######## srl_fifo_param_flat ########
--- src/rtl/srl_fifo_param_if.sv ---
// srl_fifo_param_if -- handshake/data bundle for srl_fifo_param.
//
// Signals:
//   wr, rd, din          producer/consumer requests and write data
//   dout                 oldest stored word (combinational read)
//   empty, full          fill-level extremes
//   almost_empty/full    programmable threshold flags
//   count                fill level, 0..DEPTH (AW+1 bits)
//   overflow, underflow  sticky rejected-request flags
//
// Modports:
//   master  the side issuing wr/rd (producer/consumer logic, testbench)
//   slave   the FIFO itself
interface srl_fifo_param_if #(
    parameter int WIDTH = 8,
    parameter int DEPTH = 16
);
    localparam int AW = $clog2(DEPTH);

    logic             wr;
    logic             rd;
    logic [WIDTH-1:0] din;
    logic [WIDTH-1:0] dout;
    logic             empty;
    logic             full;
    logic             almost_empty;
    logic             almost_full;
    logic [AW:0]      count;
    logic             overflow;
    logic             underflow;

    modport master (
        output wr, rd, din,
        input  dout, empty, full, almost_empty, almost_full, count,
               overflow, underflow
    );

    modport slave (
        input  wr, rd, din,
        output dout, empty, full, almost_empty, almost_full, count,
               overflow, underflow
    );
endinterface

--- src/rtl/srl_fifo_param.sv ---
// srl_fifo_param -- parametrised shift-register FIFO, first-word-fall-through.
//
// New words enter at entry 0 and everything shifts up; the oldest word lives
// at entry count-1 and is read through a DEPTH:1 mux straight onto dout.
// The storage has no reset so it can map onto SRL primitives.
//
// Ports:
//   clk   clock, rising edge
//   rst   synchronous active-high reset (clears count and flags, not storage)
//   bus   srl_fifo_param_if.slave (wr/rd/din in; dout/status/count out)
//
// Parameters: WIDTH (1..64), DEPTH (power of two, 2..256),
//   AF_THRESH (1..DEPTH), AE_THRESH (0..DEPTH-1).
//
// Build option: define SRLQ_ERRFLAG_EN to build the sticky overflow and
// underflow flags; otherwise both outputs are tied to 0.
module srl_fifo_param #(
    parameter int WIDTH     = 8,
    parameter int DEPTH     = 16,
    parameter int AF_THRESH = DEPTH - 2,
    parameter int AE_THRESH = 1
) (
    input  logic           clk,
    input  logic           rst,
    srl_fifo_param_if.slave bus
);
    localparam int AW = $clog2(DEPTH);

    // Thresholds narrowed to the count width so the compares are same-width.
    localparam logic [AW:0] DEPTH_C = DEPTH[AW:0];
    localparam logic [AW:0] AF_C    = AF_THRESH[AW:0];
    localparam logic [AW:0] AE_C    = AE_THRESH[AW:0];

    generate
        if (WIDTH < 1 || WIDTH > 64)
            $error("srl_fifo_param: WIDTH %0d outside 1..64", WIDTH);
        if (DEPTH < 2 || DEPTH > 256 || (DEPTH & (DEPTH - 1)) != 0)
            $error("srl_fifo_param: DEPTH %0d must be a power of two in 2..256", DEPTH);
        if (AF_THRESH < 1 || AF_THRESH > DEPTH)
            $error("srl_fifo_param: AF_THRESH %0d outside 1..DEPTH", AF_THRESH);
        if (AE_THRESH < 0 || AE_THRESH > DEPTH - 1)
            $error("srl_fifo_param: AE_THRESH %0d outside 0..DEPTH-1", AE_THRESH);
    endgenerate

    logic [WIDTH-1:0] mem [DEPTH];
    logic [AW:0]      cnt_q;
    logic [AW-1:0]    rd_addr;
    logic             empty_d;
    logic             full_d;
    logic             wr_ok;
    logic             rd_ok;

    assign empty_d = (cnt_q == '0);
    assign full_d  = (cnt_q == DEPTH_C);

    // A write into a full FIFO is allowed when a read frees the slot on the
    // same edge; a read from empty is never allowed, even with a write.
    assign wr_ok = bus.wr & (~full_d | bus.rd);
    assign rd_ok = bus.rd & ~empty_d;

    // Shift-in storage, no reset.
    always_ff @(posedge clk) begin
        if (wr_ok) begin
            for (int i = DEPTH - 1; i > 0; i--)
                mem[i] <= mem[i-1];
            mem[0] <= bus.din;
        end
    end

    // When count == DEPTH the low AW bits are 0 and count-1 wraps to DEPTH-1,
    // which is exactly the oldest entry, so the MSB can be dropped here.
    assign rd_addr  = cnt_q[AW-1:0] - AW'(1);
    assign bus.dout = mem[rd_addr];

    always_ff @(posedge clk) begin
        if (rst)
            cnt_q <= '0;
        else if (wr_ok & ~rd_ok)
            cnt_q <= cnt_q + (AW+1)'(1);
        else if (rd_ok & ~wr_ok)
            cnt_q <= cnt_q - (AW+1)'(1);
    end

    assign bus.count        = cnt_q;
    assign bus.empty        = empty_d;
    assign bus.full         = full_d;
    assign bus.almost_empty = (cnt_q <= AE_C);
    assign bus.almost_full  = (cnt_q >= AF_C);

`ifdef SRLQ_ERRFLAG_EN
    logic ovf_q;
    logic udf_q;

    always_ff @(posedge clk) begin
        if (rst) begin
            ovf_q <= 1'b0;
            udf_q <= 1'b0;
        end else begin
            ovf_q <= ovf_q | (bus.wr & ~wr_ok);
            udf_q <= udf_q | (bus.rd & ~rd_ok);
        end
    end

    assign bus.overflow  = ovf_q;
    assign bus.underflow = udf_q;
`else
    assign bus.overflow  = 1'b0;
    assign bus.underflow = 1'b0;
`endif

endmodule

--- src/flat_wrapper.sv ---
// flat-port wrapper written by rule: the top's interface ports become plain ports
module srl_fifo_param_flat 
#(
    parameter int WIDTH     = 8,
    parameter int DEPTH     = 16,
    parameter int AF_THRESH = DEPTH - 2,
    parameter int AE_THRESH = 1
)
  (clk, rst, bus_wr, bus_rd, bus_din, bus_dout, bus_empty, bus_full, bus_almost_empty, bus_almost_full, bus_count, bus_overflow, bus_underflow);
  srl_fifo_param_if #(.WIDTH(WIDTH), .DEPTH(DEPTH)) bus_i ();
  input  logic clk;
  input  logic rst;
  input wire logic [$bits(bus_i.wr)-1:0] bus_wr;
  input wire logic [$bits(bus_i.rd)-1:0] bus_rd;
  input wire logic [$bits(bus_i.din)-1:0] bus_din;
  output wire logic [$bits(bus_i.dout)-1:0] bus_dout;
  output wire logic [$bits(bus_i.empty)-1:0] bus_empty;
  output wire logic [$bits(bus_i.full)-1:0] bus_full;
  output wire logic [$bits(bus_i.almost_empty)-1:0] bus_almost_empty;
  output wire logic [$bits(bus_i.almost_full)-1:0] bus_almost_full;
  output wire logic [$bits(bus_i.count)-1:0] bus_count;
  output wire logic [$bits(bus_i.overflow)-1:0] bus_overflow;
  output wire logic [$bits(bus_i.underflow)-1:0] bus_underflow;
  assign bus_i.wr = bus_wr;
  assign bus_i.rd = bus_rd;
  assign bus_i.din = bus_din;
  assign bus_dout = bus_i.dout;
  assign bus_empty = bus_i.empty;
  assign bus_full = bus_i.full;
  assign bus_almost_empty = bus_i.almost_empty;
  assign bus_almost_full = bus_i.almost_full;
  assign bus_count = bus_i.count;
  assign bus_overflow = bus_i.overflow;
  assign bus_underflow = bus_i.underflow;
  srl_fifo_param #(.WIDTH(WIDTH), .DEPTH(DEPTH), .AF_THRESH(AF_THRESH), .AE_THRESH(AE_THRESH)) u_core (.clk(clk), .rst(rst), .bus(bus_i));
endmodule
--- config.mk ---
export PLATFORM = sky130hd
export DESIGN_NAME = srl_fifo_param_flat
export DESIGN_NICKNAME = d
export VERILOG_FILES = /design/src/rtl/srl_fifo_param_if.sv /design/src/rtl/srl_fifo_param.sv /design/src/flat_wrapper.sv
export SDC_FILE = /design/constraint.sdc
export NUM_CORES = 1
export LEC_CHECK = 0
export CAP_MARGIN = 0
export CORE_AREA = 2 2 114 116
export DETAILED_ROUTE_END_ITERATION = 6
export DIE_AREA = 0 0 116 118
export PLACE_DENSITY_LB_ADDON = 0.25
export SETUP_SLACK_MARGIN = 0.15
export SKIP_CTS_REPAIR_TIMING = 1
export SYNTH_ARGS = -nofsm -noshare
export SYNTH_HDL_FRONTEND = slang
export SYNTH_SLANG_ARGS = --single-unit
--- constraint.sdc ---
create_clock -name clk -period 14.1 [get_ports clk]
set_input_delay 1.41 -clock clk [delete_from_list [all_inputs] [get_ports clk]]
set_output_delay 1.41 -clock clk [all_outputs]
set_load 0.01 [all_outputs]
srl_fifo_param_flat/congestion_map.png
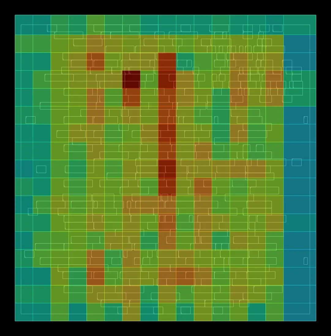
met2 global-route usage: 18.7%
total routing resource utilization after global routing: 13.5%
GR Layer Usage met1: 19.2%

==> impl_metrics.json <==
{
  "outcome": "complete, no violations",
  "power.share.combinational_pct": 40.4,
  "place.detailed.hpwl_mm": 4.70,
  "avgRoutedWirePerCell_um": 18.1,
  "grt_first_pass_wirelength_mm": 13.6,
  "critical_path.startpoint_type": "flip-flop",
  "post-place-cells": 445,
  "synthTopCellsByCount": "128 x sky130_fd_sc_hd__edfxtp_1, 18 x sky130_fd_sc_hd__mux4_2, 14 x sky130_fd_sc_hd__mux4_1",
  "source_to_sink_clock_delay_at_the_later_pin_of_the_worst_skew_pair_ns": 0.40,
  "p_int_mw": 1.06,
  "final_weighted_congestion_in_routability_driven_placement": 0.727,
  "post-synth-top-count-cell": "sky130_fd_sc_hd__edfxtp_1",
  "seq_power_share_pct": 34.8,
  "synthesis.area_mm2": 0.00538,
  "route.layer.met1.wl_mm": 4.23,
  "max_stage_delay_ns": 0.53,
  "rr_endpoint": "u_core.mem[7][1]"
}
srl_fifo_param_flat/port_trees.png
(4 px per µm)
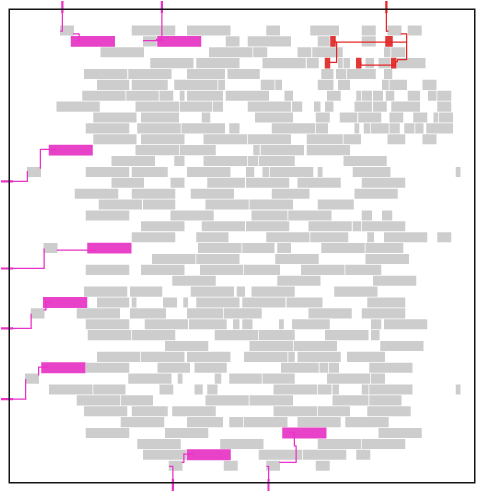
- red: rst (bits 1; direction input; edge north; end cells 5; buffers 1; wire 52.4 µm)
- magenta: bus_din (bits 8; direction input; edge 4 west, 2 north, 2 south; end cells 8; buffers 8; wire 113 µm)
top-level I/O count: 31
# port buffers: 28

==> layout make-up <==
type	count	area, µm²	area share [%]
clock buffer	20	437	6.91
clock inverter	8	63.8	1.01
inverter	3	11.3	0.178
multi-input combinational	103	1320	20.9
sequential	133	3950	62.4
tap	172	215	3.41
timing repair buffer	34	325	5.15
==> routing by layer <==
layer / up-vias / GRT usage (%)
met2: 54 / 18.7
met3: 9 / 5.46
met4: 0 / 4.69
met5: - / 0
li1: 1127 / -
met1: 1310 / 19.2
==> flip-flops by register name, summed over array words and instances (netlist names) <==
name / cells
u_core.bus.count: 5
u_core.mem: 128

######## shift_seq32 ########
shift_seq32/congestion_map.png
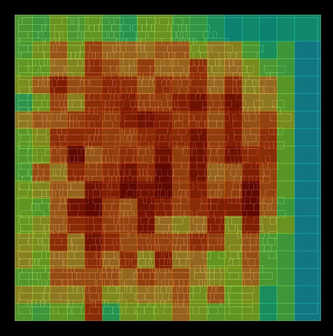
`src/rtl/shift_seq32.sv`:
```
// Multi-cycle 32-bit shifter for the ALU32 shifter path.
// Supports SLL/SRL/SRA/ROR, up to STEP bit positions per clock, with valid/ready on both sides.
module shift_seq32 #(
    parameter int STEP = 4
) (
    input  logic        clk,
    input  logic        rst_n,
    input  logic        in_valid,
    output logic        in_ready,
    input  logic [1:0]  op,
    input  logic [31:0] In1,
    input  logic [31:0] In2,
    output logic        out_valid,
    input  logic        out_ready,
    output logic [31:0] Out,
    output logic        zero
);

    localparam logic [1:0] IDLE  = 2'd0;
    localparam logic [1:0] SHIFT = 2'd1;
    localparam logic [1:0] DONE  = 2'd2;

    localparam logic [1:0] OP_SLL = 2'b00;
    localparam logic [1:0] OP_SRL = 2'b01;
    localparam logic [1:0] OP_SRA = 2'b10;

    localparam logic [4:0] STEP_W = 5'(STEP);

    logic [1:0]  state;
    logic [1:0]  cur_op;
    logic [31:0] work;
    logic [4:0]  remaining;
    logic        sign;

    logic [4:0]  k;
    logic [31:0] shr;
    logic [31:0] shifted;

    assign in_ready  = (state == IDLE);
    assign out_valid = (state == DONE);

    // One step of the working register; k is never zero while in SHIFT.
    always_comb begin
        k   = (remaining < STEP_W) ? remaining : STEP_W;
        shr = work >> k;
        case (cur_op)
            OP_SLL:  shifted = work << k;
            OP_SRL:  shifted = shr;
            OP_SRA:  shifted = sign ? (shr | ~(32'hFFFF_FFFF >> k)) : shr;
            default: shifted = shr | (work << (6'd32 - {1'b0, k}));
        endcase
    end

    always_ff @(posedge clk or negedge rst_n) begin
        if (!rst_n) begin
            state     <= IDLE;
            cur_op    <= 2'b00;
            work      <= 32'h0;
            remaining <= 5'd0;
            sign      <= 1'b0;
            Out       <= 32'h0;
            zero      <= 1'b0;
        end else begin
            case (state)
                IDLE: begin
                    if (in_valid) begin
                        cur_op    <= op;
                        work      <= In1;
                        remaining <= In2[4:0];
                        sign      <= In1[31];
                        if (In2[4:0] == 5'd0) begin
                            Out   <= In1;
                            zero  <= (In1 == 32'h0);
                            state <= DONE;
                        end else begin
                            state <= SHIFT;
                        end
                    end
                end
                SHIFT: begin
                    work      <= shifted;
                    remaining <= remaining - k;
                    // Last step: remaining drops to zero on this edge.
                    if (remaining == k) begin
                        Out   <= shifted;
                        zero  <= (shifted == 32'h0);
                        state <= DONE;
                    end
                end
                DONE: begin
                    if (out_ready) state <= IDLE;
                end
                default: state <= IDLE;
            endcase
        end
    end

endmodule

```
`config.mk`:
```
export PLATFORM = sky130hd
export DESIGN_NAME = shift_seq32
export DESIGN_NICKNAME = d
export VERILOG_FILES = /design/src/rtl/shift_seq32.sv
export SDC_FILE = /design/constraint.sdc
export NUM_CORES = 1
export LEC_CHECK = 0
export ABC_AREA = 0
export CAP_MARGIN = 15
export CORE_UTILIZATION = 50
export DETAILED_ROUTE_END_ITERATION = 7
export PLACE_DENSITY = 0.78
export SETUP_SLACK_MARGIN = 0.1
export SYNTH_ARGS = -nofsm -noshare
export SYNTH_HDL_FRONTEND = slang
export SYNTH_SLANG_ARGS = --single-unit
```
`constraint.sdc`:
```
create_clock -name clk -period 3.53 [get_ports clk]
set_input_delay 0.706 -clock clk [delete_from_list [all_inputs] [get_ports clk]]
set_output_delay 0.706 -clock clk [all_outputs]
set_load 0.02 [all_outputs]
```
==> impl_metrics.json <==
{
  "min_path_type": "reg2reg",
  "cp-end-kind": "flip-flop",
  "core_region_area_mm2": 0.0138,
  "stdcell_count": 1088,
  "worst_path_most_repeated_cell": "sky130_fd_sc_hd__ha_2",
  "outcome": "complete, no violations",
  "placedInstanceArea_mm2": 0.00822,
  "ir_drop_mv": 0.704,
  "worst_slack_ns": 0.0930,
  "crit_fanout": 14,
  "reported_combinational_group_power_mw": 6.50,
  "setup_viol": 0,
  "path_class": "reg2reg",
  "sequentialPower_mw": 2.16,
  "clock_path_buffers": 2,
  "place.detailed.hpwl_mm": 17.8,
  "seq_area_share_pct": 22.0
}
About shift_seq32/congestion_map.png:
routed length per placed instance: 23.9 µm
met2 global-route usage: 53.3%

[worst min-delay path by stage]
stage / from / to / slack, ns / cells past startpoint
5_1_grt: Out[5] / Out[5] / 0.51 / 2
3_5_place_dp: Out[31] / Out[31] / 0.47 / 2
6_report: Out[28] / Out[28] / 0.48 / 2
4_1_cts: Out[5] / Out[5] / 0.49 / 2
2_1_floorplan: rst_n / Out[0] / 0.41 / 0
3_3_place_gp: Out[28] / Out[28] / 0.46 / 2

######## line_timing_gen ########
line_timing_gen/clock_wires.png
(6 px per µm)
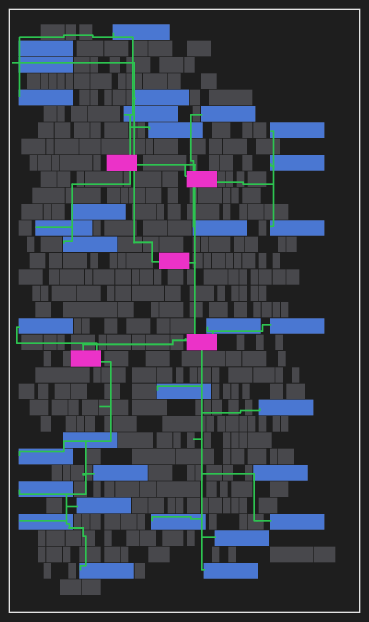
line_timing_gen/port_trees.png
(6 px per µm)
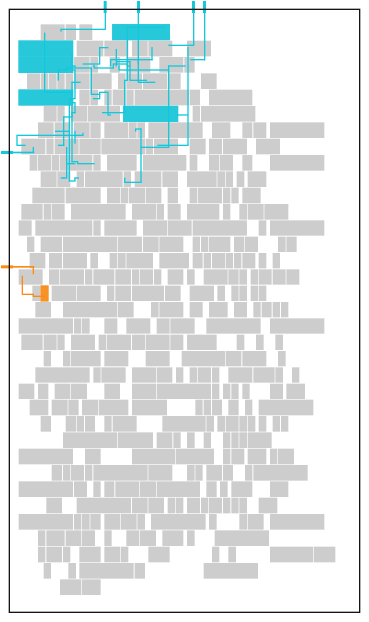
### config.mk
export PLATFORM = sky130hd
export DESIGN_NAME = line_timing_gen
export DESIGN_NICKNAME = d
export VERILOG_FILES = /design/src/rtl/line_timing_gen.sv
export SDC_FILE = /design/constraint.sdc
export NUM_CORES = 1
export LEC_CHECK = 0
export ABC_AREA = 1
export CORE_ASPECT_RATIO = 1.75
export CORE_UTILIZATION = 40
export CTS_CLUSTER_DIAMETER = 60
export DETAILED_ROUTE_END_ITERATION = 8
export PLACE_DENSITY = 0.69
export SETUP_SLACK_MARGIN = 0.5
export SKIP_LAST_GASP = 1
export SYNTH_ARGS = -nofsm -noshare
export SYNTH_HDL_FRONTEND = slang
export SYNTH_SLANG_ARGS = --single-unit
### constraint.sdc
create_clock -name clk -period 1.6 [get_ports clk]
set_clock_uncertainty 0.05 [all_clocks]
set_input_delay 0.32 -clock clk [delete_from_list [all_inputs] [get_ports clk]]
set_output_delay 0.32 -clock clk [all_outputs]
set_load 0.01 [all_outputs]
### src/rtl/line_timing_gen.sv
// Per-line pixel timing generator: walks the active pixel column and
// handshakes pixels to the pattern datapath. It inserts horizontal blanking
// with a new_line pulse per line, and inserts vertical blanking once the
// downstream line counter flags end_frame.
module line_timing_gen #(
   parameter int unsigned ACTIVE_PIX = 32,
   parameter int unsigned COL_W      = 5,
   parameter int unsigned HBLANK     = 8,
   parameter int unsigned VBLANK     = 16
) (
   input  logic             clk,
   input  logic             rst_n,
   input  logic             enb,
   input  logic             pix_ready,
   input  logic             end_frame,
   output logic [COL_W-1:0] col,
   output logic             pix_valid,
   output logic             frame_start,
   output logic             new_line,
   output logic             line_cnt_en
);

   localparam int unsigned HCNT_W = 8;
   localparam int unsigned VCNT_W = 16;

   localparam logic [COL_W-1:0]  COL_LAST  = COL_W'(ACTIVE_PIX - 1);
   localparam logic [HCNT_W-1:0] HCNT_LAST = HCNT_W'(HBLANK - 1);
   localparam logic [VCNT_W-1:0] VCNT_LAST = VCNT_W'(VBLANK - 1);

   typedef enum logic [1:0] {
      S_IDLE   = 2'd0,
      S_ACTIVE = 2'd1,
      S_HBLANK = 2'd2,
      S_VBLANK = 2'd3
   } state_t;

   state_t              state, state_nx;
   logic [COL_W-1:0]    col_q, col_nx;
   logic [HCNT_W-1:0]   hcnt, hcnt_nx;
   logic [VCNT_W-1:0]   vcnt, vcnt_nx;
   logic                first_line, first_line_nx;
   logic                hblank_last;

   // State and counter registers
   always_ff @(posedge clk or negedge rst_n) begin
      if (!rst_n) begin
         state      <= S_IDLE;
         col_q      <= '0;
         hcnt       <= '0;
         vcnt       <= '0;
         first_line <= 1'b1;
      end else begin
         state      <= state_nx;
         col_q      <= col_nx;
         hcnt       <= hcnt_nx;
         vcnt       <= vcnt_nx;
         first_line <= first_line_nx;
      end
   end

   // Next-state and counter update; enb low overrides every transition
   always_comb begin
      state_nx      = state;
      col_nx        = col_q;
      hcnt_nx       = hcnt;
      vcnt_nx       = vcnt;
      first_line_nx = first_line;

      if (!enb) begin
         state_nx      = S_IDLE;
         col_nx        = '0;
         hcnt_nx       = '0;
         vcnt_nx       = '0;
         first_line_nx = 1'b1;
      end else begin
         unique case (state)
            S_IDLE: begin
               state_nx      = S_ACTIVE;
               col_nx        = '0;
               first_line_nx = 1'b1;
            end
            S_ACTIVE: begin
               if (pix_ready) begin
                  if (col_q == COL_LAST) begin
                     state_nx      = S_HBLANK;
                     col_nx        = '0;
                     hcnt_nx       = '0;
                     first_line_nx = 1'b0;
                  end else begin
                     col_nx = col_q + COL_W'(1);
                  end
               end
            end
            S_HBLANK: begin
               if (hcnt == HCNT_LAST) begin
                  hcnt_nx = '0;
                  if (end_frame) begin
                     state_nx = S_VBLANK;
                     vcnt_nx  = '0;
                  end else begin
                     state_nx = S_ACTIVE;
                     col_nx   = '0;
                  end
               end else begin
                  hcnt_nx = hcnt + HCNT_W'(1);
               end
            end
            S_VBLANK: begin
               if (vcnt == VCNT_LAST) begin
                  state_nx      = S_ACTIVE;
                  col_nx        = '0;
                  vcnt_nx       = '0;
                  first_line_nx = 1'b1;
               end else begin
                  vcnt_nx = vcnt + VCNT_W'(1);
               end
            end
            default: state_nx = S_IDLE;
         endcase
      end
   end

   // Output decodes of registered state; end_frame only gates new_line
   assign hblank_last = (state == S_HBLANK) && (hcnt == HCNT_LAST);
   assign col         = col_q;
   assign pix_valid   = (state == S_ACTIVE);
   assign frame_start = (state == S_ACTIVE) && first_line && (col_q == '0);
   assign new_line    = hblank_last && !end_frame;
   assign line_cnt_en = (state == S_ACTIVE) || (state == S_HBLANK);

endmodule

==> impl_metrics.json <==
{
  "outcome": "complete, but fails checks",
  "violations": "negative setup slack",
  "maximum_number_of_pins_on_one_net_before_global_route_repair": 33,
  "synth.yosys.chip_area_mm2": 0.00221,
  "syn_to_final_growth_pct": 52.3,
  "number_of_h_tree_branching_levels": 2,
  "most-common-layout-cells": "59 x sky130_fd_sc_hd__nand2_1, 41 x sky130_fd_sc_hd__buf_4, 32 x sky130_fd_sc_hd__nor2_1",
  "worst_slack_ns": -0.213,
  "total_area_of_sequential_cells_um2": 803,
  "multiInputGateArea_mm2": 0.00143,
  "fp-row-count": 35,
  "cp-end-kind": "flip-flop",
  "layout.cells.most_common": "sky130_fd_sc_hd__nand2_1",
  "die_width_um": 58.2,
  "postCtsSetupBuffers": 6,
  "warning_count": 32,
  "die_y_um": 100,
  "postCtsResizedCells": 58,
  "wl_met3_um": 197,
  "dp_slack_ns": -0.412,
  "hold-worst-slack_ns": 0.351,
  "antenna-diode-count": 0,
  "setup_viol": 33
}
About line_timing_gen/clock_wires.png:
- blue: flip-flops (count 32)
- magenta: clock-net drivers (count 5)
- green: clock wires (length 480 µm)
- routed clock nets: 6
power in the clock group: 675 µW
source-to-sink clock delay at the later pin of the worst-skew pair: 0.29 ns
share of total power in the clock network: 20.6%

About line_timing_gen/port_trees.png:
- orange: line_cnt_en (bits 1; direction output; edge west; end cells 1; buffers 1; wire 11.7 µm)
- cyan: col (bits 5; direction output; edge 4 north, 1 west; end cells 5; buffers 12; wire 293 µm)
top-level I/O count: 14
# port buffers: 13

[logic make-up (layout without fill, tap and decap cells)]
kind of cell,Yosys count,in the layout,share of synthesized area [%]
xor gates and xnor gates,2,2,0.794
buffers and inverters,47,129,9.52
DFF,32,32,36.3
and+or+nand+nor,176,177,40.4
AOI/OAI and AO/OA,29,29,8.45
adders and majority gates,8,8,4.54
[flip-flops by register name, indices dropped and copies added, names as in the netlist]
signal and cells:
hcnt 8, first_line 1, state 2, col 5
vcnt 16

######## bp_update_arbiter ########
bp_update_arbiter/gates.png
(2 px per µm)
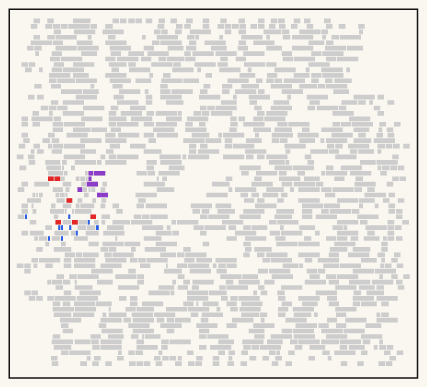
bp_update_arbiter/route_heat.png
(2 px per µm) The die is cut into 20 by 18 equal tiles; white is low, dark blue is high, scaled to the fullest tile. Values are wire area over tile area, all layers added.
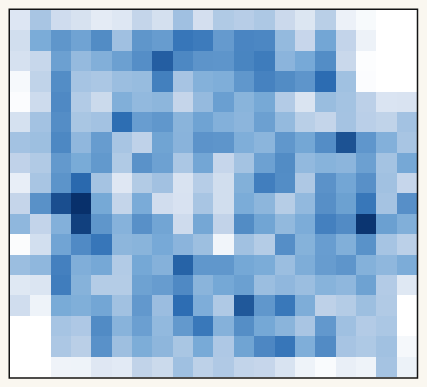
bp_update_arbiter/port_trees.png
(2 px per µm)
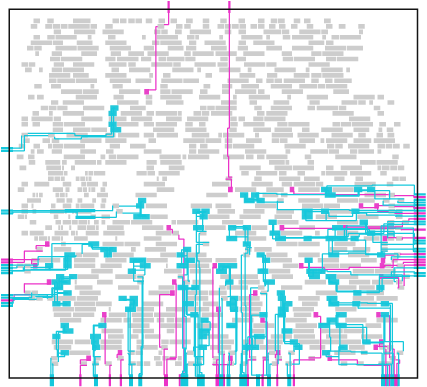
File: src/rtl/bp_update_arbiter.sv
// Serializes up to two branch-resolution requests per cycle onto the predictor's single update port.
// Define BP_UPDATE_COALESCE_EN to merge requests whose PC already waits in the queue.
`ifndef XLEN
`define XLEN 32
`endif

module bp_update_arbiter #(
  parameter int unsigned BP_UQ_DEPTH = 4
) (
  input  logic                          clock,
  input  logic                          reset,
  input  logic [1:0]                    req_valid,
  input  logic [1:0][`XLEN-1:0]         req_pc,
  input  logic [1:0]                    req_direction,
  input  logic [1:0][`XLEN-1:0]         req_target,
  output logic                          req_ready,
  input  logic                          flush,
  output logic                          update_EN,
  output logic [`XLEN-1:0]              update_pc,
  output logic                          update_direction,
  output logic [`XLEN-1:0]              update_target,
  output logic [$clog2(BP_UQ_DEPTH):0]  uq_count
);

  localparam int unsigned XW    = `XLEN;
  localparam int unsigned PTR_W = $clog2(BP_UQ_DEPTH);
  localparam int unsigned CNT_W = PTR_W + 1;

  typedef struct packed {
    logic [XW-1:0] pc;
    logic          direction;
    logic [XW-1:0] target;
  } uq_entry_t;

  uq_entry_t        mem_q [BP_UQ_DEPTH];
  logic [PTR_W-1:0] head_q;
  logic [PTR_W-1:0] tail_q;
  logic [CNT_W-1:0] count_q;

  uq_entry_t        lane_entry [2];
  uq_entry_t        head_entry;
  logic             pop;
  logic [1:0]       acc;
  logic             alloc0;
  logic             alloc1;
  logic [1:0]       n_alloc;
  logic [PTR_W-1:0] wr_idx0;
  logic [PTR_W-1:0] wr_idx1;

`ifdef BP_UPDATE_COALESCE_EN
  logic             hit0;
  logic             hit1;
  logic             same_pc;
  logic             live;
  logic [PTR_W-1:0] idx;
  logic [PTR_W-1:0] hit0_idx;
  logic [PTR_W-1:0] hit1_idx;
`endif

  // Occupancy-derived status; the head is always consumed while the queue is non-empty.
  assign req_ready = (CNT_W'(BP_UQ_DEPTH) - count_q) >= CNT_W'(2);
  assign pop       = (count_q != '0);
  assign uq_count  = count_q;

  assign head_entry       = mem_q[head_q];
  assign update_EN        = pop;
  assign update_pc        = pop ? head_entry.pc        : '0;
  assign update_direction = pop ? head_entry.direction : 1'b0;
  assign update_target    = pop ? head_entry.target    : '0;

  always_comb begin
    lane_entry[0] = '{pc: req_pc[0], direction: req_direction[0], target: req_target[0]};
    lane_entry[1] = '{pc: req_pc[1], direction: req_direction[1], target: req_target[1]};
  end

  // Slot selection for the accepted lanes.
  always_comb begin
    acc     = req_valid & {2{req_ready & ~flush & ~reset}};
    alloc0  = 1'b0;
    alloc1  = 1'b0;
    wr_idx0 = tail_q;
    wr_idx1 = tail_q;
`ifdef BP_UPDATE_COALESCE_EN
    hit0     = 1'b0;
    hit1     = 1'b0;
    live     = 1'b0;
    idx      = head_q;
    hit0_idx = head_q;
    hit1_idx = head_q;
    same_pc  = acc[0] && (req_pc[0] == req_pc[1]);
    // The head leaves this cycle whenever it exists, so only offsets 1..count-1 can be merged into.
    for (int unsigned k = 1; k < BP_UQ_DEPTH; k++) begin
      idx  = head_q + PTR_W'(k);
      live = CNT_W'(k) < count_q;
      if (live && (mem_q[idx].pc == req_pc[0])) begin
        hit0     = 1'b1;
        hit0_idx = idx;
      end
      if (live && (mem_q[idx].pc == req_pc[1])) begin
        hit1     = 1'b1;
        hit1_idx = idx;
      end
    end
    alloc0  = acc[0] & ~hit0;
    wr_idx0 = hit0 ? hit0_idx : tail_q;
    if (hit1) begin
      wr_idx1 = hit1_idx;
    end else if (same_pc) begin
      wr_idx1 = wr_idx0;
    end else begin
      wr_idx1 = tail_q + PTR_W'(alloc0);
    end
    alloc1  = acc[1] & ~hit1 & ~same_pc;
`else
    alloc0  = acc[0];
    alloc1  = acc[1];
    wr_idx0 = tail_q;
    wr_idx1 = tail_q + PTR_W'(alloc0);
`endif
    n_alloc = 2'(alloc0) + 2'(alloc1);
  end

  // Lane 1 is written after lane 0 so it wins when both target the same slot.
  always_ff @(posedge clock) begin
    if (acc[0]) mem_q[wr_idx0] <= lane_entry[0];
    if (acc[1]) mem_q[wr_idx1] <= lane_entry[1];
  end

  always_ff @(posedge clock) begin
    if (reset || flush) begin
      head_q  <= '0;
      tail_q  <= '0;
      count_q <= '0;
    end else begin
      head_q  <= head_q + PTR_W'(pop);
      tail_q  <= tail_q + PTR_W'(n_alloc);
      count_q <= count_q + CNT_W'(n_alloc) - CNT_W'(pop);
    end
  end

endmodule

File: config.mk
export PLATFORM = sky130hd
export DESIGN_NAME = bp_update_arbiter
export DESIGN_NICKNAME = d
export VERILOG_FILES = /design/src/rtl/bp_update_arbiter.sv
export SDC_FILE = /design/constraint.sdc
export NUM_CORES = 1
export LEC_CHECK = 0
export CELL_PAD_IN_SITES_DETAIL_PLACEMENT = 0
export CELL_PAD_IN_SITES_GLOBAL_PLACEMENT = 1
export CORE_ASPECT_RATIO = 0.9
export CORE_MARGIN = 3
export CORE_UTILIZATION = 40
export CTS_CLUSTER_SIZE = 8
export DETAILED_ROUTE_END_ITERATION = 6
export PLACE_DENSITY_LB_ADDON = 0.15
export SYNTH_ARGS = -nofsm -noshare
export SYNTH_HDL_FRONTEND = slang
export SYNTH_SLANG_ARGS = --single-unit
File: constraint.sdc
create_clock -name clock -period 17.9 [get_ports clock]
set_input_delay 1.79 -clock clock [delete_from_list [all_inputs] [get_ports clock]]
set_output_delay 1.79 -clock clock [all_outputs]
set_load 0.1 [all_outputs]
==> impl_metrics.json <==
{
  "clock_tree.root_cell": "sky130_fd_sc_hd__clkbuf_16",
  "syn_to_final_growth_pct": 24.8,
  "postCtsSetupBuffers": 0,
  "most-common-layout-cells": "260 x sky130_fd_sc_hd__edfxtp_1, 204 x sky130_fd_sc_hd__clkdlybuf4s50_1, 163 x sky130_fd_sc_hd__mux2_1",
  "timing.clock.skew_ns": 0.0106,
  "outcome": "complete, no violations",
  "post-synth-top-count-cell": "sky130_fd_sc_hd__edfxtp_1",
  "non_clock_buffer_area_share_pct": 12.4,
  "dp_slack_ns": 11.69,
  "antenna-diode-count": 0,
  "cts_num_sinks": 267,
  "xor_xnor_share_of_the_synthesized_area_pct": 0.375,
  "maximum_number_of_pins_on_one_net_before_global_route_repair": 66,
  "postCtsResizedCells": 0,
  "core_region_area_mm2": 0.0343,
  "design.seq.count": 267,
  "p_per_area_mw_per_mm2": 164,
  "buffers": 222,
  "critical-path-top-delay-family": "buffers and inverters"
}
About bp_update_arbiter/gates.png:
- blue: inv cells (cells 10; where west)
- red: xor and xnor cells (cells 6; where west)
- purple: aoi and oai cells (cells 6; where west)
highest-count logic cell in the final layout: sky130_fd_sc_hd__edfxtp_1
count of non-filler cells in the finished layout: 1457
multi-input combinational area share: 32.4%

About bp_update_arbiter/route_heat.png:
- emptiest ninth of the die: north-east
- tiles over half the peak: 35%
- fullest tile: 0.35
- mean over tiles: 0.14
- nearly empty tiles: 5.6%
final WL: 33.7 mm
routed length per placed instance: 23.2 µm
total routing resource utilization after global routing: 18.2%
vias: 7713

About bp_update_arbiter/port_trees.png:
- cyan: req_pc (bits 64; direction input; edge 36 south, 16 east, 12 west; end cells 128; buffers 64; wire 4160 µm)
- magenta: update_pc (bits 32; direction output; edge 17 south, 10 east, 3 west, 2 north; end cells 32; buffers 32; wire 1150 µm)
# port buffers: 204
top-level I/O count: 205

[per-layer routing]
metal | vias to the layer above | global-route usage [%] | part of all wire [%]
met2 | 211 | 29.9 | 48
li1 | 3484 | - | -
met1 | 3968 | 25.3 | 45
met3 | 46 | 3.72 | 5.5
met4 | 4 | 3.88 | 1.6
met5 | - | 0 | 0.065

######## uart_bus_slave_flat ########
<file path="src/rtl/uart_bus_slave_pkg.sv">
// Shared register indices, FSM state encoding and divider helpers for the UART bus slave.
package uart_pkg;

    localparam logic [2:0] IDX_TX_DATA  = 3'd0;
    localparam logic [2:0] IDX_TX_CTRL  = 3'd1;
    localparam logic [2:0] IDX_TX_BUSY  = 3'd2;
    localparam logic [2:0] IDX_RX_DATA  = 3'd3;
    localparam logic [2:0] IDX_RX_VALID = 3'd4;
    localparam logic [2:0] IDX_BAUD_DIV = 3'd5;
    localparam logic [2:0] IDX_RX_ERR   = 3'd6;

    localparam int unsigned MIN_DIV_DEFAULT = 4;

    typedef enum logic [1:0] {IDLE, START, DATA, STOP} uart_state_t;

    function automatic logic [15:0] clamp_div(input logic [15:0] value, input logic [15:0] floor_val);
        return (value < floor_val) ? floor_val : value;
    endfunction

endpackage

</file>
<file path="src/rtl/uart_bus_slave_if.sv">
// Word-indexed register bus between the memory master and the UART slave.
interface uart_bus_slave_if #(parameter int LENGTH = 32);
    logic              sel;
    logic [LENGTH-1:0] HAddress;
    logic [LENGTH-1:0] HWData;
    logic              write_data_en;
    logic [LENGTH-1:0] HRData;

    modport master (output sel, HAddress, HWData, write_data_en, input HRData);
    modport slave  (input sel, HAddress, HWData, write_data_en, output HRData);
endinterface

</file>
<file path="src/rtl/uart_bus_slave_rx_core.sv">
// Receive side: 2-flop synchroniser, 8N1 deserialiser, byte strobe and framing-error strobe.
// IDLE: wait falling edge | START: confirm at half bit | DATA: 8 samples LSB first | STOP: check stop, hold until line high on error
module uart_rx_core
    import uart_pkg::*;
(
    input  logic        clk,
    input  logic        rst,
    input  logic        uart_rx,
    input  logic [15:0] baud_div,
    output logic [7:0]  rx_byte,
    output logic        rx_strobe,
    output logic        frame_err
);

    logic [1:0]  sync;
    logic        rx_s;
    logic        rx_prev;
    uart_state_t state;
    logic [15:0] cnt;
    logic [15:0] rx_div;
    logic [2:0]  bit_idx;
    logic        stop_wait;

    assign rx_s = sync[1];

    always_ff @(posedge clk or posedge rst) begin
        if (rst) begin
            sync      <= 2'b11;
            rx_prev   <= 1'b1;
            state     <= IDLE;
            cnt       <= '0;
            rx_div    <= '0;
            bit_idx   <= '0;
            stop_wait <= 1'b0;
            rx_byte   <= '0;
            rx_strobe <= 1'b0;
            frame_err <= 1'b0;
        end else begin
            sync      <= {sync[0], uart_rx};
            rx_prev   <= rx_s;
            rx_strobe <= 1'b0;
            frame_err <= 1'b0;
            case (state)
                IDLE: begin
                    if (rx_prev && !rx_s) begin
                        state  <= START;
                        cnt    <= '0;
                        rx_div <= baud_div;
                    end
                end
                START: begin
                    if (cnt == (rx_div >> 1) - 16'd1) begin
                        cnt     <= '0;
                        bit_idx <= '0;
                        state   <= rx_s ? IDLE : DATA;
                    end else begin
                        cnt <= cnt + 16'd1;
                    end
                end
                DATA: begin
                    if (cnt == rx_div - 16'd1) begin
                        cnt     <= '0;
                        rx_byte <= {rx_s, rx_byte[7:1]};
                        bit_idx <= bit_idx + 3'd1;
                        if (bit_idx == 3'd7)
                            state <= STOP;
                    end else begin
                        cnt <= cnt + 16'd1;
                    end
                end
                STOP: begin
                    // A bad stop bit parks here until the line recovers, so a low line is not taken as a new start.
                    if (stop_wait) begin
                        if (rx_s) begin
                            stop_wait <= 1'b0;
                            state     <= IDLE;
                        end
                    end else if (cnt == rx_div - 16'd1) begin
                        cnt <= '0;
                        if (rx_s) begin
                            rx_strobe <= 1'b1;
                            state     <= IDLE;
                        end else begin
                            frame_err <= 1'b1;
                            stop_wait <= 1'b1;
                        end
                    end else begin
                        cnt <= cnt + 16'd1;
                    end
                end
            endcase
        end
    end

endmodule

</file>
<file path="src/rtl/uart_bus_slave.sv">
// UART bus responder: register file, TX serialiser and combinational read mux; RX lives in uart_rx_core.
// IDLE: line high, wait TX_CTRL | START: drive 0 | DATA: 8 bits LSB first | STOP: drive 1, then release BUSY
module uart_bus_slave
    import uart_pkg::*;
#(
    parameter int LENGTH       = 32,
    parameter int CLKS_PER_BIT = 16,
    parameter int MIN_DIV      = MIN_DIV_DEFAULT
) (
    input  logic              clk,
    input  logic              rst,
    uart_bus_slave_if.slave   bus,
    output logic              uart_tx,
    input  logic              uart_rx
);

    logic [2:0]  idx;
    logic        wr;
    logic [7:0]  tx_data;
    logic [15:0] baud_div;
    logic [7:0]  rx_data;
    logic        rx_valid;
    logic [1:0]  rx_err;
    logic [7:0]  rx_byte;
    logic        rx_strobe;
    logic        frame_err;

    uart_state_t tx_state;
    logic        tx_busy;
    logic [15:0] tx_cnt;
    logic [15:0] tx_div;
    logic [2:0]  tx_bit;
    logic [7:0]  tx_shift;
    logic        tx_start;
    logic        unused_bits;
    logic [LENGTH-1:0] rdata;

    assign idx         = bus.HAddress[2:0];
    assign wr          = bus.sel && bus.write_data_en;
    assign tx_start    = wr && (idx == IDX_TX_CTRL) && bus.HWData[0] && (tx_state == IDLE);
    assign unused_bits = ^{bus.HAddress[LENGTH-1:3], bus.HWData[LENGTH-1:16]};

    always_ff @(posedge clk or posedge rst) begin
        if (rst) begin
            tx_data  <= '0;
            baud_div <= 16'(CLKS_PER_BIT);
            rx_data  <= '0;
            rx_valid <= 1'b0;
            rx_err   <= '0;
        end else begin
            if (wr && idx == IDX_TX_DATA)
                tx_data <= bus.HWData[7:0];
            if (wr && idx == IDX_BAUD_DIV)
                baud_div <= clamp_div(bus.HWData[15:0], 16'(MIN_DIV));
            if (wr && idx == IDX_RX_VALID)
                rx_valid <= 1'b0;
            if (wr && idx == IDX_RX_ERR)
                rx_err <= '0;
            // Hardware sets are written last so they win over a bus clear on the same edge.
            if (rx_strobe) begin
                rx_data  <= rx_byte;
                rx_valid <= 1'b1;
                if (rx_valid)
                    rx_err[1] <= 1'b1;
            end
            if (frame_err)
                rx_err[0] <= 1'b1;
        end
    end

    always_ff @(posedge clk or posedge rst) begin
        if (rst) begin
            tx_state <= IDLE;
            uart_tx  <= 1'b1;
            tx_busy  <= 1'b0;
            tx_cnt   <= '0;
            tx_div   <= '0;
            tx_bit   <= '0;
            tx_shift <= '0;
        end else begin
            case (tx_state)
                IDLE: begin
                    if (tx_start) begin
                        tx_shift <= tx_data;
                        tx_div   <= baud_div;
                        tx_cnt   <= '0;
                        uart_tx  <= 1'b0;
                        tx_busy  <= 1'b1;
                        tx_state <= START;
                    end
                end
                START: begin
                    if (tx_cnt == tx_div - 16'd1) begin
                        tx_cnt   <= '0;
                        tx_bit   <= '0;
                        uart_tx  <= tx_shift[0];
                        tx_state <= DATA;
                    end else begin
                        tx_cnt <= tx_cnt + 16'd1;
                    end
                end
                DATA: begin
                    if (tx_cnt == tx_div - 16'd1) begin
                        tx_cnt <= '0;
                        if (tx_bit == 3'd7) begin
                            uart_tx  <= 1'b1;
                            tx_state <= STOP;
                        end else begin
                            uart_tx  <= tx_shift[1];
                            tx_shift <= tx_shift >> 1;
                            tx_bit   <= tx_bit + 3'd1;
                        end
                    end else begin
                        tx_cnt <= tx_cnt + 16'd1;
                    end
                end
                STOP: begin
                    if (tx_cnt == tx_div - 16'd1) begin
                        tx_cnt   <= '0;
                        tx_busy  <= 1'b0;
                        tx_state <= IDLE;
                    end else begin
                        tx_cnt <= tx_cnt + 16'd1;
                    end
                end
            endcase
        end
    end

    uart_rx_core u_rx (
        .clk       (clk),
        .rst       (rst),
        .uart_rx   (uart_rx),
        .baud_div  (baud_div),
        .rx_byte   (rx_byte),
        .rx_strobe (rx_strobe),
        .frame_err (frame_err)
    );

    always_comb begin
        rdata = '0;
        case (idx)
            IDX_TX_DATA:  rdata[7:0]  = tx_data;
            IDX_TX_BUSY:  rdata[0]    = tx_busy;
            IDX_RX_DATA:  rdata[7:0]  = rx_data;
            IDX_RX_VALID: rdata[0]    = rx_valid;
            IDX_BAUD_DIV: rdata[15:0] = baud_div;
            IDX_RX_ERR:   rdata[1:0]  = rx_err;
            default:      rdata       = '0;
        endcase
    end

    assign bus.HRData = rdata;

endmodule

</file>
<file path="src/flat_wrapper.sv">
// flat-port wrapper written by rule: the top's interface ports become plain ports
module uart_bus_slave_flat import uart_pkg::*;
#(
    parameter int LENGTH       = 32,
    parameter int CLKS_PER_BIT = 16,
    parameter int MIN_DIV      = MIN_DIV_DEFAULT
)
  (clk, rst, uart_tx, uart_rx, bus_sel, bus_HAddress, bus_HWData, bus_write_data_en, bus_HRData);
  uart_bus_slave_if #(.LENGTH(LENGTH)) bus_i ();
  input  logic clk;
  input  logic rst;
  output logic uart_tx;
  input  logic uart_rx;
  input wire logic [$bits(bus_i.sel)-1:0] bus_sel;
  input wire logic [$bits(bus_i.HAddress)-1:0] bus_HAddress;
  input wire logic [$bits(bus_i.HWData)-1:0] bus_HWData;
  input wire logic [$bits(bus_i.write_data_en)-1:0] bus_write_data_en;
  output wire logic [$bits(bus_i.HRData)-1:0] bus_HRData;
  assign bus_i.sel = bus_sel;
  assign bus_i.HAddress = bus_HAddress;
  assign bus_i.HWData = bus_HWData;
  assign bus_i.write_data_en = bus_write_data_en;
  assign bus_HRData = bus_i.HRData;
  uart_bus_slave #(.LENGTH(LENGTH), .CLKS_PER_BIT(CLKS_PER_BIT), .MIN_DIV(MIN_DIV)) u_core (.clk(clk), .rst(rst), .bus(bus_i), .uart_tx(uart_tx), .uart_rx(uart_rx));
endmodule
</file>
<file path="config.mk">
export PLATFORM = sky130hd
export DESIGN_NAME = uart_bus_slave_flat
export DESIGN_NICKNAME = d
export VERILOG_FILES = /design/src/rtl/uart_bus_slave_pkg.sv /design/src/rtl/uart_bus_slave_if.sv /design/src/rtl/uart_bus_slave_rx_core.sv /design/src/rtl/uart_bus_slave.sv /design/src/flat_wrapper.sv
export SDC_FILE = /design/constraint.sdc
export NUM_CORES = 1
export LEC_CHECK = 0
export ABC_AREA = 1
export CAP_MARGIN = 20
export CORE_MARGIN = 8
export CORE_UTILIZATION = 25
export CTS_CLUSTER_DIAMETER = 150
export DETAILED_ROUTE_END_ITERATION = 10
export HOLD_SLACK_MARGIN = 0.02
export MAX_ROUTING_LAYER = met4
export PLACE_DENSITY = 0.41
export REMOVE_ABC_BUFFERS = 1
export SETUP_SLACK_MARGIN = 0.02
export SLEW_MARGIN = 30
export SYNTH_ARGS = -nofsm -noshare
export SYNTH_HDL_FRONTEND = slang
export SYNTH_HIERARCHICAL = 1
export SYNTH_SLANG_ARGS = --single-unit
</file>
<file path="constraint.sdc">
create_clock -name clk -period 3.5 [get_ports clk]
set_clock_uncertainty 0.2 [all_clocks]
set_input_delay 0.35 -clock clk [delete_from_list [all_inputs] [get_ports clk]]
set_output_delay 0.35 -clock clk [all_outputs]
set_load 0.02 [all_outputs]
</file>
==> impl_metrics.json <==
{
  "outcome": "complete, no violations",
  "clock_tree.root_cell": "sky130_fd_sc_hd__clkbuf_16",
  "p_per_area_mw_per_mm2": 689,
  "power.share.combinational_pct": 36.6,
  "crit_path_top_delay_cell": "sky130_fd_sc_hd__dfrtp_1",
  "drt_iter0_markers": 335,
  "drt.antenna.violating_nets": 0,
  "cts_tree": "yes",
  "final_weighted_congestion_in_routability_driven_placement": 0.809,
  "synth.comb.largest_family": "simple AND/OR/NAND/NOR gates",
  "setup_viol": 0,
  "worst_ep_arrival_time_ns": 3.12,
  "crit_cells": 15,
  "largest_area_cell": "sky130_fd_sc_hd__dfrtp_1",
  "p_int_mw": 3.98,
  "number_of_antenna_violations_at_the_first_check_in_global_routing": 0
}
## registers in the layout, indices dropped and copies added (netlist names), 2 cells and up, named ones only
signal               cells
u_core/tx_cnt           16
u_core/tx_shift          8
u_core/tx_div           16
u_core/tx_bit            3
u_core/u_rx/bit_idx      3
u_core/u_rx/sync         2
u_core/tx_state          2
u_core/u_rx/rx_byte      8
u_core/rx_err            2
u_core/tx_data           8
u_core/u_rx/rx_div      16
u_core/baud_div         16
u_core/rx_data           8
u_core/u_rx/cnt         16
uart_bus_slave_flat/route_heat.png
(2 px per µm) The die is cut into 40 by 40 equal tiles; white is low, dark blue is high, scaled to the fullest tile. Values are wire area over tile area, all layers added.
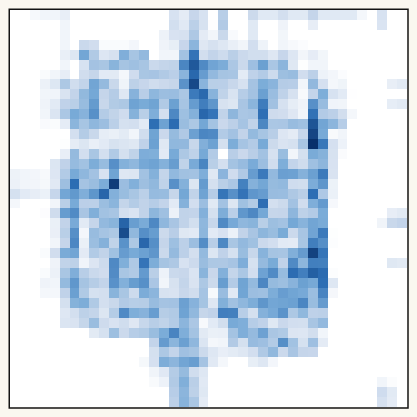
- fullest tile: 0.43
- mean over tiles: 0.087
- densest ninth of the die: centre
- nearly empty tiles: 38%
- tiles over half the peak: 11%
- emptiest ninth of the die: south-west
total routing resource utilization after global routing: 12.3%
vias: 6843

uart_bus_slave_flat/congestion_map.png
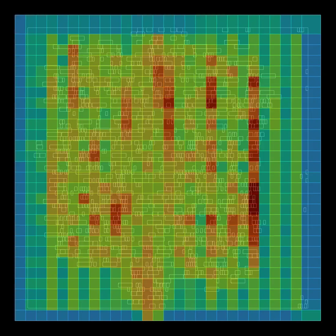
Final Util: 29.6%
most used routing layer: met2
routed length per placed instance: 14.1 µm

uart_bus_slave_flat/gates.png
(2 px per µm)
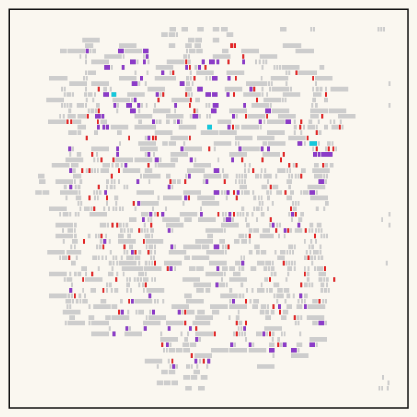
- purple: aoi and oai cells (cells 129)
- red: inv cells (cells 135)
- cyan: non-inverting ao/oa cells (cells 3)
multi-input combinational area share: 43.8%
highest-count logic cell in the final layout: sky130_fd_sc_hd__nand2_1
count of non-filler cells in the finished layout: 1614


######## int2mfp ########
int2mfp/gates.png
(4 px per µm)
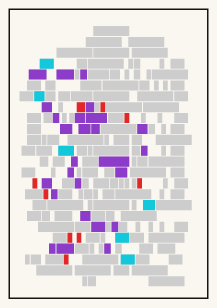
File: src/rtl/int2mfp.sv
// int2mfp: 8-bit two's-complement integer to 9-bit minifloat {0, sign, exp[2:0], frac[3:0]}
// using a shift-per-cycle normaliser. Define MFP_ROUND_NEAREST_EN for round-half-to-even; default truncates.
module int2mfp (
    input  logic       clk,
    input  logic       rst_n,
    input  logic       start,
    input  logic [7:0] int_in,
    output logic [8:0] result_9,
    output logic       z,
    output logic       ovf,
    output logic       inexact,
    output logic       busy,
    output logic       done
);

    typedef enum logic [1:0] {IDLE, NORM, PACK} state_t;

    state_t     state_q;
    logic       sign_q;
    logic [7:0] mag_q;
    logic [3:0] exp_q;
    logic [8:0] result_q;
    logic       z_q, ovf_q, inexact_q, busy_q, done_q;

    logic [7:0] mag_in;
    logic [3:0] frac;
    logic       guard, sticky;
    logic [8:0] result_d;
    logic       z_d, ovf_d, inexact_d;
`ifdef MFP_ROUND_NEAREST_EN
    logic [4:0] frac_rnd;
`endif

    // -128 negates to itself, which reads correctly as magnitude 8'h80.
    assign mag_in = int_in[7] ? (~int_in + 8'd1) : int_in;

    assign frac   = mag_q[6:3];
    assign guard  = mag_q[2];
    assign sticky = |mag_q[1:0];

    // NOTE: every output of a combinational block gets a default first, so no latch is inferred.
    always_comb begin
        result_d  = {1'b0, sign_q, exp_q[2:0], frac};
        z_d       = 1'b0;
        ovf_d     = 1'b0;
        inexact_d = guard | sticky;
`ifdef MFP_ROUND_NEAREST_EN
        frac_rnd  = {1'b0, frac} + 5'd1;
`endif
        if (mag_q == 8'd0) begin
            result_d  = 9'h000;
            z_d       = 1'b1;
            inexact_d = 1'b0;
        end else if (exp_q == 4'd8) begin
            result_d  = {1'b0, sign_q, 7'h7F};
            ovf_d     = 1'b1;
            inexact_d = 1'b1;
        end
`ifdef MFP_ROUND_NEAREST_EN
        else if (guard && (sticky || frac[0])) begin
            if (!frac_rnd[4]) begin
                result_d = {1'b0, sign_q, exp_q[2:0], frac_rnd[3:0]};
            end else if (exp_q[2:0] != 3'd7) begin
                result_d = {1'b0, sign_q, exp_q[2:0] + 3'd1, 4'h0};
            end else begin
                result_d = {1'b0, sign_q, 7'h7F};
                ovf_d    = 1'b1;
            end
        end
`endif
    end

    // NOTE: sequential state uses non-blocking assignments so every register samples pre-edge values.
    always_ff @(posedge clk or negedge rst_n) begin
        if (!rst_n) begin
            state_q   <= IDLE;
            sign_q    <= 1'b0;
            mag_q     <= 8'd0;
            exp_q     <= 4'd0;
            result_q  <= 9'h000;
            z_q       <= 1'b0;
            ovf_q     <= 1'b0;
            inexact_q <= 1'b0;
            busy_q    <= 1'b0;
            done_q    <= 1'b0;
        end else begin
            done_q <= 1'b0;
            case (state_q)
                IDLE: begin
                    if (start) begin
                        sign_q  <= int_in[7];
                        mag_q   <= mag_in;
                        exp_q   <= 4'd8;
                        busy_q  <= 1'b1;
                        state_q <= NORM;
                    end
                end
                NORM: begin
                    if (mag_q == 8'd0 || mag_q[7]) begin
                        state_q <= PACK;
                    end else begin
                        mag_q <= {mag_q[6:0], 1'b0};
                        exp_q <= exp_q - 4'd1;
                    end
                end
                PACK: begin
                    result_q  <= result_d;
                    z_q       <= z_d;
                    ovf_q     <= ovf_d;
                    inexact_q <= inexact_d;
                    done_q    <= 1'b1;
                    busy_q    <= 1'b0;
                    state_q   <= IDLE;
                end
                default: state_q <= IDLE;
            endcase
        end
    end

    assign result_9 = result_q;
    assign z        = z_q;
    assign ovf      = ovf_q;
    assign inexact  = inexact_q;
    assign busy     = busy_q;
    assign done     = done_q;

endmodule
File: config.mk
export PLATFORM = sky130hd
export DESIGN_NAME = int2mfp
export DESIGN_NICKNAME = d
export VERILOG_FILES = /design/src/rtl/int2mfp.sv
export SDC_FILE = /design/constraint.sdc
export NUM_CORES = 1
export LEC_CHECK = 0
export CAP_MARGIN = 25
export CORE_ASPECT_RATIO = 1.5
export CORE_MARGIN = 2
export CORE_UTILIZATION = 46
export CTS_BUF_LIST = sky130_fd_sc_hd__clkbuf_16
export DETAILED_ROUTE_END_ITERATION = 8
export GPL_TIMING_DRIVEN = 0
export HOLD_SLACK_MARGIN = 0.08
export PLACE_DENSITY = 0.75
export RECOVER_POWER = 25
export SYNTH_ARGS = -nofsm -noshare
export SYNTH_HDL_FRONTEND = slang
export SYNTH_SLANG_ARGS = --single-unit
File: constraint.sdc
create_clock -name clk -period 1.7 [get_ports clk]
set_input_delay 0.17 -clock clk [delete_from_list [all_inputs] [get_ports clk]]
set_output_delay 0.17 -clock clk [all_outputs]
set_load 0.05 [all_outputs]
==> impl_metrics.json <==
{
  "outcome": "complete, but fails checks",
  "violations": "negative setup slack",
  "finalHoldViolCount": 0,
  "yosys_most_used_dff": "sky130_fd_sc_hd__dfrtp_1",
  "ir_drop_mv": 0.959,
  "post-place-cells": 210,
  "hold-worst-slack_ns": 0.272,
  "top_power_group": "combinational cells",
  "setup_viol": 14,
  "chipArea_mm2": 0.00354,
  "reported_combinational_group_power_mw": 2.40,
  "timing.max_slew.rel_slack_pct": 43.0,
  "cp_data_required_time_ns": 1.84,
  "maximum_number_of_pins_on_one_net_before_global_route_repair": 21,
  "final_util_pct": 66.6,
  "total_area_of_sequential_cells_um2": 701,
  "core_region_area_mm2": 0.00291,
  "grt_remaining_overflow": 0,
  "timing.reg2reg.setup_slack_ns": -0.14,
  "worst_pin_slew_ns": 0.854,
  "largest_cell_class": "combinational gates",
  "worst_slack_ns": -0.135,
  "postCtsResizedCells": 11,
  "port_buffers": 23,
  "placedInstanceArea_mm2": 0.00173,
  "finish.net_count": 198,
  "edf_count": 0
}
Notes on int2mfp/gates.png above:
- cyan: non-inverting ao/oa cells (cells 6)
- red: inv cells (cells 9)
- purple: aoi and oai cells (cells 26)
multi-input combinational area share: 37.3%
count of non-filler cells in the finished layout: 222
highest-count logic cell in the final layout: sky130_fd_sc_hd__dfrtp_1

-- routing by layer --
layer	wire [µm]	global-route usage [%]	vias to the layer above
met2	1980	40.4	43
met1	1240	24.3	614
li1	-	-	588
met4	87	9.21	0
met5	0	0	-
met3	145	2.26	10
-- path summary, 6_finish.rpt --
| path | start | end | cells after the start |
|---|---|---|---|
| worst max-delay path | mag_q[3] | mag_q[6] | 5 |
| min in group clk | ovf | ovf | 2 |
| worst min-delay path | rst_n | exp_q[3] | 1 |
| worst max register to register | mag_q[3] | mag_q[6] | 5 |
| max in group asynchronous | rst_n | mag_q[3] | 2 |
| worst min register to register | ovf | ovf | 2 |

######## rx_udp ########
rx_udp/port_trees.png
(4 px per µm)
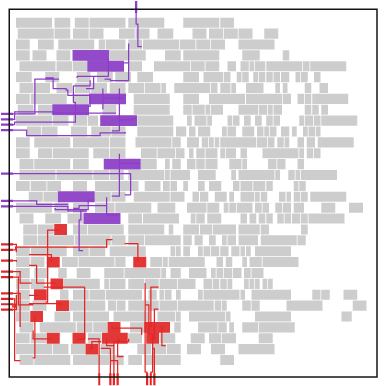
### src/rtl/rx_udp.sv
// UDP receive stage: parses the 8-byte header, filters on destination port and forwards length-8 payload bytes.
// Latency: 1 cycle registered for payload bytes; irq/err pulse 1 cycle after the end-of-frame rising edge is sampled.
// Backpressure: none, every valid byte is consumed; func_en low freezes all state and silences pulse outputs.
module rx_udp #(
  parameter int OCT = 8
) (
  input  logic           RX_CLK,
  input  logic           rst_n,
  input  logic           func_en,
  input  logic [15:0]    udp_port,
  input  logic           rx_ipv4_irq,
  input  logic           rx_ipv4_data_v,
  input  logic [OCT-1:0] rx_ipv4_data,
  output logic [15:0]    rx_src_port,
  output logic [15:0]    rx_dst_port,
  output logic [15:0]    rx_udp_len,
  output logic           rx_udp_data_v,
  output logic [OCT-1:0] rx_udp_data,
  output logic           rx_udp_irq,
  output logic           rx_udp_err
);

  localparam logic [1:0] HDR     = 2'd0;
  localparam logic [1:0] PAYLOAD = 2'd1;
  localparam logic [1:0] DROP    = 2'd2;
  localparam logic [1:0] DONE    = 2'd3;

  logic [1:0]  state;
  logic [2:0]  hdr_cnt;
  logic [15:0] rem;
  logic        bad;
  logic        irq_q;
  logic        data_v_q;
  logic        irq_p;
  logic        err_p;
  logic        frame_end;

  // End of frame is the rising edge of the upstream irq level.
  assign frame_end = rx_ipv4_irq & ~irq_q;

  // Pulse outputs are silenced immediately while the block is disabled.
  assign rx_udp_data_v = data_v_q & func_en;
  assign rx_udp_irq    = irq_p & func_en;
  assign rx_udp_err    = err_p & func_en;

  // Header parse, payload forwarding and frame-end bookkeeping.
  always_ff @(posedge RX_CLK or negedge rst_n) begin
    if (!rst_n) begin
      state       <= HDR;
      hdr_cnt     <= 3'd0;
      rem         <= 16'd0;
      bad         <= 1'b0;
      irq_q       <= 1'b0;
      data_v_q    <= 1'b0;
      irq_p       <= 1'b0;
      err_p       <= 1'b0;
      rx_udp_data <= '0;
      rx_src_port <= 16'd0;
      rx_dst_port <= 16'd0;
      rx_udp_len  <= 16'd0;
    end else begin
      data_v_q <= 1'b0;
      irq_p    <= 1'b0;
      err_p    <= 1'b0;
      if (func_en) begin
        irq_q <= rx_ipv4_irq;
        if (frame_end) begin
          // DONE is only reachable with a matching port, so it alone means success.
          irq_p   <= (state == DONE);
          err_p   <= ((state == HDR) && (hdr_cnt != 3'd0)) || (state == PAYLOAD) || bad;
          state   <= HDR;
          hdr_cnt <= 3'd0;
          rem     <= 16'd0;
          bad     <= 1'b0;
        end else if (rx_ipv4_data_v) begin
          case (state)
            HDR: begin
              hdr_cnt <= hdr_cnt + 3'd1;
              case (hdr_cnt)
                3'd0, 3'd1: rx_src_port <= {rx_src_port[15-OCT:0], rx_ipv4_data};
                3'd2, 3'd3: rx_dst_port <= {rx_dst_port[15-OCT:0], rx_ipv4_data};
                3'd4, 3'd5: rx_udp_len  <= {rx_udp_len[15-OCT:0], rx_ipv4_data};
                3'd7: begin
                  // Checksum is ignored; length and port are already complete here.
                  if (rx_udp_len < 16'd8) begin
                    state <= DROP;
                    bad   <= 1'b1;
                  end else if (rx_dst_port != udp_port) begin
                    state <= DROP;
                  end else if (rx_udp_len == 16'd8) begin
                    state <= DONE;
                  end else begin
                    state <= PAYLOAD;
                    rem   <= rx_udp_len - 16'd8;
                  end
                end
                default: ;
              endcase
            end
            PAYLOAD: begin
              data_v_q    <= 1'b1;
              rx_udp_data <= rx_ipv4_data;
              rem         <= rem - 16'd1;
              if (rem == 16'd1) state <= DONE;
            end
            default: ;
          endcase
        end
      end
    end
  end

endmodule

### config.mk
export PLATFORM = sky130hd
export DESIGN_NAME = rx_udp
export DESIGN_NICKNAME = d
export VERILOG_FILES = /design/src/rtl/rx_udp.sv
export SDC_FILE = /design/constraint.sdc
export NUM_CORES = 1
export LEC_CHECK = 0
export CAP_MARGIN = 25
export CORE_UTILIZATION = 51
export DETAILED_ROUTE_END_ITERATION = 8
export GPL_TIMING_DRIVEN = 0
export MAX_ROUTING_LAYER = met4
export PLACE_DENSITY = 0.83
export SLEW_MARGIN = 20
export SYNTH_ARGS = -nofsm -noshare
export SYNTH_HDL_FRONTEND = slang
export SYNTH_SLANG_ARGS = --single-unit
### constraint.sdc
create_clock -name RX_CLK -period 3.2 [get_ports RX_CLK]
set_input_delay 0.64 -clock RX_CLK [delete_from_list [all_inputs] [get_ports RX_CLK]]
set_output_delay 0.64 -clock RX_CLK [all_outputs]
set_load 0.02 [all_outputs]
==> impl_metrics.json <==
{
  "timing.max_slew.rel_slack_pct": 37.6,
  "sw_frac_of_total_pct": 38.7,
  "setup_tns_ns": 0,
  "drt_iter0_markers": 181,
  "outcome": "complete, no violations",
  "yosys.area_share.adder_pct": 2.75,
  "yosys-top-cells-area": "sky130_fd_sc_hd__dfrtp_1 50%, sky130_fd_sc_hd__mux2_2 15%, sky130_fd_sc_hd__xnor2_1 4.7%",
  "power.share.combinational_pct": 42.9,
  "postSynthNetCount": 411,
  "postCtsSetupBuffers": 0,
  "syn_inst": 373,
  "critical_path.startpoint_type": "primary input",
  "worst_slack_ns": 0.188,
  "synth.yosys.chip_area_mm2": 0.00409,
  "numSynthFlops": 82,
  "first_global_vias": 3485,
  "grt_setup_unrepaired": "false",
  "p_per_area_mw_per_mm2": 803,
  "route.final.wire_length_mm": 10.5,
  "pwr.group.clock_uw": 803,
  "clock_tree.root_cell": "sky130_fd_sc_hd__clkbuf_8",
  "num_tap_cells": 102
}
## Picture notes: rx_udp/port_trees.png
- purple: rx_udp_data (bits 8; direction output; edge 7 west, 1 north; end cells 8; buffers 8; wire 330 µm)
- red: udp_port (bits 16; direction input; edge 9 west, 7 south; end cells 16; buffers 16; wire 328 µm)
# port buffers: 87
top-level I/O count: 88

[Yosys cell counts (all sizes together), types with 5 or more instances]
library cell / instances
buf: 5
a31oi: 9
nor2: 29
dfrtp: 82
nand2b: 9
xnor2: 22
a21oi: 22
o21ai: 34
or2: 5
clkbuf: 10
mux2: 55
nor4: 9
inv: 9
nor3: 11
ha: 9
nand2: 16
[sequential cells by signal, indices dropped and copies added, names as in the netlist]
name	count
state	2
rx_dst_port	16
rx_src_port	16
rx_udp_data	8
rem	16
irq_q	1
err_p	1
rx_udp_len	16
irq_p	1
hdr_cnt	3
data_v_q	1
bad	1

######## vedic_mul_seq ########
### config.mk
export PLATFORM = sky130hd
export DESIGN_NAME = vedic_mul_seq
export DESIGN_NICKNAME = d
export VERILOG_FILES = /design/src/rtl/vedic_mul_seq.sv
export SDC_FILE = /design/constraint.sdc
export NUM_CORES = 2
export LEC_CHECK = 0
export ABC_AREA = 1
export CAP_MARGIN = 20
export CORE_UTILIZATION = 40
export DETAILED_ROUTE_END_ITERATION = 7
export PLACE_DENSITY_LB_ADDON = 0.1
export SYNTH_ARGS = -nofsm -noshare
export SYNTH_HDL_FRONTEND = slang
export SYNTH_SLANG_ARGS = --single-unit
### constraint.sdc
create_clock -name clk -period 14.7 [get_ports clk]
set_input_delay 2.205 -clock clk [delete_from_list [all_inputs] [get_ports clk]]
set_output_delay 2.205 -clock clk [all_outputs]
set_load 0.005 [all_outputs]
### src/rtl/vedic_mul_seq.sv
// vedic_mul_seq: multi-cycle signed/unsigned multiplier producing a full
// 2*WIDTH product. One HALF x HALF Vedic (vertically-and-crosswise) core
// is reused over four partial-product steps on operand magnitudes; the
// sign is re-applied in a final FIX cycle. Valid/ready on both sides.
module vedic_mul_seq #(
    parameter int WIDTH = 64
) (
    input  logic               clk,
    input  logic               rst_n,
    input  logic               in_valid,
    output logic               in_ready,
    input  logic [1:0]         op,
    input  logic [WIDTH-1:0]   src_a,
    input  logic [WIDTH-1:0]   src_b,
    output logic               out_valid,
    input  logic               out_ready,
    output logic [2*WIDTH-1:0] result,
    output logic               busy
);

    localparam int HALF  = WIDTH / 2;
    localparam int PW    = 2 * WIDTH;
    localparam int COL_W = $clog2(HALF + 1);

    typedef enum logic [1:0] {
        S_IDLE,
        S_MUL,
        S_FIX,
        S_DONE
    } state_t;

    state_t            state;
    state_t            state_nxt;
    logic [WIDTH-1:0]  abs_a;
    logic [WIDTH-1:0]  abs_b;
    logic              negate;
    logic [1:0]        step;
    logic [PW-1:0]     acc;

    logic              accept;
    logic              sign_a;
    logic              sign_b;
    logic [WIDTH-1:0]  mag_a;
    logic [WIDTH-1:0]  mag_b;
    logic [HALF-1:0]   mul_a;
    logic [HALF-1:0]   mul_b;
    logic [3*HALF-1:0] b_pad;
    logic [3*HALF-1:0] b_sh;
    logic [HALF-1:0]   a_sh;
    logic [COL_W-1:0]  col;
    logic [WIDTH-1:0]  pp_prod;
    logic [PW-1:0]     pp_ext;
    logic [PW-1:0]     addend;

    assign accept = in_valid & in_ready;

    // Operand sign extraction and magnitude; the most-negative value maps to
    // 2^(WIDTH-1), which still fits unsigned in WIDTH bits.
    assign sign_a = src_a[WIDTH-1] & ((op == 2'b01) | (op == 2'b10));
    assign sign_b = src_b[WIDTH-1] & (op == 2'b01);
    assign mag_a  = sign_a ? -src_a : src_a;
    assign mag_b  = sign_b ? -src_b : src_b;

    // Step picks the operand halves: bit 1 selects A high, bit 0 selects B high.
    assign mul_a = step[1] ? abs_a[WIDTH-1:HALF] : abs_a[HALF-1:0];
    assign mul_b = step[0] ? abs_b[WIDTH-1:HALF] : abs_b[HALF-1:0];

    // B padded with HALF zeros on each side so column k, row i always reads
    // bit (k - i + HALF) in range, with zeros outside the diagonal.
    assign b_pad = {{HALF{1'b0}}, mul_b, {HALF{1'b0}}};

    // Vertically-and-crosswise core: each column sums its crosswise bit
    // products, columns are then weighted by position and added.
    always_comb begin
        // NOTE: every variable gets a default before the loops so no path leaves it unassigned (no latch).
        pp_prod = '0;
        col     = '0;
        a_sh    = '0;
        b_sh    = '0;
        for (int k = 0; k < 2 * HALF - 1; k++) begin
            col = '0;
            for (int i = 0; i < HALF; i++) begin
                a_sh = mul_a >> i;
                b_sh = b_pad >> (k - i + HALF);
                col  = col + COL_W'(a_sh[0] & b_sh[0]);
            end
            pp_prod = pp_prod + (WIDTH'(col) << k);
        end
    end

    // Align the partial product to its weight for the current step.
    always_comb begin
        pp_ext = {{WIDTH{1'b0}}, pp_prod};
        addend = pp_ext;
        case (step)
            2'd0:    addend = pp_ext;
            2'd1:    addend = pp_ext << HALF;
            2'd2:    addend = pp_ext << HALF;
            default: addend = pp_ext << WIDTH;
        endcase
    end

    // State register.
    always_ff @(posedge clk or negedge rst_n) begin
        // NOTE: sequential state uses non-blocking assignments so all flops update together at the edge.
        if (!rst_n) begin
            state <= S_IDLE;
        end else begin
            state <= state_nxt;
        end
    end

    // Next-state and handshake outputs.
    always_comb begin
        state_nxt = state;
        in_ready  = 1'b0;
        busy      = 1'b1;
        case (state)
            S_IDLE: begin
                in_ready = 1'b1;
                busy     = 1'b0;
                if (in_valid) begin
                    state_nxt = S_MUL;
                end
            end
            S_MUL: begin
                if (step == 2'd3) begin
                    state_nxt = S_FIX;
                end
            end
            S_FIX: begin
                state_nxt = S_DONE;
            end
            S_DONE: begin
                if (out_valid && out_ready) begin
                    state_nxt = S_IDLE;
                end
            end
            default: begin
                state_nxt = S_IDLE;
            end
        endcase
    end

    // Datapath: capture operands, accumulate partial products, apply sign.
    always_ff @(posedge clk or negedge rst_n) begin
        if (!rst_n) begin
            abs_a     <= '0;
            abs_b     <= '0;
            negate    <= 1'b0;
            step      <= 2'd0;
            acc       <= '0;
            result    <= '0;
            out_valid <= 1'b0;
        end else begin
            case (state)
                S_IDLE: begin
                    if (accept) begin
                        abs_a  <= mag_a;
                        abs_b  <= mag_b;
                        negate <= sign_a ^ sign_b;
                        acc    <= '0;
                        step   <= 2'd0;
                    end
                end
                S_MUL: begin
                    acc  <= acc + addend;
                    step <= step + 2'd1;
                end
                S_FIX: begin
                    result    <= negate ? -acc : acc;
                    out_valid <= 1'b1;
                end
                S_DONE: begin
                    if (out_ready) begin
                        out_valid <= 1'b0;
                    end
                end
                default: begin
                    out_valid <= 1'b0;
                end
            endcase
        end
    end

endmodule

vedic_mul_seq/route_heat.png
(1 px per µm) The die is cut into 21 by 21 equal tiles; white is low, dark blue is high, scaled to the fullest tile. Values are wire area over tile area, all layers added.
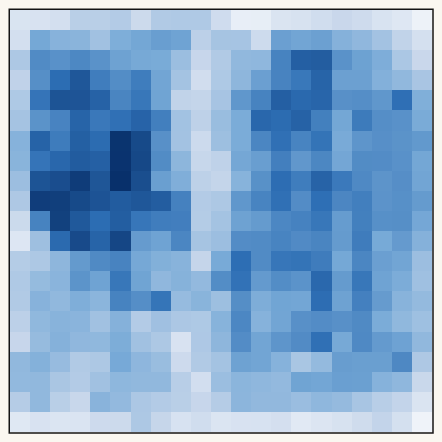
- fullest tile: 0.72
- densest ninth of the die: west
- mean over tiles: 0.36
vias: 72.1k
total routing resource utilization after global routing: 41.2%
routed length per placed instance: 28.8 µm
final WL: 371 mm

==> registers in the layout, summed over array words and instances, names as in the netlist <==
signal / flops
abs_a: 64
abs_b: 64
acc: 128
negate: 1
out_valid: 1
result: 128
state: 2
step: 2
==> final cells by class <==
type,instances,area [µm²],share of cell area (%)
clock inverter,19,282,0.351
inverter,1729,6500,8.10
sequential,390,9770,12.2
antenna,6,15.0,0.0187
timing repair buffer,637,5540,6.90
multi-input combinational,7714,53700,66.9
tap,2325,2910,3.63
clock buffer,76,1530,1.91
==> impl_metrics.json <==
{
  "synth.yosys.chip_area_mm2": 0.0707,
  "critical_path.startpoint_type": "flip-flop",
  "clock_path_buffers": 3,
  "die_width_um": 422,
  "dp_slack_ns": -0.473,
  "grt_busiest_layer": "met2",
  "largest_area_cell": "sky130_fd_sc_hd__fa_1",
  "timing.final.crit_period_ns": 14.31,
  "fin_area_mm2": 0.0802,
  "wl_met3_mm": 29.1,
  "post-place-cells": 12800,
  "min_from": "abs_a[55]",
  "post-synth-top-count-cell": "sky130_fd_sc_hd__nand2_1",
  "placedInstanceArea_mm2": 0.0782,
  "first_global_vias": 73900,
  "die_y_um": 422,
  "clock_tree.root_cell": "sky130_fd_sc_hd__clkbuf_16",
  "rr_endpoint": "acc[70]",
  "numCtsBuffers": 52,
  "worst_path_most_repeated_cell": "sky130_fd_sc_hd__fa_1",
  "min_path_type": "reg2reg",
  "critical-path-top-delay-family": "adder cells",
  "and_or_nand_nor_cells_area_fraction_pct": 27.0,
  "cp_data_required_time_ns": 15.25,
  "outcome": "complete, no violations",
  "worst_slack_ns": 0.391,
  "post_synth_ao_oa_area_fraction_pct": 10.2,
  "edf_count": 0,
  "source_to_sink_clock_delay_at_the_later_pin_of_the_worst_skew_pair_ns": 0.71
}

######## uart_tx_ctrl ########
uart_tx_ctrl/route_heat.png
(4 px per µm) The die is cut into 16 by 16 equal tiles; white is low, dark blue is high, scaled to the fullest tile. Values are wire area over tile area, all layers added.
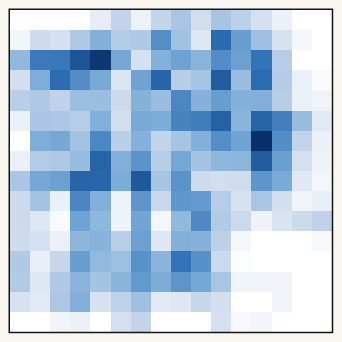
uart_tx_ctrl/clock_wires.png
(6 px per µm)
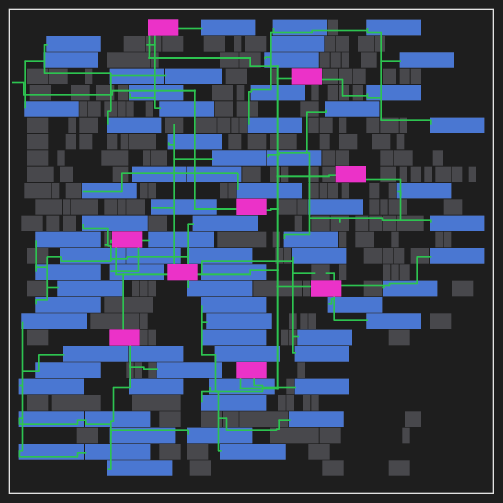
<file path="config.mk">
export PLATFORM = sky130hd
export DESIGN_NAME = uart_tx_ctrl
export DESIGN_NICKNAME = d
export VERILOG_FILES = /design/src/rtl/uart_ctrl_pkg.sv /design/src/rtl/uart_tx_fifo.sv /design/src/rtl/uart_tx_ctrl.sv
export SDC_FILE = /design/constraint.sdc
export NUM_CORES = 1
export LEC_CHECK = 0
export CAP_MARGIN = 20
export CORE_UTILIZATION = 51
export CTS_CLUSTER_SIZE = 40
export DETAILED_ROUTE_END_ITERATION = 8
export HOLD_SLACK_MARGIN = 0.05
export PLACE_DENSITY = 0.75
export SYNTH_ARGS = -nofsm -noshare
export SYNTH_HDL_FRONTEND = slang
export SYNTH_SLANG_ARGS = --single-unit
</file>
<file path="constraint.sdc">
create_clock -name clk_i -period 2.79 [get_ports clk_i]
set_input_delay 0.279 -clock clk_i [delete_from_list [all_inputs] [get_ports clk_i]]
set_output_delay 0.279 -clock clk_i [all_outputs]
set_load 0.005 [all_outputs]
</file>
<file path="src/rtl/uart_ctrl_pkg.sv">
// Shared types and defaults for the UART transmit controller.
//   state_e         : controller FSM states
//   DEFAULT_DEPTH   : default byte FIFO depth
//   DEFAULT_TIMEOUT : default WAIT cycle budget before abort
//   cnt_width()     : counter width able to hold 0..n-1 (at least 1 bit)
package uart_ctrl_pkg;

  localparam int unsigned DATA_W          = 8;
  localparam int unsigned DEFAULT_DEPTH   = 4;
  localparam int unsigned DEFAULT_TIMEOUT = 1_000_000;

  typedef enum logic [1:0] {
    ST_IDLE  = 2'd0,
    ST_LOAD  = 2'd1,
    ST_START = 2'd2,
    ST_WAIT  = 2'd3
  } state_e;

  function automatic int unsigned cnt_width(input int unsigned n);
    return (n < 2) ? 1 : $clog2(n);
  endfunction

endpackage

</file>
<file path="src/rtl/uart_tx_fifo.sv">
// Byte FIFO feeding the transmit controller.
//   push_i/push_data_i : enqueue a byte (dropped when full unless a pop happens too)
//   pop_i/pop_data_c   : dequeue; pop_data_c is the current head (combinational)
//   flush_i            : empty the FIFO on the next edge, beats a same-cycle push
//   full_o/empty_o     : registered status
//   level_o            : registered occupancy, 0..DEPTH
//   drop_c             : a push was rejected this cycle
module uart_tx_fifo
  import uart_ctrl_pkg::*;
#(
  parameter int unsigned DEPTH = DEFAULT_DEPTH
) (
  input  logic                    clk_i,
  input  logic                    reset_i,
  input  logic                    push_i,
  input  logic [DATA_W-1:0]       push_data_i,
  input  logic                    pop_i,
  input  logic                    flush_i,
  output logic [DATA_W-1:0]       pop_data_c,
  output logic                    full_o,
  output logic                    empty_o,
  output logic [$clog2(DEPTH):0]  level_o,
  output logic                    drop_c
);

  localparam int unsigned PTR_W = $clog2(DEPTH);
  localparam int unsigned LVL_W = PTR_W + 1;

  logic [DATA_W-1:0] mem_q [DEPTH];
  logic [PTR_W-1:0]  wr_ptr_q, wr_ptr_d;
  logic [PTR_W-1:0]  rd_ptr_q, rd_ptr_d;
  logic [LVL_W-1:0]  level_q, level_d;
  logic              full_q, full_d;
  logic              empty_q, empty_d;
  logic              push_ok, pop_ok;

  // Pointer/level update; pointers wrap naturally since DEPTH is a power of two.
  always_comb begin
    pop_ok     = pop_i && !empty_q;
    push_ok    = push_i && !flush_i && (!full_q || pop_ok);
    drop_c     = push_i && !flush_i && full_q && !pop_ok;
    pop_data_c = mem_q[rd_ptr_q];
    wr_ptr_d   = wr_ptr_q;
    rd_ptr_d   = rd_ptr_q;
    level_d    = level_q;
    if (flush_i) begin
      wr_ptr_d = '0;
      rd_ptr_d = '0;
      level_d  = '0;
    end else begin
      if (push_ok) wr_ptr_d = wr_ptr_q + PTR_W'(1);
      if (pop_ok)  rd_ptr_d = rd_ptr_q + PTR_W'(1);
      level_d = level_q + LVL_W'(push_ok) - LVL_W'(pop_ok);
    end
    full_d  = (level_d == LVL_W'(DEPTH));
    empty_d = (level_d == '0);
  end

  always_ff @(posedge clk_i or posedge reset_i) begin
    if (reset_i) begin
      wr_ptr_q <= '0;
      rd_ptr_q <= '0;
      level_q  <= '0;
      full_q   <= 1'b0;
      empty_q  <= 1'b1;
    end else begin
      wr_ptr_q <= wr_ptr_d;
      rd_ptr_q <= rd_ptr_d;
      level_q  <= level_d;
      full_q   <= full_d;
      empty_q  <= empty_d;
    end
  end

  // Storage needs no reset; occupancy is tracked by the pointers.
  always_ff @(posedge clk_i) begin
    if (push_ok) mem_q[wr_ptr_q] <= push_data_i;
  end

  assign full_o  = full_q;
  assign empty_o = empty_q;
  assign level_o = level_q;

endmodule

</file>
<file path="src/rtl/uart_tx_ctrl.sv">
// CPU-side transmit controller: queues bytes and hands them one at a time
// to a UART TX core with a start/done handshake and a WAIT timeout.
//   wr_en_i/wr_data_i : CPU byte write
//   flush_i           : drop queued bytes (in-flight byte continues)
//   clr_err_i         : clear sticky ovf_o/tout_o
//   tx_done_i         : TX core finished the current byte
//   tx_data_o/tx_start_o/send_o : handshake to the TX core
//   full_o/empty_o/level_o      : FIFO status
//   ovf_o/tout_o                : sticky overflow / timeout flags
module uart_tx_ctrl
  import uart_ctrl_pkg::*;
#(
  parameter int unsigned DEPTH   = DEFAULT_DEPTH,
  parameter int unsigned TIMEOUT = DEFAULT_TIMEOUT
) (
  input  logic                   clk_i,
  input  logic                   reset_i,
  input  logic                   wr_en_i,
  input  logic [7:0]             wr_data_i,
  input  logic                   flush_i,
  input  logic                   clr_err_i,
  input  logic                   tx_done_i,
  output logic [7:0]             tx_data_o,
  output logic                   tx_start_o,
  output logic                   send_o,
  output logic                   full_o,
  output logic                   empty_o,
  output logic [$clog2(DEPTH):0] level_o,
  output logic                   ovf_o,
  output logic                   tout_o
);

  localparam int unsigned CNT_W = cnt_width(TIMEOUT);
  localparam logic [CNT_W-1:0] CNT_LAST = CNT_W'(TIMEOUT - 1);

  state_e            state_q, state_d;
  logic [DATA_W-1:0] tx_data_q, tx_data_d;
  logic              tx_start_q, tx_start_d;
  logic              send_q, send_d;
  logic              ovf_q, ovf_d;
  logic              tout_q, tout_d;
  logic [CNT_W-1:0]  cnt_q, cnt_d;
  logic              pop_c;
  logic              tout_hit_c;
  logic [DATA_W-1:0] fifo_data_c;
  logic              fifo_drop_c;
  logic              fifo_full, fifo_empty;

  uart_tx_fifo #(.DEPTH(DEPTH)) u_fifo (
    .clk_i       (clk_i),
    .reset_i     (reset_i),
    .push_i      (wr_en_i),
    .push_data_i (wr_data_i),
    .pop_i       (pop_c),
    .flush_i     (flush_i),
    .pop_data_c  (fifo_data_c),
    .full_o      (fifo_full),
    .empty_o     (fifo_empty),
    .level_o     (level_o),
    .drop_c      (fifo_drop_c)
  );

  // WAIT budget exhausted with no completion this cycle.
  assign tout_hit_c = (state_q == ST_WAIT) && !tx_done_i && (cnt_q == CNT_LAST);

  // State and output registers.
  always_ff @(posedge clk_i or posedge reset_i) begin
    if (reset_i) begin
      state_q    <= ST_IDLE;
      tx_data_q  <= '0;
      tx_start_q <= 1'b0;
      send_q     <= 1'b0;
      ovf_q      <= 1'b0;
      tout_q     <= 1'b0;
      cnt_q      <= '0;
    end else begin
      state_q    <= state_d;
      tx_data_q  <= tx_data_d;
      tx_start_q <= tx_start_d;
      send_q     <= send_d;
      ovf_q      <= ovf_d;
      tout_q     <= tout_d;
      cnt_q      <= cnt_d;
    end
  end

  // Next-state logic. A flush landing between IDLE and LOAD leaves nothing
  // to send, so LOAD falls back to IDLE instead of starting a stale byte.
  always_comb begin
    state_d = state_q;
    case (state_q)
      ST_IDLE:  if (!fifo_empty) state_d = ST_LOAD;
      ST_LOAD:  state_d = fifo_empty ? ST_IDLE : ST_START;
      ST_START: state_d = ST_WAIT;
      ST_WAIT:  if (tx_done_i || tout_hit_c) state_d = ST_IDLE;
      default:  state_d = ST_IDLE;
    endcase
  end

  // Output/datapath next values; outputs are registered so tx_start_o
  // is high during START and send_o covers START and WAIT.
  always_comb begin
    pop_c      = 1'b0;
    tx_data_d  = tx_data_q;
    tx_start_d = 1'b0;
    cnt_d      = '0;
    ovf_d      = ovf_q;
    tout_d     = tout_q;
    if (state_q == ST_LOAD && !fifo_empty) begin
      pop_c      = 1'b1;
      tx_data_d  = fifo_data_c;
      tx_start_d = 1'b1;
    end
    send_d = (state_d == ST_START) || (state_d == ST_WAIT);
    if (state_q == ST_WAIT) cnt_d = cnt_q + CNT_W'(1);
    // A new error in the same cycle as a clear keeps the flag set.
    if (clr_err_i) begin
      ovf_d  = 1'b0;
      tout_d = 1'b0;
    end
    if (fifo_drop_c) ovf_d  = 1'b1;
    if (tout_hit_c)  tout_d = 1'b1;
  end

  assign tx_data_o  = tx_data_q;
  assign tx_start_o = tx_start_q;
  assign send_o     = send_q;
  assign ovf_o      = ovf_q;
  assign tout_o     = tout_q;
  assign full_o     = fifo_full;
  assign empty_o    = fifo_empty;

endmodule
</file>
==> impl_metrics.json <==
{
  "worst_pin_slew_ns": 0.667,
  "route.final.wire_length_mm": 5.41,
  "buffers": 33,
  "multiInputGateArea_mm2": 0.00104,
  "synthArstFlopShare_pct": 56.8,
  "yosys-top-cells-area": "sky130_fd_sc_hd__dfrtp_1 33%, sky130_fd_sc_hd__edfxtp_1 31%, sky130_fd_sc_hd__mux4_2 5.7%",
  "num_tap_cells": 75,
  "worst_ep_arrival_time_ns": 2.79,
  "yosys.area_share.adder_pct": 3.43,
  "grt_util_met2_pct": 30.3,
  "max_stage_delay_ns": 0.62,
  "rr_endpoint": "u_fifo.full_o",
  "drc": 0,
  "synth.comb.largest_family": "simple AND/OR/NAND/NOR gates",
  "final-clk-cell-share_pct": 4.77,
  "outcome": "complete, no violations",
  "power.leakage_nw": 1.43,
  "final_weighted_congestion_in_routability_driven_placement": 0.760,
  "final.clkbuf_count": 9,
  "critical_path.startpoint_type": "flip-flop",
  "clock_path_buffers": 2,
  "numSynthFlops": 74,
  "path_class": "reg2reg",
  "drt.antenna.violating_nets": 0,
  "timing.rr.start": "send_o",
  "place.detailed.hpwl_mm": 3.67,
  "globalRouteMet3Util_pct": 5.23,
  "stdcell_count": 363,
  "largest_cell_class": "sequential cells",
  "setup_tns_ns": 0,
  "placedInstanceArea_mm2": 0.00352,
  "cp-end-kind": "flip-flop",
  "chipArea_mm2": 0.00647,
  "die_width_um": 80.4,
  "yosys_warning_tally": 0
}
About uart_tx_ctrl/route_heat.png:
- emptiest ninth of the die: south-east
- fullest tile: 0.41
- mean over tiles: 0.13
- nearly empty tiles: 13%
- tiles over half the peak: 23%
total routing resource utilization after global routing: 19.3%
routed length per placed instance: 14.9 µm
vias: 1919

About uart_tx_ctrl/clock_wires.png:
- blue: flip-flops (count 74)
- green: clock wires (length 851 µm)
- magenta: clock-net drivers (count 9)
- routed clock nets: 10
share of total power in the clock network: 26.3%
worst-case clock skew: 0.00880 ns
source-to-sink clock delay at the later pin of the worst-skew pair: 0.35 ns
power in the clock group: 745 µW

critical path: cells and delay by family (launching register included):
| kind | cells | cell delay [ns] |
|---|---|---|
| adders and majority gates | 3 | 0.84 |
| DFF | 1 | 0.43 |
| buffers and inverters | 3 | 0.22 |
| and+or+nand+nor | 3 | 0.96 |
power breakdown:
part           internal (mW)  switching [mW]  leakage, nW
clock network          0.327           0.419       0.0799
logic                  0.361           0.302        0.495
registers               1.30           0.132        0.852
total                   1.98           0.853         1.43

######## mode_ctrl ########
==> config.mk <==
export PLATFORM = sky130hd
export DESIGN_NAME = mode_ctrl
export DESIGN_NICKNAME = d
export VERILOG_FILES = /design/src/rtl/mode_ctrl_pkg.sv /design/src/rtl/btn_debounce.sv /design/src/rtl/mode_ctrl.sv
export SDC_FILE = /design/constraint.sdc
export NUM_CORES = 1
export LEC_CHECK = 0
export ABC_AREA = 1
export CAP_MARGIN = 5
export CORE_UTILIZATION = 40
export CTS_BUF_LIST = sky130_fd_sc_hd__clkbuf_4 sky130_fd_sc_hd__clkbuf_8 sky130_fd_sc_hd__clkbuf_16
export CTS_CLUSTER_SIZE = 20
export DETAILED_ROUTE_END_ITERATION = 8
export GPL_ROUTABILITY_DRIVEN = 1
export MAX_ROUTING_LAYER = met4
export PLACE_DENSITY = 0.58
export SKIP_CTS_REPAIR_TIMING = 1
export SLEW_MARGIN = 25
export SYNTH_ARGS = -nofsm -noshare
export SYNTH_HDL_FRONTEND = slang
export SYNTH_SLANG_ARGS = --single-unit
==> constraint.sdc <==
create_clock -name clk -period 2.1 [get_ports clk]
set_input_delay 0.42 -clock clk [delete_from_list [all_inputs] [get_ports clk]]
set_output_delay 0.42 -clock clk [all_outputs]
set_load 0.02 [all_outputs]
==> src/rtl/mode_ctrl_pkg.sv <==
// Shared definitions for the piano mode sequencer: mode and cursor codes,
// button lane indices, FSM state and event types, and small wrap helpers.
package mode_ctrl_pkg;

    // Default system clock; debounce and mute defaults are derived from it.
    localparam int unsigned CLK_FREQ_HZ = 100_000_000;

    // Mode codes seen by the signal selector and the players.
    localparam logic [2:0] MODE_MENU  = 3'b000;
    localparam logic [2:0] MODE_FREE  = 3'b001;
    localparam logic [2:0] MODE_AUTO  = 3'b011;
    localparam logic [2:0] MODE_LEARN = 3'b111;

    // Menu cursor codes.
    localparam logic [1:0] CUR_FREE  = 2'd0;
    localparam logic [1:0] CUR_AUTO  = 2'd1;
    localparam logic [1:0] CUR_LEARN = 2'd2;

    // Button lanes in the debounced press vector.
    localparam int BTN_CNT  = 5;
    localparam int BTN_NEXT = 0;
    localparam int BTN_OK   = 1;
    localparam int BTN_BACK = 2;
    localparam int BTN_UP   = 3;
    localparam int BTN_DOWN = 4;

    typedef enum logic [1:0] {
        ST_MENU,
        ST_FREE,
        ST_AUTO,
        ST_LEARN
    } state_t;

    // At most one event is acted on per cycle; this is the winner.
    typedef enum logic [2:0] {
        EV_NONE,
        EV_BACK,
        EV_OK,
        EV_NEXT,
        EV_UP,
        EV_DOWN,
        EV_DONE,
        EV_TIMEOUT
    } event_t;

    function automatic logic [2:0] mode_code(input state_t s);
        logic [2:0] code;
        unique case (s)
            ST_FREE:  code = MODE_FREE;
            ST_AUTO:  code = MODE_AUTO;
            ST_LEARN: code = MODE_LEARN;
            default:  code = MODE_MENU;
        endcase
        return code;
    endfunction

    // Cursor walks free -> auto -> learn -> free.
    function automatic logic [1:0] cursor_inc(input logic [1:0] c);
        return (c == CUR_LEARN) ? CUR_FREE : c + 2'd1;
    endfunction

    function automatic logic [1:0] song_inc(input logic [1:0] s, input int unsigned cnt);
        return (32'(s) == cnt - 32'd1) ? 2'd0 : s + 2'd1;
    endfunction

    function automatic logic [1:0] song_dec(input logic [1:0] s, input int unsigned cnt);
        return (s == 2'd0) ? 2'(cnt - 32'd1) : s - 2'd1;
    endfunction

endpackage

==> src/rtl/btn_debounce.sv <==
// Raw button conditioner: two-flop synchroniser followed by a stability
// counter. Emits a single-cycle press_pulse when a 0->1 level has been
// stable for DEBOUNCE_CYC cycles; releases and holds produce no pulse.
module btn_debounce #(
    parameter int unsigned DEBOUNCE_CYC = 2_000_000
) (
    input  logic clk,
    input  logic rst_n,
    input  logic btn_raw,
    output logic press_pulse
);

    localparam int CNT_W = (DEBOUNCE_CYC > 1) ? $clog2(DEBOUNCE_CYC) : 1;
    localparam logic [CNT_W-1:0] CNT_LAST = CNT_W'(DEBOUNCE_CYC - 1);

    logic             sync_p0;
    logic             sync_p1;
    logic             level;
    logic [CNT_W-1:0] cnt;

    // Synchronise, then accept a new level only after it held for the full window.
    always_ff @(posedge clk or negedge rst_n) begin
        if (!rst_n) begin
            sync_p0     <= 1'b0;
            sync_p1     <= 1'b0;
            level       <= 1'b0;
            cnt         <= '0;
            press_pulse <= 1'b0;
        end else begin
            sync_p0     <= btn_raw;
            sync_p1     <= sync_p0;
            press_pulse <= 1'b0;
            if (sync_p1 == level) begin
                cnt <= '0;
            end else if (cnt == CNT_LAST) begin
                level       <= sync_p1;
                cnt         <= '0;
                press_pulse <= sync_p1;
            end else begin
                cnt <= cnt + CNT_W'(1);
            end
        end
    end

endmodule

==> src/rtl/mode_ctrl.sv <==
// Piano user-mode sequencer. Debounces five buttons, runs the
// MENU/FREE/AUTO/LEARN state machine, tracks the song number and opens a
// mute window on every committed mode or song change.
// Optional feature macro: MODE_TIMEOUT_EN (inactivity return to MENU).
module mode_ctrl
    import mode_ctrl_pkg::*;
#(
    parameter int unsigned     DEBOUNCE_CYC     = CLK_FREQ_HZ / 50,
    parameter int unsigned     MUTE_CYC         = CLK_FREQ_HZ / 100,
    parameter int unsigned     SONG_CNT         = 4,
    parameter longint unsigned IDLE_TIMEOUT_CYC = 64'd3_000_000_000
) (
    input  logic       clk,
    input  logic       rst_n,
    input  logic       btn_next,
    input  logic       btn_ok,
    input  logic       btn_back,
    input  logic       btn_up,
    input  logic       btn_down,
    input  logic       song_done,
    input  logic       key_active,
    output logic [2:0] mode,
    output logic [1:0] song_num,
    output logic [1:0] cursor,
    output logic       mute,
    output logic       switch_pulse
);

    localparam int MUTE_W = $clog2(MUTE_CYC + 1);

    logic [BTN_CNT-1:0] btn_raw;
    logic [BTN_CNT-1:0] press;
    event_t             evt;
    state_t             state;
    state_t             state_nxt;
    logic [1:0]         cursor_nxt;
    logic [1:0]         song_nxt;
    logic               commit;
    logic               timeout_hit;
    logic [MUTE_W-1:0]  mute_cnt;

    assign btn_raw = {btn_down, btn_up, btn_back, btn_ok, btn_next};

    for (genvar i = 0; i < BTN_CNT; i++) begin : g_btn
        btn_debounce #(
            .DEBOUNCE_CYC(DEBOUNCE_CYC)
        ) u_debounce (
            .clk        (clk),
            .rst_n      (rst_n),
            .btn_raw    (btn_raw[i]),
            .press_pulse(press[i])
        );
    end

    // Pick the single winning event: back > ok > next > up > down > song_done > timeout.
    always_comb begin
        evt = EV_NONE;
        if (press[BTN_BACK]) begin
            evt = EV_BACK;
        end else if (press[BTN_OK]) begin
            evt = EV_OK;
        end else if (press[BTN_NEXT]) begin
            evt = EV_NEXT;
        end else if (press[BTN_UP]) begin
            evt = EV_UP;
        end else if (press[BTN_DOWN]) begin
            evt = EV_DOWN;
        end else if (song_done) begin
            evt = EV_DONE;
        end else if (timeout_hit) begin
            evt = EV_TIMEOUT;
        end
    end

    // Next state, cursor and song; commit flags any mode or song change.
    always_comb begin
        state_nxt  = state;
        cursor_nxt = cursor;
        song_nxt   = song_num;
        commit     = 1'b0;
        unique case (state)
            ST_MENU: begin
                if (evt == EV_NEXT) begin
                    cursor_nxt = cursor_inc(cursor);
                end else if (evt == EV_OK) begin
                    commit = 1'b1;
                    if (cursor == CUR_AUTO) begin
                        state_nxt = ST_AUTO;
                    end else if (cursor == CUR_LEARN) begin
                        state_nxt = ST_LEARN;
                    end else begin
                        state_nxt = ST_FREE;
                    end
                end
            end
            ST_FREE: begin
                if (evt == EV_BACK || evt == EV_TIMEOUT) begin
                    state_nxt = ST_MENU;
                    commit    = 1'b1;
                end
            end
            ST_AUTO: begin
                if (evt == EV_BACK || evt == EV_TIMEOUT) begin
                    state_nxt = ST_MENU;
                    commit    = 1'b1;
                end else if (evt == EV_UP || evt == EV_DONE) begin
                    song_nxt = song_inc(song_num, SONG_CNT);
                    commit   = 1'b1;
                end else if (evt == EV_DOWN) begin
                    song_nxt = song_dec(song_num, SONG_CNT);
                    commit   = 1'b1;
                end
            end
            ST_LEARN: begin
                if (evt == EV_BACK || evt == EV_TIMEOUT || evt == EV_DONE) begin
                    state_nxt = ST_MENU;
                    commit    = 1'b1;
                end else if (evt == EV_UP) begin
                    song_nxt = song_inc(song_num, SONG_CNT);
                    commit   = 1'b1;
                end else if (evt == EV_DOWN) begin
                    song_nxt = song_dec(song_num, SONG_CNT);
                    commit   = 1'b1;
                end
            end
            default: begin
                state_nxt = ST_MENU;
            end
        endcase
    end

    // State, cursor, song and the one-cycle commit strobe.
    always_ff @(posedge clk or negedge rst_n) begin
        if (!rst_n) begin
            state        <= ST_MENU;
            cursor       <= CUR_FREE;
            song_num     <= 2'd0;
            switch_pulse <= 1'b0;
        end else begin
            state        <= state_nxt;
            cursor       <= cursor_nxt;
            song_num     <= song_nxt;
            switch_pulse <= commit;
        end
    end

    // Mute window: every commit (re)loads the full length, then counts down.
    always_ff @(posedge clk or negedge rst_n) begin
        if (!rst_n) begin
            mute_cnt <= '0;
        end else if (commit) begin
            mute_cnt <= MUTE_W'(MUTE_CYC);
        end else if (mute_cnt != '0) begin
            mute_cnt <= mute_cnt - MUTE_W'(1);
        end
    end

    assign mode = mode_code(state);
    assign mute = (mute_cnt != '0);

`ifdef MODE_TIMEOUT_EN
    logic [63:0] idle_cnt;
    logic        auto_hold;
    logic        activity;
    logic        idle_frozen;

    // Any accepted press or a held piano key counts as user activity.
    assign activity    = (|press) | key_active;
    // AUTO keeps the counter parked while its song is still playing.
    assign idle_frozen = (state == ST_AUTO) && auto_hold;
    assign timeout_hit = (state != ST_MENU) && !activity && !idle_frozen &&
                         (idle_cnt == IDLE_TIMEOUT_CYC - 64'd1);

    // Inactivity counter and the AUTO song-playing hold flag.
    always_ff @(posedge clk or negedge rst_n) begin
        if (!rst_n) begin
            idle_cnt  <= '0;
            auto_hold <= 1'b0;
        end else begin
            if (state_nxt == ST_AUTO && state != ST_AUTO) begin
                auto_hold <= 1'b1;
            end else if (song_done) begin
                auto_hold <= 1'b0;
            end
            if (state == ST_MENU || activity || commit) begin
                idle_cnt <= '0;
            end else if (!idle_frozen) begin
                idle_cnt <= idle_cnt + 64'd1;
            end
        end
    end
`else
    logic unused_cfg;

    assign timeout_hit = 1'b0;
    assign unused_cfg  = key_active ^ (IDLE_TIMEOUT_CYC == 64'd0);
`endif

endmodule

==> impl_metrics.json <==
{
  "synth.yosys.chip_area_mm2": 0.00868,
  "reported_combinational_group_power_mw": 1.02,
  "synth.distinct_cells": 46,
  "final_util_pct": 47.5,
  "critical_path.startpoint_type": "flip-flop",
  "worst_slack_ns": -0.125,
  "wl_met3_um": 587,
  "finalHoldViolCount": 49,
  "top_power_group": "registers",
  "critical_path_source": "mute_cnt[1]",
  "postSynthNetCount": 1106,
  "timing.reg2reg.setup_slack_ns": 0.23,
  "buffers": 53,
  "cp-endpoint": "mute",
  "p_int_mw": 5.30,
  "cts.clk_slew.worst_paths_ns": 0.06,
  "power.leakage_nw": 4.31,
  "n_multi_input_combinational_cell": 784,
  "via_count_normalized_by_instance_count": 5.00,
  "yosys-top-cells-area": "sky130_fd_sc_hd__dfrtp_1 44%, sky130_fd_sc_hd__nand2_1 8.9%, sky130_fd_sc_hd__nor2_1 7.1%",
  "largestRegisters": "g_btn.u_debounce.cnt x105, mute_cnt x20",
  "core_region_area_mm2": 0.0212,
  "stdcell_count": 1433,
  "xor_xnor_share_of_the_synthesized_area_pct": 5.44,
  "top_layer": "met4",
  "place.detailed.hpwl_mm": 13.7,
  "setup_viol": 1,
  "fp_util_pct": 41.0,
  "route.final.wire_length_mm": 18.5,
  "yosys.area.top_type_share_pct": 43.8,
  "final_weighted_congestion_in_routability_driven_placement": 0.888,
  "min_path_type": "in2async",
  "numCtsBuffers": 17,
  "hold-worst-slack_ns": -0.0274,
  "violations": "negative hold slack, negative setup slack",
  "registers.top_by_ff_count": "g_btn.u_debounce.cnt",
  "outcome": "complete, but fails checks"
}
-- worst max-delay path, cell delays in order (launching register included) --
cell	delay (ns)
sky130_fd_sc_hd__dfrtp_1	0.38
sky130_fd_sc_hd__inv_2	0.08
sky130_fd_sc_hd__ha_4	0.14
sky130_fd_sc_hd__nand2_4	0.05
sky130_fd_sc_hd__nor2_4	0.12
sky130_fd_sc_hd__nand2_4	0.07
sky130_fd_sc_hd__nor4_4	0.12
sky130_fd_sc_hd__buf_4	0.15
sky130_fd_sc_hd__nand4_1	0.08
sky130_fd_sc_hd__buf_4	0.19
mode_ctrl/port_trees.png
(3 px per µm)
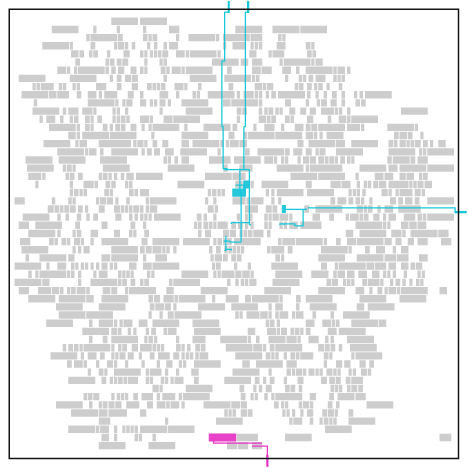
- magenta: btn_up (bits 1; direction input; edge south; end cells 1; buffers 1; wire 26.4 µm)
- cyan: mode (bits 3; direction output; edge 2 north, 1 east; end cells 3; buffers 4; wire 261 µm)
top-level I/O count: 18
# port buffers: 16


######## if_fetch_unit ########
**src/rtl/mips_pkg.sv**
```systemverilog
// Shared types and defaults for the MIPS instruction-fetch front end.
package mips_pkg;

   typedef enum logic [1:0] {
      IDLE = 2'd0,
      WAIT = 2'd1,
      DROP = 2'd2
   } fetch_state_e;

   typedef struct packed {
      logic [31:0] pc_incr;
      logic [31:0] instr;
   } fetch_entry_t;

   localparam int unsigned DEFAULT_DEPTH    = 4;
   localparam logic [31:0] DEFAULT_RESET_PC = 32'h0000_0000;

endpackage

```
**src/rtl/if_fetch_unit_fifo.sv**
```systemverilog
// Small circular queue of fetched {PC+4, instruction} entries with a combinational head.
module fetch_fifo
   import mips_pkg::*;
#(
   parameter int unsigned DEPTH = DEFAULT_DEPTH
) (
   input  logic                     clk,
   input  logic                     rst,
   input  logic                     push_i,
   input  fetch_entry_t             push_data_i,
   input  logic                     pop_i,
   input  logic                     flush_i,
   output logic [$clog2(DEPTH):0]   count_o,
   output fetch_entry_t             head_o
);

   localparam int unsigned AW = $clog2(DEPTH);

   fetch_entry_t  mem_q [DEPTH];
   logic [AW-1:0] rd_ptr_q, rd_ptr_d;
   logic [AW-1:0] wr_ptr_q, wr_ptr_d;
   logic [AW:0]   count_q, count_d;

   always_comb begin
      rd_ptr_d = rd_ptr_q;
      wr_ptr_d = wr_ptr_q;
      count_d  = count_q;
      if (flush_i) begin
         rd_ptr_d = '0;
         wr_ptr_d = '0;
         count_d  = '0;
      end else begin
         if (push_i) wr_ptr_d = wr_ptr_q + AW'(1);
         if (pop_i)  rd_ptr_d = rd_ptr_q + AW'(1);
         count_d = count_q + (AW+1)'(push_i) - (AW+1)'(pop_i);
      end
   end

   always_ff @(posedge clk or posedge rst) begin
      if (rst) begin
         for (int unsigned i = 0; i < DEPTH; i++) mem_q[i] <= '0;
         rd_ptr_q <= '0;
         wr_ptr_q <= '0;
         count_q  <= '0;
      end else begin
         // Push while full is safe when paired with a pop: the write slot is the one being freed.
         if (push_i && !flush_i) mem_q[wr_ptr_q] <= push_data_i;
         rd_ptr_q <= rd_ptr_d;
         wr_ptr_q <= wr_ptr_d;
         count_q  <= count_d;
      end
   end

   assign count_o = count_q;
   assign head_o  = mem_q[rd_ptr_q];

endmodule

```
**src/rtl/if_fetch_unit.sv**
```systemverilog
// Instruction-fetch front end: owns the PC, fetches over a req/ack handshake, and queues
// fetched words towards IF/ID. Redirects flush the queue and discard any stale fetch.
module if_fetch_unit
   import mips_pkg::*;
#(
   parameter int unsigned DEPTH    = DEFAULT_DEPTH,
   parameter logic [31:0] RESET_PC = DEFAULT_RESET_PC
) (
   input  logic        clk,
   input  logic        rst,
   output logic        imem_req,
   output logic [31:0] imem_addr,
   input  logic        imem_ack,
   input  logic [31:0] imem_rdata,
   input  logic        redirect,
   input  logic [31:0] redirect_pc,
   input  logic        id_ready,
   output logic        id_valid,
   output logic [31:0] id_instr,
   output logic [31:0] id_pc_incr,
   output logic [31:0] fetch_pc
);

   localparam int unsigned CW      = $clog2(DEPTH) + 1;
   localparam logic [CW:0] DEPTH_W = (CW+1)'(DEPTH);

   fetch_state_e  state_q, state_d;
   logic [31:0]   fetch_pc_q, fetch_pc_d;
   logic [31:0]   addr_q, addr_d;
   logic          req_q, req_d;
   logic [CW-1:0] count;
   logic [CW:0]   count_next;
   logic          ack_seen, push, pop, space;
   logic [31:0]   pc_plus4, redirect_tgt;
   fetch_entry_t  push_entry, head;

   assign pc_plus4     = fetch_pc_q + 32'd4;
   assign redirect_tgt = {redirect_pc[31:2], 2'b00};
   assign ack_seen     = imem_ack & req_q;
   assign push         = (state_q == WAIT) & ack_seen & ~redirect;
   assign id_valid     = (count != '0) & ~redirect;
   assign pop          = id_valid & id_ready;
   assign count_next   = {1'b0, count} + (CW+1)'(push) - (CW+1)'(pop);
   // Issue only if a word returning later still has a free slot: count_next + 1 <= DEPTH.
   assign space        = count_next < DEPTH_W;
   assign push_entry   = '{pc_incr: pc_plus4, instr: imem_rdata};

   always_comb begin
      state_d    = state_q;
      fetch_pc_d = fetch_pc_q;
      addr_d     = addr_q;
      case (state_q)
         IDLE: begin
            if (redirect) begin
               fetch_pc_d = redirect_tgt;
            end else if (space) begin
               state_d = WAIT;
               addr_d  = fetch_pc_q;
            end
         end
         WAIT: begin
            if (redirect) begin
               fetch_pc_d = redirect_tgt;
               state_d    = ack_seen ? IDLE : DROP;
            end else if (ack_seen) begin
               fetch_pc_d = pc_plus4;
               if (space) addr_d  = pc_plus4;
               else       state_d = IDLE;
            end
         end
         DROP: begin
            if (redirect) fetch_pc_d = redirect_tgt;
            if (ack_seen) state_d = IDLE;
         end
         default: state_d = IDLE;
      endcase
      req_d = (state_d != IDLE);
   end

   always_ff @(posedge clk or posedge rst) begin
      if (rst) begin
         state_q    <= IDLE;
         fetch_pc_q <= RESET_PC;
         addr_q     <= RESET_PC;
         req_q      <= 1'b0;
      end else begin
         state_q    <= state_d;
         fetch_pc_q <= fetch_pc_d;
         addr_q     <= addr_d;
         req_q      <= req_d;
      end
   end

   fetch_fifo #(
      .DEPTH (DEPTH)
   ) u_fifo (
      .clk         (clk),
      .rst         (rst),
      .push_i      (push),
      .push_data_i (push_entry),
      .pop_i       (pop),
      .flush_i     (redirect),
      .count_o     (count),
      .head_o      (head)
   );

   assign imem_req   = req_q;
   assign imem_addr  = addr_q;
   assign id_instr   = head.instr;
   assign id_pc_incr = head.pc_incr;
   assign fetch_pc   = fetch_pc_q;

endmodule

```
**config.mk**
```make
export PLATFORM = sky130hd
export DESIGN_NAME = if_fetch_unit
export DESIGN_NICKNAME = d
export VERILOG_FILES = /design/src/rtl/mips_pkg.sv /design/src/rtl/if_fetch_unit_fifo.sv /design/src/rtl/if_fetch_unit.sv
export SDC_FILE = /design/constraint.sdc
export NUM_CORES = 1
export LEC_CHECK = 0
export ABC_AREA = 1
export CELL_PAD_IN_SITES_DETAIL_PLACEMENT = 0
export CELL_PAD_IN_SITES_GLOBAL_PLACEMENT = 1
export CORE_ASPECT_RATIO = 0.9
export CORE_UTILIZATION = 28
export DETAILED_ROUTE_END_ITERATION = 16
export PLACE_DENSITY_LB_ADDON = 0.1
export SLEW_MARGIN = 40
export SYNTH_ARGS = -nofsm -noshare
export SYNTH_HDL_FRONTEND = slang
export SYNTH_SLANG_ARGS = --single-unit
```
**constraint.sdc**
```tcl
create_clock -name clk -period 27.7 [get_ports clk]
set_input_delay 2.77 -clock clk [delete_from_list [all_inputs] [get_ports clk]]
set_output_delay 2.77 -clock clk [all_outputs]
set_load 0.02 [all_outputs]
```
if_fetch_unit/route_heat.png
(1.5 px per µm) The die is cut into 25 by 23 equal tiles; white is low, dark blue is high, scaled to the fullest tile. Values are wire area over tile area, all layers added.
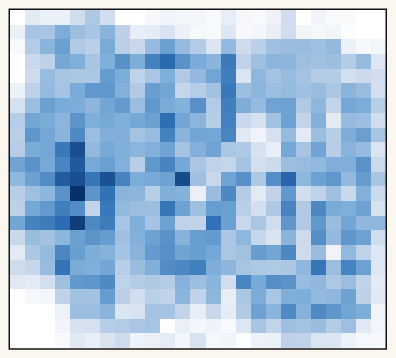
- nearly empty tiles: 4.0%
- tiles over half the peak: 26%
- mean over tiles: 0.15
final WL: 54.8 mm
routed length per placed instance: 18.5 µm
vias: 13.9k
total routing resource utilization after global routing: 19.6%

if_fetch_unit/congestion_map.png
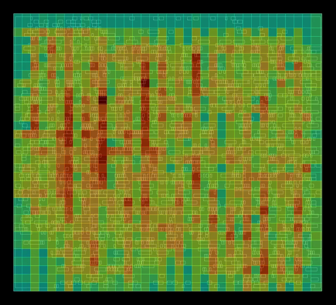
Final Util: 35.6%
M3 GR Usage: 2.97%

==> impl_metrics.json <==
{
  "power.share.combinational_pct": 41.6,
  "drt.antenna.violating_nets": 0,
  "min_path_type": "reg2reg",
  "grt_util_met2_pct": 31.9,
  "crit_path_top_delay_cell": "sky130_fd_sc_hd__clkdlybuf4s50_1",
  "multiInputGateArea_mm2": 0.00677,
  "postSynthAreaPerCell_um2": 7.48,
  "layout.cells.most_common": "sky130_fd_sc_hd__nand2_1",
  "fraction_of_final_layout_cells_with_drive_strength_greater_than_1_pct": 5.73,
  "final_weighted_congestion_in_routability_driven_placement": 0.808,
  "comb-cell-share_pct": 34.8,
  "crit_chain": "clkdlybuf4s50_1, a31oi_1, clkdlybuf4s50_1",
  "die_y_um": 226,
  "yosys_warning_tally": 0,
  "critical-path-top-delay-family": "buffers and inverters",
  "placedInstanceArea_mm2": 0.0180,
  "postCtsResizedCells": 0,
  "finish.net_count": 2299,
  "slew_violations": 0,
  "design_power_total_mw": 2.09,
  "most-common-layout-cells": "887 x sky130_fd_sc_hd__nand2_1, 317 x sky130_fd_sc_hd__dfrtp_1, 217 x sky130_fd_sc_hd__nor2_1",
  "outcome": "complete, no violations",
  "crit_cells": 3,
  "fp_util_pct": 28.5,
  "setup_tns_ns": 0,
  "top_layer": "met4",
  "worst_ep_arrival_time_ns": 4.36,
  "timing.max_slew.rel_slack_pct": 46.6,
  "fin_area_mm2": 0.0195,
  "first_global_vias": 13700,
  "path_class": "in2out",
  "edf_count": 0,
  "ir_drop_mv": 0.0497,
  "postCtsSetupBuffers": 0,
  "seq_power_share_pct": 31.2,
  "synthesis.area_mm2": 0.0155,
  "place.detailed.hpwl_mm": 32.2,
  "synth.yosys.chip_area_mm2": 0.0155,
  "worst_slack_ns": 20.57,
  "max_stage_delay_ns": 0.68,
  "n_multi_input_combinational_cell": 1564
}
-- registers in the layout, indices dropped and copies added, names as in the netlist --
signal and cells:
imem_req 1, u_fifo.wr_ptr_q 2, u_fifo.mem_q 248, state_q 2, u_fifo.rd_ptr_q 2, imem_addr 30
fetch_pc 30, u_fifo.count_o 3
-- cell families after synthesis --
family / Yosys count / synth area share, %
compound gates: 311 / 10.6
other cells: 1 / 0.0241
buf+inv: 202 / 5.49
simple gates: 1230 / 31.5
xor+xnor: 7 / 0.394
flops: 318 / 51.2
fa+ha+maj: 10 / 0.853

######## seq_serializer_flat ########
## src/rtl/seq_serializer_pkg.sv

```systemverilog
`default_nettype none
// ============================================================================
// Module      : seq_serializer_pkg
// Description : Shared constants, state encoding and sizing helper for the
//               sequence-word serialiser.
// Revision    : 1.0 - initial release
// ============================================================================
package seq_serializer_pkg;

    localparam int C_DEF_WIDTH = 32;

    typedef enum logic [0:0] {
        ST_IDLE  = 1'b0,
        ST_SHIFT = 1'b1
    } state_t;

    // Occupancy counter must hold the value DEPTH itself, hence the extra bit.
    function automatic int count_width(input int depth);
        return $clog2(depth) + 1;
    endfunction

endpackage
`default_nettype wire

```

## src/rtl/seq_serializer_if.sv

```systemverilog
`default_nettype none
// ============================================================================
// Module      : seq_serializer_if
// Description : Valid/ready word handshake feeding the serialiser FIFO.
// Revision    : 1.0 - initial release
// ============================================================================
interface seq_serializer_if
    import seq_serializer_pkg::*;
#(
    parameter int WIDTH = C_DEF_WIDTH
);

    logic [WIDTH-1:0] in_word;
    logic             in_valid;
    logic             in_ready;

    modport master (
        output in_word,
        output in_valid,
        input  in_ready
    );

    modport slave (
        input  in_word,
        input  in_valid,
        output in_ready
    );

endinterface
`default_nettype wire

```

## src/rtl/seq_serializer_word_fifo.sv

```systemverilog
`default_nettype none
// ============================================================================
// Module      : seq_serializer_word_fifo
// Description : Synchronous word FIFO with push/pop, synchronous clear and an
//               occupancy count; pointers wrap modulo DEPTH.
// Revision    : 1.0 - initial release
// ============================================================================
module seq_serializer_word_fifo
    import seq_serializer_pkg::*;
#(
    parameter int WIDTH = C_DEF_WIDTH,
    parameter int DEPTH = 4
) (
    input  wire                            clk,
    input  wire                            rst,
    input  wire                            clr,
    input  wire                            push,
    input  wire                            pop,
    input  wire  [WIDTH-1:0]               din,
    output logic [WIDTH-1:0]               dout,
    output logic [count_width(DEPTH)-1:0]  count
);

    localparam int AW = $clog2(DEPTH);
    localparam int CW = count_width(DEPTH);

    logic [WIDTH-1:0] r_mem [DEPTH];
    logic [AW-1:0]    r_wr_ptr;
    logic [AW-1:0]    r_rd_ptr;
    logic [CW-1:0]    r_count;
    logic             w_push;
    logic             w_pop;

    // Full blocks a push even when a pop lands in the same cycle.
    assign w_push = push && !clr && (r_count < CW'(DEPTH));
    assign w_pop  = pop  && !clr && (r_count != '0);

    always_ff @(posedge clk) begin
        if (w_push) begin
            r_mem[r_wr_ptr] <= din;
        end
    end

    always_ff @(posedge clk or negedge rst) begin
        if (!rst) begin
            r_wr_ptr <= '0;
            r_rd_ptr <= '0;
            r_count  <= '0;
        end else if (clr) begin
            r_wr_ptr <= '0;
            r_rd_ptr <= '0;
            r_count  <= '0;
        end else begin
            if (w_push) begin
                r_wr_ptr <= r_wr_ptr + 1'b1;
            end
            if (w_pop) begin
                r_rd_ptr <= r_rd_ptr + 1'b1;
            end
            if (w_push && !w_pop) begin
                r_count <= r_count + 1'b1;
            end else if (w_pop && !w_push) begin
                r_count <= r_count - 1'b1;
            end
        end
    end

    assign dout  = r_mem[r_rd_ptr];
    assign count = r_count;

endmodule
`default_nettype wire

```

## src/rtl/seq_serializer.sv

```systemverilog
`default_nettype none
// ============================================================================
// Module      : seq_serializer
// Description : Buffers sequence words and shifts them MSB-first onto a 1-bit
//               stream, each bit held HOLD cycles, with no gap between words.
// Revision    : 1.0 - initial release
// ============================================================================
module seq_serializer
    import seq_serializer_pkg::*;
#(
    parameter int WIDTH = C_DEF_WIDTH,
    parameter int DEPTH = 4,
    parameter int HOLD  = 1
) (
    input  wire                            clk,
    input  wire                            rst,    // asynchronous, active low
    input  wire                            clr,
    seq_serializer_if.slave                up,
    output logic                           x,
    output logic                           x_valid,
    output logic                           last_bit,
    output logic                           busy,
    output logic [count_width(DEPTH)-1:0]  fifo_count,
    output logic [15:0]                    words_done
);

    localparam int CW = count_width(DEPTH);
    localparam int BW = $clog2(WIDTH);
    localparam int HW = (HOLD > 1) ? $clog2(HOLD) : 1;
    localparam logic [BW-1:0] C_BIT_FIRST = BW'(WIDTH - 1);
    localparam logic [HW-1:0] C_HOLD_LOAD = HW'(HOLD - 1);

    state_t           r_state;
    logic [WIDTH-1:0] r_shreg;
    logic [BW-1:0]    r_bit_cnt;
    logic [HW-1:0]    r_hold_cnt;
    logic [15:0]      r_words_done;
    logic             r_x;
    logic             r_x_valid;
    logic             r_last_bit;
    logic             r_busy;

    state_t           w_state;
    logic [WIDTH-1:0] w_shreg;
    logic [BW-1:0]    w_bit_cnt;
    logic [HW-1:0]    w_hold_cnt;
    logic [15:0]      w_words_done;
    logic             w_x;
    logic             w_x_valid;
    logic             w_last_bit;
    logic             w_busy;

    logic             w_in_ready;
    logic             w_push;
    logic             w_pop;
    logic [WIDTH-1:0] w_fifo_dout;
    logic [CW-1:0]    w_fifo_count;

    assign w_in_ready  = (w_fifo_count < CW'(DEPTH));
    assign w_push      = up.in_valid && w_in_ready;
    assign up.in_ready = w_in_ready;

    seq_serializer_word_fifo #(
        .WIDTH (WIDTH),
        .DEPTH (DEPTH)
    ) u_word_fifo (
        .clk   (clk),
        .rst   (rst),
        .clr   (clr),
        .push  (w_push),
        .pop   (w_pop),
        .din   (up.in_word),
        .dout  (w_fifo_dout),
        .count (w_fifo_count)
    );

    always_ff @(posedge clk or negedge rst) begin
        if (!rst) begin
            r_state      <= ST_IDLE;
            r_shreg      <= '0;
            r_bit_cnt    <= '0;
            r_hold_cnt   <= '0;
            r_words_done <= '0;
            r_x          <= 1'b0;
            r_x_valid    <= 1'b0;
            r_last_bit   <= 1'b0;
            r_busy       <= 1'b0;
        end else begin
            r_state      <= w_state;
            r_shreg      <= w_shreg;
            r_bit_cnt    <= w_bit_cnt;
            r_hold_cnt   <= w_hold_cnt;
            r_words_done <= w_words_done;
            r_x          <= w_x;
            r_x_valid    <= w_x_valid;
            r_last_bit   <= w_last_bit;
            r_busy       <= w_busy;
        end
    end

    always_comb begin
        w_state      = r_state;
        w_shreg      = r_shreg;
        w_bit_cnt    = r_bit_cnt;
        w_hold_cnt   = r_hold_cnt;
        w_words_done = r_words_done;
        w_pop        = 1'b0;

        if (clr) begin
            w_state    = ST_IDLE;
            w_shreg    = '0;
            w_bit_cnt  = '0;
            w_hold_cnt = '0;
        end else begin
            case (r_state)
                ST_IDLE: begin
                    if (w_fifo_count != '0) begin
                        w_pop      = 1'b1;
                        w_shreg    = w_fifo_dout;
                        w_bit_cnt  = C_BIT_FIRST;
                        w_hold_cnt = C_HOLD_LOAD;
                        w_state    = ST_SHIFT;
                    end
                end
                ST_SHIFT: begin
                    if (r_hold_cnt != '0) begin
                        w_hold_cnt = r_hold_cnt - 1'b1;
                    end else if (r_bit_cnt != '0) begin
                        w_shreg    = {r_shreg[WIDTH-2:0], 1'b0};
                        w_bit_cnt  = r_bit_cnt - 1'b1;
                        w_hold_cnt = C_HOLD_LOAD;
                    end else begin
                        // Last cycle of the LSB: chain straight into the next word.
                        w_words_done = r_words_done + 16'd1;
                        if (w_fifo_count != '0) begin
                            w_pop      = 1'b1;
                            w_shreg    = w_fifo_dout;
                            w_bit_cnt  = C_BIT_FIRST;
                            w_hold_cnt = C_HOLD_LOAD;
                        end else begin
                            w_state = ST_IDLE;
                        end
                    end
                end
                default: begin
                    w_state = ST_IDLE;
                end
            endcase
        end

        w_x_valid  = (w_state == ST_SHIFT);
        w_busy     = (w_state == ST_SHIFT);
        w_x        = (w_state == ST_SHIFT) && w_shreg[WIDTH-1];
        w_last_bit = (w_state == ST_SHIFT) && (w_bit_cnt == '0);
    end

    assign x          = r_x;
    assign x_valid    = r_x_valid;
    assign last_bit   = r_last_bit;
    assign busy       = r_busy;
    assign fifo_count = w_fifo_count;
    assign words_done = r_words_done;

endmodule
`default_nettype wire

```

## src/flat_wrapper.sv

```systemverilog
// flat-port wrapper written by rule: the top's interface ports become plain ports
module seq_serializer_flat import seq_serializer_pkg::*;
#(
    parameter int WIDTH = C_DEF_WIDTH,
    parameter int DEPTH = 4,
    parameter int HOLD  = 1
)
  (clk, rst, clr, x, x_valid, last_bit, busy, fifo_count, words_done, up_in_word, up_in_valid, up_in_ready);
  seq_serializer_if #(.WIDTH(WIDTH)) up_i ();
  input  wire clk;
  input  wire rst;
  input  wire clr;
  output logic x;
  output logic x_valid;
  output logic last_bit;
  output logic busy;
  output logic [count_width(DEPTH)-1:0] fifo_count;
  output logic [15:0] words_done;
  input wire logic [$bits(up_i.in_word)-1:0] up_in_word;
  input wire logic [$bits(up_i.in_valid)-1:0] up_in_valid;
  output wire logic [$bits(up_i.in_ready)-1:0] up_in_ready;
  assign up_i.in_word = up_in_word;
  assign up_i.in_valid = up_in_valid;
  assign up_in_ready = up_i.in_ready;
  seq_serializer #(.WIDTH(WIDTH), .DEPTH(DEPTH), .HOLD(HOLD)) u_core (.clk(clk), .rst(rst), .clr(clr), .up(up_i), .x(x), .x_valid(x_valid), .last_bit(last_bit), .busy(busy), .fifo_count(fifo_count), .words_done(words_done));
endmodule
```

## config.mk

```make
export PLATFORM = sky130hd
export DESIGN_NAME = seq_serializer_flat
export DESIGN_NICKNAME = d
export VERILOG_FILES = /design/src/rtl/seq_serializer_pkg.sv /design/src/rtl/seq_serializer_if.sv /design/src/rtl/seq_serializer_word_fifo.sv /design/src/rtl/seq_serializer.sv /design/src/flat_wrapper.sv
export SDC_FILE = /design/constraint.sdc
export NUM_CORES = 1
export LEC_CHECK = 0
export ABC_AREA = 1
export CORE_ASPECT_RATIO = 1.5
export CORE_MARGIN = 3
export CORE_UTILIZATION = 25
export DETAILED_ROUTE_END_ITERATION = 10
export DONT_BUFFER_PORTS = 1
export PLACE_DENSITY = 0.43
export SETUP_SLACK_MARGIN = 0.1
export SLEW_MARGIN = 20
export SYNTH_ARGS = -nofsm -noshare
export SYNTH_HDL_FRONTEND = slang
export SYNTH_SLANG_ARGS = --single-unit
```

## constraint.sdc

```tcl
create_clock -name clk -period 3.35 [get_ports clk]
set_clock_uncertainty 0.2 [all_clocks]
set_input_delay 0.67 -clock clk [delete_from_list [all_inputs] [get_ports clk]]
set_output_delay 0.67 -clock clk [all_outputs]
set_load 0.03 [all_outputs]
```

==> impl_metrics.json <==
{
  "outcome": "complete, no violations",
  "synth.comb.largest_family": "simple AND/OR/NAND/NOR gates",
  "postSynthAreaPerCell_um2": 10.3,
  "postCtsSetupBuffers": 0,
  "sequentialPower_mw": 3.21,
  "fin_crit_sh_pct": 77.1,
  "num_tap_cells": 415,
  "synthesis.area_mm2": 0.00831,
  "syn_inst": 810,
  "syn_to_final_growth_pct": 13.3,
  "cp-end-kind": "flip-flop",
  "via_count_normalized_by_instance_count": 4.42,
  "yosys.area_share.adder_pct": 1.14,
  "grt_util_met2_pct": 20.1,
  "number_of_antenna_violations_at_the_first_check_in_global_routing": 0,
  "postCtsResizedCells": 0,
  "cp_data_required_time_ns": 3.29,
  "p_sw_mw": 2.94,
  "place.detailed.hpwl_mm": 11.7,
  "setup_viol": 0,
  "crit_path_top_delay_cell": "sky130_fd_sc_hd__dfrtp_1",
  "top_power_group": "registers",
  "port_buffers": 0,
  "synthTopCellsByCount": "149 x sky130_fd_sc_hd__nor2_1, 147 x sky130_fd_sc_hd__nand2_1, 128 x sky130_fd_sc_hd__edfxtp_1",
  "die_y_um": 229,
  "crit_chain": "inv_1, nand2_1, nor2_1, inv_1, nor2_4, buf_4",
  "setup_tns_ns": 0,
  "design_power_total_mw": 7.59,
  "hold-path-cell-count": 0,
  "cts_num_sinks": 191,
  "sw_frac_of_total_pct": 38.7,
  "most-common-layout-cells": "147 x sky130_fd_sc_hd__nand2_1, 145 x sky130_fd_sc_hd__nor2_1, 128 x sky130_fd_sc_hd__edfxtp_1",
  "worst_pin_slew_ns": 0.782
}
==> metal layers <==
metal	part of all wire, %	routed length [µm]
met5	0	0
met4	1.9	367
met3	5.2	1010
met2	51	10000
met1	42	8140
==> through the flow <==
step	cell area, µm²	instances	util, %	worst slack (ns)
3_3_place_gp	8800	1199	26.9	0.749
3_5_place_dp	8800	1199	26.9	0.727
4_1_cts	9410	1233	28.8	0.697
6_report	9410	1233	28.8	0.766
5_1_grt	9410	1233	28.8	0.603
2_1_floorplan	8310	810	-	0.198
seq_serializer_flat/clock_wires.png
(2 px per µm)
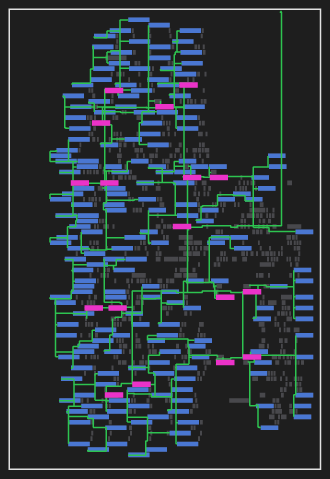
- magenta: clock-net drivers (count 17)
- blue: flip-flops (count 191)
- green: clock wires (length 2480 µm)
- routed clock nets: 18
power in the clock group: 2.00 mW
source-to-sink clock delay at the later pin of the worst-skew pair: 0.44 ns
share of total power in the clock network: 26.4%

seq_serializer_flat/congestion_map.png
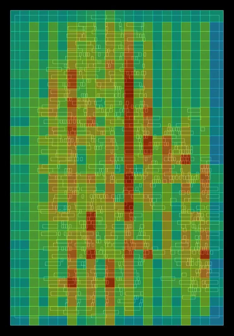
M3 GR Usage: 3.23%
GR Layer Usage met1: 13.5%

seq_serializer_flat/route_heat.png
(1.5 px per µm) The die is cut into 15 by 23 equal tiles; white is low, dark blue is high, scaled to the fullest tile. Values are wire area over tile area, all layers added.
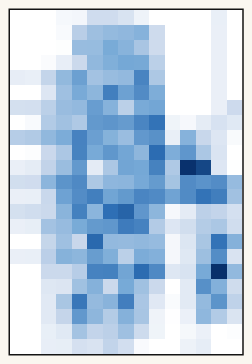
- fullest tile: 0.30
- nearly empty tiles: 20%
- emptiest ninth of the die: north-east
total routing resource utilization after global routing: 11.5%
vias: 5456


######## unidade_controle ########
unidade_controle/gates.png
(8 px per µm)
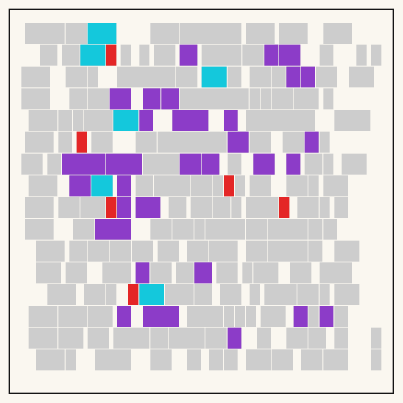
unidade_controle/congestion_map.png
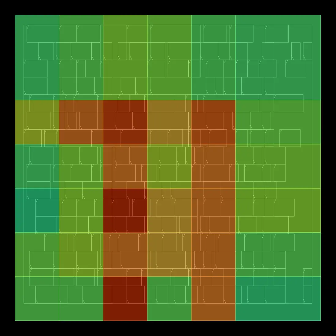
unidade_controle/port_trees.png
(10 px per µm)
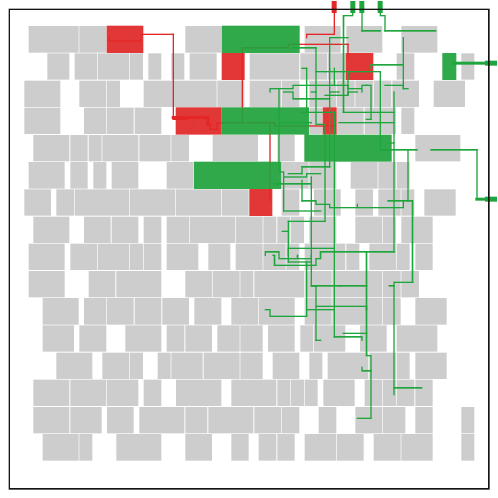
`src/rtl/unidade_controle.sv`:
```
// unidade_controle -- multicycle control unit for the RV64 datapath (UP).
//
// Sequences fetch, decode, execute, memory and write-back. All outputs are
// decoded from the state register (Moore). The one exception is PCwrite in
// BRANCH, which follows the ALU flags combinationally.
//
// Ports
//   clk, rst                 : clock, synchronous active-high reset
//   opcode, funct3, funct7   : instruction fields from IR
//   AluIgual, AluMenor       : ALU comparison flags (A==B, A<B signed)
//   PCwrite, LoadIR, RegWrite, loadRegA, loadRegB,
//   loadRegAluOut, loadRegMemData : datapath load enables
//   DMemWrite                : data memory write (0 = read)
//   SelMuxA/B/Mem, SelMuxPC  : datapath mux selects
//   AluOperation             : 000 load, 001 add, 010 sub, 011 and, 111 compare
//   state_out                : current state code
//   halted                   : FSM is in HALT
//   illegal                  : HALT was entered on an unsupported instruction
module unidade_controle (
  input  logic       clk,
  input  logic       rst,
  input  logic [6:0] opcode,
  input  logic [2:0] funct3,
  input  logic [6:0] funct7,
  input  logic       AluIgual,
  input  logic       AluMenor,
  output logic       PCwrite,
  output logic       LoadIR,
  output logic       RegWrite,
  output logic       loadRegA,
  output logic       loadRegB,
  output logic       loadRegAluOut,
  output logic       loadRegMemData,
  output logic       DMemWrite,
  output logic [2:0] SelMuxA,
  output logic [2:0] SelMuxB,
  output logic [2:0] SelMuxMem,
  output logic       SelMuxPC,
  output logic [2:0] AluOperation,
  output logic [4:0] state_out,
  output logic       halted,
  output logic       illegal
);

  localparam logic [4:0] RESET      = 5'd0;
  localparam logic [4:0] FETCH      = 5'd1;
  localparam logic [4:0] FETCH_WAIT = 5'd2;
  localparam logic [4:0] DECODE     = 5'd3;
  localparam logic [4:0] EXEC_R     = 5'd4;
  localparam logic [4:0] EXEC_I     = 5'd5;
  localparam logic [4:0] ALU_WB     = 5'd6;
  localparam logic [4:0] MEM_ADDR   = 5'd7;
  localparam logic [4:0] LD_READ    = 5'd8;
  localparam logic [4:0] LD_WAIT    = 5'd9;
  localparam logic [4:0] LD_WB      = 5'd10;
  localparam logic [4:0] SD_WRITE   = 5'd11;
  localparam logic [4:0] BRANCH     = 5'd12;
  localparam logic [4:0] JAL        = 5'd13;
  localparam logic [4:0] LUI_WB     = 5'd14;
  localparam logic [4:0] HALT       = 5'd15;

  localparam logic [6:0] OP_R      = 7'b0110011;
  localparam logic [6:0] OP_IMM    = 7'b0010011;
  localparam logic [6:0] OP_LOAD   = 7'b0000011;
  localparam logic [6:0] OP_STORE  = 7'b0100011;
  localparam logic [6:0] OP_BRANCH = 7'b1100011;
  localparam logic [6:0] OP_JAL    = 7'b1101111;
  localparam logic [6:0] OP_LUI    = 7'b0110111;

  localparam logic [2:0] ALU_ADD = 3'b001;
  localparam logic [2:0] ALU_SUB = 3'b010;
  localparam logic [2:0] ALU_AND = 3'b011;
  localparam logic [2:0] ALU_CMP = 3'b111;

  logic [4:0] state;
  logic [4:0] nextState;
  logic       setIllegal;
  logic       illegalReg;
  logic       branchTaken;
  logic       isAdd;
  logic       isSub;
  logic       isAnd;

  assign isAdd = (funct3 == 3'b000) && (funct7 == 7'b0000000);
  assign isSub = (funct3 == 3'b000) && (funct7 == 7'b0100000);
  assign isAnd = (funct3 == 3'b111) && (funct7 == 7'b0000000);

  always_comb begin
    case (funct3)
      3'b000:  branchTaken = AluIgual;
      3'b001:  branchTaken = !AluIgual;
      3'b100:  branchTaken = AluMenor;
      3'b101:  branchTaken = !AluMenor;
      default: branchTaken = 1'b0;
    endcase
  end

  // Next-state logic. setIllegal marks a transition into HALT caused by an
  // unsupported encoding (break reaches HALT without it).
  always_comb begin
    nextState  = state;
    setIllegal = 1'b0;
    case (state)
      RESET:      nextState = FETCH;
      FETCH:      nextState = FETCH_WAIT;
      FETCH_WAIT: nextState = DECODE;
      DECODE: begin
        if (opcode == OP_R)
          nextState = EXEC_R;
        else if (opcode == OP_IMM && funct3 == 3'b000)
          nextState = EXEC_I;
        else if ((opcode == OP_LOAD && funct3 == 3'b011) ||
                 (opcode == OP_STORE && funct3 == 3'b111))
          nextState = MEM_ADDR;
        else if (opcode == OP_BRANCH &&
                 (funct3 == 3'b000 || funct3 == 3'b001 ||
                  funct3 == 3'b100 || funct3 == 3'b101))
          nextState = BRANCH;
        else if (opcode == OP_JAL)
          nextState = JAL;
        else if (opcode == OP_LUI)
          nextState = LUI_WB;
        else if (opcode == 7'b1110011)
          nextState = HALT;
        else begin
          nextState  = HALT;
          setIllegal = 1'b1;
        end
      end
      EXEC_R: begin
        if (isAdd || isSub || isAnd)
          nextState = ALU_WB;
        else begin
          nextState  = HALT;
          setIllegal = 1'b1;
        end
      end
      EXEC_I:   nextState = ALU_WB;
      ALU_WB:   nextState = FETCH;
      MEM_ADDR: nextState = (opcode == OP_LOAD) ? LD_READ : SD_WRITE;
      LD_READ:  nextState = LD_WAIT;
      LD_WAIT:  nextState = LD_WB;
      LD_WB:    nextState = FETCH;
      SD_WRITE: nextState = FETCH;
      BRANCH:   nextState = FETCH;
      JAL:      nextState = FETCH;
      LUI_WB:   nextState = FETCH;
      HALT:     nextState = HALT;
      default:  nextState = RESET;
    endcase
  end

  always_ff @(posedge clk) begin
    if (rst) begin
      state      <= RESET;
      illegalReg <= 1'b0;
    end else begin
      state <= nextState;
      if (setIllegal)
        illegalReg <= 1'b1;
    end
  end

  // Output decode: everything defaults to 0 and each state raises only
  // what it needs.
  always_comb begin
    PCwrite        = 1'b0;
    LoadIR         = 1'b0;
    RegWrite       = 1'b0;
    loadRegA       = 1'b0;
    loadRegB       = 1'b0;
    loadRegAluOut  = 1'b0;
    loadRegMemData = 1'b0;
    DMemWrite      = 1'b0;
    SelMuxA        = 3'd0;
    SelMuxB        = 3'd0;
    SelMuxMem      = 3'd0;
    SelMuxPC       = 1'b0;
    AluOperation   = 3'b000;
    case (state)
      FETCH: begin
        SelMuxA       = 3'd0;
        SelMuxB       = 3'd1;
        AluOperation  = ALU_ADD;
        loadRegAluOut = 1'b1;
      end
      FETCH_WAIT: LoadIR = 1'b1;
      DECODE: begin
        // PC takes the old AluOut (PC+4) on the same edge AluOut takes the
        // branch/jal target.
        PCwrite       = 1'b1;
        SelMuxPC      = 1'b1;
        SelMuxA       = 3'd0;
        SelMuxB       = 3'd2;
        AluOperation  = ALU_ADD;
        loadRegAluOut = 1'b1;
        loadRegA      = 1'b1;
        loadRegB      = 1'b1;
      end
      EXEC_R: begin
        SelMuxA       = 3'd1;
        SelMuxB       = 3'd0;
        loadRegAluOut = 1'b1;
        if (isAdd)      AluOperation = ALU_ADD;
        else if (isSub) AluOperation = ALU_SUB;
        else if (isAnd) AluOperation = ALU_AND;
        else            AluOperation = 3'b000;
      end
      EXEC_I, MEM_ADDR: begin
        SelMuxA       = 3'd1;
        SelMuxB       = 3'd2;
        AluOperation  = ALU_ADD;
        loadRegAluOut = 1'b1;
      end
      ALU_WB: begin
        SelMuxMem = 3'd0;
        RegWrite  = 1'b1;
      end
      LD_WAIT: loadRegMemData = 1'b1;
      LD_WB: begin
        SelMuxMem = 3'd1;
        RegWrite  = 1'b1;
      end
      SD_WRITE: DMemWrite = 1'b1;
      BRANCH: begin
        SelMuxA      = 3'd1;
        SelMuxB      = 3'd0;
        AluOperation = ALU_CMP;
        SelMuxPC     = 1'b1;
        PCwrite      = branchTaken;
      end
      JAL: begin
        SelMuxMem = 3'd3;
        RegWrite  = 1'b1;
        PCwrite   = 1'b1;
        SelMuxPC  = 1'b1;
      end
      LUI_WB: begin
        SelMuxMem = 3'd2;
        RegWrite  = 1'b1;
      end
      default: ;
    endcase
  end

  assign state_out = state;
  assign halted    = (state == HALT);
  assign illegal   = illegalReg;

endmodule

```
`config.mk`:
```
export PLATFORM = sky130hd
export DESIGN_NAME = unidade_controle
export DESIGN_NICKNAME = d
export VERILOG_FILES = /design/src/rtl/unidade_controle.sv
export SDC_FILE = /design/constraint.sdc
export NUM_CORES = 1
export LEC_CHECK = 0
export CORE_UTILIZATION = 36
export CTS_BUF_LIST = sky130_fd_sc_hd__clkbuf_8 sky130_fd_sc_hd__clkbuf_16
export CTS_CLUSTER_DIAMETER = 100
export CTS_CLUSTER_SIZE = 16
export DETAILED_ROUTE_END_ITERATION = 7
export GPL_TIMING_DRIVEN = 1
export PLACE_DENSITY_LB_ADDON = 0.05
export SYNTH_ARGS = -nofsm -noshare
export SYNTH_HDL_FRONTEND = slang
export SYNTH_SLANG_ARGS = --single-unit
```
`constraint.sdc`:
```
create_clock -name clk -period 1.5 [get_ports clk]
set_input_delay 0.15 -clock clk [delete_from_list [all_inputs] [get_ports clk]]
set_output_delay 0.15 -clock clk [all_outputs]
set_load 0.01 [all_outputs]
```
==> impl_metrics.json <==
{
  "die_width_um": 47.8,
  "timing.clock.skew_ns": 0.00114,
  "post_synth_ao_oa_area_fraction_pct": 33.3,
  "syn_to_final_growth_pct": 105,
  "fill_cells": 158,
  "wl_met3_um": 120,
  "outcome": "complete, no violations",
  "hold-worst-slack_ns": 0.530,
  "route.layer.met1.wl_mm": 1.08,
  "largest_register_ffs": 4,
  "number_of_h_tree_branching_levels": 1,
  "postCtsSetupBuffers": 0,
  "drt.antenna.violating_nets": 0,
  "hold-path-cell-count": 2,
  "timing.reg2reg.setup_slack_ns": 0.13
}
Notes on unidade_controle/gates.png above:
- red: inv cells (cells 6)
- cyan: non-inverting ao/oa cells (cells 6)
- purple: aoi and oai cells (cells 31)
multi-input combinational area share: 40.3%
count of non-filler cells in the finished layout: 225
highest-count logic cell in the final layout: sky130_fd_sc_hd__buf_4

Notes on unidade_controle/congestion_map.png above:
M3 GR Usage: 3.77%
GR Layer Usage met1: 27.1%
routed length per placed instance: 12.2 µm
met2 global-route usage: 47.3%

Notes on unidade_controle/port_trees.png above:
- green: state_out (bits 5; direction output; edge 3 north, 2 east; end cells 5; buffers 8; wire 369 µm)
- red: rst (bits 1; direction input; edge north; end cells 7; buffers 1; wire 68.8 µm)
# port buffers: 43
top-level I/O count: 49

[worst paths after layout]
| kind | end |
|---|---|
| setup / recovery | SelMuxMem[0] |
| hold / removal | illegal |
| setup reg to reg | state_out[0] |
| hold reg to reg | illegal |
[layout by cell type, fill, tap and decap left out, drive strengths merged, types with 7 or more instances in the layout]
cell,instances
buf,47
nor2,16
clkdlybuf4s50,14
dlygate4sd2,11
nand2,9
o21ai,9
clkbuf,8
dlymetal6s2s,7
inv,7
nand2b,7

######## qpsk_rx_ctrl ########
--- src/rtl/qpsk_rx_ctrl.sv ---
// qpsk_rx_ctrl: frame sequencer around a QPSK hard-decision demapper.
// Forwards accepted I/Q samples to the demapper, packs the returned 2-bit
// decisions four per byte (first symbol in [7:6]) and streams the bytes out
// through a small FIFO with valid/ready/last. A done pulse marks frame end.
module qpsk_rx_ctrl #(
  parameter int SAMP_W     = 11,
  parameter int LEN_W      = 12,
  parameter int OBUF_DEPTH = 2
) (
  input  logic                     CLK,
  input  logic                     RST,
  input  logic                     start,
  input  logic [LEN_W-1:0]         frame_len,
  input  logic                     valid_i,
  output logic                     ready_o,
  input  logic signed [SAMP_W-1:0] ar,
  input  logic signed [SAMP_W-1:0] ai,
  output logic                     dm_valid,
  output logic signed [SAMP_W-1:0] dm_ar,
  output logic signed [SAMP_W-1:0] dm_ai,
  input  logic                     dm_valid_x,
  input  logic [1:0]               dm_x,
  output logic                     byte_valid,
  input  logic                     byte_ready,
  output logic [7:0]               byte_data,
  output logic                     byte_last,
  output logic                     busy,
  output logic                     done
);

  localparam int PTR_W = (OBUF_DEPTH > 1) ? $clog2(OBUF_DEPTH) : 1;
  localparam int CNT_W = PTR_W + 1;
  localparam logic [CNT_W:0] DEPTH_C = (CNT_W + 1)'(OBUF_DEPTH);

  typedef enum logic [1:0] {
    S_IDLE  = 2'd0,
    S_RUN   = 2'd1,
    S_DRAIN = 2'd2,
    S_DONE  = 2'd3
  } state_t;

  state_t           state_q, state_d;
  logic [LEN_W-1:0] len_q, len_d;
  logic [LEN_W-1:0] acc_q, acc_d;
  logic [LEN_W-1:0] rcv_q, rcv_d;
  logic [7:0]       pack_q, pack_d;
  logic             byte_open_q, byte_open_d;
  logic             zero_done_q, zero_done_d;
  logic [PTR_W-1:0] wr_ptr_q, wr_ptr_d;
  logic [PTR_W-1:0] rd_ptr_q, rd_ptr_d;
  logic [CNT_W-1:0] cnt_q, cnt_d;
  logic [8:0]       obuf_q [OBUF_DEPTH];

  logic             accept;
  logic             take_x;
  logic             last_sym;
  logic             push;
  logic             pop;
  logic [LEN_W-1:0] rcv_inc;
  logic [CNT_W:0]   reserved;
  logic [8:0]       head;

  // Input handshake, demapper pass-through and decision bookkeeping.
  always_comb begin
    // NOTE: every signal driven here gets a value on every path, so no latch can be inferred.
    reserved = {1'b0, cnt_q} + {{CNT_W{1'b0}}, byte_open_q};
    // A new byte may only start when a buffer slot is reserved for it.
    ready_o  = (state_q == S_RUN) && (acc_q < len_q) &&
               ((acc_q[1:0] != 2'b00) || (reserved < DEPTH_C));
    accept   = valid_i && ready_o;
    dm_valid = accept;
    dm_ar    = ar;
    dm_ai    = ai;
    take_x   = (state_q == S_RUN) && dm_valid_x && (rcv_q != len_q);
    rcv_inc  = rcv_q + LEN_W'(1);
    last_sym = (rcv_inc == len_q);
    push     = take_x && ((rcv_q[1:0] == 2'b11) || last_sym);
    byte_valid = (cnt_q != '0);
    pop      = byte_valid && byte_ready;
  end

  // Pack register: slot 0 restarts the byte so unused trailing slots read 2'b00.
  always_comb begin
    pack_d = pack_q;
    if (take_x) begin
      case (rcv_q[1:0])
        2'd0:    pack_d = {dm_x, 6'b000000};
        2'd1:    pack_d[5:4] = dm_x;
        2'd2:    pack_d[3:2] = dm_x;
        default: pack_d[1:0] = dm_x;
      endcase
    end
  end

  // Frame FSM next-state and counters.
  always_comb begin
    state_d     = state_q;
    len_d       = len_q;
    acc_d       = acc_q;
    rcv_d       = rcv_q;
    byte_open_d = byte_open_q;
    zero_done_d = 1'b0;
    case (state_q)
      S_IDLE: begin
        if (start) begin
          if (frame_len != '0) begin
            state_d     = S_RUN;
            len_d       = frame_len;
            acc_d       = '0;
            rcv_d       = '0;
            byte_open_d = 1'b0;
          end else begin
            zero_done_d = 1'b1;
          end
        end
      end
      S_RUN: begin
        if (accept) acc_d = acc_q + LEN_W'(1);
        if (take_x) rcv_d = rcv_inc;
        // Opening the next byte wins over closing the previous one in the same cycle.
        if (accept && (acc_q[1:0] == 2'b00)) byte_open_d = 1'b1;
        else if (push)                      byte_open_d = 1'b0;
        if (rcv_q == len_q) state_d = S_DRAIN;
      end
      S_DRAIN: begin
        if (cnt_q == '0) state_d = S_DONE;
      end
      S_DONE: begin
        state_d = S_IDLE;
      end
      default: begin
        state_d = S_IDLE;
      end
    endcase
  end

  // Output FIFO pointer and occupancy update.
  always_comb begin
    wr_ptr_d = push ? wr_ptr_q + PTR_W'(1) : wr_ptr_q;
    rd_ptr_d = pop  ? rd_ptr_q + PTR_W'(1) : rd_ptr_q;
    case ({push, pop})
      2'b10:   cnt_d = cnt_q + CNT_W'(1);
      2'b01:   cnt_d = cnt_q - CNT_W'(1);
      default: cnt_d = cnt_q;
    endcase
  end

  // Control state registers.
  always_ff @(posedge CLK or negedge RST) begin
    if (!RST) begin
      // NOTE: sequential state uses non-blocking assignments so all flops update together.
      state_q     <= S_IDLE;
      len_q       <= '0;
      acc_q       <= '0;
      rcv_q       <= '0;
      pack_q      <= '0;
      byte_open_q <= 1'b0;
      zero_done_q <= 1'b0;
      wr_ptr_q    <= '0;
      rd_ptr_q    <= '0;
      cnt_q       <= '0;
    end else begin
      state_q     <= state_d;
      len_q       <= len_d;
      acc_q       <= acc_d;
      rcv_q       <= rcv_d;
      pack_q      <= pack_d;
      byte_open_q <= byte_open_d;
      zero_done_q <= zero_done_d;
      wr_ptr_q    <= wr_ptr_d;
      rd_ptr_q    <= rd_ptr_d;
      cnt_q       <= cnt_d;
    end
  end

  // Byte buffer storage: each entry is {last, data}.
  // NOTE: storage is not reset; the cleared occupancy count marks it empty and the outputs are gated below.
  always_ff @(posedge CLK) begin
    if (push) obuf_q[wr_ptr_q] <= {last_sym, pack_d};
  end

  // Downstream byte port and status outputs.
  always_comb begin
    head      = obuf_q[rd_ptr_q];
    byte_data = byte_valid ? head[7:0] : 8'h00;
    byte_last = byte_valid && head[8];
    busy      = (state_q != S_IDLE);
    done      = (state_q == S_DONE) || zero_done_q;
  end

endmodule

--- config.mk ---
export PLATFORM = sky130hd
export DESIGN_NAME = qpsk_rx_ctrl
export DESIGN_NICKNAME = d
export VERILOG_FILES = /design/src/rtl/qpsk_rx_ctrl.sv
export SDC_FILE = /design/constraint.sdc
export NUM_CORES = 1
export LEC_CHECK = 0
export ABC_AREA = 1
export CELL_PAD_IN_SITES_DETAIL_PLACEMENT = 1
export CELL_PAD_IN_SITES_GLOBAL_PLACEMENT = 2
export CORE_ASPECT_RATIO = 2
export CORE_MARGIN = 5
export CORE_UTILIZATION = 34
export CTS_BUF_LIST = sky130_fd_sc_hd__clkbuf_4
export CTS_CLUSTER_DIAMETER = 150
export CTS_CLUSTER_SIZE = 16
export DETAILED_ROUTE_END_ITERATION = 10
export GPL_ROUTABILITY_DRIVEN = 0
export MAX_ROUTING_LAYER = met4
export PLACE_DENSITY_LB_ADDON = 0.1
export SLEW_MARGIN = 0
export SYNTH_ARGS = -nofsm -noshare
export SYNTH_HDL_FRONTEND = slang
export SYNTH_SLANG_ARGS = --single-unit
--- constraint.sdc ---
create_clock -name CLK -period 6.88 [get_ports CLK]
set_input_delay 1.376 -clock CLK [delete_from_list [all_inputs] [get_ports CLK]]
set_output_delay 1.376 -clock CLK [all_outputs]
set_load 0.01 [all_outputs]
qpsk_rx_ctrl/port_trees.png
(4 px per µm)
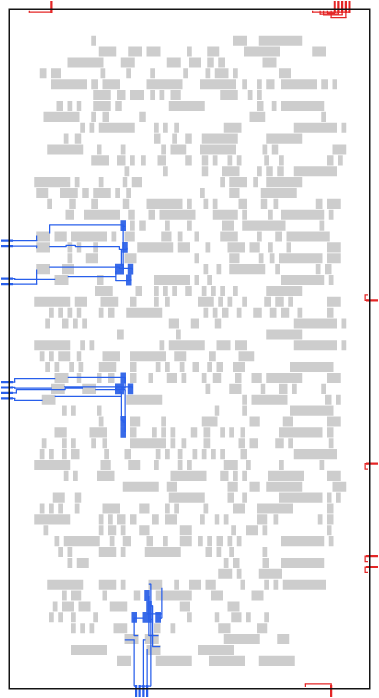
- red: dm_ai (bits 11; direction output; edge 6 north, 4 east, 1 south; end cells 0; buffers 0; wire 56.1 µm)
- blue: frame_len (bits 12; direction input; edge 8 west, 4 south; end cells 15; buffers 12; wire 369 µm)
# port buffers: 33
top-level I/O count: 78

qpsk_rx_ctrl/gates.png
(3 px per µm)
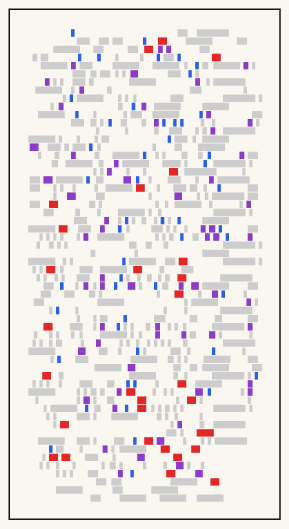
- red: xor and xnor cells (cells 29)
- purple: aoi and oai cells (cells 63; where widely spread)
- blue: inv cells (cells 52)
count of non-filler cells in the finished layout: 692
multi-input combinational area share: 42.8%
highest-count logic cell in the final layout: sky130_fd_sc_hd__nand2_1

==> impl_metrics.json <==
{
  "timing.clock.skew_ns": 0.0209,
  "crit_cells": 9,
  "critical_path_buf_inv_count": 4,
  "numSynthFlops": 70,
  "critical_path.startpoint_type": "flip-flop",
  "post_synth_ao_oa_area_fraction_pct": 8.56,
  "yosys.stat.seqShare_pct": 42.6,
  "synthTopCellsByCount": "154 x sky130_fd_sc_hd__nand2_1, 52 x sky130_fd_sc_hd__dfrtp_1, 47 x sky130_fd_sc_hd__inv_1",
  "top_power_group": "combinational cells",
  "outcome": "complete, no violations",
  "most-common-layout-cells": "154 x sky130_fd_sc_hd__nand2_1, 52 x sky130_fd_sc_hd__dfrtp_1, 47 x sky130_fd_sc_hd__inv_1",
  "setup_viol": 0,
  "drt_iter0_markers": 100,
  "timing.reg2reg.worst_path_depth": 14,
  "path_class": "reg2out",
  "synth.yosys.chip_area_mm2": 0.00433,
  "power.leakage_nw": 2.18,
  "p_sw_uw": 683,
  "xor_xnor_share_of_the_synthesized_area_pct": 6.05,
  "timing.reg2reg.setup_slack_ns": 3.77,
  "synthesis.area_mm2": 0.00433,
  "place.detailed.hpwl_mm": 9.41,
  "post_cts_hold_buffer_count": 0,
  "cts_num_sinks": 70,
  "hold-path-cell-count": 2
}
qpsk_rx_ctrl/congestion_map.png
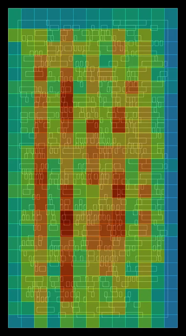
Final Util: 37.6%
met2 global-route usage: 34.2%
most used routing layer: met2
M3 GR Usage: 2.66%

## layout make-up
class | count | share of cell area (%)
Antenna cell | 1 | 0.0530
Clock buffer | 9 | 1.43
Clock inverter | 7 | 1.54
Inverter | 52 | 4.14
Multi-Input combinational cell | 369 | 42.8
Sequential cell | 70 | 39.0
Tap cell | 150 | 3.98
Timing Repair Buffer | 34 | 7.05
## registers in the layout (all words and copies together) (netlist names)
signal / count
state_q: 2
cnt_q: 2
pack_q: 8
zero_done_q: 1
len_q: 12
byte_open_q: 1
rcv_q: 12
rd_ptr_q: 1
acc_q: 12
obuf_q: 18
wr_ptr_q: 1

######## mii_tx_frame ########
File: config.mk
export PLATFORM = sky130hd
export DESIGN_NAME = mii_tx_frame
export DESIGN_NICKNAME = d
export VERILOG_FILES = /design/src/rtl/mii_tx_pkg.sv /design/src/rtl/crc32_nib_update.sv /design/src/rtl/mii_tx_frame.sv
export SDC_FILE = /design/constraint.sdc
export NUM_CORES = 1
export LEC_CHECK = 0
export CORE_ASPECT_RATIO = 1.5
export CORE_MARGIN = 2
export CORE_UTILIZATION = 56
export CTS_BUF_LIST = sky130_fd_sc_hd__clkbuf_4 sky130_fd_sc_hd__clkbuf_8 sky130_fd_sc_hd__clkbuf_16
export DETAILED_ROUTE_END_ITERATION = 6
export GPL_TIMING_DRIVEN = 0
export HOLD_SLACK_MARGIN = 0.08
export PLACE_DENSITY = 0.9
export SLEW_MARGIN = 5
export SYNTH_ARGS = -nofsm -noshare
export SYNTH_HDL_FRONTEND = slang
export SYNTH_SLANG_ARGS = --single-unit
File: constraint.sdc
create_clock -name clk_25Mz -period 9.2 [get_ports clk_25Mz]
set_input_delay 2.3 -clock clk_25Mz [delete_from_list [all_inputs] [get_ports clk_25Mz]]
set_output_delay 2.3 -clock clk_25Mz [all_outputs]
set_load 0.005 [all_outputs]
File: src/rtl/mii_tx_pkg.sv
// mii_tx_pkg: shared definitions for the MII transmit framer.
// Holds the framer state encoding, the preamble/SFD nibbles, the CRC-32
// constants and a nibble-serial CRC-32 helper that the receive checker
// uses as well.
package mii_tx_pkg;

  localparam int DATA_W = 64;

  typedef enum logic [2:0] {
    ST_IDLE,
    ST_PRE,
    ST_DATA,
    ST_PAD,
    ST_FCS,
    ST_IFG
  } state_t;

  localparam logic [3:0]  PREAMBLE_NIBBLE = 4'h5;
  localparam logic [3:0]  SFD_NIBBLE      = 4'hD;
  localparam logic [31:0] CRC_POLY        = 32'hEDB88320;
  localparam logic [31:0] CRC_INIT        = 32'hFFFFFFFF;

  // Reflected CRC-32, four data bits per call, LSB of the nibble first
  // (matching the order the bits leave on the wire).
  function automatic logic [31:0] crc32_nib(input logic [31:0] crc,
                                            input logic [3:0]  nib);
    logic [31:0] c;
    c = crc;
    for (int i = 0; i < 4; i++) begin
      if (c[0] ^ nib[i]) c = (c >> 1) ^ CRC_POLY;
      else               c = c >> 1;
    end
    return c;
  endfunction

endpackage

File: src/rtl/crc32_nib_update.sv
// crc32_nib_update: combinational one-nibble step of the reflected CRC-32.
// Ports:
//   crc      in  32  current CRC register
//   nib      in  4   nibble to absorb (bit 0 first)
//   crc_next out 32  CRC register after absorbing nib
module crc32_nib_update
  import mii_tx_pkg::*;
(
  input  logic [31:0] crc,
  input  logic [3:0]  nib,
  output logic [31:0] crc_next
);

  assign crc_next = crc32_nib(crc, nib);

endmodule

File: src/rtl/mii_tx_frame.sv
// mii_tx_frame: MII (100Base) transmit framer.
// Takes 64-bit payload words and drives the PHY nibble bus with
// preamble/SFD, payload (low nibble of each byte first), zero pad up to
// MIN_PAYLOAD_BYTES, the CRC-32 FCS, then holds the line idle for the
// inter-frame gap.
// Ports:
//   clk_25Mz  in      MII transmit clock (rising edge)
//   RESET_N   in      synchronous active-low reset
//   s_data    in  64  payload word, byte 0 in [7:0]
//   s_valid   in      s_data valid
//   s_last    in      last word of the frame
//   s_bytes   in  4   valid bytes in the last word (1..8)
//   s_ready   out     word accepted when s_valid && s_ready
//   COL       in      PHY collision indication
//   TX_EN     out     transmit enable (registered)
//   TRAN_DATA out 4   transmit nibble (registered)
//   busy      out     not idle
//   done      out     pulse on the last FCS nibble
//   underrun  out     pulse when a frame is aborted for lack of data
//   col_seen  out     sticky collision flag, cleared on next frame accept
module mii_tx_frame
  import mii_tx_pkg::*;
#(
  parameter int MIN_PAYLOAD_BYTES = 60,
  parameter int IFG_NIBBLES       = 24
) (
  input  logic              clk_25Mz,
  input  logic              RESET_N,
  input  logic [DATA_W-1:0] s_data,
  input  logic              s_valid,
  input  logic              s_last,
  input  logic [3:0]        s_bytes,
  output logic              s_ready,
  input  logic              COL,
  output logic              TX_EN,
  output logic [3:0]        TRAN_DATA,
  output logic              busy,
  output logic              done,
  output logic              underrun,
  output logic              col_seen
);

  localparam logic [11:0] MIN_B = 12'(MIN_PAYLOAD_BYTES);
  // The IDLE cycle that accepts the next frame is itself an idle nibble on
  // the wire, so the IFG state lasts one cycle less than the gap.
  localparam logic [7:0]  IFG_LAST = 8'(IFG_NIBBLES - 2);

  state_t              state, state_d;
  logic [7:0]          cnt, cnt_d;
  logic [10:0]         byte_cnt, byte_cnt_d, byte_inc;
  logic [DATA_W-1:0]   sr, sr_d;
  logic                last, last_d;
  logic [3:0]          nbytes, nbytes_d, nbytes_eff;
  logic [31:0]         crc, crc_d, crc_upd;
  logic                crc_we, crc_init;
  logic                tx_en_d;
  logic [3:0]          txd_d;
  logic [4:0]          word_nibs;
  logic                word_end;
  logic                pad_needed;
  logic                accept;

  // Out-of-range byte counts are treated as a full word.
  assign nbytes_eff = (nbytes == 4'd0 || nbytes > 4'd8) ? 4'd8 : nbytes;
  assign word_nibs  = last ? {nbytes_eff, 1'b0} : 5'd16;
  assign word_end   = (cnt == {3'b000, word_nibs - 5'd1});

  // Bytes completed once the nibble now on the pins is counted, if it is
  // the high nibble of its byte.
  assign byte_inc   = (byte_cnt == 11'h7FF) ? byte_cnt : byte_cnt + 11'd1;
  assign pad_needed = (MIN_B != 12'd0) && ({1'b0, byte_inc} < MIN_B);

  assign s_ready  = RESET_N &&
                    ((state == ST_IDLE) ||
                     (state == ST_DATA && word_end && !last));
  assign accept   = s_valid && s_ready;
  assign busy     = (state != ST_IDLE);
  assign done     = (state == ST_FCS) && (cnt == 8'd7);
  assign underrun = (state == ST_DATA) && word_end && !last && !s_valid;

  // The CRC absorbs exactly the payload/pad nibble being loaded onto the pins.
  crc32_nib_update u_crc (
    .crc      (crc),
    .nib      (txd_d),
    .crc_next (crc_upd)
  );

  assign crc_d = crc_init ? CRC_INIT : (crc_we ? crc_upd : crc);

  // State names the nibble currently on the pins; this block chooses the
  // next nibble so the pin register never lags the sequencing.
  always_comb begin
    state_d    = state;
    cnt_d      = cnt;
    byte_cnt_d = byte_cnt;
    sr_d       = sr;
    last_d     = last;
    nbytes_d   = nbytes;
    tx_en_d    = 1'b0;
    txd_d      = 4'h0;
    crc_we     = 1'b0;
    crc_init   = 1'b0;
    case (state)
      ST_IDLE: begin
        if (s_valid) begin
          sr_d       = s_data;
          last_d     = s_last;
          nbytes_d   = s_bytes;
          cnt_d      = 8'd0;
          byte_cnt_d = 11'd0;
          crc_init   = 1'b1;
          state_d    = ST_PRE;
          tx_en_d    = 1'b1;
          txd_d      = PREAMBLE_NIBBLE;
        end
      end
      ST_PRE: begin
        tx_en_d = 1'b1;
        cnt_d   = cnt + 8'd1;
        if (cnt == 8'd14) begin
          txd_d = SFD_NIBBLE;
        end else if (cnt == 8'd15) begin
          state_d = ST_DATA;
          cnt_d   = 8'd0;
          txd_d   = sr[3:0];
          sr_d    = sr >> 4;
          crc_we  = 1'b1;
        end else begin
          txd_d = PREAMBLE_NIBBLE;
        end
      end
      ST_DATA: begin
        if (cnt[0]) byte_cnt_d = byte_inc;
        if (!word_end) begin
          tx_en_d = 1'b1;
          txd_d   = sr[3:0];
          sr_d    = sr >> 4;
          cnt_d   = cnt + 8'd1;
          crc_we  = 1'b1;
        end else if (!last) begin
          if (s_valid) begin
            last_d   = s_last;
            nbytes_d = s_bytes;
            tx_en_d  = 1'b1;
            txd_d    = s_data[3:0];
            sr_d     = s_data >> 4;
            cnt_d    = 8'd0;
            crc_we   = 1'b1;
          end else begin
            state_d = ST_IFG;
            cnt_d   = 8'd0;
          end
        end else if (pad_needed) begin
          state_d = ST_PAD;
          cnt_d   = 8'd0;
          tx_en_d = 1'b1;
          crc_we  = 1'b1;
        end else begin
          state_d = ST_FCS;
          cnt_d   = 8'd0;
          tx_en_d = 1'b1;
          txd_d   = ~crc[3:0];
          sr_d    = {32'h0, ~crc} >> 4;
        end
      end
      ST_PAD: begin
        // Pad starts on a byte boundary, so cnt[0] marks the high nibble.
        if (cnt[0]) byte_cnt_d = byte_inc;
        if (cnt[0] && !pad_needed) begin
          state_d = ST_FCS;
          cnt_d   = 8'd0;
          tx_en_d = 1'b1;
          txd_d   = ~crc[3:0];
          sr_d    = {32'h0, ~crc} >> 4;
        end else begin
          tx_en_d = 1'b1;
          cnt_d   = cnt + 8'd1;
          crc_we  = 1'b1;
        end
      end
      ST_FCS: begin
        cnt_d = cnt + 8'd1;
        if (cnt == 8'd7) begin
          state_d = ST_IFG;
          cnt_d   = 8'd0;
        end else begin
          tx_en_d = 1'b1;
          txd_d   = sr[3:0];
          sr_d    = sr >> 4;
        end
      end
      ST_IFG: begin
        cnt_d = cnt + 8'd1;
        if (cnt == IFG_LAST) begin
          state_d = ST_IDLE;
          cnt_d   = 8'd0;
        end
      end
      default: begin
        state_d = ST_IDLE;
        cnt_d   = 8'd0;
      end
    endcase
  end

  always_ff @(posedge clk_25Mz) begin
    if (!RESET_N) begin
      state     <= ST_IDLE;
      cnt       <= 8'd0;
      byte_cnt  <= 11'd0;
      TX_EN     <= 1'b0;
      TRAN_DATA <= 4'h0;
      col_seen  <= 1'b0;
    end else begin
      state     <= state_d;
      cnt       <= cnt_d;
      byte_cnt  <= byte_cnt_d;
      TX_EN     <= tx_en_d;
      TRAN_DATA <= txd_d;
      if (accept && state == ST_IDLE) col_seen <= 1'b0;
      else if (COL && TX_EN)          col_seen <= 1'b1;
    end
  end

  always_ff @(posedge clk_25Mz) begin
    sr     <= sr_d;
    last   <= last_d;
    nbytes <= nbytes_d;
    crc    <= crc_d;
  end

endmodule

mii_tx_frame/route_heat.png
(3 px per µm) The die is cut into 19 by 28 equal tiles; white is low, dark blue is high, scaled to the fullest tile. Values are wire area over tile area, all layers added.
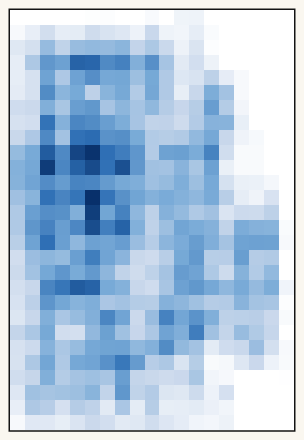
- tiles over half the peak: 24%
- emptiest ninth of the die: north-east
- mean over tiles: 0.28
- fullest tile: 0.87
- densest ninth of the die: west
- nearly empty tiles: 14%
vias: 6602
final WL: 21.9 mm

mii_tx_frame/congestion_map.png
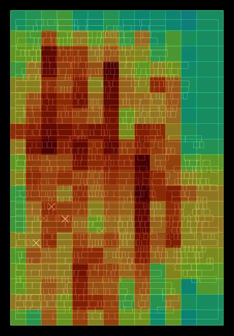
met2 global-route usage: 57.8%
GR Layer Usage met1: 35.2%
M3 GR Usage: 8.34%
Final Util: 70.9%
most used routing layer: met2

## stage by stage
stage,area (µm²),util [%],cells
final,8520,70.9,985
after global routing,8520,70.9,985
after CTS,8520,70.9,985
after detailed placement,7970,66.3,953
after global placement,7910,65.8,948
after floorplan,6910,-,714
## registers in the layout (all words and copies together), names as in the netlist
signal,cells
col_seen,1
state,3
nbytes,4
sr,64
TRAN_DATA,4
crc,32
TX_EN,1
byte_cnt,11
cnt,8
last,1
## report_power, final
part,switching (mW),leakage (nW),internal [mW]
registers,0.0394,1.17,0.741
clock network,0.287,0.277,0.361
logic,0.281,1.66,0.190
==> impl_metrics.json <==
{
  "critical_path_buf_inv_count": 3,
  "ys_sh_mux_pct": 0.942,
  "chipArea_mm2": 0.0133,
  "fp-row-count": 49,
  "worst_pin_slew_ns": 1.20,
  "avgRoutedWirePerCell_um": 22.2,
  "yosys_most_used_dff": "sky130_fd_sc_hd__edfxtp_1",
  "drv.max_cap_violation_count": 0,
  "fin_crit_sh_pct": 71.1,
  "wl_met3_mm": 1.81,
  "violations": "design-rule violations",
  "syn_inst": 714,
  "grt_setup_unrepaired": "false",
  "num_tap_cells": 153,
  "fill_cells": 825,
  "via_count_normalized_by_instance_count": 6.70,
  "clock_tree.root_cell": "sky130_fd_sc_hd__clkbuf_16",
  "postCtsSetupBuffers": 0,
  "seq_area_share_pct": 38.4,
  "grt_first_pass_wirelength_mm": 33.8,
  "layout.cells.most_common": "sky130_fd_sc_hd__clkdlybuf4s50_1",
  "post_cts_hold_buffer_count": 0,
  "source_to_sink_clock_delay_at_the_later_pin_of_the_worst_skew_pair_ns": 0.43,
  "drc": 15,
  "finalHoldViolCount": 0,
  "design.seq.count": 129,
  "min_delay_worst_endpoint": "col_seen",
  "outcome": "complete, but fails checks",
  "xor_xnor_share_of_the_synthesized_area_pct": 6.01,
  "cp-endpoint": "s_ready",
  "numSynthFlops": 129,
  "synthesis.area_mm2": 0.00691,
  "critical_path.startpoint_type": "primary input"
}


==> layout pictures side by side <==
Selected gate families.
shot_01.png
(3 px per µm)
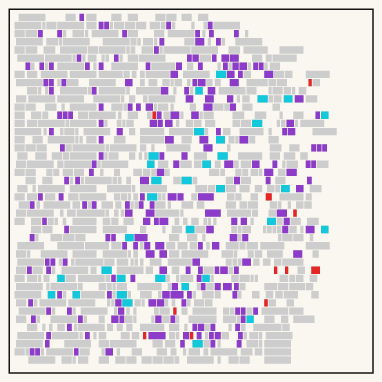
shot_02.png
(4 px per µm)
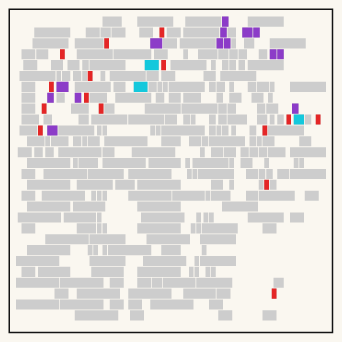
shot_03.png
(3 px per µm)
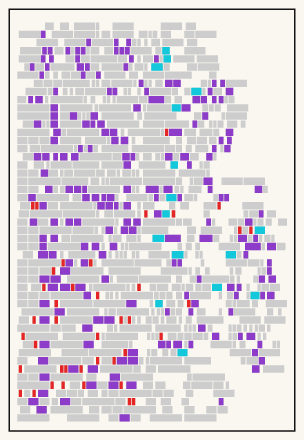
shot_04.png
(2 px per µm)
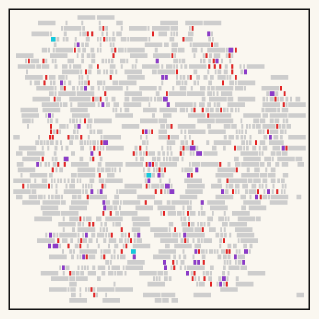
shot_05.png
(1.5 px per µm)
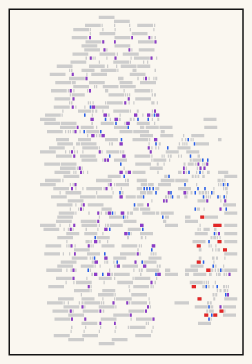
shot_06.png
(3 px per µm)
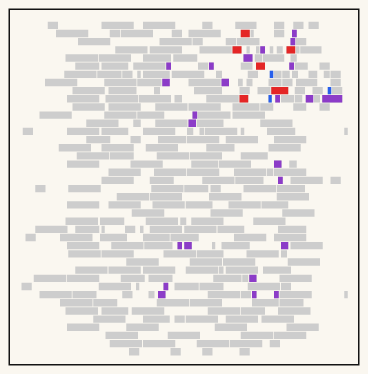
- shot_03.png = mii_tx_frame
- shot_05.png = seq_serializer_flat
- shot_04.png = mode_ctrl
- shot_06.png = srl_fifo_param_flat
- shot_01.png = shift_seq32
- shot_02.png = uart_tx_ctrl
- fewest cells: shot_02.png
- largest die: shot_05.png

Key to shot_04.png:
- red: inv cells (cells 137)
- purple: aoi and oai cells (cells 60; where widely spread)
- cyan: non-inverting ao/oa cells (cells 3)


==> notes/layouts.md <==
Pictures saved along the way, in no particular order.

Nets reached from selected ports.
picture 1
(6 px per µm)
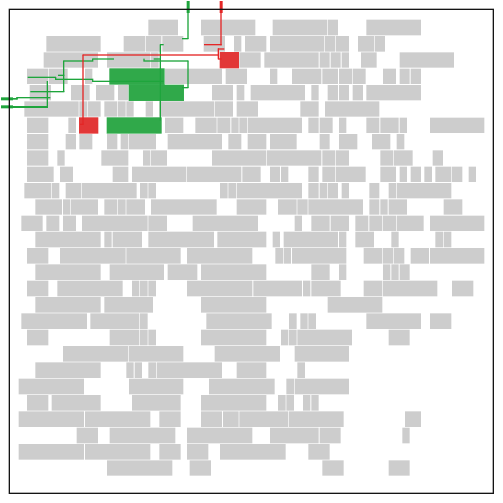
picture 2
(3 px per µm)
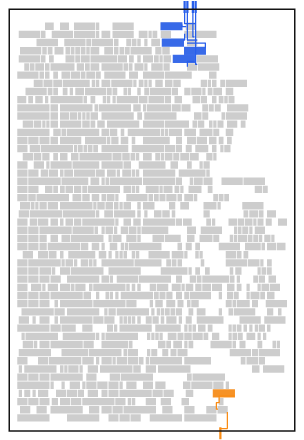
picture 3
(6 px per µm)
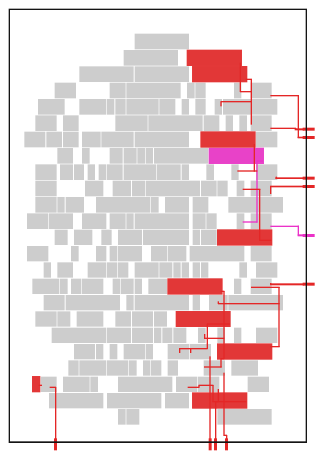
picture 4
(2 px per µm)
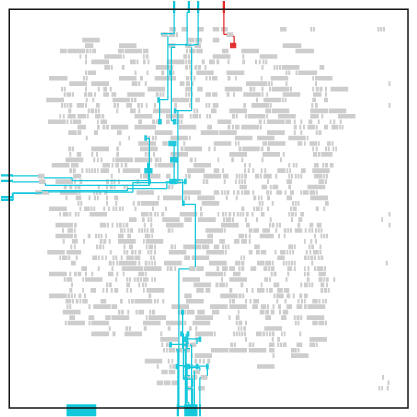
picture 5
(2 px per µm)
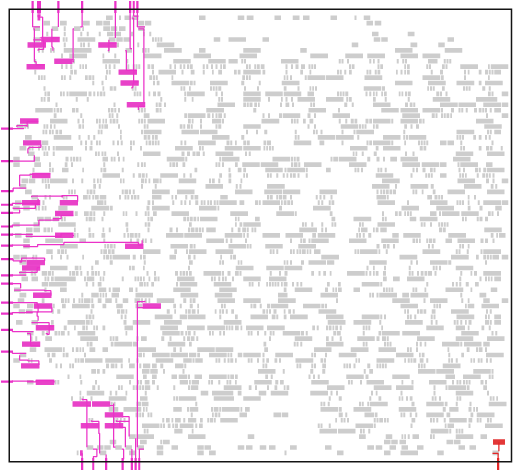
picture 6
(4 px per µm)
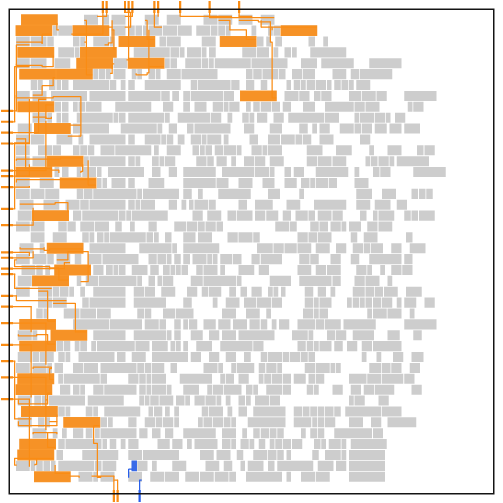
For uart_bus_slave_flat, see picture 4.
For shift_seq32, see picture 6.
For if_fetch_unit, see picture 5.
For mii_tx_frame, see picture 2.
For uart_tx_ctrl, see picture 1.
For int2mfp, see picture 3.
- fewest cells: picture 3

Key to picture 6:
- orange: Out (bits 32; direction output; edge 20 west, 10 north, 2 south; end cells 32; buffers 32; wire 860 µm)
- blue: out_valid (bits 1; direction output; edge south; end cells 1; buffers 1; wire 6.30 µm)

Power figures rest on the tool's default switching activity, not on a simulated workload.
